# ---- delay_line_vld ----
**delay_line_vld: zoomed window**

Bar = 5 um. Region (75, 108) to (95, 128) um. Cells in grey, sequential cells in the stronger grey; small squares are vias.
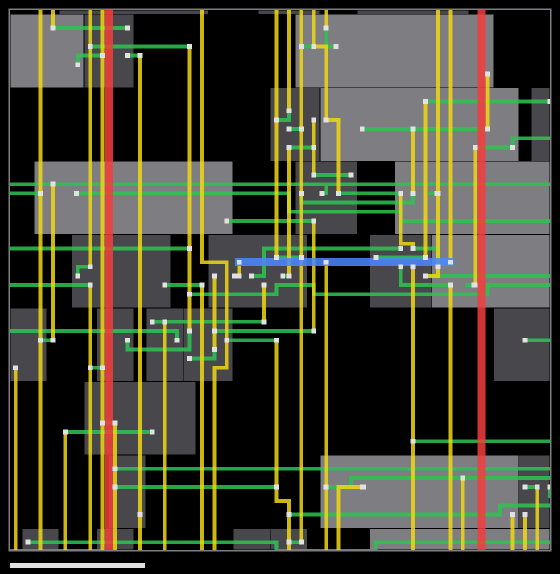

### config.mk
export PLATFORM = sky130hd
export DESIGN_NAME = delay_line_vld
export DESIGN_NICKNAME = d
export VERILOG_FILES = /design/src/rtl/delay_line_vld.sv
export SDC_FILE = /design/constraint.sdc
export NUM_CORES = 1
export LEC_CHECK = 0
export CAP_MARGIN = 30
export CORE_MARGIN = 2
export CORE_UTILIZATION = 30
export CTS_CLUSTER_SIZE = 14
export DETAILED_ROUTE_END_ITERATION = 7
export GPL_TIMING_DRIVEN = 0
export PLACE_DENSITY = 0.56
export SLEW_MARGIN = 25
export SYNTH_ARGS = -nofsm -noshare
export SYNTH_HDL_FRONTEND = slang
export SYNTH_SLANG_ARGS = --single-unit
### constraint.sdc
create_clock -name clk -period 6.56 [get_ports clk]
set_input_delay 1.312 -clock clk [delete_from_list [all_inputs] [get_ports clk]]
set_output_delay 1.312 -clock clk [all_outputs]
set_load 0.02 [all_outputs]
### src/rtl/delay_line_vld.sv
// delay_line_vld: multi-lane delay line with per-stage valid tracking and a
// runtime-programmable depth (0..MAX_SHIFT). The depth register only accepts a
// new value while no stage holds a valid item.
// Optional feature macro: DELAY_LINE_STALL_EN adds an 'en' advance strobe; when
// undefined the stages shift every cycle and the 'en' port does not exist.
module delay_line_vld #(
  parameter int MAX_SHIFT = 8,
  parameter int DATA      = 32,
  parameter int LANES     = 1,
  localparam int DW       = $clog2(MAX_SHIFT + 1)
) (
  input  logic                  clk,
  input  logic                  rst,
  input  logic                  cfg_we,
  input  logic [DW-1:0]         cfg_delay,
  output logic                  cfg_err,
  output logic [DW-1:0]         cur_delay,
`ifdef DELAY_LINE_STALL_EN
  input  logic                  en,
`endif
  input  logic                  valid_in,
  input  logic [LANES*DATA-1:0] data_in,
  output logic                  valid_out,
  output logic [LANES*DATA-1:0] data_out,
  output logic                  busy
);

  localparam int W = LANES * DATA;
  localparam logic [DW-1:0] MAX_D = DW'(MAX_SHIFT);

  logic [MAX_SHIFT-1:0] stage_vld;
  logic [W-1:0]         stage_data [MAX_SHIFT];
  logic                 adv;
  logic                 tap_vld;
  logic [W-1:0]         tap_data;

`ifdef DELAY_LINE_STALL_EN
  assign adv = en;
`else
  assign adv = 1'b1;
`endif

  // Valid bits shift with the data; reset discards every in-flight item.
  always_ff @(posedge clk) begin
    if (rst) begin
      stage_vld <= '0;
    end else if (adv) begin
      for (int i = MAX_SHIFT - 1; i > 0; i--) begin
        stage_vld[i] <= stage_vld[i-1];
      end
      stage_vld[0] <= valid_in;
    end
  end

  // Data stages carry no reset so they can map onto shift-register primitives;
  // stale contents are hidden by the valid mask at the tap.
  always_ff @(posedge clk) begin
    if (adv) begin
      for (int i = MAX_SHIFT - 1; i > 0; i--) begin
        stage_data[i] <= stage_data[i-1];
      end
      stage_data[0] <= data_in;
    end
  end

  // Depth register: loads (clamped) only while idle, else flags a one-cycle error.
  always_ff @(posedge clk) begin
    if (rst) begin
      cur_delay <= MAX_D;
      cfg_err   <= 1'b0;
    end else begin
      cfg_err <= cfg_we & busy;
      if (cfg_we && !busy) begin
        cur_delay <= (cfg_delay > MAX_D) ? MAX_D : cfg_delay;
      end else begin
        cur_delay <= cur_delay;
      end
    end
  end

  // Output tap: bypass at depth 0, otherwise select stage[cur_delay-1].
  always_comb begin
    tap_vld  = 1'b0;
    tap_data = '0;
    if (cur_delay == '0) begin
      tap_vld  = valid_in;
      tap_data = data_in;
    end else begin
      for (int i = 0; i < MAX_SHIFT; i++) begin
        if (cur_delay == DW'(i + 1)) begin
          tap_vld  = stage_vld[i];
          tap_data = stage_data[i];
        end
      end
    end
  end

  assign valid_out = tap_vld;
  assign data_out  = tap_vld ? tap_data : '0;
  assign busy      = |stage_vld;

endmodule

# ---- seq_datapath ----
$ cat src/rtl/seq_datapath.sv
// Register-file datapath with a built-in five-state micro-sequencer: one start pulse
// reads Rn into A, reads Rm into B, runs shift/ALU into C, and writes back to Rd.
module seq_datapath #(
    parameter  int WIDTH = 16,
    parameter  int NREGS = 8,
    parameter  int IMM_W = 8,
    parameter  int PC_W  = 8,
    localparam int AW    = (NREGS > 1) ? $clog2(NREGS) : 1
) (
    input  logic             clk,
    input  logic             reset,
    input  logic             start,
    input  logic [AW-1:0]    rn,
    input  logic [AW-1:0]    rm,
    input  logic [AW-1:0]    rd,
    input  logic [1:0]       shift,
    input  logic [1:0]       aluop,
    input  logic             asel,
    input  logic             bsel,
    input  logic             setflags,
    input  logic [1:0]       wb_sel,
    input  logic             wb_en,
    input  logic [IMM_W-1:0] imm,
    input  logic [WIDTH-1:0] mdata,
    input  logic [PC_W-1:0]  pc,
    input  logic [AW-1:0]    dbg_addr,
    output logic             busy,
    output logic             done,
    output logic [2:0]       stat,
    output logic [WIDTH-1:0] datapath_out,
    output logic [WIDTH-1:0] dbg_data
);

    localparam logic [AW:0] NREGS_W = (AW + 1)'(NREGS);

    typedef enum logic [2:0] {
        S_IDLE,
        S_RDA,
        S_RDB,
        S_EXEC,
        S_WB
    } state_t;

    typedef enum logic [1:0] {
        SH_NONE = 2'b00,
        SH_LSL1 = 2'b01,
        SH_LSR1 = 2'b10,
        SH_ASR1 = 2'b11
    } shift_t;

    typedef enum logic [1:0] {
        ALU_ADD = 2'b00,
        ALU_SUB = 2'b01,
        ALU_AND = 2'b10,
        ALU_NOT = 2'b11
    } aluop_t;

    typedef enum logic [1:0] {
        WB_MDATA = 2'b00,
        WB_IMM   = 2'b01,
        WB_PC    = 2'b10,
        WB_C     = 2'b11
    } wb_sel_t;

    // Every control field of one operation, captured together on the accepted start.
    typedef struct packed {
        logic [AW-1:0]    rn;
        logic [AW-1:0]    rm;
        logic [AW-1:0]    rd;
        shift_t           shift;
        aluop_t           aluop;
        logic             asel;
        logic             bsel;
        logic             setflags;
        wb_sel_t          wb_sel;
        logic             wb_en;
        logic [IMM_W-1:0] imm;
    } ctrl_t;

    state_t           state_q, state_d;
    ctrl_t            ctrl_q, ctrl_d;
    logic [WIDTH-1:0] a_q, a_d;
    logic [WIDTH-1:0] b_q, b_d;
    logic [WIDTH-1:0] c_q, c_d;
    logic [2:0]       stat_q, stat_d;
    logic             done_q, done_d;
    logic [WIDTH-1:0] regs_q [NREGS];
    logic [WIDTH-1:0] regs_d [NREGS];

    logic [WIDTH-1:0] rdata_a;
    logic [WIDTH-1:0] rdata_b;
    logic [WIDTH-1:0] imm_sext;
    logic [WIDTH-1:0] pc_zext;
    logic [WIDTH-1:0] b_shifted;
    logic [WIDTH-1:0] a_op;
    logic [WIDTH-1:0] b_op;
    logic [WIDTH-1:0] alu_res;
    logic             alu_v;
    logic [2:0]       alu_flags;
    logic [WIDTH-1:0] wb_data;
    logic             wb_fire;

    function automatic logic idx_valid(input logic [AW-1:0] idx);
        return {1'b0, idx} < NREGS_W;
    endfunction

    // Indices past the last register read as zero.
    assign rdata_a  = idx_valid(ctrl_q.rn) ? regs_q[ctrl_q.rn] : '0;
    assign rdata_b  = idx_valid(ctrl_q.rm) ? regs_q[ctrl_q.rm] : '0;
    assign dbg_data = idx_valid(dbg_addr)  ? regs_q[dbg_addr]  : '0;

    assign imm_sext = WIDTH'($signed(ctrl_q.imm));
    assign pc_zext  = WIDTH'(pc);

    always_comb begin
        unique case (ctrl_q.shift)
            SH_NONE: b_shifted = b_q;
            SH_LSL1: b_shifted = {b_q[WIDTH-2:0], 1'b0};
            SH_LSR1: b_shifted = {1'b0, b_q[WIDTH-1:1]};
            SH_ASR1: b_shifted = {b_q[WIDTH-1], b_q[WIDTH-1:1]};
            default: b_shifted = b_q;
        endcase
    end

    assign a_op = ctrl_q.asel ? '0 : a_q;
    assign b_op = ctrl_q.bsel ? imm_sext : b_shifted;

    // Overflow: operands (with B inverted for SUB) agree in sign but the result does not.
    always_comb begin
        // NOTE: every output of a combinational block gets a default first, so no path
        // leaves it unassigned and no latch is inferred.
        alu_res = '0;
        alu_v   = 1'b0;
        unique case (ctrl_q.aluop)
            ALU_ADD: begin
                alu_res = a_op + b_op;
                alu_v   = (a_op[WIDTH-1] == b_op[WIDTH-1]) &&
                          (alu_res[WIDTH-1] != a_op[WIDTH-1]);
            end
            ALU_SUB: begin
                alu_res = a_op - b_op;
                alu_v   = (a_op[WIDTH-1] != b_op[WIDTH-1]) &&
                          (alu_res[WIDTH-1] != a_op[WIDTH-1]);
            end
            ALU_AND: alu_res = a_op & b_op;
            ALU_NOT: alu_res = ~b_op;
            default: alu_res = '0;
        endcase
    end

    assign alu_flags = {alu_res[WIDTH-1], alu_v, (alu_res == '0)};

    // mdata and pc are taken live in the WB cycle, not at start.
    always_comb begin
        unique case (ctrl_q.wb_sel)
            WB_MDATA: wb_data = mdata;
            WB_IMM:   wb_data = imm_sext;
            WB_PC:    wb_data = pc_zext;
            WB_C:     wb_data = c_q;
            default:  wb_data = c_q;
        endcase
    end

    assign wb_fire = (state_q == S_WB) && ctrl_q.wb_en && idx_valid(ctrl_q.rd);

    always_comb begin
        state_d = state_q;
        ctrl_d  = ctrl_q;
        a_d     = a_q;
        b_d     = b_q;
        c_d     = c_q;
        stat_d  = stat_q;
        done_d  = 1'b0;
        unique case (state_q)
            S_IDLE: begin
                if (start) begin
                    ctrl_d = '{rn: rn, rm: rm, rd: rd,
                               shift: shift_t'(shift), aluop: aluop_t'(aluop),
                               asel: asel, bsel: bsel, setflags: setflags,
                               wb_sel: wb_sel_t'(wb_sel), wb_en: wb_en, imm: imm};
                    state_d = S_RDA;
                end
            end
            S_RDA: begin
                a_d     = rdata_a;
                state_d = S_RDB;
            end
            S_RDB: begin
                b_d     = rdata_b;
                state_d = S_EXEC;
            end
            S_EXEC: begin
                c_d = alu_res;
                if (ctrl_q.setflags) begin
                    stat_d = alu_flags;
                end
                state_d = S_WB;
            end
            S_WB: begin
                done_d  = 1'b1;
                state_d = S_IDLE;
            end
            default: state_d = S_IDLE;
        endcase
    end

    always_comb begin
        regs_d = regs_q;
        if (wb_fire) begin
            regs_d[ctrl_q.rd] = wb_data;
        end
    end

    // NOTE: state is updated with non-blocking assignments only, so every flop samples
    // the pre-edge values regardless of statement order.
    always_ff @(posedge clk) begin
        if (reset) begin
            state_q <= S_IDLE;
            ctrl_q  <= '0;
            a_q     <= '0;
            b_q     <= '0;
            c_q     <= '0;
            stat_q  <= '0;
            done_q  <= 1'b0;
            // NOTE: the register file is reset as a whole; it must read all-zero after
            // reset, so it is built from resettable flops rather than a RAM macro.
            regs_q  <= '{default: '0};
        end else begin
            state_q <= state_d;
            ctrl_q  <= ctrl_d;
            a_q     <= a_d;
            b_q     <= b_d;
            c_q     <= c_d;
            stat_q  <= stat_d;
            done_q  <= done_d;
            regs_q  <= regs_d;
        end
    end

    assign busy         = (state_q != S_IDLE);
    assign done         = done_q;
    assign stat         = stat_q;
    assign datapath_out = c_q;

endmodule

$ cat config.mk
export PLATFORM = sky130hd
export DESIGN_NAME = seq_datapath
export DESIGN_NICKNAME = d
export VERILOG_FILES = /design/src/rtl/seq_datapath.sv
export SDC_FILE = /design/constraint.sdc
export NUM_CORES = 1
export LEC_CHECK = 0
export CELL_PAD_IN_SITES_DETAIL_PLACEMENT = 1
export CELL_PAD_IN_SITES_GLOBAL_PLACEMENT = 1
export CORE_MARGIN = 2
export CORE_UTILIZATION = 50
export DETAILED_ROUTE_END_ITERATION = 10
export PLACE_DENSITY_LB_ADDON = 0.05
export SYNTH_ARGS = -nofsm -noshare
export SYNTH_HDL_FRONTEND = slang
export SYNTH_SLANG_ARGS = --single-unit
$ cat constraint.sdc
create_clock -name clk -period 7.52 [get_ports clk]
set_clock_uncertainty 0.05 [all_clocks]
set_input_delay 1.504 -clock clk [delete_from_list [all_inputs] [get_ports clk]]
set_output_delay 1.504 -clock clk [all_outputs]
set_load 0.005 [all_outputs]
**seq_datapath: selected gate families**

Bar = 50 um.
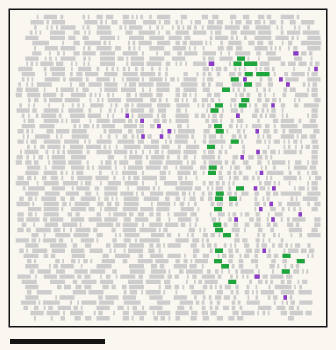
green -> fa/ha/maj cells  # cells 33, most used ha_1
purple -> and/or cells  # cells 28

==> run summary, seq_datapath <==
max incr delay on CP: 0.60 ns
CTS tree: yes
Worst VDD drop: 0.000263 V
chip area: 27400 sq um
DIE HEIGHT: 166 um
ANT nets after route: 0
Flops after synth: 210
top cells, area: dfxtp_1 32%, mux4_2 18%, nand2_1 6.7%, a211oi_1 6.2%, a21oi_1 5.1%
Met2 Wirelength: 21200 um
Synth async-reset ratio: 0%
ys cells: 1445
status: complete, no violations
Synth Area per Inst: 9.03 sq um
I/O Pins: 94
gr ovfl total: 0
predominant post-synthesis flop cell: dfxtp_1
Critical path buffers and inverters: 3
RR Startpoint: ctrl_q[16]
**delay_line_vld: routed metal, one colour a layer**

Bar = 50 um.
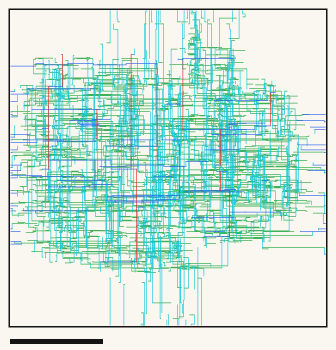
cyan -> M2  # wire length 10300 um
blue -> M3  # wire length 1310 um
green -> M1  # wire length 10500 um
red -> M4  # wire length 392 um

**delay_line_vld: sequential cells coloured by netlist name**

Bar = 50 um.
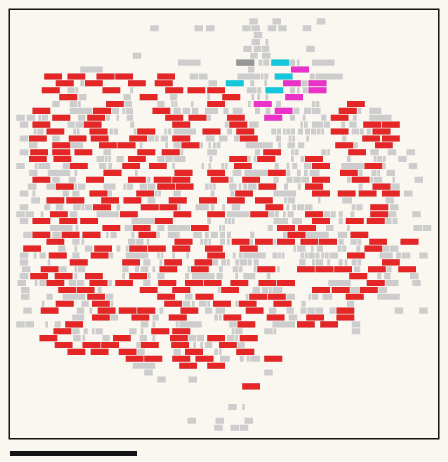
magenta -> stage_vld  # flops 8
cyan -> cur_delay  # flops 4
red -> stage_data  # flops 256

Notes on 'zoomed window' of delay_line_vld above:
blue -> M3
yellow -> M2
green -> M1
red -> M4
sequential cells in the window = 6
most frequent = dfxtp_1 (6), clkbuf_1 (3), o21ai_0 (2)
cells with their middle in the window = 19
netlist names of flops here include = stage_data (6)

==> run summary, delay_line_vld <==
status: complete, no violations
CTS max path bufs: 3
MaxCap Viol Count: 0
Synth Area per Inst: 11.5 sq um
Die Width: 169 um
Hold-fix buffers, CTS: 0
YS warnings: 0
Top cell excl fill/tap: dfxtp_1
GPL Wtd Cong: 0.797
Synth top cells by count: 269 x dfxtp_1, 56 x nor2_1, 46 x a221oi_1, 46 x nand2_1, 34 x o21ai_0
Final Skew: 0.0111 ns
Switching Fraction: 23.0%
chip area: 28600 sq um
Pwr top: registers
Reg power frac: 49.5%
Highest Signal Layer: met4
Flops: 269

# ---- cordic_rot_seq ----
<file path="config.mk">
export PLATFORM = sky130hd
export DESIGN_NAME = cordic_rot_seq
export DESIGN_NICKNAME = d
export VERILOG_FILES = /design/src/rtl/cordic_rot_seq.sv
export SDC_FILE = /design/constraint.sdc
export NUM_CORES = 1
export LEC_CHECK = 0
export CAP_MARGIN = 20
export CORE_MARGIN = 4
export CORE_UTILIZATION = 50
export DETAILED_ROUTE_END_ITERATION = 16
export GPL_TIMING_DRIVEN = 1
export HOLD_SLACK_MARGIN = 0.06
export MAX_ROUTING_LAYER = met4
export PLACE_DENSITY = 0.85
export SLEW_MARGIN = 20
export SYNTH_ARGS = -nofsm -noshare
export SYNTH_HDL_FRONTEND = slang
export SYNTH_SLANG_ARGS = --single-unit
export TNS_END_PERCENT = 5
</file>
<file path="constraint.sdc">
create_clock -name Clk_i -period 4.4 [get_ports Clk_i]
set_input_delay 0.66 -clock Clk_i [delete_from_list [all_inputs] [get_ports Clk_i]]
set_output_delay 0.66 -clock Clk_i [all_outputs]
set_load 0.005 [all_outputs]
</file>
<file path="src/rtl/cordic_rot_seq.sv">
// rtl/cordic_rot_seq.sv - iterative CORDIC rotation sequencer driving an external shift/add stage
// Optional gain compensation: define CORDIC_GAIN_COMP_EN to add a SCALE state before DONE.
module cordic_rot_seq #(
  parameter int ITER = 14,
  parameter int W    = 16
) (
  input  logic         Clk_i,
  input  logic         Rst_ni,
  input  logic         Start_i,
  output logic         Ready_o,
  input  logic [W-1:0] X_i,
  input  logic [W-1:0] Y_i,
  input  logic [W-1:0] Z_i,
  output logic [W-1:0] RotX_o,
  output logic [W-1:0] RotY_o,
  output logic [3:0]   RotShift_o,
  output logic         RotSign_o,
  input  logic [W-1:0] RotX_i,
  input  logic [W-1:0] RotY_i,
  output logic         Valid_o,
  output logic [W-1:0] X_o,
  output logic [W-1:0] Y_o,
  input  logic         Ack_i
);

  typedef enum logic [2:0] {
    S_IDLE  = 3'd0,
    S_ISSUE = 3'd1,
    S_WAIT  = 3'd2,
    S_SCALE = 3'd3,
    S_DONE  = 3'd4
  } state_e;

  localparam logic [3:0]   LAST_ITER = 4'(ITER - 1);
  localparam logic [W-1:0] HALF_TURN = {1'b1, {(W-1){1'b0}}};
  localparam logic [W-1:0] MAX_POS   = {1'b0, {(W-1){1'b1}}};

  state_e       state_q, state_d;
  logic [3:0]   iter_q, iter_d;
  logic [W-1:0] x_q, x_d;
  logic [W-1:0] y_q, y_d;
  logic [W-1:0] z_q, z_d;
  logic         fold;
  logic         issue;

  // atan(2^-i) in binary-angle units, rounded to nearest
  function automatic logic [W-1:0] atan_lut(input logic [3:0] idx);
    logic [15:0] a;
    case (idx)
      4'd0:    a = 16'h2000;
      4'd1:    a = 16'h12E4;
      4'd2:    a = 16'h09FB;
      4'd3:    a = 16'h0511;
      4'd4:    a = 16'h028B;
      4'd5:    a = 16'h0146;
      4'd6:    a = 16'h00A3;
      4'd7:    a = 16'h0051;
      4'd8:    a = 16'h0029;
      4'd9:    a = 16'h0014;
      4'd10:   a = 16'h000A;
      4'd11:   a = 16'h0005;
      4'd12:   a = 16'h0003;
      4'd13:   a = 16'h0001;
      4'd14:   a = 16'h0001;
      default: a = 16'h0000;
    endcase
    return W'(a);
  endfunction

  // Negation with the most negative code clamped, so a fold never flips its sign back
  function automatic logic [W-1:0] neg_sat(input logic [W-1:0] v);
    if (v == HALF_TURN) begin
      return MAX_POS;
    end
    return -v;
  endfunction

`ifdef CORDIC_GAIN_COMP_EN
  localparam logic signed [31:0] INV_GAIN = 32'sh0000_26DD;
  localparam logic signed [31:0] RND_HALF = 32'sh0000_2000;

  function automatic logic [W-1:0] gain_comp(input logic [W-1:0] v);
    logic signed [31:0] p;
    p = 32'(signed'(v)) * INV_GAIN + RND_HALF;
    return W'(p >>> 14);
  endfunction
`endif

  // Angles beyond +/-90 deg lie outside CORDIC convergence: rotate by 180 deg up front
  assign fold  = Z_i[W-1] ^ Z_i[W-2];
  assign issue = (state_q == S_ISSUE);

  always_comb begin
    state_d = state_q;
    iter_d  = iter_q;
    x_d     = x_q;
    y_d     = y_q;
    z_d     = z_q;
    case (state_q)
      S_IDLE: begin
        if (Start_i) begin
          iter_d  = '0;
          state_d = S_ISSUE;
          if (fold) begin
            x_d = neg_sat(X_i);
            y_d = neg_sat(Y_i);
            z_d = Z_i + HALF_TURN;
          end else begin
            x_d = X_i;
            y_d = Y_i;
            z_d = Z_i;
          end
        end
      end
      S_ISSUE: begin
        if (z_q[W-1]) begin
          z_d = z_q + atan_lut(iter_q);
        end else begin
          z_d = z_q - atan_lut(iter_q);
        end
        state_d = S_WAIT;
      end
      S_WAIT: begin
        x_d = RotX_i;
        y_d = RotY_i;
        if (iter_q == LAST_ITER) begin
`ifdef CORDIC_GAIN_COMP_EN
          state_d = S_SCALE;
`else
          state_d = S_DONE;
`endif
        end else begin
          iter_d  = iter_q + 4'd1;
          state_d = S_ISSUE;
        end
      end
      S_SCALE: begin
`ifdef CORDIC_GAIN_COMP_EN
        x_d = gain_comp(x_q);
        y_d = gain_comp(y_q);
`endif
        state_d = S_DONE;
      end
      S_DONE: begin
        if (Ack_i) begin
          state_d = S_IDLE;
        end
      end
      default: state_d = S_IDLE;
    endcase
  end

  always_ff @(posedge Clk_i) begin
    if (!Rst_ni) begin
      state_q <= S_IDLE;
      iter_q  <= '0;
      x_q     <= '0;
      y_q     <= '0;
      z_q     <= '0;
    end else begin
      state_q <= state_d;
      iter_q  <= iter_d;
      x_q     <= x_d;
      y_q     <= y_d;
      z_q     <= z_d;
    end
  end

  // Stage-side outputs are only meaningful during ISSUE; held at zero otherwise
  assign RotX_o     = issue ? x_q : '0;
  assign RotY_o     = issue ? y_q : '0;
  assign RotShift_o = issue ? iter_q : 4'd0;
  assign RotSign_o  = issue & z_q[W-1];

  assign Ready_o = (state_q == S_IDLE);
  assign Valid_o = (state_q == S_DONE);
  assign X_o     = Valid_o ? x_q : '0;
  assign Y_o     = Valid_o ? y_q : '0;

endmodule

</file>
# ---- approx_rc_err_monitor_flat ----
===== src/rtl/approx_rc_err_monitor_if.sv =====
// Sample/result stream bundle for approx_rc_err_monitor.
// ERR_BIAS_EN adds the signed bias accumulator output err_bias.
interface approx_rc_err_monitor_if #(
  parameter int WIDTH = 16,
  parameter int CNT_W = 32,
  parameter int ACC_W = WIDTH + 1 + CNT_W
);
  logic              clear;
  logic              start;
  logic [CNT_W-1:0]  cfg_n;
  logic              in_valid;
  logic              in_ready;
  logic [WIDTH-1:0]  in_a;
  logic [WIDTH-1:0]  in_b;
  logic [WIDTH:0]    in_sum;
  logic              res_valid;
  logic              res_ready;
  logic [ACC_W-1:0]  err_sum;
  logic [WIDTH:0]    err_max;
  logic [CNT_W-1:0]  err_cnt;
  logic [CNT_W-1:0]  smp_cnt;
`ifdef ERR_BIAS_EN
  logic signed [ACC_W-1:0] err_bias;

  modport master (
    output clear, start, cfg_n, in_valid, in_a, in_b, in_sum, res_ready,
    input  in_ready, res_valid, err_sum, err_max, err_cnt, smp_cnt, err_bias
  );
  modport slave (
    input  clear, start, cfg_n, in_valid, in_a, in_b, in_sum, res_ready,
    output in_ready, res_valid, err_sum, err_max, err_cnt, smp_cnt, err_bias
  );
`else
  modport master (
    output clear, start, cfg_n, in_valid, in_a, in_b, in_sum, res_ready,
    input  in_ready, res_valid, err_sum, err_max, err_cnt, smp_cnt
  );
  modport slave (
    input  clear, start, cfg_n, in_valid, in_a, in_b, in_sum, res_ready,
    output in_ready, res_valid, err_sum, err_max, err_cnt, smp_cnt
  );
`endif
endinterface


===== src/rtl/approx_rc_err_monitor.sv =====
// Error-statistics monitor for an approximate WIDTH-bit adder over an N-sample window.
// Define ERR_BIAS_EN to add the saturating signed bias accumulator (err_bias).
//
// state | meaning
// IDLE  | waiting for start; results held
// RUN   | accepting samples until cfg_n taken and the pipeline drains
// DONE  | results valid until res_ready, start or clear
module approx_rc_err_monitor #(
  parameter int WIDTH = 16,
  parameter int CNT_W = 32,
  parameter int ACC_W = WIDTH + 1 + CNT_W
) (
  input  logic clk,
  input  logic rst_n,
  approx_rc_err_monitor_if.slave bus
);
  typedef enum logic [1:0] {IDLE, RUN, DONE} state_t;

  state_t            state;
  logic [CNT_W-1:0]  cfg_q;
  logic              in_ready_q;
  logic              res_valid_q;
  logic              s1_valid;
  logic [WIDTH:0]    s1_abs;
  logic [ACC_W-1:0]  err_sum_q;
  logic [WIDTH:0]    err_max_q;
  logic [CNT_W-1:0]  err_cnt_q;
  logic [CNT_W-1:0]  smp_cnt_q;

  logic              accept;
  logic [WIDTH:0]    exact;
  logic [WIDTH:0]    abs_d;
  logic [CNT_W-1:0]  smp_nxt;
  logic [ACC_W:0]    sum_ext;
  logic [ACC_W-1:0]  sum_sat;

  assign accept  = bus.in_valid & in_ready_q;
  assign exact   = {1'b0, bus.in_a} + {1'b0, bus.in_b};
  assign abs_d   = (bus.in_sum >= exact) ? (bus.in_sum - exact) : (exact - bus.in_sum);
  assign smp_nxt = accept ? (smp_cnt_q + CNT_W'(1)) : smp_cnt_q;
  assign sum_ext = {1'b0, err_sum_q} + {{(ACC_W - WIDTH){1'b0}}, s1_abs};
  // A carry out of the accumulator pins it at all-ones rather than wrapping.
  assign sum_sat = sum_ext[ACC_W] ? {ACC_W{1'b1}} : sum_ext[ACC_W-1:0];

`ifdef ERR_BIAS_EN
  logic signed [WIDTH+1:0] diff_d;
  logic signed [WIDTH+1:0] s1_diff;
  logic signed [ACC_W-1:0] err_bias_q;
  logic signed [ACC_W:0]   bias_ext;
  logic signed [ACC_W-1:0] bias_sat;

  assign diff_d   = $signed({1'b0, bus.in_sum}) - $signed({1'b0, exact});
  assign bias_ext = $signed({err_bias_q[ACC_W-1], err_bias_q}) + (ACC_W+1)'(s1_diff);
  // Overflow shows as disagreement between the two top bits of the widened sum.
  assign bias_sat = (bias_ext[ACC_W] == bias_ext[ACC_W-1]) ? bias_ext[ACC_W-1:0] :
                    bias_ext[ACC_W] ? {1'b1, {(ACC_W-1){1'b0}}} : {1'b0, {(ACC_W-1){1'b1}}};
  assign bus.err_bias = err_bias_q;

  always_ff @(posedge clk or negedge rst_n) begin
    if (!rst_n) begin
      s1_diff    <= '0;
      err_bias_q <= '0;
    end else if (bus.clear) begin
      s1_diff    <= '0;
      err_bias_q <= '0;
    end else begin
      if (accept) s1_diff <= diff_d;
      if ((state == IDLE || state == DONE) && bus.start)
        err_bias_q <= '0;
      else if (state == RUN && s1_valid)
        err_bias_q <= bias_sat;
    end
  end
`endif

  always_ff @(posedge clk or negedge rst_n) begin
    if (!rst_n) begin
      state       <= IDLE;
      cfg_q       <= '0;
      in_ready_q  <= 1'b0;
      res_valid_q <= 1'b0;
      s1_valid    <= 1'b0;
      s1_abs      <= '0;
      err_sum_q   <= '0;
      err_max_q   <= '0;
      err_cnt_q   <= '0;
      smp_cnt_q   <= '0;
    end else if (bus.clear) begin
      state       <= IDLE;
      cfg_q       <= '0;
      in_ready_q  <= 1'b0;
      res_valid_q <= 1'b0;
      s1_valid    <= 1'b0;
      s1_abs      <= '0;
      err_sum_q   <= '0;
      err_max_q   <= '0;
      err_cnt_q   <= '0;
      smp_cnt_q   <= '0;
    end else begin
      s1_valid <= accept;
      if (accept) s1_abs <= abs_d;
      case (state)
        IDLE, DONE: begin
          if (bus.start) begin
            state       <= RUN;
            cfg_q       <= bus.cfg_n;
            in_ready_q  <= (bus.cfg_n != '0);
            res_valid_q <= 1'b0;
            err_sum_q   <= '0;
            err_max_q   <= '0;
            err_cnt_q   <= '0;
            smp_cnt_q   <= '0;
          end else if (state == DONE && bus.res_ready) begin
            state       <= IDLE;
            res_valid_q <= 1'b0;
          end
        end
        RUN: begin
          smp_cnt_q  <= smp_nxt;
          in_ready_q <= (smp_nxt < cfg_q);
          if (s1_valid) begin
            err_sum_q <= sum_sat;
            if (s1_abs > err_max_q) err_max_q <= s1_abs;
            if (s1_abs != '0) err_cnt_q <= err_cnt_q + CNT_W'(1);
          end
          // Window closes only once the last accepted sample has left S2.
          if (smp_cnt_q == cfg_q && !s1_valid) begin
            state       <= DONE;
            in_ready_q  <= 1'b0;
            res_valid_q <= 1'b1;
          end
        end
        default: begin
          state      <= IDLE;
          in_ready_q <= 1'b0;
        end
      endcase
    end
  end

  assign bus.in_ready  = in_ready_q;
  assign bus.res_valid = res_valid_q;
  assign bus.err_sum   = err_sum_q;
  assign bus.err_max   = err_max_q;
  assign bus.err_cnt   = err_cnt_q;
  assign bus.smp_cnt   = smp_cnt_q;
endmodule


===== src/flat_wrapper.sv =====
// flat-port wrapper written by rule: the top's interface ports become plain ports
module approx_rc_err_monitor_flat 
#(
  parameter int WIDTH = 16,
  parameter int CNT_W = 32,
  parameter int ACC_W = WIDTH + 1 + CNT_W
)
  (clk, rst_n, bus_clear, bus_start, bus_cfg_n, bus_in_valid, bus_in_a, bus_in_b, bus_in_sum, bus_res_ready, bus_in_ready, bus_res_valid, bus_err_sum, bus_err_max, bus_err_cnt, bus_smp_cnt);
  approx_rc_err_monitor_if #(.WIDTH(WIDTH), .CNT_W(CNT_W), .ACC_W(ACC_W)) bus_i ();
  input  logic clk;
  input  logic rst_n;
  input wire logic [$bits(bus_i.clear)-1:0] bus_clear;
  input wire logic [$bits(bus_i.start)-1:0] bus_start;
  input wire logic [$bits(bus_i.cfg_n)-1:0] bus_cfg_n;
  input wire logic [$bits(bus_i.in_valid)-1:0] bus_in_valid;
  input wire logic [$bits(bus_i.in_a)-1:0] bus_in_a;
  input wire logic [$bits(bus_i.in_b)-1:0] bus_in_b;
  input wire logic [$bits(bus_i.in_sum)-1:0] bus_in_sum;
  input wire logic [$bits(bus_i.res_ready)-1:0] bus_res_ready;
  output wire logic [$bits(bus_i.in_ready)-1:0] bus_in_ready;
  output wire logic [$bits(bus_i.res_valid)-1:0] bus_res_valid;
  output wire logic [$bits(bus_i.err_sum)-1:0] bus_err_sum;
  output wire logic [$bits(bus_i.err_max)-1:0] bus_err_max;
  output wire logic [$bits(bus_i.err_cnt)-1:0] bus_err_cnt;
  output wire logic [$bits(bus_i.smp_cnt)-1:0] bus_smp_cnt;
  assign bus_i.clear = bus_clear;
  assign bus_i.start = bus_start;
  assign bus_i.cfg_n = bus_cfg_n;
  assign bus_i.in_valid = bus_in_valid;
  assign bus_i.in_a = bus_in_a;
  assign bus_i.in_b = bus_in_b;
  assign bus_i.in_sum = bus_in_sum;
  assign bus_i.res_ready = bus_res_ready;
  assign bus_in_ready = bus_i.in_ready;
  assign bus_res_valid = bus_i.res_valid;
  assign bus_err_sum = bus_i.err_sum;
  assign bus_err_max = bus_i.err_max;
  assign bus_err_cnt = bus_i.err_cnt;
  assign bus_smp_cnt = bus_i.smp_cnt;
  approx_rc_err_monitor #(.WIDTH(WIDTH), .CNT_W(CNT_W), .ACC_W(ACC_W)) u_core (.clk(clk), .rst_n(rst_n), .bus(bus_i));
endmodule

===== config.mk =====
export PLATFORM = sky130hd
export DESIGN_NAME = approx_rc_err_monitor_flat
export DESIGN_NICKNAME = d
export VERILOG_FILES = /design/src/rtl/approx_rc_err_monitor_if.sv /design/src/rtl/approx_rc_err_monitor.sv /design/src/flat_wrapper.sv
export SDC_FILE = /design/constraint.sdc
export NUM_CORES = 1
export LEC_CHECK = 0
export ABC_CLOCK_PERIOD_IN_PS = 5000
export CELL_PAD_IN_SITES_DETAIL_PLACEMENT = 1
export CELL_PAD_IN_SITES_GLOBAL_PLACEMENT = 2
export CORE_AREA = 4 4 206 208
export DETAILED_ROUTE_END_ITERATION = 8
export DIE_AREA = 0 0 210 212
export GPL_ROUTABILITY_DRIVEN = 0
export PLACE_DENSITY_LB_ADDON = 0.25
export SYNTH_ARGS = -nofsm -noshare
export SYNTH_HDL_FRONTEND = slang
export SYNTH_SLANG_ARGS = --single-unit

===== constraint.sdc =====
create_clock -name clk -period 5 [get_ports clk]
set_input_delay 1 -clock clk [delete_from_list [all_inputs] [get_ports clk]]
set_output_delay 1 -clock clk [all_outputs]
set_load 0.05 [all_outputs]

# ---- fta_asynch2sync_q ----
--- config.mk ---
export PLATFORM = sky130hd
export DESIGN_NAME = fta_asynch2sync_q
export DESIGN_NICKNAME = d
export VERILOG_FILES = /design/src/rtl/fta_asynch2sync_q.sv
export SDC_FILE = /design/constraint.sdc
export NUM_CORES = 1
export LEC_CHECK = 0
export CORE_UTILIZATION = 40
export DETAILED_ROUTE_END_ITERATION = 7
export PLACE_DENSITY = 0.73
export SYNTH_ARGS = -nofsm -noshare
export SYNTH_HDL_FRONTEND = slang
export SYNTH_SLANG_ARGS = --single-unit
--- constraint.sdc ---
create_clock -name clk -period 6.54 [get_ports clk]
set_input_delay 1.308 -clock clk [delete_from_list [all_inputs] [get_ports clk]]
set_output_delay 1.308 -clock clk [all_outputs]
set_load 0.1 [all_outputs]
--- src/rtl/fta_asynch2sync_q.sv ---
// fta_asynch2sync_q: buffers pulsed requests from a foreign-timed master in a
// DEPTH-entry FIFO and replays them one at a time to a synchronous target as a
// held cyc cycle, returning one single-cycle response pulse per request.
// Optional feature: define FTA_A2S_TIMEOUT_EN to abort a silent target with an
// error response after TMO busy cycles.
module fta_asynch2sync_q #(
    parameter int AW    = 32,
    parameter int DW    = 128,
    parameter int TIDW  = 8,
    parameter int DEPTH = 4,
    parameter int TMO   = 255
) (
    input  logic              clk,
    input  logic              rst_n,
    input  logic              req_cyc_i,
    input  logic              req_we_i,
    input  logic [AW-1:0]     req_adr_i,
    input  logic [DW-1:0]     req_dat_i,
    input  logic [DW/8-1:0]   req_sel_i,
    input  logic [TIDW-1:0]   req_tid_i,
    output logic              req_full_o,
    output logic              req_ovf_o,
    output logic              req_cyc_o,
    output logic              req_we_o,
    output logic [AW-1:0]     req_adr_o,
    output logic [DW-1:0]     req_dat_o,
    output logic [DW/8-1:0]   req_sel_o,
    output logic [TIDW-1:0]   req_tid_o,
    input  logic              resp_ack_i,
    input  logic              resp_err_i,
    input  logic              resp_rty_i,
    input  logic [DW-1:0]     resp_dat_i,
    output logic              resp_ack_o,
    output logic              resp_err_o,
    output logic              resp_rty_o,
    output logic [DW-1:0]     resp_dat_o,
    output logic [TIDW-1:0]   resp_tid_o
);

    localparam int PW = $clog2(DEPTH);
    localparam int SW = DW / 8;
    localparam int EW = 1 + AW + DW + SW + TIDW;
    localparam logic [PW:0] FULL_CNT = (PW+1)'(DEPTH);

    typedef enum logic [1:0] {
        IDLE,
        BUSY,
        REL
    } state_t;

    state_t state, state_nx;

    logic [EW-1:0]   mem [DEPTH];
    logic [PW:0]     wr_ptr, rd_ptr, count;
    logic [EW-1:0]   head;
    logic            h_we;
    logic [AW-1:0]   h_adr;
    logic [DW-1:0]   h_dat;
    logic [SW-1:0]   h_sel;
    logic [TIDW-1:0] h_tid;

    logic empty, full, push, pop;
    logic aer, aer_q, evt, tmo_hit, ovf;

    logic            rsp_ack, rsp_err, rsp_rty;
    logic [DW-1:0]   rsp_dat;
    logic [TIDW-1:0] rsp_tid;

    // Pointers carry one extra wrap bit so full and empty are distinguishable.
    assign count = wr_ptr - rd_ptr;
    assign empty = (count == '0);
    assign full  = (count == FULL_CNT);

    assign aer  = resp_ack_i | resp_err_i | resp_rty_i;
    assign evt  = aer & ~aer_q;
    assign pop  = (state == BUSY) & (evt | tmo_hit);
    // A pop in the same cycle frees a slot, so a push into a full FIFO is kept.
    assign push = req_cyc_i & (~full | pop);

    assign head = mem[rd_ptr[PW-1:0]];
    assign {h_we, h_adr, h_dat, h_sel, h_tid} = head;

    // Request storage; contents are only visible while BUSY, so no reset needed.
    always_ff @(posedge clk) begin
        if (push) begin
            mem[wr_ptr[PW-1:0]] <= {req_we_i, req_adr_i, req_dat_i, req_sel_i, req_tid_i};
        end
    end

    // FIFO pointers, sticky overflow flag and registered completion level.
    always_ff @(posedge clk or negedge rst_n) begin
        if (!rst_n) begin
            wr_ptr <= '0;
            rd_ptr <= '0;
            ovf    <= 1'b0;
            aer_q  <= 1'b0;
        end else begin
            aer_q <= aer;
            if (push) begin
                wr_ptr <= wr_ptr + 1'b1;
            end
            if (pop) begin
                rd_ptr <= rd_ptr + 1'b1;
            end
            if (req_cyc_i && !push) begin
                ovf <= 1'b1;
            end
        end
    end

`ifdef FTA_A2S_TIMEOUT_EN
    localparam int CW0 = $clog2(TMO + 1);
    localparam int CW  = (CW0 < 8) ? 8 : ((CW0 > 16) ? 16 : CW0);

    logic [CW-1:0] tmo_cnt;

    // Busy-cycle counter; held at zero outside BUSY so it restarts on every entry.
    always_ff @(posedge clk or negedge rst_n) begin
        if (!rst_n) begin
            tmo_cnt <= '0;
        end else if (state != BUSY) begin
            tmo_cnt <= '0;
        end else begin
            tmo_cnt <= tmo_cnt + 1'b1;
        end
    end

    // Fires in the TMO-th busy cycle so the error pulse lands TMO cycles after entry.
    assign tmo_hit = (state == BUSY) && (tmo_cnt == CW'(TMO - 1));
`else
    assign tmo_hit = 1'b0;
`endif

    // State register.
    always_ff @(posedge clk or negedge rst_n) begin
        if (!rst_n) begin
            state <= IDLE;
        end else begin
            state <= state_nx;
        end
    end

    // Next-state logic: issue head, wait for completion edge, then wait for release.
    always_comb begin
        state_nx = state;
        unique case (state)
            IDLE:    if (!empty)          state_nx = BUSY;
            BUSY:    if (evt || tmo_hit)  state_nx = REL;
            REL:     if (!aer)            state_nx = IDLE;
            default:                      state_nx = IDLE;
        endcase
    end

    // One-cycle response pulse, err > rty > ack; a timeout reports err with zero data.
    always_ff @(posedge clk or negedge rst_n) begin
        if (!rst_n) begin
            rsp_ack <= 1'b0;
            rsp_err <= 1'b0;
            rsp_rty <= 1'b0;
            rsp_dat <= '0;
            rsp_tid <= '0;
        end else begin
            rsp_ack <= 1'b0;
            rsp_err <= 1'b0;
            rsp_rty <= 1'b0;
            rsp_dat <= '0;
            rsp_tid <= '0;
            if (state == BUSY && evt) begin
                rsp_err <= resp_err_i;
                rsp_rty <= resp_rty_i & ~resp_err_i;
                rsp_ack <= resp_ack_i & ~resp_err_i & ~resp_rty_i;
                rsp_dat <= resp_dat_i;
                rsp_tid <= h_tid;
            end else if (tmo_hit) begin
                rsp_err <= 1'b1;
                rsp_tid <= h_tid;
            end
        end
    end

    assign req_full_o = full;
    assign req_ovf_o  = ovf;
    assign req_cyc_o  = (state == BUSY);
    assign req_we_o   = req_cyc_o & h_we;
    assign req_adr_o  = req_cyc_o ? h_adr : '0;
    assign req_dat_o  = req_cyc_o ? h_dat : '0;
    assign req_sel_o  = req_cyc_o ? h_sel : '0;
    assign req_tid_o  = req_cyc_o ? h_tid : '0;

    assign resp_ack_o = rsp_ack;
    assign resp_err_o = rsp_err;
    assign resp_rty_o = rsp_rty;
    assign resp_dat_o = rsp_dat;
    assign resp_tid_o = rsp_tid;

endmodule

# ---- mipsfpga_ahb_lcd_spi ----
--- config.mk ---
export PLATFORM = sky130hd
export DESIGN_NAME = mipsfpga_ahb_lcd_spi
export DESIGN_NICKNAME = d
export VERILOG_FILES = /design/src/rtl/mipsfpga_lcd_spi_pkg.sv /design/src/rtl/mipsfpga_sync_fifo.sv /design/src/rtl/mipsfpga_ahb_lcd_spi.sv
export SDC_FILE = /design/constraint.sdc
export NUM_CORES = 1
export LEC_CHECK = 0
export CAP_MARGIN = 20
export CORE_ASPECT_RATIO = 1.25
export CORE_MARGIN = 1
export CORE_UTILIZATION = 40
export DETAILED_ROUTE_END_ITERATION = 16
export PLACE_DENSITY = 0.75
export SLEW_MARGIN = 20
export SYNTH_ARGS = -nofsm -noshare
export SYNTH_HDL_FRONTEND = slang
export SYNTH_HIERARCHICAL = 1
export SYNTH_SLANG_ARGS = --single-unit
--- constraint.sdc ---
create_clock -name HCLK -period 4.14 [get_ports HCLK]
set_input_delay 0.621 -clock HCLK [delete_from_list [all_inputs] [get_ports HCLK]]
set_output_delay 0.621 -clock HCLK [all_outputs]
set_load 0.02 [all_outputs]
--- src/rtl/mipsfpga_lcd_spi_pkg.sv ---
// Shared definitions for the AHB-Lite LCD SPI transmitter: register map, field
// positions, shift FSM encoding and reset defaults.
package mipsfpga_lcd_spi_pkg;

   localparam logic [1:0] REG_DATA   = 2'd0;
   localparam logic [1:0] REG_STATUS = 2'd1;
   localparam logic [1:0] REG_CTRL   = 2'd2;

   localparam int ST_BUSY      = 0;
   localparam int ST_FULL      = 1;
   localparam int ST_EMPTY     = 2;
   localparam int ST_OVF       = 3;
   localparam int ST_LEVEL_LSB = 4;

   localparam int CTRL_DIV_MSB = 7;
   localparam int CTRL_IRQ_EN  = 8;
   localparam int DATA_RS      = 8;

   localparam int DIV_RESET_DEFAULT = 4;

   typedef enum logic [1:0] {
      S_IDLE  = 2'd0,
      S_SHIFT = 2'd1,
      S_GAP   = 2'd2
   } spi_state_e;

endpackage

--- src/rtl/mipsfpga_sync_fifo.sv ---
// Single-clock FIFO with power-of-two depth; pointers wrap naturally and a
// push is accepted while full only if a pop happens in the same cycle.
module mipsfpga_sync_fifo #(
   parameter int WIDTH = 9,
   parameter int DEPTH = 8
) (
   input  logic                   clk_i,
   input  logic                   rst_ni,
   input  logic                   push_i,
   input  logic [WIDTH-1:0]       wdata_i,
   input  logic                   pop_i,
   output logic [WIDTH-1:0]       rdata_o,
   output logic                   full_o,
   output logic                   empty_o,
   output logic [$clog2(DEPTH):0] level_o
);

   localparam int AW = $clog2(DEPTH);
   localparam logic [AW:0] DEPTH_C = (AW+1)'(DEPTH);

   logic [WIDTH-1:0] mem_q [DEPTH];
   logic [AW-1:0]    wptr_q, rptr_q;
   logic [AW:0]      count_q;
   logic             do_push, do_pop;

   assign empty_o = (count_q == '0);
   assign full_o  = (count_q == DEPTH_C);
   assign level_o = count_q;
   assign rdata_o = mem_q[rptr_q];
   assign do_pop  = pop_i && !empty_o;
   assign do_push = push_i && (!full_o || do_pop);

   always_ff @(posedge clk_i) begin
      if (do_push) mem_q[wptr_q] <= wdata_i;
   end

   always_ff @(posedge clk_i or negedge rst_ni) begin
      if (!rst_ni) begin
         wptr_q  <= '0;
         rptr_q  <= '0;
         count_q <= '0;
      end else begin
         if (do_push) wptr_q <= wptr_q + AW'(1);
         if (do_pop)  rptr_q <= rptr_q + AW'(1);
         case ({do_push, do_pop})
            2'b10:   count_q <= count_q + (AW+1)'(1);
            2'b01:   count_q <= count_q - (AW+1)'(1);
            default: ;
         endcase
      end
   end

endmodule

--- src/rtl/mipsfpga_ahb_lcd_spi.sv ---
// AHB-Lite slave feeding a byte FIFO into an SPI shifter for an LCD panel.
// Define MIPSFPGA_LCD_SPI_IRQ_EN to add the lcd_irq output and CTRL[8] enable.
module mipsfpga_ahb_lcd_spi
   import mipsfpga_lcd_spi_pkg::*;
#(
   parameter int FIFO_DEPTH = 8,
   parameter int DIV_RESET  = DIV_RESET_DEFAULT
) (
   input  logic        HCLK,
   input  logic        HRESETn,
   input  logic        HSEL,
   input  logic [31:0] HADDR,
   input  logic [1:0]  HTRANS,
   input  logic        HWRITE,
   input  logic [2:0]  HSIZE,
   input  logic [31:0] HWDATA,
   output logic [31:0] HRDATA,
   output logic        HREADY,
   output logic        HRESP,
   output logic        lcd_sck,
   output logic        lcd_sdo,
   output logic        lcd_rs
`ifdef MIPSFPGA_LCD_SPI_IRQ_EN
   ,
   output logic        lcd_irq
`endif
);

   localparam int LW = $clog2(FIFO_DEPTH) + 1;

   logic [LW-1:0] fifo_level;
   logic [8:0]    fifo_rdata;
   logic          fifo_full, fifo_empty, fifo_pop, busy;
   logic          dp_valid_q, dp_write_q;
   logic [1:0]    dp_addr_q;
   logic          wr_data, wr_status, wr_ctrl;
   logic          ovf_q, ovf_d;
   logic [7:0]    div_q, div_cur_q, hcnt_q, shreg_q;
   logic [3:0]    hp_q, lvl4;
   logic [4:0]    lvl_ext;
   logic          sck_q, sdo_q, rs_q;
   spi_state_e    state_q;
   logic          unused_bits;

   assign HREADY      = 1'b1;
   assign HRESP       = 1'b0;
   assign unused_bits = ^{HSIZE, HADDR[31:4], HADDR[1:0], HTRANS[0], HWDATA[31:9]};

   // Zero-wait slave: address phase is latched, the access happens one cycle later.
   always_ff @(posedge HCLK or negedge HRESETn) begin
      if (!HRESETn) begin
         dp_valid_q <= 1'b0;
         dp_write_q <= 1'b0;
         dp_addr_q  <= REG_DATA;
      end else begin
         dp_valid_q <= HSEL && HTRANS[1];
         dp_write_q <= HWRITE;
         dp_addr_q  <= HADDR[3:2];
      end
   end

   assign wr_data   = dp_valid_q && dp_write_q && (dp_addr_q == REG_DATA);
   assign wr_status = dp_valid_q && dp_write_q && (dp_addr_q == REG_STATUS);
   assign wr_ctrl   = dp_valid_q && dp_write_q && (dp_addr_q == REG_CTRL);

   mipsfpga_sync_fifo #(.WIDTH(9), .DEPTH(FIFO_DEPTH)) u_fifo (
      .clk_i   (HCLK),
      .rst_ni  (HRESETn),
      .push_i  (wr_data),
      .wdata_i (HWDATA[8:0]),
      .pop_i   (fifo_pop),
      .rdata_o (fifo_rdata),
      .full_o  (fifo_full),
      .empty_o (fifo_empty),
      .level_o (fifo_level)
   );

   assign fifo_pop = (state_q == S_IDLE) && !fifo_empty;
   assign busy     = (state_q != S_IDLE) || !fifo_empty;
   assign lvl_ext  = 5'(fifo_level);
   assign lvl4     = (lvl_ext > 5'd15) ? 4'hF : lvl_ext[3:0];

   // A dropped write sets overflow even when software clears it in the same cycle.
   always_comb begin
      ovf_d = ovf_q;
      if (wr_status && HWDATA[ST_OVF]) ovf_d = 1'b0;
      if (wr_data && fifo_full && !fifo_pop) ovf_d = 1'b1;
   end

`ifdef MIPSFPGA_LCD_SPI_IRQ_EN
   logic irq_en_q, irq_q;
   assign lcd_irq = irq_q;
`endif

   always_ff @(posedge HCLK or negedge HRESETn) begin
      if (!HRESETn) begin
         ovf_q <= 1'b0;
         div_q <= 8'(DIV_RESET);
`ifdef MIPSFPGA_LCD_SPI_IRQ_EN
         irq_en_q <= 1'b0;
         irq_q    <= 1'b0;
`endif
      end else begin
         ovf_q <= ovf_d;
         if (wr_ctrl) div_q <= HWDATA[CTRL_DIV_MSB:0];
`ifdef MIPSFPGA_LCD_SPI_IRQ_EN
         if (wr_ctrl) irq_en_q <= HWDATA[CTRL_IRQ_EN];
         irq_q <= irq_en_q && !busy;
`endif
      end
   end

   always_comb begin
      HRDATA = '0;
      if (dp_valid_q && !dp_write_q) begin
         case (dp_addr_q)
            REG_STATUS: begin
               HRDATA[ST_BUSY]            = busy;
               HRDATA[ST_FULL]            = fifo_full;
               HRDATA[ST_EMPTY]           = fifo_empty;
               HRDATA[ST_OVF]             = ovf_q;
               HRDATA[ST_LEVEL_LSB +: 4]  = lvl4;
            end
            REG_CTRL: begin
               HRDATA[CTRL_DIV_MSB:0] = div_q;
`ifdef MIPSFPGA_LCD_SPI_IRQ_EN
               HRDATA[CTRL_IRQ_EN]    = irq_en_q;
`endif
            end
            default: ;
         endcase
      end
   end

   // Even half-periods end with SCK rising, odd ones with SCK falling and the next bit.
   always_ff @(posedge HCLK or negedge HRESETn) begin
      if (!HRESETn) begin
         state_q   <= S_IDLE;
         hcnt_q    <= '0;
         hp_q      <= '0;
         shreg_q   <= '0;
         div_cur_q <= '0;
         sck_q     <= 1'b0;
         sdo_q     <= 1'b0;
         rs_q      <= 1'b0;
      end else begin
         case (state_q)
            S_IDLE: begin
               if (!fifo_empty) begin
                  state_q   <= S_SHIFT;
                  shreg_q   <= {fifo_rdata[6:0], 1'b0};
                  sdo_q     <= fifo_rdata[7];
                  rs_q      <= fifo_rdata[DATA_RS];
                  div_cur_q <= div_q;
                  hcnt_q    <= '0;
                  hp_q      <= '0;
               end
            end
            S_SHIFT: begin
               if (hcnt_q == div_cur_q) begin
                  hcnt_q <= '0;
                  hp_q   <= hp_q + 4'd1;
                  if (!hp_q[0]) begin
                     sck_q <= 1'b1;
                  end else begin
                     sck_q   <= 1'b0;
                     sdo_q   <= shreg_q[7];
                     shreg_q <= {shreg_q[6:0], 1'b0};
                     if (hp_q == 4'd15) state_q <= S_GAP;
                  end
               end else begin
                  hcnt_q <= hcnt_q + 8'd1;
               end
            end
            S_GAP: begin
               if (hcnt_q == div_cur_q) begin
                  hcnt_q  <= '0;
                  state_q <= S_IDLE;
               end else begin
                  hcnt_q <= hcnt_q + 8'd1;
               end
            end
            default: state_q <= S_IDLE;
         endcase
      end
   end

   assign lcd_sck = sck_q;
   assign lcd_sdo = sdo_q;
   assign lcd_rs  = rs_q;

endmodule

**approx_rc_err_monitor_flat: zoomed window**

Bar = 5 um. Region (95, 138) to (115, 158) um. Cells in grey, sequential cells in the stronger grey; small squares are vias.
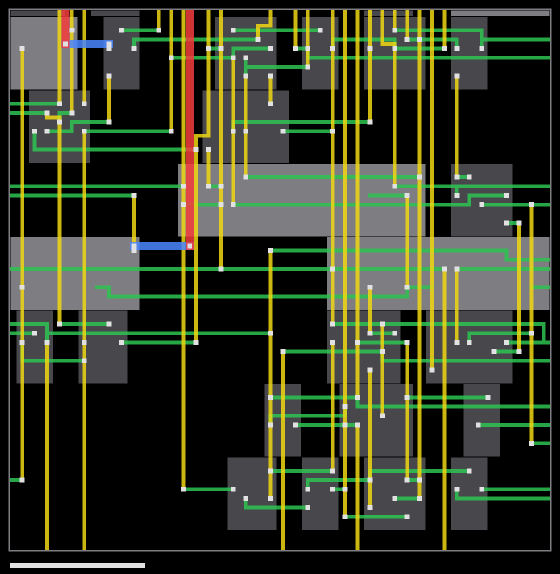
red -> M4
green -> M1
blue -> M3
yellow -> M2
most frequent = nor2_1 (5), a31oi_1 (3), dfrtp_1 (3)
netlist names of flops here include = u_core.bus.err_sum (3)
cells with their middle in the window = 22
sequential cells in the window = 3

==> run summary, approx_rc_err_monitor_flat <==
PnR worst setup slack: -0.0696 ns
post-CTS sizing: 74
cell class contributing the biggest share of worst-path delay: AND-OR/OR-AND gates
Setup Viol. Count Final: 6
crit path DAT: 5.41 ns
clock buffer count from CTS: 17
Signal inverters: 109
Synth Area per Inst: 8.53 sq um
clk root buf: clkbuf_16
GRT met3 Usage: 3.19%
Compound Share, Synth: 19.9%
placed cells: 2335
failing checks: negative setup slack
fin cells: 2392
Adder Share, Synth: 11.5%
status: complete, but fails checks
Die Width: 210 um
wl on met1: 21400 um
floorplan utilization: 32.8%
yosys synthesis chip area: 13300 sq um
worst hold stages: 1
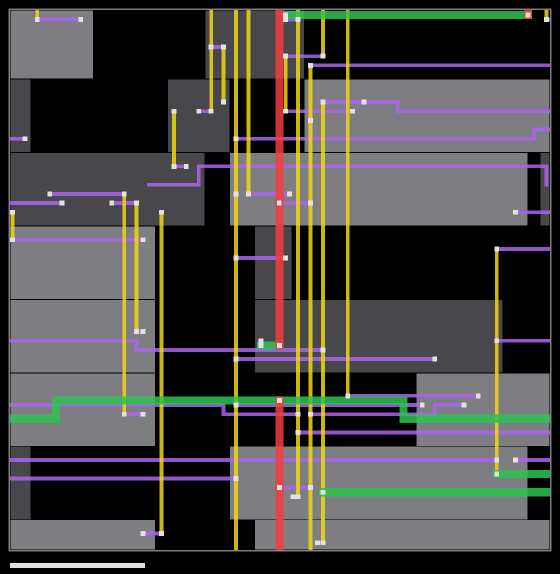
**Above:** fta_asynch2sync_q (zoomed window).
Bar = 5 um. Region (134, 192) to (154, 212) um. Cells in grey, sequential cells in the stronger grey; small squares are vias.
red -> M4
green -> M3
purple -> M1
yellow -> M2
most frequent = edfxtp_1 (3)
sequential cells in the window = 3
cells with their middle in the window = 8
netlist names of flops here include = mem (3)

**fta_asynch2sync_q: congestion heat map**

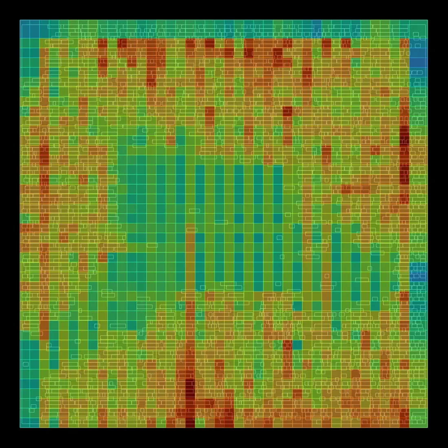
GR peak layer: met2
Util after Layout: 53.9%
GRT met3 Usage: 5.81%
met2 usage: 33.0%

==> run summary, fta_asynch2sync_q <==
fin cells: 3343
via count: 16700
status: complete, no violations
Met2 Wirelength: 41400 um
CTS max path bufs: 3
Critical Path End Type: primary output
worst-path maximum fanout: 66
pre-CTS setup slack: 1.92 ns
CLK BUF: 117
Synth Area per Inst: 21.7 sq um
cell type with the largest total area: edfxtp_1
I/O Pins: 646
H-Tree Depth: 3
GPL Wtd Cong: 0.899
setup TNS: 0 ns
crit path to: req_dat_o[117]
Total Wirelength: 80500 um
Well Taps: 1060
PortBufs: 645
Max Fclk: 193 MHz
crit path DAT: 3.86 ns
clock buffer count from CTS: 91
wl on met1: 30900 um
worst hold stages: 1
area fraction in mux cells: 12.7%
M1 GR Usage: 22.8%
Worst path depth: 4
first-pass GRT wire length: 117000 um
max incr delay on CP: 1.20 ns
RR Startpoint: rd_ptr[1]
Hold-fix buffers, CTS: 0
RSZ-0062 raised after global routing: false
Design Area, Final: 43600 sq um
share of layout cells above drive strength 1: 15.9%
largest net degree at the start of global routing: 94
Clock-cell share: 6.68%
metal3 WL: 6020 um
**mipsfpga_ahb_lcd_spi: sequential cells coloured by netlist name**

Bar = 20 um.
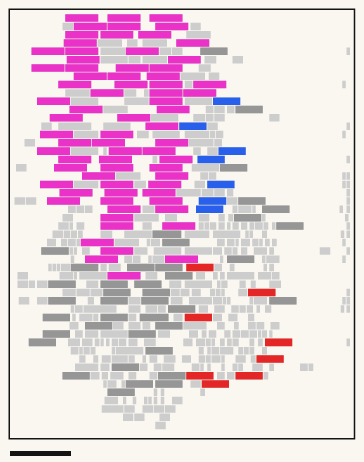
blue -> shreg_q  # flops 7
red -> hcnt_q  # flops 8
magenta -> u_fifo/mem_q  # flops 72
not coloured = 40

**mipsfpga_ahb_lcd_spi: congestion heat map**

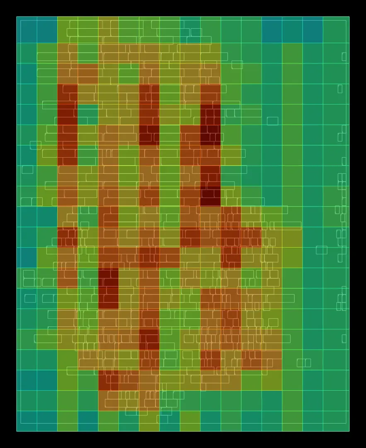
GR peak layer: met2
M1 GR Usage: 19.3%

==> run summary, mipsfpga_ahb_lcd_spi <==
Post-Synth XOR/XNOR Area: 2.16%
placed cells: 638
Min-Delay Path Class: in2async
post-CTS sizing: 0
Final Skew: 0.0100 ns
max reg flops: 72
Adder Share, Synth: 3.00%
top cells, area: edfxtp_1 35%, dfrtp_1 22%, mux4_2 6.7%, mux2_2 5.4%, buf_4 3.2%
status: complete, no violations
cell type with the largest total area: edfxtp_1
Synth Area per Inst: 13.7 sq um
Util after Layout: 46.9%
Tcrit/Tclk final: 85.8%
synthesized instance count: 445
worst reg2reg endpoint: u_fifo/level_o[3]
Setup Viol. Count Final: 0
Post-Syn Area: 6090 sq um
non-clock buffer instance count of the final layout: 36
# DRC: 0
Signal inverters: 14
register area share after synthesis: 58.1%
crit path from: u_fifo/level_o[1]
Hold-fix buffers, CTS: 0
Top cell excl fill/tap: edfxtp_1
RSZ-0062 raised after global routing: false
first-pass GRT wire length: 19500 um
wl on met1: 4760 um
Critical path buffers and inverters: 2
dpl hpwl: 7810 um
YS warnings: 6
final hold violations: 0
**cordic_rot_seq: sequential cells coloured by netlist name**

Bar = 20 um.
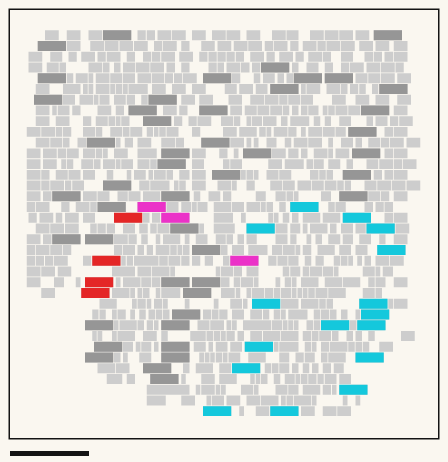
magenta -> state_q  # flops 3
red -> iter_q  # flops 4, where middle left
cyan -> z_q  # flops 16
not coloured = 46

==> run summary, cordic_rot_seq <==
WS Path Type: reg2out
Post-Synth XOR/XNOR Area: 9.39%
max incr delay on CP: 0.64 ns
top cells, area: dfxtp_1 27%, a21oi_1 8.4%, ha_1 7.4%, xnor2_1 5.4%, and3_1 5.2%
num rows: 36
vias in the first global route: 5409
Critical Path, Cell by Cell: nor2_2 > nand2_1 > nor2_1 > clkdlybuf4s50_1
status: complete, no violations
Util after Layout: 70.3%
CTS tree: yes
Tool Warnings: 36
Well Taps: 133
FF+latch area: 1380 sq um
Tcrit/Tclk final: 77.4%
Critical Path End Type: primary output
Post-Synthesis Net Count: 759
Design Area, Final: 6870 sq um

# ---- md_unit ----
**md_unit: congestion heat map**

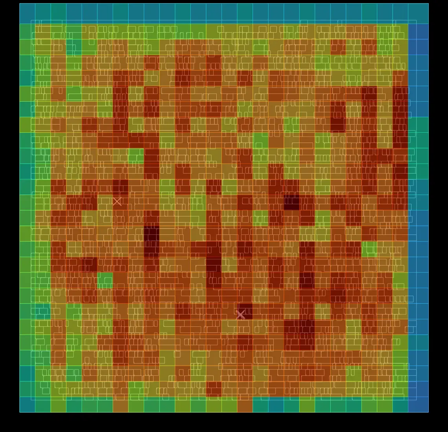

## src/rtl/md_unit.sv

```systemverilog
// md_unit: iterative RV32M mul/div unit; in_valid/in_ready take funct3, op_a, op_b and rd_in; out_valid/out_ready return result and rd_out; reg_write drives RegWrite; kill aborts.
module md_unit #(
  parameter int XLEN = 32
) (
  input  logic            clk,
  input  logic            reset,
  input  logic            in_valid,
  output logic            in_ready,
  input  logic [2:0]      funct3,
  input  logic [XLEN-1:0] op_a,
  input  logic [XLEN-1:0] op_b,
  input  logic [4:0]      rd_in,
  input  logic            kill,
  output logic            out_valid,
  input  logic            out_ready,
  output logic [XLEN-1:0] result,
  output logic [4:0]      rd_out,
  output logic            reg_write
);
  typedef enum logic [1:0] {IDLE, CALC, FIX, DONE} state_e;
  state_e      state_q;
  logic [2:0]  op_q;
  logic        neg_q;
  logic [4:0]  cnt_q;
  logic [31:0] opnd_q;
  logic [63:0] acc_q;
  logic [31:0] res_q;
  logic [4:0]  rd_q;
  logic        sga, sgb, sa, sb, is_div, ovf, spec, ge;
  logic [31:0] ua, ub, spec_res, dv, rnew, res_d;
  logic [32:0] msum, rsh;
  logic [63:0] acc_d, pm;
  always_comb begin
    sga      = funct3[2] ? ~funct3[0] : funct3[1] ^ funct3[0];
    sgb      = funct3[2] ? ~funct3[0] : funct3[1:0] == 2'b01;
    sa       = sga & op_a[31];
    sb       = sgb & op_b[31];
    ua       = sa ? -op_a : op_a;
    ub       = sb ? -op_b : op_b;
    is_div   = funct3[2];
    ovf      = is_div & ~funct3[0] & (op_a == 32'h8000_0000) & (op_b == 32'hFFFF_FFFF);
    spec     = is_div & ((op_b == '0) | ovf);
    spec_res = (op_b == '0) ? (funct3[1] ? op_a : '1) : (funct3[1] ? '0 : 32'h8000_0000);
    msum     = {1'b0, acc_q[63:32]} + (acc_q[0] ? {1'b0, opnd_q} : 33'd0);
    rsh      = {acc_q[63:32], acc_q[31]};
    ge       = rsh >= {1'b0, opnd_q};
    rnew     = ge ? rsh[31:0] - opnd_q : rsh[31:0];
    acc_d    = op_q[2] ? {rnew, acc_q[30:0], ge} : {msum, acc_q[31:1]};
    pm       = neg_q ? -acc_q : acc_q;
    dv       = op_q[1] ? acc_q[63:32] : acc_q[31:0];
    res_d    = op_q[2] ? (neg_q ? -dv : dv) : (op_q[1:0] == 2'b00 ? pm[31:0] : pm[63:32]);
  end
  always_ff @(posedge clk or negedge reset) begin
    if (!reset) begin
      state_q <= IDLE;
      op_q    <= '0;
      neg_q   <= 1'b0;
      cnt_q   <= '0;
      opnd_q  <= '0;
      acc_q   <= '0;
      res_q   <= '0;
      rd_q    <= '0;
    end else if (kill) begin
      state_q <= IDLE;
    end else begin
      case (state_q)
        IDLE: if (in_valid) begin
          op_q    <= funct3;
          rd_q    <= rd_in;
          neg_q   <= (funct3[2] & funct3[1]) ? sa : sa ^ sb;
          cnt_q   <= '0;
          acc_q   <= {32'b0, is_div ? ua : ub};
          opnd_q  <= is_div ? ub : ua;
          res_q   <= spec_res;
          state_q <= spec ? DONE : CALC;
        end
        CALC: begin
          acc_q <= acc_d;
          cnt_q <= cnt_q + 5'd1;
          if (cnt_q == 5'd31) state_q <= FIX;
        end
        FIX: begin
          res_q   <= res_d;
          state_q <= DONE;
        end
        DONE: if (out_ready) state_q <= IDLE;
      endcase
    end
  end
  assign in_ready  = state_q == IDLE;
  assign out_valid = state_q == DONE;
  assign result    = res_q;
  assign rd_out    = rd_q;
  assign reg_write = out_valid && (rd_q != '0);
endmodule

```

## config.mk

```make
export PLATFORM = sky130hd
export DESIGN_NAME = md_unit
export DESIGN_NICKNAME = d
export VERILOG_FILES = /design/src/rtl/md_unit.sv
export SDC_FILE = /design/constraint.sdc
export NUM_CORES = 1
export LEC_CHECK = 0
export CAP_MARGIN = 25
export CORE_MARGIN = 5
export CORE_UTILIZATION = 55
export CTS_CLUSTER_DIAMETER = 200
export CTS_CLUSTER_SIZE = 20
export DETAILED_ROUTE_END_ITERATION = 6
export HOLD_SLACK_MARGIN = 0.1
export PLACE_DENSITY = 0.79
export SKIP_CTS_REPAIR_TIMING = 1
export SLEW_MARGIN = 15
export SYNTH_ARGS = -nofsm -noshare
export SYNTH_HDL_FRONTEND = slang
export SYNTH_SLANG_ARGS = --single-unit
export TNS_END_PERCENT = 100
```

## constraint.sdc

```tcl
create_clock -name clk -period 4.1 [get_ports clk]
set_input_delay 0.82 -clock clk [delete_from_list [all_inputs] [get_ports clk]]
set_output_delay 0.82 -clock clk [all_outputs]
set_load 0.05 [all_outputs]
```

# ---- bytecode_fetch_ctrl ----
## config.mk

```make
export PLATFORM = sky130hd
export DESIGN_NAME = bytecode_fetch_ctrl
export DESIGN_NICKNAME = d
export VERILOG_FILES = /design/src/rtl/bytecode_fetch_ctrl.sv
export SDC_FILE = /design/constraint.sdc
export NUM_CORES = 1
export LEC_CHECK = 0
export ABC_AREA = 0
export CORE_MARGIN = 3
export CORE_UTILIZATION = 55
export CTS_BUF_LIST = sky130_fd_sc_hd__clkbuf_4 sky130_fd_sc_hd__clkbuf_8
export CTS_CLUSTER_SIZE = 25
export DETAILED_ROUTE_END_ITERATION = 16
export PLACE_DENSITY = 0.87
export SKIP_CTS_REPAIR_TIMING = 1
export SYNTH_ARGS = -nofsm -noshare
export SYNTH_HDL_FRONTEND = slang
export SYNTH_SLANG_ARGS = --single-unit
```

## constraint.sdc

```tcl
create_clock -name i_clk -period 4.3 [get_ports i_clk]
set_clock_uncertainty 0.15 [all_clocks]
set_input_delay 0.86 -clock i_clk [delete_from_list [all_inputs] [get_ports i_clk]]
set_output_delay 0.86 -clock i_clk [all_outputs]
set_load 0.1 [all_outputs]
```

## src/rtl/bytecode_fetch_ctrl.sv

```systemverilog
// Bytecode fetch controller: owns the bytecode PC, issues IRAM reads and buffers bytes for the decoder.
// Optional build macro FETCH_STATS_EN adds the o_stat_bytes / o_stat_starve counters.
module bytecode_fetch_ctrl #(
  parameter int ADR_W = 16,
  parameter int DEPTH = 4,
  parameter int LVL_W = 3
) (
  input  logic             i_clk,
  input  logic             i_reset,
  input  logic             i_start,
  input  logic [ADR_W-1:0] i_start_adr,
  input  logic             i_redirect,
  input  logic [ADR_W-1:0] i_redirect_adr,
  input  logic             i_hold,
  output logic             o_iram_rd,
  output logic [ADR_W-1:0] o_iram_adr,
  input  logic [7:0]       i_iram_q,
  output logic [7:0]       o_byte_data,
  output logic             o_byte_valid,
  input  logic             i_byte_pop,
  output logic             o_waiting,
  output logic [ADR_W-1:0] o_head_pc,
  output logic [LVL_W-1:0] o_level,
`ifdef FETCH_STATS_EN
  output logic [31:0]      o_stat_bytes,
  output logic [31:0]      o_stat_starve,
`endif
  output logic [1:0]       o_state
);

  localparam int PTR_W = (DEPTH > 1) ? $clog2(DEPTH) : 1;
  localparam logic [LVL_W-1:0] DEPTH_L = LVL_W'(DEPTH);

  // Debug state encoding: IDLE is 0.
  typedef enum logic [1:0] {S_IDLE = 2'd0, S_RUN = 2'd1, S_FLUSH = 2'd2} state_t;

  state_t           r_state, w_state_nxt;
  logic [ADR_W-1:0] r_fetch_ptr, r_head_pc;
  logic [7:0]       r_mem [DEPTH];
  logic [PTR_W-1:0] r_rd_ptr, r_wr_ptr;
  logic [LVL_W-1:0] r_level;
  logic             r_inflight;

  logic             w_redir, w_issue, w_push, w_pop, w_valid, w_waiting;
  logic [ADR_W-1:0] w_target;

  // Handshake: o_byte_valid/o_byte_data describe the head; a byte is consumed on a cycle where
  // i_byte_pop && o_byte_valid (and no redirect/start); i_byte_pop without o_byte_valid is ignored.
  always_comb begin
    w_valid     = (r_level != '0);
    w_waiting   = (r_state == S_IDLE) || !w_valid;
    w_redir     = i_start || (i_redirect && (r_state != S_IDLE));
    w_target    = i_start ? i_start_adr : i_redirect_adr;
    w_issue     = (r_state == S_RUN) && ((r_level + LVL_W'(r_inflight)) < DEPTH_L) &&
                  !i_hold && !i_redirect && !i_start;
    w_push      = r_inflight && (r_state == S_RUN) && !w_redir;
    w_pop       = i_byte_pop && w_valid && (r_state == S_RUN) && !w_redir;
    w_state_nxt = r_state;
    // A read returning during the redirect cycle would land in the new stream, so burn one cycle.
    if (w_redir) w_state_nxt = r_inflight ? S_FLUSH : S_RUN;
    else if (r_state == S_FLUSH) w_state_nxt = S_RUN;
  end

  always_ff @(posedge i_clk) begin
    if (i_reset) begin
      r_state     <= S_IDLE;
      r_fetch_ptr <= '0;
      r_head_pc   <= '0;
      r_rd_ptr    <= '0;
      r_wr_ptr    <= '0;
      r_level     <= '0;
      r_inflight  <= 1'b0;
      for (int i = 0; i < DEPTH; i++) r_mem[i] <= '0;
    end else begin
      r_state    <= w_state_nxt;
      r_inflight <= w_issue;
      if (w_redir) begin
        r_fetch_ptr <= w_target;
        r_head_pc   <= w_target;
        r_rd_ptr    <= '0;
        r_wr_ptr    <= '0;
        r_level     <= '0;
      end else begin
        if (w_issue) r_fetch_ptr <= r_fetch_ptr + ADR_W'(1);
        if (w_pop) begin
          r_head_pc <= r_head_pc + ADR_W'(1);
          r_rd_ptr  <= r_rd_ptr + PTR_W'(1);
        end
        if (w_push) begin
          r_mem[r_wr_ptr] <= i_iram_q;
          r_wr_ptr        <= r_wr_ptr + PTR_W'(1);
        end
        if (w_push && !w_pop) r_level <= r_level + LVL_W'(1);
        else if (w_pop && !w_push) r_level <= r_level - LVL_W'(1);
      end
    end
  end

`ifdef FETCH_STATS_EN
  logic [31:0] r_stat_bytes, r_stat_starve;

  always_ff @(posedge i_clk) begin
    if (i_reset || i_start) begin
      r_stat_bytes  <= '0;
      r_stat_starve <= '0;
    end else begin
      if (w_pop && (r_stat_bytes != 32'hFFFF_FFFF)) r_stat_bytes <= r_stat_bytes + 32'd1;
      if ((r_state == S_RUN) && w_waiting && !i_hold && (r_stat_starve != 32'hFFFF_FFFF))
        r_stat_starve <= r_stat_starve + 32'd1;
    end
  end

  assign o_stat_bytes  = r_stat_bytes;
  assign o_stat_starve = r_stat_starve;
`endif

  assign o_iram_rd    = w_issue;
  assign o_iram_adr   = r_fetch_ptr;
  assign o_byte_valid = w_valid;
  assign o_byte_data  = w_valid ? r_mem[r_rd_ptr] : 8'h00;
  assign o_waiting    = w_waiting;
  assign o_head_pc    = r_head_pc;
  assign o_level      = r_level;
  assign o_state      = r_state;

endmodule

```

**bytecode_fetch_ctrl: zoomed window**

Bar = 5 um. Region (35, 53) to (55, 73) um. Cells in grey, sequential cells in the stronger grey; small squares are vias.
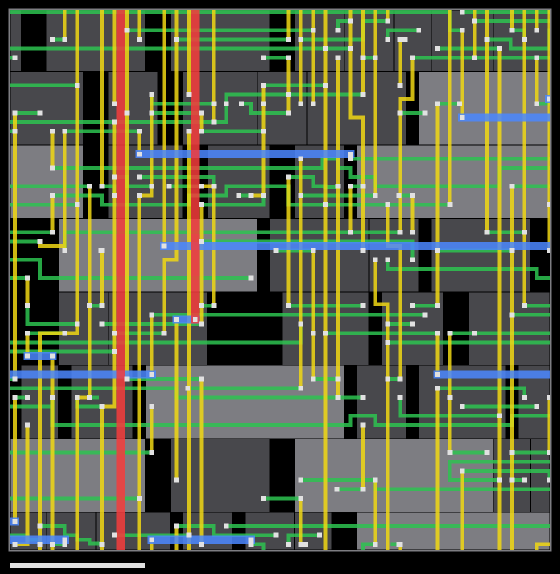
green -> M1
red -> M4
blue -> M3
yellow -> M2
netlist names of flops here include = o_head_pc (4), o_iram_adr (3)
sequential cells in the window = 7
most frequent = clkdlybuf4s50_1 (8), dfxtp_1 (7)
cells with their middle in the window = 43

**bytecode_fetch_ctrl: congestion heat map**

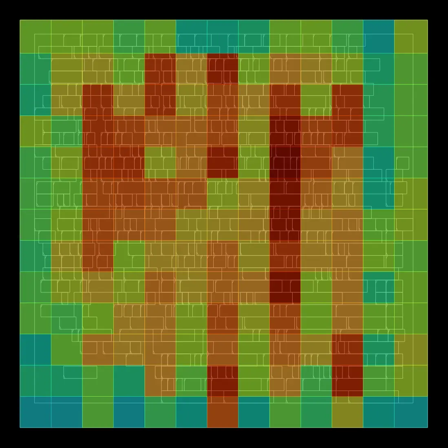
met2 usage: 42.9%
Util after Layout: 74.5%
GRT met3 Usage: 5.77%
GRT Overall Usage: 26.7%

==> run summary, bytecode_fetch_ctrl <==
Critical path buffers and inverters: 1
Reg power frac: 47.1%
GR peak layer: met2
Tcrit/Tclk final: 86.7%
Synth Area per Inst: 9.48 sq um
Clock-cell share: 3.86%
CP max stage cell: clkdlybuf4s50_1
MI comb area: 1870 sq um
Post-Synthesis Net Count: 461
diode count: 0
r2r setup slk: 1.58 ns
Comb power frac: 20.7%
Die Width: 90.2 um
Compound Share, Synth: 14.0%
R2R depth: 9
RR Startpoint: o_level[0]
via/cell ratio: 5.84
Min-Delay Path Class: reg2reg
M1 GR Usage: 36.0%
Final Critical Period: 3.73 ns
Adder Share, Synth: 1.48%
P_comb: 0.358 mW
Top Layout Cells: 91 x clkdlybuf4s50_1, 51 x nor2_1, 44 x dfxtp_1
ANT nets after route: 0
fin cells: 600
Seq/total area: 36.2%
combinational gates: 288
share of layout cells above drive strength 1: 8.53%
NetSw: 0.565 mW
Area Overhead vs Synth: 30.7%
status: complete, no violations
PnR worst setup slack: 0.570 ns
cell type with the largest total area: edfxtp_1
**md_unit: sequential cells coloured by netlist name**

Bar = 50 um.
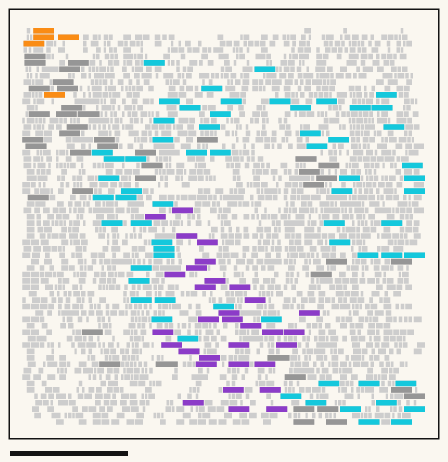
cyan -> acc_q  # flops 64, where spread over the die
orange -> cnt_q  # flops 5, where upper left
purple -> result  # flops 32

## Picture notes: 'congestion heat map' of md_unit
GRT Overall Usage: 38.8%
Util after Layout: 64.7%
GRT met3 Usage: 10.9%
mean routed wirelength per cell: 24.9 um
met2 usage: 57.2%

==> run summary, md_unit <==
Compound Share, Synth: 27.7%
failing checks: design-rule violations
fin cells: 2652
Clock Latency Late Sink: 0.45 ns
Iter 0 DRT Violations: 3033
area fraction in mux cells: 5.98%
Top Layout Cells: 207 x nand2_1, 205 x nor2_1, 191 x a21oi_1
MI comb area: 11700 sq um
MaxCap Viol Count: 0
Max Fclk: 266 MHz
PnR worst setup slack: 0.346 ns
CP max stage cell: or4_1
Worst-path clk slew: 0.08 ns
share of layout cells above drive strength 1: 9.71%
wl on met1: 27000 um
DP Area: 18100 sq um
setup TNS: 0 ns
FF+latch area: 3610 sq um
GR peak layer: met2
Synth async-reset ratio: 100%
largest net degree at the start of global routing: 92
Flops: 144
P_clk: 1.61 mW
RR Startpoint: acc_q[0]
Final non-clock buffer share: 10.8%
number of enable flip-flop cells: 0
Area leader share: 22.3%
CLK BUF: 20
diode count: 2
Tool Warnings: 30
Largest Register: acc_q
Clock-cell share: 3.11%
Largest cell class: combinational gates
r2r setup slk: 0.39 ns
crit path from: op_b[25]
CTS Sinks: 144
CP dominant cell by count: or4_1
status: complete, but fails checks
Worst VDD drop: 0.000530 V
non-clock buffer instance count of the final layout: 223
# DRC: 10
I/O Pins: 117
Setup Viol. Count Final: 0

# ---- board_row_reader_flat ----
`config.mk`:
```
export PLATFORM = sky130hd
export DESIGN_NAME = board_row_reader_flat
export DESIGN_NICKNAME = d
export VERILOG_FILES = /design/src/rtl/board_row_if.sv /design/src/rtl/board_row_reader.sv /design/src/flat_wrapper.sv
export SDC_FILE = /design/constraint.sdc
export NUM_CORES = 1
export LEC_CHECK = 0
export CORE_AREA = 2 2 180 182
export DETAILED_ROUTE_END_ITERATION = 10
export DIE_AREA = 0 0 182 184
export PLACE_DENSITY = 0.77
export SLEW_MARGIN = 5
export SYNTH_ARGS = -nofsm -noshare
export SYNTH_HDL_FRONTEND = slang
export SYNTH_SLANG_ARGS = --single-unit
```
`constraint.sdc`:
```
create_clock -name clk -period 2.82 [get_ports clk]
set_input_delay 0.282 -clock clk [delete_from_list [all_inputs] [get_ports clk]]
set_output_delay 0.282 -clock clk [all_outputs]
set_load 0.02 [all_outputs]
```
`src/rtl/board_row_if.sv`:
```
// board_row_if: row payload handshake between the board reader and the display driver.
interface board_row_if #(
  parameter int COLS = 16
) ();
  logic [COLS-1:0] row_data;
  logic [3:0] row_index;
  logic row_valid;
  logic row_ready;
  logic frame_done;
  modport master (output row_data, row_index, row_valid, frame_done, input row_ready);
  modport slave (input row_data, row_index, row_valid, frame_done, output row_ready);
endinterface

```
`src/rtl/board_row_reader.sv`:
```
// board_row_reader: snapshots the board once per frame and streams it row by row,
// optionally blinking the cursor row.
module board_row_reader #(
  parameter int ROWS = 16,
  parameter int COLS = 16,
  parameter int TICK_DIV = 100000,
  parameter int BLINK_FRAMES = 32
) (
  input  logic clk,
  input  logic reset,
  input  logic enable,
  input  logic [ROWS*COLS-1:0] board_input,
  input  logic [3:0] cursor_index,
  input  logic show_cursor,
  board_row_if.master row
);
  localparam int TW = $clog2(TICK_DIV);
  localparam int FW = BLINK_FRAMES > 1 ? $clog2(BLINK_FRAMES) : 1;
  typedef enum logic [1:0] {IDLE, WAIT_TICK, LOAD, PRESENT} state_t;
  state_t state, nxt;
  logic [TW-1:0] tick;
  logic [FW-1:0] frames;
  logic blink_phase;
  logic [ROWS*COLS-1:0] snapshot;
  logic tick_end, hs, last, hit;
  logic [COLS-1:0] src;
  assign tick_end = tick == TW'(TICK_DIV - 1);
  assign hs = state == PRESENT && row.row_ready;
  assign last = row.row_index == 4'(ROWS - 1);
  assign hit = show_cursor && blink_phase && row.row_index == cursor_index;
  // Row 0 reads the live board directly, since the snapshot is only being captured this cycle.
  assign src = row.row_index == '0 ? board_input[0 +: COLS] : snapshot[row.row_index*COLS +: COLS];
  always_comb begin
    nxt = state;
    nxt = state == IDLE ? (enable ? WAIT_TICK : IDLE) :
          state == WAIT_TICK ? (!enable ? IDLE : tick_end ? LOAD : WAIT_TICK) :
          state == LOAD ? PRESENT :
          hs ? (enable ? WAIT_TICK : IDLE) : PRESENT;
  end
  always_ff @(posedge clk or negedge reset) begin
    if (!reset) state <= IDLE;
    else state <= nxt;
  end
  always_ff @(posedge clk or negedge reset) begin
    if (!reset) begin
      tick <= '0;
      frames <= '0;
      blink_phase <= 1'b0;
      snapshot <= '0;
      row.row_data <= '0;
      row.row_index <= '0;
      row.row_valid <= 1'b0;
      row.frame_done <= 1'b0;
    end else begin
      tick <= state == WAIT_TICK && !tick_end ? tick + 1'b1 : '0;
      row.frame_done <= hs && last;
      if (state == LOAD) begin
        if (row.row_index == '0) snapshot <= board_input;
        row.row_data <= src ^ {COLS{hit}};
        row.row_valid <= 1'b1;
      end
      if (hs) row.row_valid <= 1'b0;
      if (hs && last) begin
        frames <= frames == FW'(BLINK_FRAMES - 1) ? '0 : frames + 1'b1;
        blink_phase <= frames == FW'(BLINK_FRAMES - 1) ? !blink_phase : blink_phase;
      end
      row.row_index <= nxt == IDLE ? '0 : hs ? (last ? '0 : row.row_index + 4'd1) : row.row_index;
    end
  end
endmodule

```
`src/flat_wrapper.sv`:
```
// flat-port wrapper written by rule: the top's interface ports become plain ports
module board_row_reader_flat 
#(
  parameter int ROWS = 16,
  parameter int COLS = 16,
  parameter int TICK_DIV = 100000,
  parameter int BLINK_FRAMES = 32
)
  (clk, reset, enable, board_input, cursor_index, show_cursor, row_row_data, row_row_index, row_row_valid, row_frame_done, row_row_ready);
  board_row_if #(.COLS(COLS)) row_i ();
  input  logic clk;
  input  logic reset;
  input  logic enable;
  input  logic [ROWS*COLS-1:0] board_input;
  input  logic [3:0] cursor_index;
  input  logic show_cursor;
  output wire logic [$bits(row_i.row_data)-1:0] row_row_data;
  output wire logic [$bits(row_i.row_index)-1:0] row_row_index;
  output wire logic [$bits(row_i.row_valid)-1:0] row_row_valid;
  output wire logic [$bits(row_i.frame_done)-1:0] row_frame_done;
  input wire logic [$bits(row_i.row_ready)-1:0] row_row_ready;
  assign row_row_data = row_i.row_data;
  assign row_row_index = row_i.row_index;
  assign row_row_valid = row_i.row_valid;
  assign row_frame_done = row_i.frame_done;
  assign row_i.row_ready = row_row_ready;
  board_row_reader #(.ROWS(ROWS), .COLS(COLS), .TICK_DIV(TICK_DIV), .BLINK_FRAMES(BLINK_FRAMES)) u_core (.clk(clk), .reset(reset), .enable(enable), .board_input(board_input), .cursor_index(cursor_index), .show_cursor(show_cursor), .row(row_i));
endmodule
```
# ---- updown_counter_n ----
`config.mk`:
```
export PLATFORM = sky130hd
export DESIGN_NAME = updown_counter_n
export DESIGN_NICKNAME = d
export VERILOG_FILES = /design/src/rtl/updown_counter_n.sv
export SDC_FILE = /design/constraint.sdc
export NUM_CORES = 1
export LEC_CHECK = 0
export ABC_AREA = 0
export CORE_MARGIN = 2
export CORE_UTILIZATION = 43
export CTS_BUF_LIST = sky130_fd_sc_hd__clkbuf_16
export DETAILED_ROUTE_END_ITERATION = 12
export HOLD_SLACK_MARGIN = 0.15
export PLACE_DENSITY = 0.76
export REMOVE_ABC_BUFFERS = 1
export SETUP_SLACK_MARGIN = 0.02
export SLEW_MARGIN = 20
export SYNTH_ARGS = -nofsm -noshare
export SYNTH_HDL_FRONTEND = slang
export SYNTH_SLANG_ARGS = --single-unit
```
`constraint.sdc`:
```
create_clock -name clk -period 1.69 [get_ports clk]
set_input_delay 0.169 -clock clk [delete_from_list [all_inputs] [get_ports clk]]
set_output_delay 0.169 -clock clk [all_outputs]
set_load 0.05 [all_outputs]
```
`src/rtl/updown_counter_n.sv`:
```
// rtl/updown_counter_n.sv - parametrised up/down counter with modulus, variable step, load/clear, wrap or saturate
module updown_counter_n #(
   parameter int WIDTH    = 8,
   parameter int MAX_VAL  = 2**WIDTH-1,
   parameter bit SATURATE = 1'b0
) (
   input  logic             clk,
   input  logic             rstn,
   input  logic             clr,
   input  logic             load,
   input  logic [WIDTH-1:0] load_val,
   input  logic             en,
   input  logic             up_down,
   input  logic [WIDTH-1:0] step,
   output logic [WIDTH-1:0] count,
   output logic             ovf,
   output logic             unf,
   output logic             at_max,
   output logic             at_min
);

   if (WIDTH < 2) begin : g_bad_width
      $error("updown_counter_n: WIDTH must be at least 2");
   end
   if (MAX_VAL < 1 || MAX_VAL > 2**WIDTH-1) begin : g_bad_max
      $error("updown_counter_n: MAX_VAL out of range");
   end

   localparam logic [WIDTH:0] MAX_EXT   = (WIDTH+1)'(MAX_VAL);
   localparam logic [WIDTH:0] RANGE_EXT = MAX_EXT + 1'b1;

   logic [WIDTH-1:0] count_q, count_d;
   logic             ovf_q, ovf_d;
   logic             unf_q, unf_d;

   logic [WIDTH:0] cnt_ext;
   logic [WIDTH:0] step_ext;
   logic [WIDTH:0] load_ext;
   logic [WIDTH:0] s_ext;
   logic [WIDTH:0] sum_ext;
   logic [WIDTH:0] nxt_ext;

   always_comb begin
      cnt_ext  = {1'b0, count_q};
      step_ext = {1'b0, step};
      load_ext = {1'b0, load_val};
      s_ext    = (step_ext > MAX_EXT) ? MAX_EXT : step_ext;
      sum_ext  = cnt_ext + s_ext;
      nxt_ext  = cnt_ext;
      ovf_d    = 1'b0;
      unf_d    = 1'b0;

      if (clr) begin
         nxt_ext = '0;
      end else if (load) begin
         nxt_ext = (load_ext > MAX_EXT) ? MAX_EXT : load_ext;
      end else if (en) begin
         if (up_down) begin
            if (sum_ext <= MAX_EXT) begin
               nxt_ext = sum_ext;
            end else begin
               ovf_d   = 1'b1;
               nxt_ext = SATURATE ? MAX_EXT : (sum_ext - RANGE_EXT);
            end
         end else begin
            if (cnt_ext >= s_ext) begin
               nxt_ext = cnt_ext - s_ext;
            end else begin
               // wrap adds the modulus before subtracting so the (WIDTH+1)-bit math never goes negative
               unf_d   = 1'b1;
               nxt_ext = SATURATE ? '0 : (cnt_ext + RANGE_EXT - s_ext);
            end
         end
      end

      count_d = nxt_ext[WIDTH-1:0];
   end

   always_ff @(posedge clk or negedge rstn) begin
      if (!rstn) begin
         count_q <= '0;
         ovf_q   <= 1'b0;
         unf_q   <= 1'b0;
      end else begin
         count_q <= count_d;
         ovf_q   <= ovf_d;
         unf_q   <= unf_d;
      end
   end

   assign count  = count_q;
   assign ovf    = ovf_q;
   assign unf    = unf_q;
   assign at_max = (count_q == MAX_EXT[WIDTH-1:0]);
   assign at_min = (count_q == '0);

endmodule

```
**board_row_reader_flat: sequential cells coloured by netlist name**

Bar = 50 um.
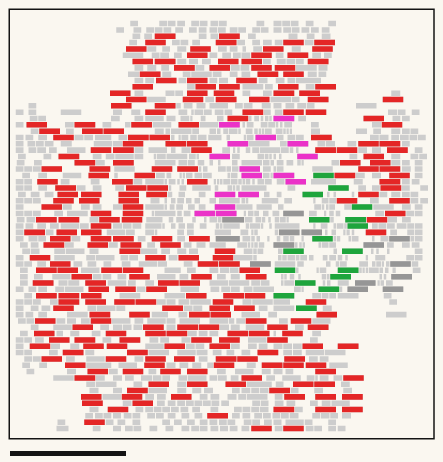
red -> u_core.snapshot  # flops 256, where spread over the die
magenta -> u_core.row.row_data  # flops 16
green -> u_core.tick  # flops 17, where middle right
not coloured = 14

==> run summary, board_row_reader_flat <==
CTS Sinks: 303
H-Tree Depth: 2
crit path DAT: 2.82 ns
Hold-fix buffers, CTS: 1
DP Area: 17300 sq um
status: complete, no violations
ys cells: 980
M1 GR Usage: 31.4%
ANT nets after route: 0
CTS tree: yes
Signal inverters: 22
r2r setup slk: 0.38 ns
Critical Path End Type: flip-flop
Switching Fraction: 27.7%
Flops after synth: 303
Iter 0 DRT Violations: 650
drt pass-1 iters: 5
diode count: 4
via/cell ratio: 5.52
Largest cell class: flip-flops and latches
placed cells: 1628
# DRC: 0
Comb power frac: 27.8%
area fraction in mux cells: 32.1%
Top cell excl fill/tap: dfrtp_1
Final Critical Period: 2.44 ns
Final Max Tran Viols: 0
DIE HEIGHT: 184 um
Tool Warnings: 28
max incr delay on CP: 0.58 ns
via count: 9355
fin cells: 1695
P_comb: 4.77 mW
Worst path depth: 6
Max Fclk: 410 MHz
clock buffer count from CTS: 34
chip area: 33500 sq um
R2R depth: 6
first-pass GRT wire length: 57700 um
dpl hpwl: 28000 um
vias in the first global route: 9860
distinct cell type count after synthesis: 37
Slew @ Worst Pin: 0.682 ns
NetSw: 4.75 mW
**updown_counter_n: I/O nets highlighted**

Bar = 20 um.
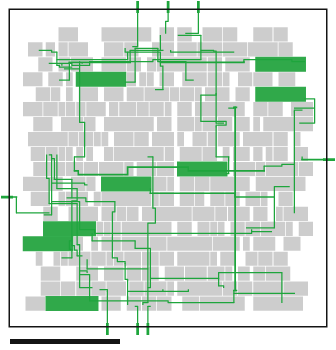
green -> count  # bits 8, direction output, edge 3 bottom, 3 top, 1 left, 1 right, end cells 8, wire 764 um

==> run summary, updown_counter_n <==
status: complete, but fails checks
failing checks: negative setup slack
Post-Synth XOR/XNOR Area: 1.42%
GR peak layer: met2
mean routed wirelength per cell: 19.7 um
via count: 1643
Total Wirelength: 5380 um
diode count: 0
setup TNS: -1.70 ns
Critical Path, Cell by Cell: ha_4 > nand2b_1 > a211oi_2 > o211ai_1 > a41o_1 > a311o_1
Met2 Wirelength: 2580 um
P_clk: 0.445 mW
I/O Pins: 34
combinational gates: 119
Hold-fix buffers, CTS: 0
area fraction in mux cells: 4.07%
Setup Viol. Count Final: 10
cell class contributing the biggest share of worst-path delay: AND-OR/OR-AND gates
Dominant combinational family: AND-OR/OR-AND gates
Comb power frac: 54.1%
Clock-cell share: 3.42%
chip area: 3300 sq um
Die Width: 57.5 um
Setup Fix Bufs, Post-CTS: 5
CTS Sinks: 10
wl on met1: 2020 um
Synth async-reset ratio: 100%
synthesized instance count: 153
Flops: 10
Top Layout Cells: 56 x buf_4, 18 x clkdlybuf4s50_1, 13 x inv_1
Filler cells: 155
GRT met3 Usage: 7.94%
metal3 WL: 486 um
Largest cell class: combinational gates
PnR worst setup slack: -0.293 ns
crit path to: count[7]
Switching Fraction: 37.8%
Pwr top: combinational cells
Min-Delay Path Class: in2async
CLK BUF: 3
Final Max Tran Viols: 0
gr ovfl total: 0
Tool Warnings: 35
dpl hpwl: 3620 um
Clk pwr share: 28.0%

==> layout pictures side by side <==
Routed metal, one colour a layer.
shot_01.png
Bar = 20 um.
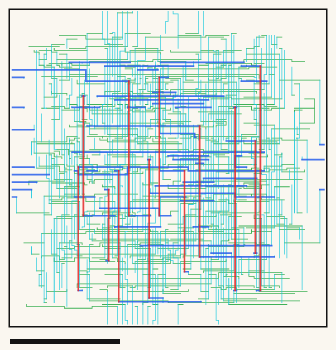
shot_02.png
Bar = 50 um.
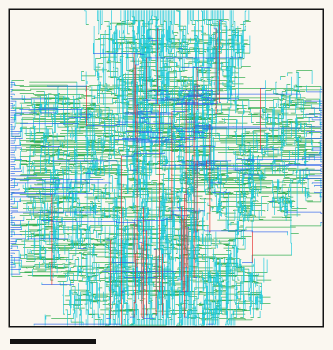
shot_01.png comes from updown_counter_n.
shot_02.png comes from board_row_reader_flat.
Of these, most wire: shot_02.png


# ---- jtag_scan_chain ----
[config.mk]
export PLATFORM = sky130hd
export DESIGN_NAME = jtag_scan_chain
export DESIGN_NICKNAME = d
export VERILOG_FILES = /design/src/rtl/jtag_scan_chain.sv
export SDC_FILE = /design/constraint.sdc
export NUM_CORES = 1
export LEC_CHECK = 0
export CAP_MARGIN = 5
export CORE_ASPECT_RATIO = 1.1
export CORE_MARGIN = 3
export CORE_UTILIZATION = 40
export DETAILED_ROUTE_END_ITERATION = 8
export GPL_TIMING_DRIVEN = 0
export HOLD_SLACK_MARGIN = 0.02
export PLACE_DENSITY = 0.87
export SYNTH_ARGS = -nofsm -noshare
export SYNTH_HDL_FRONTEND = slang
export SYNTH_SLANG_ARGS = --single-unit
[constraint.sdc]
create_clock -name i_tclk -period 7.1 [get_ports i_tclk]
set_input_delay 1.065 -clock i_tclk [delete_from_list [all_inputs] [get_ports i_tclk]]
set_output_delay 1.065 -clock i_tclk [all_outputs]
set_load 0.005 [all_outputs]
[src/rtl/jtag_scan_chain.sv]
// jtag_scan_chain: IR / user-DR / BYPASS scan chains driven by external TAP
// state decodes. Optional feature macro: JTAG_IDCODE_EN adds a 32-bit
// read-only IDCODE chain selected by IDCODE_OP, which also becomes the reset
// instruction. Without it, IDCODE_OP decodes as BYPASS and the reset
// instruction is all-ones.
// Note: i_trst_n is active-high despite its name.
module jtag_scan_chain #(
    parameter int                IR_W       = 4,
    parameter int                DR_W       = 32,
    parameter int                N_DR       = 4,
    parameter logic [IR_W-1:0]   IR_CAPTURE = 4'b0101,
    parameter logic [31:0]       IDCODE     = 32'h1000_0001,
    parameter logic [IR_W-1:0]   IDCODE_OP  = 4'hE
) (
    input  logic                 i_tclk,
    input  logic                 i_trst_n,
    input  logic                 i_tdi,
    output logic                 o_tdo,
    input  logic                 i_stateIsTestLogicReset,
    input  logic                 i_stateIsCaptureIr,
    input  logic                 i_stateIsShiftIr,
    input  logic                 i_stateIsUpdateIr,
    input  logic                 i_stateIsCaptureDr,
    input  logic                 i_stateIsShiftDr,
    input  logic                 i_stateIsUpdateDr,
    input  logic [N_DR*DR_W-1:0] i_dataReg,
    output logic [IR_W-1:0]      o_ir,
    output logic [N_DR-1:0]      o_drWrite,
    output logic [DR_W-1:0]      o_drData,
    output logic                 o_bypassSel
);

`ifdef JTAG_IDCODE_EN
    localparam logic [IR_W-1:0] RST_IR = IDCODE_OP;
`else
    localparam logic [IR_W-1:0] RST_IR = '1;
`endif

    logic [IR_W-1:0] ir_chain_q, ir_chain_d;
    logic [IR_W-1:0] ir_q, ir_d;
    logic [DR_W-1:0] dr_q, dr_d;
    logic            byp_q, byp_d;
    logic [N_DR-1:0] drw_q, drw_d;
    logic [DR_W-1:0] drd_q, drd_d;

    // Exactly one action per edge; TLR beats capture beats shift beats
    // update, and within each class IR beats DR.
    logic act_tlr, act_cir, act_cdr, act_sir, act_sdr, act_uir, act_udr;
    assign act_tlr = i_stateIsTestLogicReset;
    assign act_cir = !act_tlr && i_stateIsCaptureIr;
    assign act_cdr = !act_tlr && !i_stateIsCaptureIr && i_stateIsCaptureDr;
    assign act_sir = !act_tlr && !i_stateIsCaptureIr && !i_stateIsCaptureDr
                     && i_stateIsShiftIr;
    assign act_sdr = !act_tlr && !i_stateIsCaptureIr && !i_stateIsCaptureDr
                     && !i_stateIsShiftIr && i_stateIsShiftDr;
    assign act_uir = !act_tlr && !i_stateIsCaptureIr && !i_stateIsCaptureDr
                     && !i_stateIsShiftIr && !i_stateIsShiftDr && i_stateIsUpdateIr;
    assign act_udr = !act_tlr && !i_stateIsCaptureIr && !i_stateIsCaptureDr
                     && !i_stateIsShiftIr && !i_stateIsShiftDr && !i_stateIsUpdateIr
                     && i_stateIsUpdateDr;

    // Instruction decode: low codes pick a user register, everything else
    // (including all-ones) is BYPASS unless it is the IDCODE opcode.
    logic sel_user, sel_idc;
    assign sel_user = (int'(ir_q) < N_DR);

`ifdef JTAG_IDCODE_EN
    logic [31:0] idc_q, idc_d;
    assign sel_idc = !sel_user && (ir_q == IDCODE_OP);

    // IDCODE chain: loads the constant on capture, shifts like any DR.
    always_comb begin
        idc_d = idc_q;
        if (act_cdr && sel_idc)
            idc_d = IDCODE;
        else if (act_sdr && sel_idc)
            idc_d = 32'({i_tdi, idc_q} >> 1);
    end

    // IDCODE chain register.
    always_ff @(posedge i_tclk or posedge i_trst_n) begin
        if (i_trst_n) idc_q <= '0;
        else          idc_q <= idc_d;
    end
`else
    assign sel_idc = 1'b0;
`endif

    // Capture source and update strobe for the currently selected user DR.
    logic [DR_W-1:0] cap_val;
    logic [N_DR-1:0] sel_onehot;
    always_comb begin
        cap_val    = '0;
        sel_onehot = '0;
        for (int k = 0; k < N_DR; k++) begin
            if (ir_q == IR_W'(k)) begin
                cap_val       = i_dataReg[k*DR_W +: DR_W];
                sel_onehot[k] = 1'b1;
            end
        end
    end

    // Next-state for all chains and output registers.
    always_comb begin
        ir_chain_d = ir_chain_q;
        ir_d       = ir_q;
        dr_d       = dr_q;
        byp_d      = byp_q;
        drw_d      = '0;
        drd_d      = drd_q;
        if (act_tlr) begin
            ir_d = RST_IR;
        end else if (act_cir) begin
            ir_chain_d = IR_CAPTURE;
        end else if (act_cdr) begin
            byp_d = 1'b0;
            if (sel_user) dr_d = cap_val;
        end else if (act_sir) begin
            ir_chain_d = IR_W'({i_tdi, ir_chain_q} >> 1);
        end else if (act_sdr) begin
            if (sel_user)      dr_d  = DR_W'({i_tdi, dr_q} >> 1);
            else if (!sel_idc) byp_d = i_tdi;
        end else if (act_uir) begin
            ir_d = ir_chain_q;
        end else if (act_udr) begin
            if (sel_user) begin
                drd_d = dr_q;
                drw_d = sel_onehot;
            end
        end
    end

    // State registers; reset aborts any scan in progress.
    always_ff @(posedge i_tclk or posedge i_trst_n) begin
        if (i_trst_n) begin
            ir_chain_q <= '0;
            ir_q       <= RST_IR;
            dr_q       <= '0;
            byp_q      <= 1'b0;
            drw_q      <= '0;
            drd_q      <= '0;
        end else begin
            ir_chain_q <= ir_chain_d;
            ir_q       <= ir_d;
            dr_q       <= dr_d;
            byp_q      <= byp_d;
            drw_q      <= drw_d;
            drd_q      <= drd_d;
        end
    end

    // TDO: IR bit0 while shifting IR, otherwise bit0 of the selected DR.
    always_comb begin
        if (act_sir)       o_tdo = ir_chain_q[0];
`ifdef JTAG_IDCODE_EN
        else if (sel_idc)  o_tdo = idc_q[0];
`endif
        else if (sel_user) o_tdo = dr_q[0];
        else               o_tdo = byp_q;
    end

    assign o_ir        = ir_q;
    assign o_drWrite   = drw_q;
    assign o_drData    = drd_q;
    assign o_bypassSel = !sel_user && !sel_idc;

endmodule
# ---- fetch_queue_unit ----
==> config.mk <==
export PLATFORM = sky130hd
export DESIGN_NAME = fetch_queue_unit
export DESIGN_NICKNAME = d
export VERILOG_FILES = /design/src/rtl/fetch_pkg.sv /design/src/rtl/fetch_queue_unit_fifo.sv /design/src/rtl/fetch_queue_unit.sv
export SDC_FILE = /design/constraint.sdc
export NUM_CORES = 1
export LEC_CHECK = 0
export ABC_AREA = 1
export CAP_MARGIN = 20
export CORE_MARGIN = 4
export CORE_UTILIZATION = 40
export DETAILED_ROUTE_END_ITERATION = 8
export HOLD_SLACK_MARGIN = 0.15
export PLACE_DENSITY = 0.72
export SYNTH_ARGS = -nofsm -noshare
export SYNTH_HDL_FRONTEND = slang
export SYNTH_HIERARCHICAL = 1
export SYNTH_SLANG_ARGS = --single-unit
==> constraint.sdc <==
create_clock -name clk -period 7.65 [get_ports clk]
set_clock_uncertainty 0.05 [all_clocks]
set_input_delay 1.53 -clock clk [delete_from_list [all_inputs] [get_ports clk]]
set_output_delay 1.53 -clock clk [all_outputs]
set_load 0.02 [all_outputs]
==> src/rtl/fetch_pkg.sv <==
// Shared types and constants for the instruction-fetch stage.
package fetch_pkg;

  localparam int FETCH_ADDR_W  = 16;
  localparam int FETCH_INSTR_W = 16;

  // Opcode value that marks a halt instruction.
  localparam logic [3:0] HLT_OPC = 4'hF;

  // Instruction presented to decode while the prefetch queue is empty.
  localparam logic [FETCH_INSTR_W-1:0] NOP_INSTR = 16'hB0FF;

  // One prefetch queue entry: the instruction and the address it came from.
  typedef struct packed {
    logic [FETCH_ADDR_W-1:0]  pc;
    logic [FETCH_INSTR_W-1:0] instr;
  } fetch_entry_t;

  // Opcode lives in the top nibble of the instruction word.
  function automatic logic [3:0] opcode(input logic [FETCH_INSTR_W-1:0] instr);
    return instr[FETCH_INSTR_W-1 -: 4];
  endfunction

endpackage

==> src/rtl/fetch_queue_unit_fifo.sv <==
// Generic synchronous FIFO used as the prefetch queue.
// Flush has priority over push and pop; push while full is accepted only
// together with a pop, so occupancy stays unchanged in that case.
module fetch_fifo #(
  parameter int WIDTH = 32,
  parameter int DEPTH = 4
) (
  input  logic                       clk,
  input  logic                       rst_n,
  input  logic                       push,
  input  logic [WIDTH-1:0]           push_data,
  input  logic                       pop,
  input  logic                       flush,
  output logic                       full,
  output logic                       empty,
  output logic [$clog2(DEPTH+1)-1:0] count,
  output logic [WIDTH-1:0]           head
);

  localparam int PTR_W = $clog2(DEPTH);
  localparam int CNT_W = $clog2(DEPTH + 1);
  localparam logic [CNT_W-1:0] FULL_CNT = CNT_W'(DEPTH);

  logic [WIDTH-1:0] mem [DEPTH];
  logic [PTR_W-1:0] wr_ptr_reg;
  logic [PTR_W-1:0] rd_ptr_reg;
  logic [CNT_W-1:0] count_reg;
  logic             do_push;
  logic             do_pop;

  assign empty   = (count_reg == '0);
  assign full    = (count_reg == FULL_CNT);
  assign count   = count_reg;
  assign head    = mem[rd_ptr_reg];
  assign do_pop  = pop && !empty;
  assign do_push = push && (!full || do_pop);

  // Pointer and occupancy bookkeeping; pointers wrap naturally (DEPTH is a power of 2).
  always_ff @(posedge clk or negedge rst_n) begin
    if (!rst_n) begin
      wr_ptr_reg <= '0;
      rd_ptr_reg <= '0;
      count_reg  <= '0;
    end else if (flush) begin
      wr_ptr_reg <= '0;
      rd_ptr_reg <= '0;
      count_reg  <= '0;
    end else begin
      if (do_push) wr_ptr_reg <= wr_ptr_reg + 1'b1;
      if (do_pop)  rd_ptr_reg <= rd_ptr_reg + 1'b1;
      if (do_push && !do_pop)      count_reg <= count_reg + 1'b1;
      else if (do_pop && !do_push) count_reg <= count_reg - 1'b1;
    end
  end

  // Entry storage; contents are qualified by the count, so no reset is needed.
  always_ff @(posedge clk) begin
    if (do_push && !flush) mem[wr_ptr_reg] <= push_data;
  end

endmodule

==> src/rtl/fetch_queue_unit.sv <==
// Instruction-fetch stage: keeps one IM read in flight per cycle while the
// prefetch queue has room, hands {instr, pc} to decode, and handles branch
// redirect (flush) and halt detection at the queue head.
module fetch_queue_unit #(
  parameter int                 ADDR_W         = 16,
  parameter int                 INSTR_W        = 16,
  parameter int                 DEPTH          = 4,
  parameter logic [ADDR_W-1:0]  RESET_PC       = '0,
  parameter logic [3:0]         HLT_OPC        = fetch_pkg::HLT_OPC,
  parameter logic [INSTR_W-1:0] NOP_INSTR      = fetch_pkg::NOP_INSTR,
  parameter int                 REDIRECT_GUARD = 3
) (
  input  logic               clk,
  input  logic               rst_n,
  output logic [ADDR_W-1:0]  im_addr,
  output logic               im_rd_en,
  input  logic [INSTR_W-1:0] im_instr,
  input  logic               stall,
  input  logic               branch,
  input  logic [ADDR_W-1:0]  branch_addr,
  output logic [INSTR_W-1:0] instr,
  output logic [ADDR_W-1:0]  instr_pc,
  output logic [ADDR_W-1:0]  pc_next,
  output logic               instr_valid,
  output logic               hlt,
  output logic               branch_init
);

  import fetch_pkg::*;

  localparam int ENTRY_W = ADDR_W + INSTR_W;
  localparam int CNT_W   = $clog2(DEPTH + 1);
  localparam int GUARD_W = (REDIRECT_GUARD > 0) ? $clog2(REDIRECT_GUARD + 1) : 1;
  localparam logic [GUARD_W-1:0] GUARD_MAX = GUARD_W'(REDIRECT_GUARD);
  localparam logic [CNT_W:0]     DEPTH_C   = (CNT_W + 1)'(DEPTH);

  logic [ADDR_W-1:0]  fetch_pc_reg;
  logic               inflight_reg;
  logic [ADDR_W-1:0]  inflight_pc_reg;
  logic [GUARD_W-1:0] issue_cnt_reg;
  logic [ADDR_W-1:0]  pc_hold_reg;

  logic               fifo_full;
  logic               fifo_empty;
  logic [CNT_W-1:0]   fifo_count;
  logic [ENTRY_W-1:0] fifo_head;
  logic [ADDR_W-1:0]  head_pc;
  logic [INSTR_W-1:0] head_instr;
  logic               redirect;
  logic               room;
  logic               issue;
  logic               dequeue;

  assign head_pc    = fifo_head[ENTRY_W-1 -: ADDR_W];
  assign head_instr = fifo_head[INSTR_W-1:0];

  assign branch_init = (issue_cnt_reg >= GUARD_MAX);
  assign redirect    = branch && branch_init;

  // A redirect in the same cycle flushes the halting head, so it also cancels the halt.
  assign hlt = !fifo_empty && (opcode(head_instr) == HLT_OPC) && !redirect;

  // Queued entries plus the outstanding read must leave space for the new response.
  assign room     = !fifo_full && (({1'b0, fifo_count} + (CNT_W + 1)'(inflight_reg)) < DEPTH_C);
  assign issue    = rst_n && !hlt && room;
  assign dequeue  = !fifo_empty && !stall && !hlt;
  assign im_rd_en = issue;
  assign im_addr  = fetch_pc_reg;

  assign instr_valid = !fifo_empty;
  assign instr       = fifo_empty ? NOP_INSTR : head_instr;
  assign instr_pc    = fifo_empty ? pc_hold_reg : head_pc;
  assign pc_next     = instr_pc + 1'b1;

  fetch_fifo #(
    .WIDTH (ENTRY_W),
    .DEPTH (DEPTH)
  ) u_fifo (
    .clk       (clk),
    .rst_n     (rst_n),
    .push      (inflight_reg),
    .push_data ({inflight_pc_reg, im_instr}),
    .pop       (dequeue),
    .flush     (redirect),
    .full      (fifo_full),
    .empty     (fifo_empty),
    .count     (fifo_count),
    .head      (fifo_head)
  );

  // Fetch PC, in-flight tracking, guard counter and the held head PC.
  always_ff @(posedge clk or negedge rst_n) begin
    if (!rst_n) begin
      fetch_pc_reg    <= RESET_PC;
      inflight_reg    <= 1'b0;
      inflight_pc_reg <= '0;
      issue_cnt_reg   <= '0;
      pc_hold_reg     <= RESET_PC;
    end else begin
      if (!fifo_empty) pc_hold_reg <= head_pc;
      if (issue && (issue_cnt_reg != GUARD_MAX)) issue_cnt_reg <= issue_cnt_reg + 1'b1;
      if (redirect) begin
        // Any read issued this cycle belongs to the old path: drop it.
        fetch_pc_reg <= branch_addr;
        inflight_reg <= 1'b0;
      end else begin
        inflight_reg <= issue;
        if (issue) begin
          fetch_pc_reg    <= fetch_pc_reg + 1'b1;
          inflight_pc_reg <= fetch_pc_reg;
        end
      end
    end
  end

endmodule

# ---- pipe_ctrl ----
--- src/rtl/pipe_pkg.sv ---
// pipe_pkg: shared definitions for the pipeline control slice.
// Holds the RV32I base opcode constants, the decoded opcode class, the ALU
// select codes, the flush FSM state encoding and the MEM/WB stage record.
package pipe_pkg;

    localparam logic [6:0] OPC_OP     = 7'b0110011;
    localparam logic [6:0] OPC_OP_IMM = 7'b0010011;
    localparam logic [6:0] OPC_LOAD   = 7'b0000011;
    localparam logic [6:0] OPC_STORE  = 7'b0100011;
    localparam logic [6:0] OPC_BRANCH = 7'b1100011;

    typedef enum logic [2:0] {
        CLS_NOP,
        CLS_OP,
        CLS_OP_IMM,
        CLS_LOAD,
        CLS_STORE,
        CLS_BRANCH
    } op_class_e;

    localparam logic [3:0] ALU_ADD = 4'b0000;
    localparam logic [3:0] ALU_SUB = 4'b1000;

    typedef enum logic {
        ST_RUN,
        ST_FLUSH
    } state_e;

    // One slot of the MEM or WB stage register.
    typedef struct packed {
        logic       load_inst;
        logic       reg_dest;
        logic       we;
        logic [4:0] rd;
    } stage_t;

    function automatic op_class_e classify(input logic [6:0] opc);
        case (opc)
            OPC_OP:     return CLS_OP;
            OPC_OP_IMM: return CLS_OP_IMM;
            OPC_LOAD:   return CLS_LOAD;
            OPC_STORE:  return CLS_STORE;
            OPC_BRANCH: return CLS_BRANCH;
            default:    return CLS_NOP;
        endcase
    endfunction

endpackage

--- src/rtl/pipe_decode.sv ---
// pipe_decode: purely combinational decode of the ID/EX instruction.
// Ports:
//   opcode    in  7  instruction bits [6:0]
//   func      in  4  {bit30, bits14:12}
//   ex_rd     in  5  destination register
//   op_class  out    decoded opcode class
//   branch_inst, reg_reg_inst, ex_load_inst, ex_reg_dest  out 1 each
//   alu_op    out 4  ALU select
//   write_en  out 1  instruction writes a non-zero destination register
module pipe_decode
    import pipe_pkg::*;
(
    input  logic [6:0] opcode,
    input  logic [3:0] func,
    input  logic [4:0] ex_rd,
    output op_class_e  op_class,
    output logic       branch_inst,
    output logic       reg_reg_inst,
    output logic       ex_load_inst,
    output logic       ex_reg_dest,
    output logic [3:0] alu_op,
    output logic       write_en
);

    always_comb begin
        op_class     = classify(opcode);
        branch_inst  = 1'b0;
        reg_reg_inst = 1'b0;
        ex_load_inst = 1'b0;
        ex_reg_dest  = 1'b0;
        alu_op       = ALU_ADD;
        write_en     = 1'b0;
        case (op_class)
            CLS_OP: begin
                reg_reg_inst = 1'b1;
                alu_op       = func;
                write_en     = (ex_rd != 5'd0);
            end
            CLS_OP_IMM: begin
                // Immediate forms have no SUB; bit30 only selects SRA vs SRL.
                alu_op   = (func[2:0] == 3'b101) ? func : {1'b0, func[2:0]};
                write_en = (ex_rd != 5'd0);
            end
            CLS_LOAD: begin
                ex_load_inst = 1'b1;
                write_en     = (ex_rd != 5'd0);
            end
            CLS_STORE: begin
                ex_load_inst = 1'b1;
                ex_reg_dest  = 1'b1;
            end
            CLS_BRANCH: begin
                branch_inst = 1'b1;
                alu_op      = ALU_SUB;
            end
            default: ;
        endcase
    end

endmodule

--- src/rtl/pipe_ctrl.sv ---
// pipe_ctrl: pipeline control for a 5-stage in-order core.
// Detects load-use hazards (stall), kills the wrong path after a taken
// branch (flush, two cycles via a RUN/FLUSH FSM), carries control through
// the MEM and WB stage registers and keeps saturating event counters.
// Ports:
//   clk, reset                       clock, synchronous active-high reset
//   current_opcode, current_func     ID/EX instruction fields
//   ex_rd, if_rs1, if_rs2, if_uses_rs2   register numbers for hazard check
//   branch_taken                     EX/MEM branch resolved taken
//   branch_inst, reg_reg_inst, ex_load_inst, ex_reg_dest, alu_op   EX control
//   load_inst, reg_dest              MEM control (registered)
//   stall, flush                     pipeline hold / kill
//   reg_we, wb_rd                    WB register-file write
//   stall_count, flush_count         saturating event counters
module pipe_ctrl
    import pipe_pkg::*;
(
    input  logic        clk,
    input  logic        reset,
    input  logic [6:0]  current_opcode,
    input  logic [3:0]  current_func,
    input  logic [4:0]  ex_rd,
    input  logic [4:0]  if_rs1,
    input  logic [4:0]  if_rs2,
    input  logic        if_uses_rs2,
    input  logic        branch_taken,
    output logic        branch_inst,
    output logic        reg_reg_inst,
    output logic        ex_load_inst,
    output logic        ex_reg_dest,
    output logic        load_inst,
    output logic        reg_dest,
    output logic [3:0]  alu_op,
    output logic        stall,
    output logic        flush,
    output logic        reg_we,
    output logic [4:0]  wb_rd,
    output logic [15:0] stall_count,
    output logic [15:0] flush_count
);

    function automatic logic [15:0] sat_inc(input logic [15:0] v);
        return (v == 16'hFFFF) ? v : v + 16'd1;
    endfunction

    op_class_e  dec_class;
    logic       dec_branch, dec_rr, dec_load, dec_rdst, dec_we;
    logic [3:0] dec_alu;

    pipe_decode u_decode (
        .opcode       (current_opcode),
        .func         (current_func),
        .ex_rd        (ex_rd),
        .op_class     (dec_class),
        .branch_inst  (dec_branch),
        .reg_reg_inst (dec_rr),
        .ex_load_inst (dec_load),
        .ex_reg_dest  (dec_rdst),
        .alu_op       (dec_alu),
        .write_en     (dec_we)
    );

    state_e state, state_nxt;
    logic   cnt, cnt_nxt;
    logic   load_use, flush_start;
    stage_t mem_p1, wb_p2, mem_nxt;

    assign load_use = (dec_class == CLS_LOAD) && (ex_rd != 5'd0) &&
                      ((if_rs1 == ex_rd) || (if_uses_rs2 && (if_rs2 == ex_rd)));

    always_comb begin
        state_nxt   = state;
        cnt_nxt     = cnt;
        flush       = 1'b0;
        flush_start = 1'b0;
        case (state)
            ST_RUN: begin
                if (branch_taken) begin
                    flush       = 1'b1;
                    flush_start = 1'b1;
                    state_nxt   = ST_FLUSH;
                    cnt_nxt     = 1'b1;
                end
            end
            ST_FLUSH: begin
                // A branch_taken seen here belongs to the path already being killed.
                flush   = 1'b1;
                cnt_nxt = cnt - 1'b1;
                if (cnt_nxt == 1'b0) begin
                    state_nxt = ST_RUN;
                end
            end
            default: begin
                state_nxt = ST_RUN;
                cnt_nxt   = 1'b0;
            end
        endcase
    end

    // Flush wins over a simultaneous load-use hazard.
    assign stall = (state == ST_RUN) && load_use && !flush;

    // Killed ID/EX instructions present no EX-stage control.
    assign branch_inst  = dec_branch & ~flush;
    assign reg_reg_inst = dec_rr     & ~flush;
    assign ex_load_inst = dec_load   & ~flush;
    assign ex_reg_dest  = dec_rdst   & ~flush;
    assign alu_op       = dec_alu;

    always_comb begin
        mem_nxt = '0;
        if (!stall && !flush) begin
            mem_nxt.load_inst = dec_load;
            mem_nxt.reg_dest  = dec_rdst;
            mem_nxt.we        = dec_we;
            mem_nxt.rd        = ex_rd;
        end
    end

    always_ff @(posedge clk) begin
        if (reset) begin
            state       <= ST_RUN;
            cnt         <= 1'b0;
            mem_p1      <= '0;
            wb_p2       <= '0;
            stall_count <= 16'd0;
            flush_count <= 16'd0;
        end else begin
            state  <= state_nxt;
            cnt    <= cnt_nxt;
            // EX -> MEM
            mem_p1 <= mem_nxt;
            // MEM -> WB
            wb_p2  <= mem_p1;
            if (stall) begin
                stall_count <= sat_inc(stall_count);
            end
            if (flush_start) begin
                flush_count <= sat_inc(flush_count);
            end
        end
    end

    assign load_inst = mem_p1.load_inst;
    assign reg_dest  = mem_p1.reg_dest;
    assign reg_we    = wb_p2.we;
    assign wb_rd     = wb_p2.rd;

endmodule

--- config.mk ---
export PLATFORM = sky130hd
export DESIGN_NAME = pipe_ctrl
export DESIGN_NICKNAME = d
export VERILOG_FILES = /design/src/rtl/pipe_pkg.sv /design/src/rtl/pipe_decode.sv /design/src/rtl/pipe_ctrl.sv
export SDC_FILE = /design/constraint.sdc
export NUM_CORES = 1
export LEC_CHECK = 0
export CORE_MARGIN = 5
export CORE_UTILIZATION = 45
export DETAILED_ROUTE_END_ITERATION = 8
export PLACE_DENSITY = 0.8
export SLEW_MARGIN = 15
export SYNTH_ARGS = -nofsm -noshare
export SYNTH_HDL_FRONTEND = slang
export SYNTH_SLANG_ARGS = --single-unit
--- constraint.sdc ---
create_clock -name clk -period 2 [get_ports clk]
set_input_delay 0.4 -clock clk [delete_from_list [all_inputs] [get_ports clk]]
set_output_delay 0.4 -clock clk [all_outputs]
set_load 0.01 [all_outputs]
# ---- vfu_wb_arbiter ----
--- config.mk ---
export PLATFORM = sky130hd
export DESIGN_NAME = vfu_wb_arbiter
export DESIGN_NICKNAME = d
export VERILOG_FILES = /design/src/rtl/ara_pkg.sv /design/src/rtl/wb_beat_fifo.sv /design/src/rtl/vfu_wb_arbiter.sv
export SDC_FILE = /design/constraint.sdc
export NUM_CORES = 1
export LEC_CHECK = 0
export CORE_AREA = 2 2 187 189
export DETAILED_ROUTE_END_ITERATION = 10
export DIE_AREA = 0 0 189 191
export GPL_TIMING_DRIVEN = 1
export SYNTH_ARGS = -nofsm -noshare
export SYNTH_HDL_FRONTEND = slang
export SYNTH_SLANG_ARGS = --single-unit
--- constraint.sdc ---
create_clock -name clk_i -period 6.3 [get_ports clk_i]
set_clock_uncertainty 0.2 [all_clocks]
set_input_delay 0.63 -clock clk_i [delete_from_list [all_inputs] [get_ports clk_i]]
set_output_delay 0.63 -clock clk_i [all_outputs]
set_load 0.05 [all_outputs]
--- src/rtl/ara_pkg.sv ---
// Shared lane types: instruction ids, element width and write-back beat/source definitions.
package ara_pkg;

    localparam int unsigned NrVInsn = 8;
    localparam int unsigned ElenWidth = 64;

    typedef logic [$clog2(NrVInsn)-1:0] vid_t;
    typedef logic [ElenWidth-1:0] elen_t;
    typedef logic [ElenWidth/8-1:0] strb_t;

    typedef enum logic {
        WbSrcAlu  = 1'b0,
        WbSrcMfpu = 1'b1
    } wb_src_e;

    // Default beat with a one-bit element address; users with a wider address rebuild it.
    typedef struct packed {
        vid_t  id;
        logic  addr;
        elen_t wdata;
        strb_t be;
    } wb_beat_t;

endpackage

--- src/rtl/wb_beat_fifo.sv ---
// In-order queue of write-back beats with wrap-around pointers and synchronous active-low reset.
module wb_beat_fifo
    import ara_pkg::*;
#(
    parameter int unsigned Depth = 2,
    parameter type beat_t = wb_beat_t
) (
    input  logic  clk_i,
    input  logic  rst_ni,
    input  logic  push_i,
    input  beat_t data_i,
    input  logic  pop_i,
    output beat_t data_o,
    output logic  full_o,
    output logic  empty_o
);

    localparam int unsigned PtrWidth = (Depth > 1) ? $clog2(Depth) : 1;
    localparam int unsigned CntWidth = $clog2(Depth + 1);

    typedef logic [PtrWidth-1:0] ptr_t;
    localparam ptr_t LastPtr = ptr_t'(Depth - 1);

    beat_t               mem_q [Depth];
    ptr_t                wr_ptr_q, wr_ptr_d;
    ptr_t                rd_ptr_q, rd_ptr_d;
    logic [CntWidth-1:0] cnt_q, cnt_d;
    logic                push, pop;

    assign full_o  = (cnt_q == CntWidth'(Depth));
    assign empty_o = (cnt_q == '0);
    assign push    = push_i & ~full_o;
    assign pop     = pop_i & ~empty_o;
    assign data_o  = mem_q[rd_ptr_q];

    always_comb begin
        wr_ptr_d = wr_ptr_q;
        rd_ptr_d = rd_ptr_q;
        cnt_d    = cnt_q;
        if (push) begin
            wr_ptr_d = (wr_ptr_q == LastPtr) ? '0 : wr_ptr_q + ptr_t'(1);
        end
        if (pop) begin
            rd_ptr_d = (rd_ptr_q == LastPtr) ? '0 : rd_ptr_q + ptr_t'(1);
        end
        unique case ({push, pop})
            2'b10:   cnt_d = cnt_q + CntWidth'(1);
            2'b01:   cnt_d = cnt_q - CntWidth'(1);
            default: cnt_d = cnt_q;
        endcase
    end

    always_ff @(posedge clk_i) begin
        if (!rst_ni) begin
            wr_ptr_q <= '0;
            rd_ptr_q <= '0;
            cnt_q    <= '0;
        end else begin
            wr_ptr_q <= wr_ptr_d;
            rd_ptr_q <= rd_ptr_d;
            cnt_q    <= cnt_d;
        end
    end

    always_ff @(posedge clk_i) begin
        if (push) begin
            mem_q[wr_ptr_q] <= data_i;
        end
    end

endmodule

--- src/rtl/vfu_wb_arbiter.sv ---
// Buffers ALU and MFPU result beats and arbitrates them round-robin onto one VRF write port.
module vfu_wb_arbiter
    import ara_pkg::*;
#(
    parameter int unsigned QueueDepth = 2,
    parameter type vaddr_t = logic,
    localparam int unsigned DataWidth = $bits(elen_t),
    localparam int unsigned StrbWidth = DataWidth / 8
) (
    input  logic                 clk_i,
    input  logic                 rst_ni,
    input  logic                 alu_result_req_i,
    input  vid_t                 alu_result_id_i,
    input  vaddr_t               alu_result_addr_i,
    input  logic [DataWidth-1:0] alu_result_wdata_i,
    input  logic [StrbWidth-1:0] alu_result_be_i,
    output logic                 alu_result_gnt_o,
    input  logic                 mfpu_result_req_i,
    input  vid_t                 mfpu_result_id_i,
    input  vaddr_t               mfpu_result_addr_i,
    input  logic [DataWidth-1:0] mfpu_result_wdata_i,
    input  logic [StrbWidth-1:0] mfpu_result_be_i,
    output logic                 mfpu_result_gnt_o,
    output logic                 vrf_wr_valid_o,
    output logic                 vrf_wr_src_o,
    output vid_t                 vrf_wr_id_o,
    output vaddr_t               vrf_wr_addr_o,
    output logic [DataWidth-1:0] vrf_wr_data_o,
    output logic [StrbWidth-1:0] vrf_wr_be_o,
    input  logic                 vrf_wr_ack_i,
    output logic [NrVInsn-1:0]   alu_wb_done_o,
    output logic [NrVInsn-1:0]   mfpu_wb_done_o
);

    typedef struct packed {
        vid_t                 id;
        vaddr_t               addr;
        logic [DataWidth-1:0] wdata;
        logic [StrbWidth-1:0] be;
    } beat_t;

    beat_t   alu_in, mfpu_in, alu_head, mfpu_head, win;
    logic    alu_full, alu_empty, mfpu_full, mfpu_empty;
    logic    active_q, en, valid, fire;
    logic    lock_q, lock_d;
    wb_src_e lock_src_q, lock_src_d;
    wb_src_e prio_q, prio_d;
    wb_src_e src;

    // Held low for the first cycle after reset so no request is granted then.
    assign en = rst_ni & active_q;

    assign alu_in  = '{id: alu_result_id_i, addr: alu_result_addr_i,
                       wdata: alu_result_wdata_i, be: alu_result_be_i};
    assign mfpu_in = '{id: mfpu_result_id_i, addr: mfpu_result_addr_i,
                       wdata: mfpu_result_wdata_i, be: mfpu_result_be_i};

    assign alu_result_gnt_o  = en & alu_result_req_i & ~alu_full;
    assign mfpu_result_gnt_o = en & mfpu_result_req_i & ~mfpu_full;

    wb_beat_fifo #(
        .Depth  (QueueDepth),
        .beat_t (beat_t)
    ) i_alu_fifo (
        .clk_i   (clk_i),
        .rst_ni  (rst_ni),
        .push_i  (alu_result_gnt_o),
        .data_i  (alu_in),
        .pop_i   (fire && (src == WbSrcAlu)),
        .data_o  (alu_head),
        .full_o  (alu_full),
        .empty_o (alu_empty)
    );

    wb_beat_fifo #(
        .Depth  (QueueDepth),
        .beat_t (beat_t)
    ) i_mfpu_fifo (
        .clk_i   (clk_i),
        .rst_ni  (rst_ni),
        .push_i  (mfpu_result_gnt_o),
        .data_i  (mfpu_in),
        .pop_i   (fire && (src == WbSrcMfpu)),
        .data_o  (mfpu_head),
        .full_o  (mfpu_full),
        .empty_o (mfpu_empty)
    );

    assign valid = en & (lock_q | ~alu_empty | ~mfpu_empty);
    assign fire  = valid & vrf_wr_ack_i;

    always_comb begin
        src = WbSrcAlu;
        if (lock_q) begin
            src = lock_src_q;
        end else if (!alu_empty && !mfpu_empty) begin
            src = prio_q;
        end else if (alu_empty) begin
            src = WbSrcMfpu;
        end
    end

    assign win = (src == WbSrcMfpu) ? mfpu_head : alu_head;

    always_comb begin
        lock_d     = lock_q;
        lock_src_d = lock_src_q;
        prio_d     = prio_q;
        if (fire) begin
            lock_d = 1'b0;
            prio_d = (src == WbSrcAlu) ? WbSrcMfpu : WbSrcAlu;
        end else if (valid) begin
            lock_d     = 1'b1;
            lock_src_d = src;
        end
    end

    always_ff @(posedge clk_i) begin
        if (!rst_ni) begin
            active_q   <= 1'b0;
            lock_q     <= 1'b0;
            lock_src_q <= WbSrcAlu;
            prio_q     <= WbSrcAlu;
        end else begin
            active_q   <= 1'b1;
            lock_q     <= lock_d;
            lock_src_q <= lock_src_d;
            prio_q     <= prio_d;
        end
    end

    always_comb begin
        vrf_wr_valid_o = valid;
        vrf_wr_src_o   = valid & (src == WbSrcMfpu);
        vrf_wr_id_o    = valid ? win.id : '0;
        vrf_wr_addr_o  = valid ? win.addr : '0;
        vrf_wr_data_o  = valid ? win.wdata : '0;
        vrf_wr_be_o    = valid ? win.be : '0;
        alu_wb_done_o  = '0;
        mfpu_wb_done_o = '0;
        if (fire && (src == WbSrcAlu)) begin
            alu_wb_done_o = NrVInsn'(1) << win.id;
        end
        if (fire && (src == WbSrcMfpu)) begin
            mfpu_wb_done_o = NrVInsn'(1) << win.id;
        end
    end

endmodule


## Gallery

Sequential cells coloured by netlist name.
(a)
Bar = 20 um.
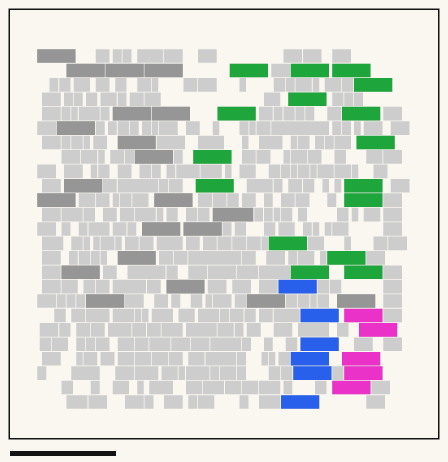
(b)
Bar = 50 um.
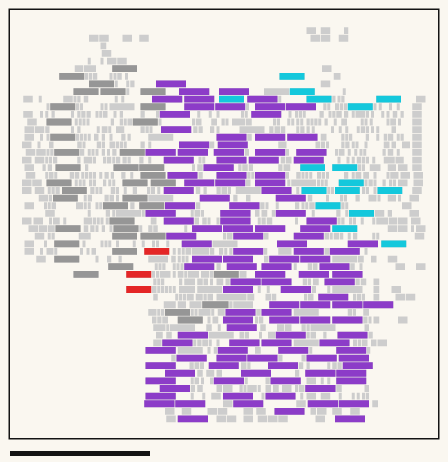
(c)
Bar = 50 um.
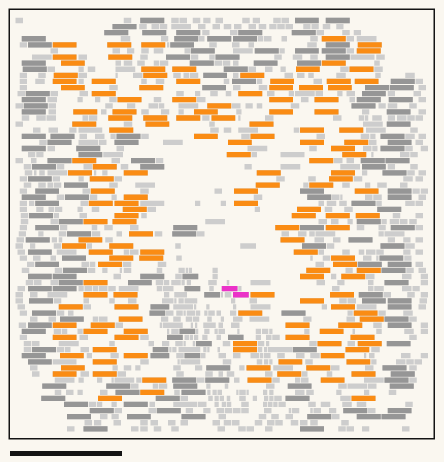
(d)
Bar = 20 um.
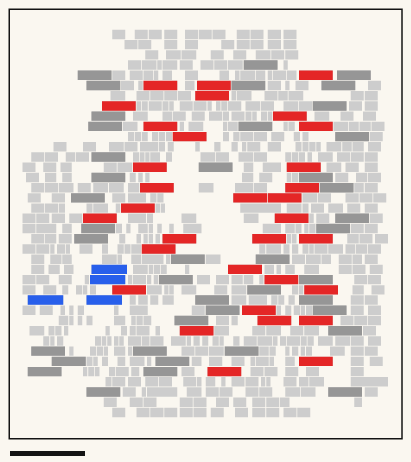
(a) is pipe_ctrl.
(d) is jtag_scan_chain.
(c) is vfu_wb_arbiter.
(b) is fetch_queue_unit.
- most sequential cells: (c)
- most cells: (c)

Key to (d):
red -> dr_q  # flops 32
blue -> o_ir  # flops 4

**fetch_queue_unit: congestion heat map**

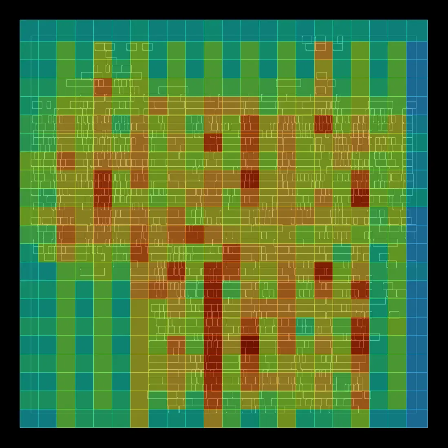
M1 GR Usage: 22.0%
Util after Layout: 50.1%
GRT Overall Usage: 15.6%

==> run summary, fetch_queue_unit <==
status: complete, no violations
Compound Share, Synth: 8.48%
r2r setup slk: 3.29 ns
cell class contributing the biggest share of worst-path delay: buffers and inverters
Synth Area per Inst: 9.97 sq um
register area share after synthesis: 63.1%
Largest cell class: flip-flops and latches
top-count cell post-synth: nand2_1
combinational gates: 542
Final Critical Period: 5.36 ns
Switching Fraction: 42.3%
RSZ-0062 raised after global routing: false
gr ovfl total: 0
P_leak: 4.12 nW
Reg power frac: 31.3%
Slew @ Worst Pin: 1.04 ns
largest net degree at the start of global routing: 66
top cells, area: edfxtp_1 46%, dfrtp_1 17%, nand2_1 9.3%, nor2_1 4.5%, o21ai_0 3.8%
via count: 6012
metal3 WL: 840 um
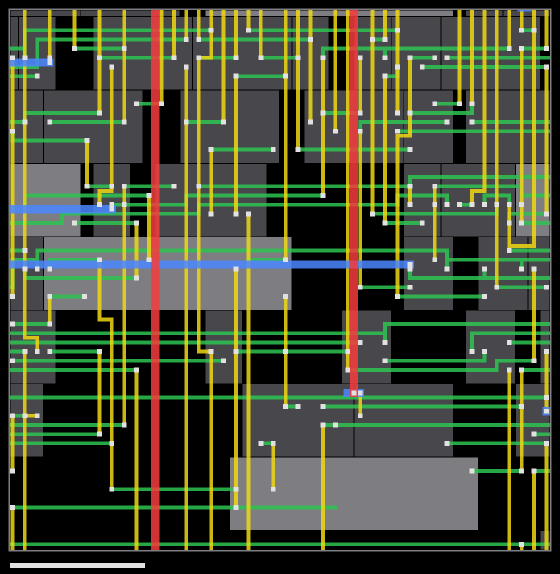
**Above:** jtag_scan_chain (zoomed window).
Bar = 5 um. Region (42, 70) to (62, 90) um. Cells in grey, sequential cells in the stronger grey; small squares are vias.
red -> M4
yellow -> M2
blue -> M3
green -> M1
netlist names of flops here include = dr_q (1), o_drData (1)
most frequent = a21oi_1 (7), clkdlybuf4s50_1 (6)
cells with their middle in the window = 28
sequential cells in the window = 2

**jtag_scan_chain: routed metal, one colour a layer**

Bar = 20 um.
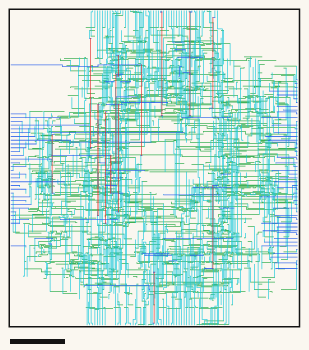
red -> M4  # wire length 421 um
cyan -> M2  # wire length 7680 um
blue -> M3  # wire length 949 um
green -> M1  # wire length 5630 um

==> run summary, jtag_scan_chain <==
DIE HEIGHT: 114 um
Design Area, Final: 6410 sq um
CLK BUF: 10
Signal inverters: 8
CTS max path bufs: 2
share of layout cells above drive strength 1: 15.2%
Met2 Wirelength: 7680 um
Util after Layout: 63.6%
register area share after synthesis: 45.6%
Adder Share, Synth: 0%
Iter 0 DRT Violations: 183
Final #Nets: 740
Pwr top: registers
via count: 4079
floorplan utilization: 42.0%
CP dominant cell by count: clkdlybuf4s50_1
Top Layout Cells: 178 x clkdlybuf4s50_1, 73 x dfrtp_1, 49 x mux2_2
WHS Endpoint: o_drData[22]
Power Total: 1.23 mW
synthesized instance count: 412
Setup Fix Bufs, Post-CTS: 0
Critical Path End Type: primary output
YS warnings: 0
Largest cell class: combinational gates
Final Skew: 0.0147 ns
Comb power frac: 24.7%
status: complete, no violations
PortBufs: 178
via/cell ratio: 5.46
Critical Path, Cell by Cell: clkdlybuf4s50_1 > nand2b_1 > nor3_1 > nand2_1 > o21ai_0 > clkdlybuf4s50_1
crit start category: primary input
clock buffer count from CTS: 9
number of enable flip-flop cells: 0
Final non-clock buffer share: 31.0%
Synth top cells by count: 73 x dfrtp_1, 49 x mux2_2, 43 x a21oi_1
ANT nets after route: 0
I/O Pins: 180
worst reg2reg endpoint: dr_q[13]
Die Width: 104 um
Max Fclk: 251 MHz
max incr delay on CP: 0.53 ns
pre-CTS setup slack: 3.11 ns
chip area: 11900 sq um
first-pass GRT wire length: 23100 um
RR Startpoint: o_ir[0]
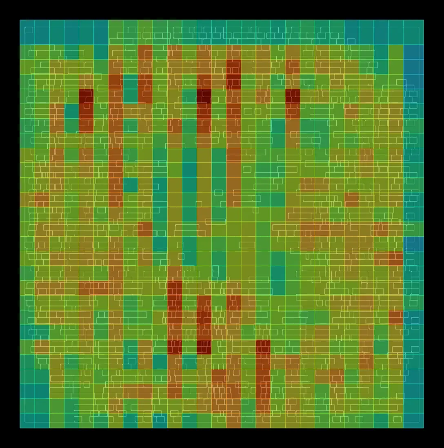
**Above:** vfu_wb_arbiter (congestion heat map).
mean routed wirelength per cell: 21.4 um
GRT met3 Usage: 4.42%
GRT Overall Usage: 17.6%
met2 usage: 29.8%

==> run summary, vfu_wb_arbiter <==
status: complete, no violations
Slew headroom: 20.9%
P_comb: 0.489 mW
CP max stage cell: o21ai_4
sequential power: 2.39 mW
Design Area, Final: 17600 sq um
Comb area share: 20.9%
yosys synthesis chip area: 13500 sq um
fin cells: 1514
Synth async-reset ratio: 0%
Util after Layout: 51.5%
P_clk: 2.18 mW
Largest cell class: flip-flops and latches
Dominant combinational family: multiplexers
num rows: 68
Worst VDD drop: 0.000181 V
Setup Fix Bufs, Post-CTS: 0
Die Width: 189 um
Worst path depth: 5
top flop regs: i_alu_fifo.mem_q (152), i_mfpu_fifo.mem_q (152)
Max Fclk: 212 MHz
crit path to: vrf_wr_data_o[37]
share of layout cells above drive strength 1: 18.5%
YS warnings: 0
top-count cell post-synth: edfxtp_1
Filler cells: 2836
WS Path Type: reg2out
final hold violations: 0
Final Critical Period: 4.71 ns
Well Taps: 455
metal3 WL: 1960 um
gr ovfl total: 0
diode count: 0
chip area: 36100 sq um
# DRC: 0
Power per Cell Area: 287 nW/um^2
pre-CTS setup slack: 1.83 ns
**pipe_ctrl: zoomed window**

Bar = 5 um. Region (30, 47) to (50, 67) um. Cells in grey, sequential cells in the stronger grey; small squares are vias.
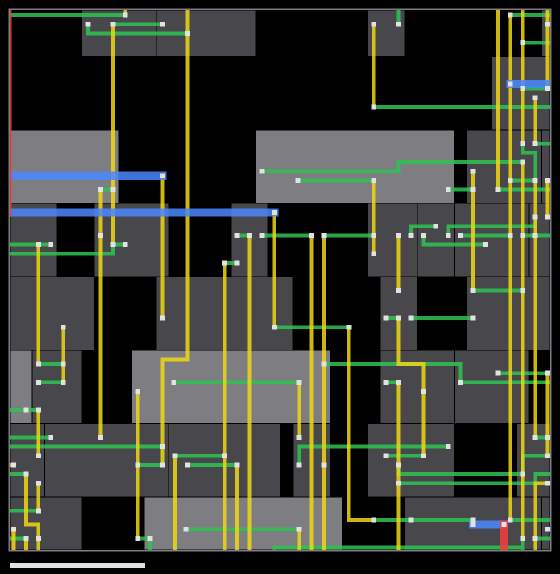
blue -> M3
red -> M4
yellow -> M2
green -> M1
netlist names of flops here include = flush_count (3), stall_count (1)
sequential cells in the window = 4
cells with their middle in the window = 29
most frequent = buf_4 (7), dfxtp_1 (4), nor2_1 (3)

==> run summary, pipe_ctrl <==
top-count cell post-synth: dfxtp_1
P_clk: 0.709 mW
DP Area: 3410 sq um
Setup Viol. Count Final: 1
r2r setup slk: -0.0006 ns
status: complete, but fails checks
# DRC: 0
Design Area, Final: 3710 sq um
cell type with the largest total area: dfxtp_1
Slew @ Worst Pin: 0.467 ns
Seq/total area: 25.9%
worst path required time: 2.24 ns
distinct cell type count after synthesis: 39
PnR worst setup slack: -0.000600 ns
Reg power frac: 50.7%
Util after Layout: 77.5%
AND/OR/NAND/NOR Cells, Area Fraction: 31.8%
top flop regs: flush_count (16), stall_count (16), mem_p1 (6)
MI comb area: 1370 sq um
Final Max Tran Viols: 0
synthesized instance count: 257
GPL Wtd Cong: 0.875
share of layout cells above drive strength 1: 28.1%
Flops: 48
failing checks: negative setup slack
Final Critical Period: 2.00 ns
Setup Fix Bufs, Post-CTS: 6
ys cells: 257
Met2 Wirelength: 3270 um
metal3 WL: 255 um
worst reg2reg endpoint: stall_count[10]
Worst path depth: 7
Final #Nets: 423
Floorplan Core Area: 4790 sq um
R2R depth: 7


## Gallery

Sequential cells coloured by netlist name.
image #1
Bar = 50 um.
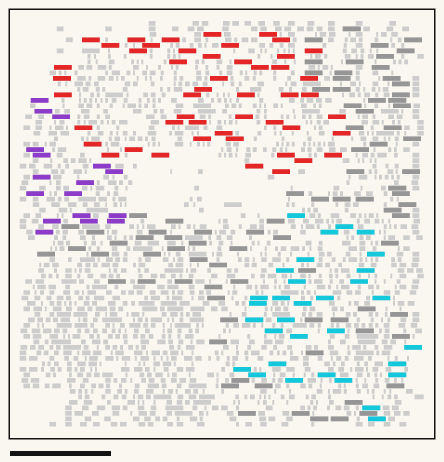
image #2
Bar = 20 um.
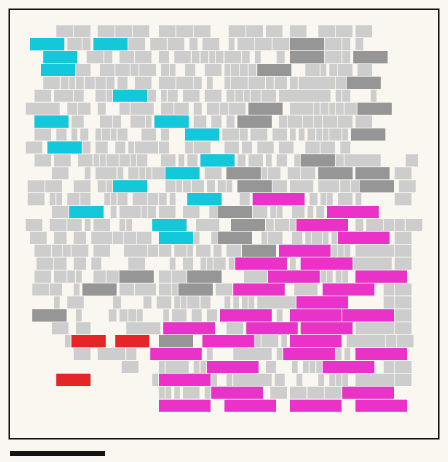
image #3
Bar = 50 um.
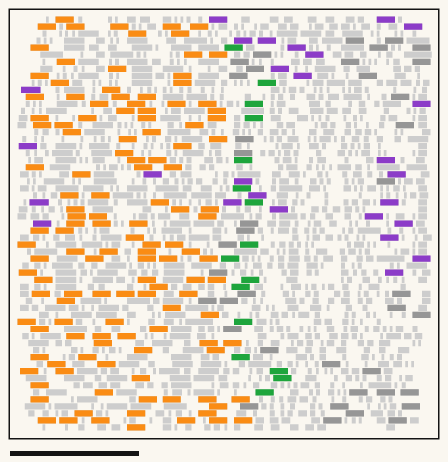
image #4
Bar = 100 um.
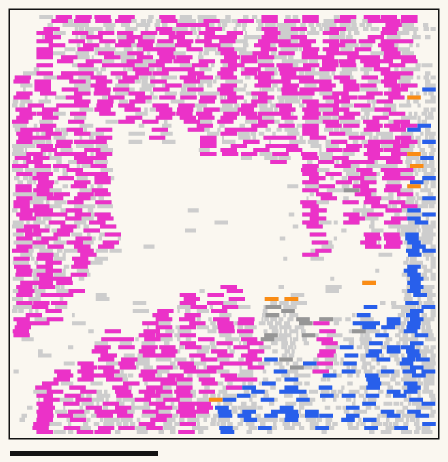
The one with the fewest cells is image #2.
The one with the most sequential cells is image #4.
| from | picture |
|---|---|
| approx_rc_err_monitor_flat | image #1 |
| bytecode_fetch_ctrl | image #2 |
| seq_datapath | image #3 |
| fta_asynch2sync_q | image #4 |


==> layout pictures side by side <==
Routed metal, one colour a layer.
picture 1
Bar = 100 um.
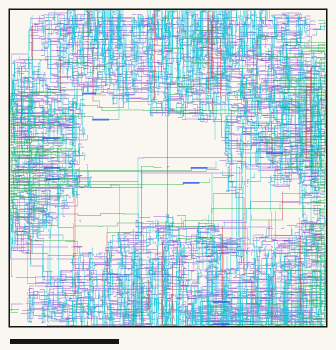
picture 2
Bar = 50 um.
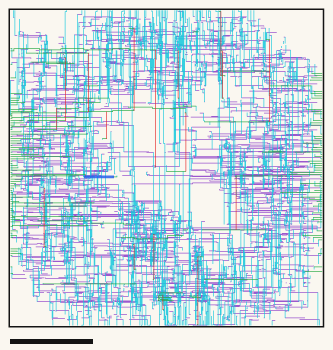
picture 3
Bar = 20 um.
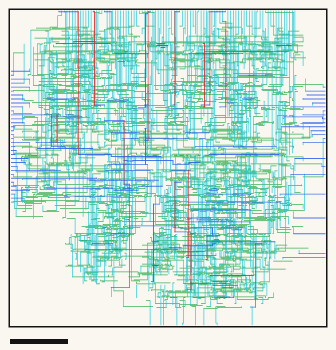
picture 4
Bar = 20 um.
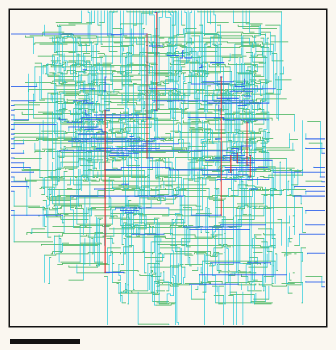
picture 5
Bar = 20 um.
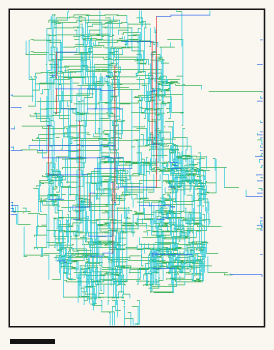
picture 6
Bar = 50 um.
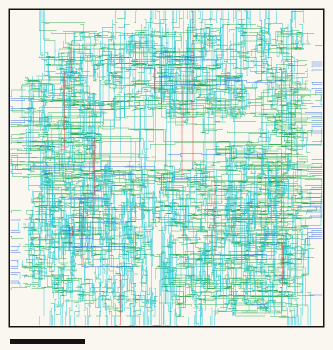
cordic_rot_seq is picture 3.
mipsfpga_ahb_lcd_spi is picture 5.
bytecode_fetch_ctrl is picture 4.
fta_asynch2sync_q is picture 1.
approx_rc_err_monitor_flat is picture 6.
vfu_wb_arbiter is picture 2.
The one with the largest die is picture 1.
The one with the most wire is picture 1.

Power is estimated from default activity; no workload was simulated.
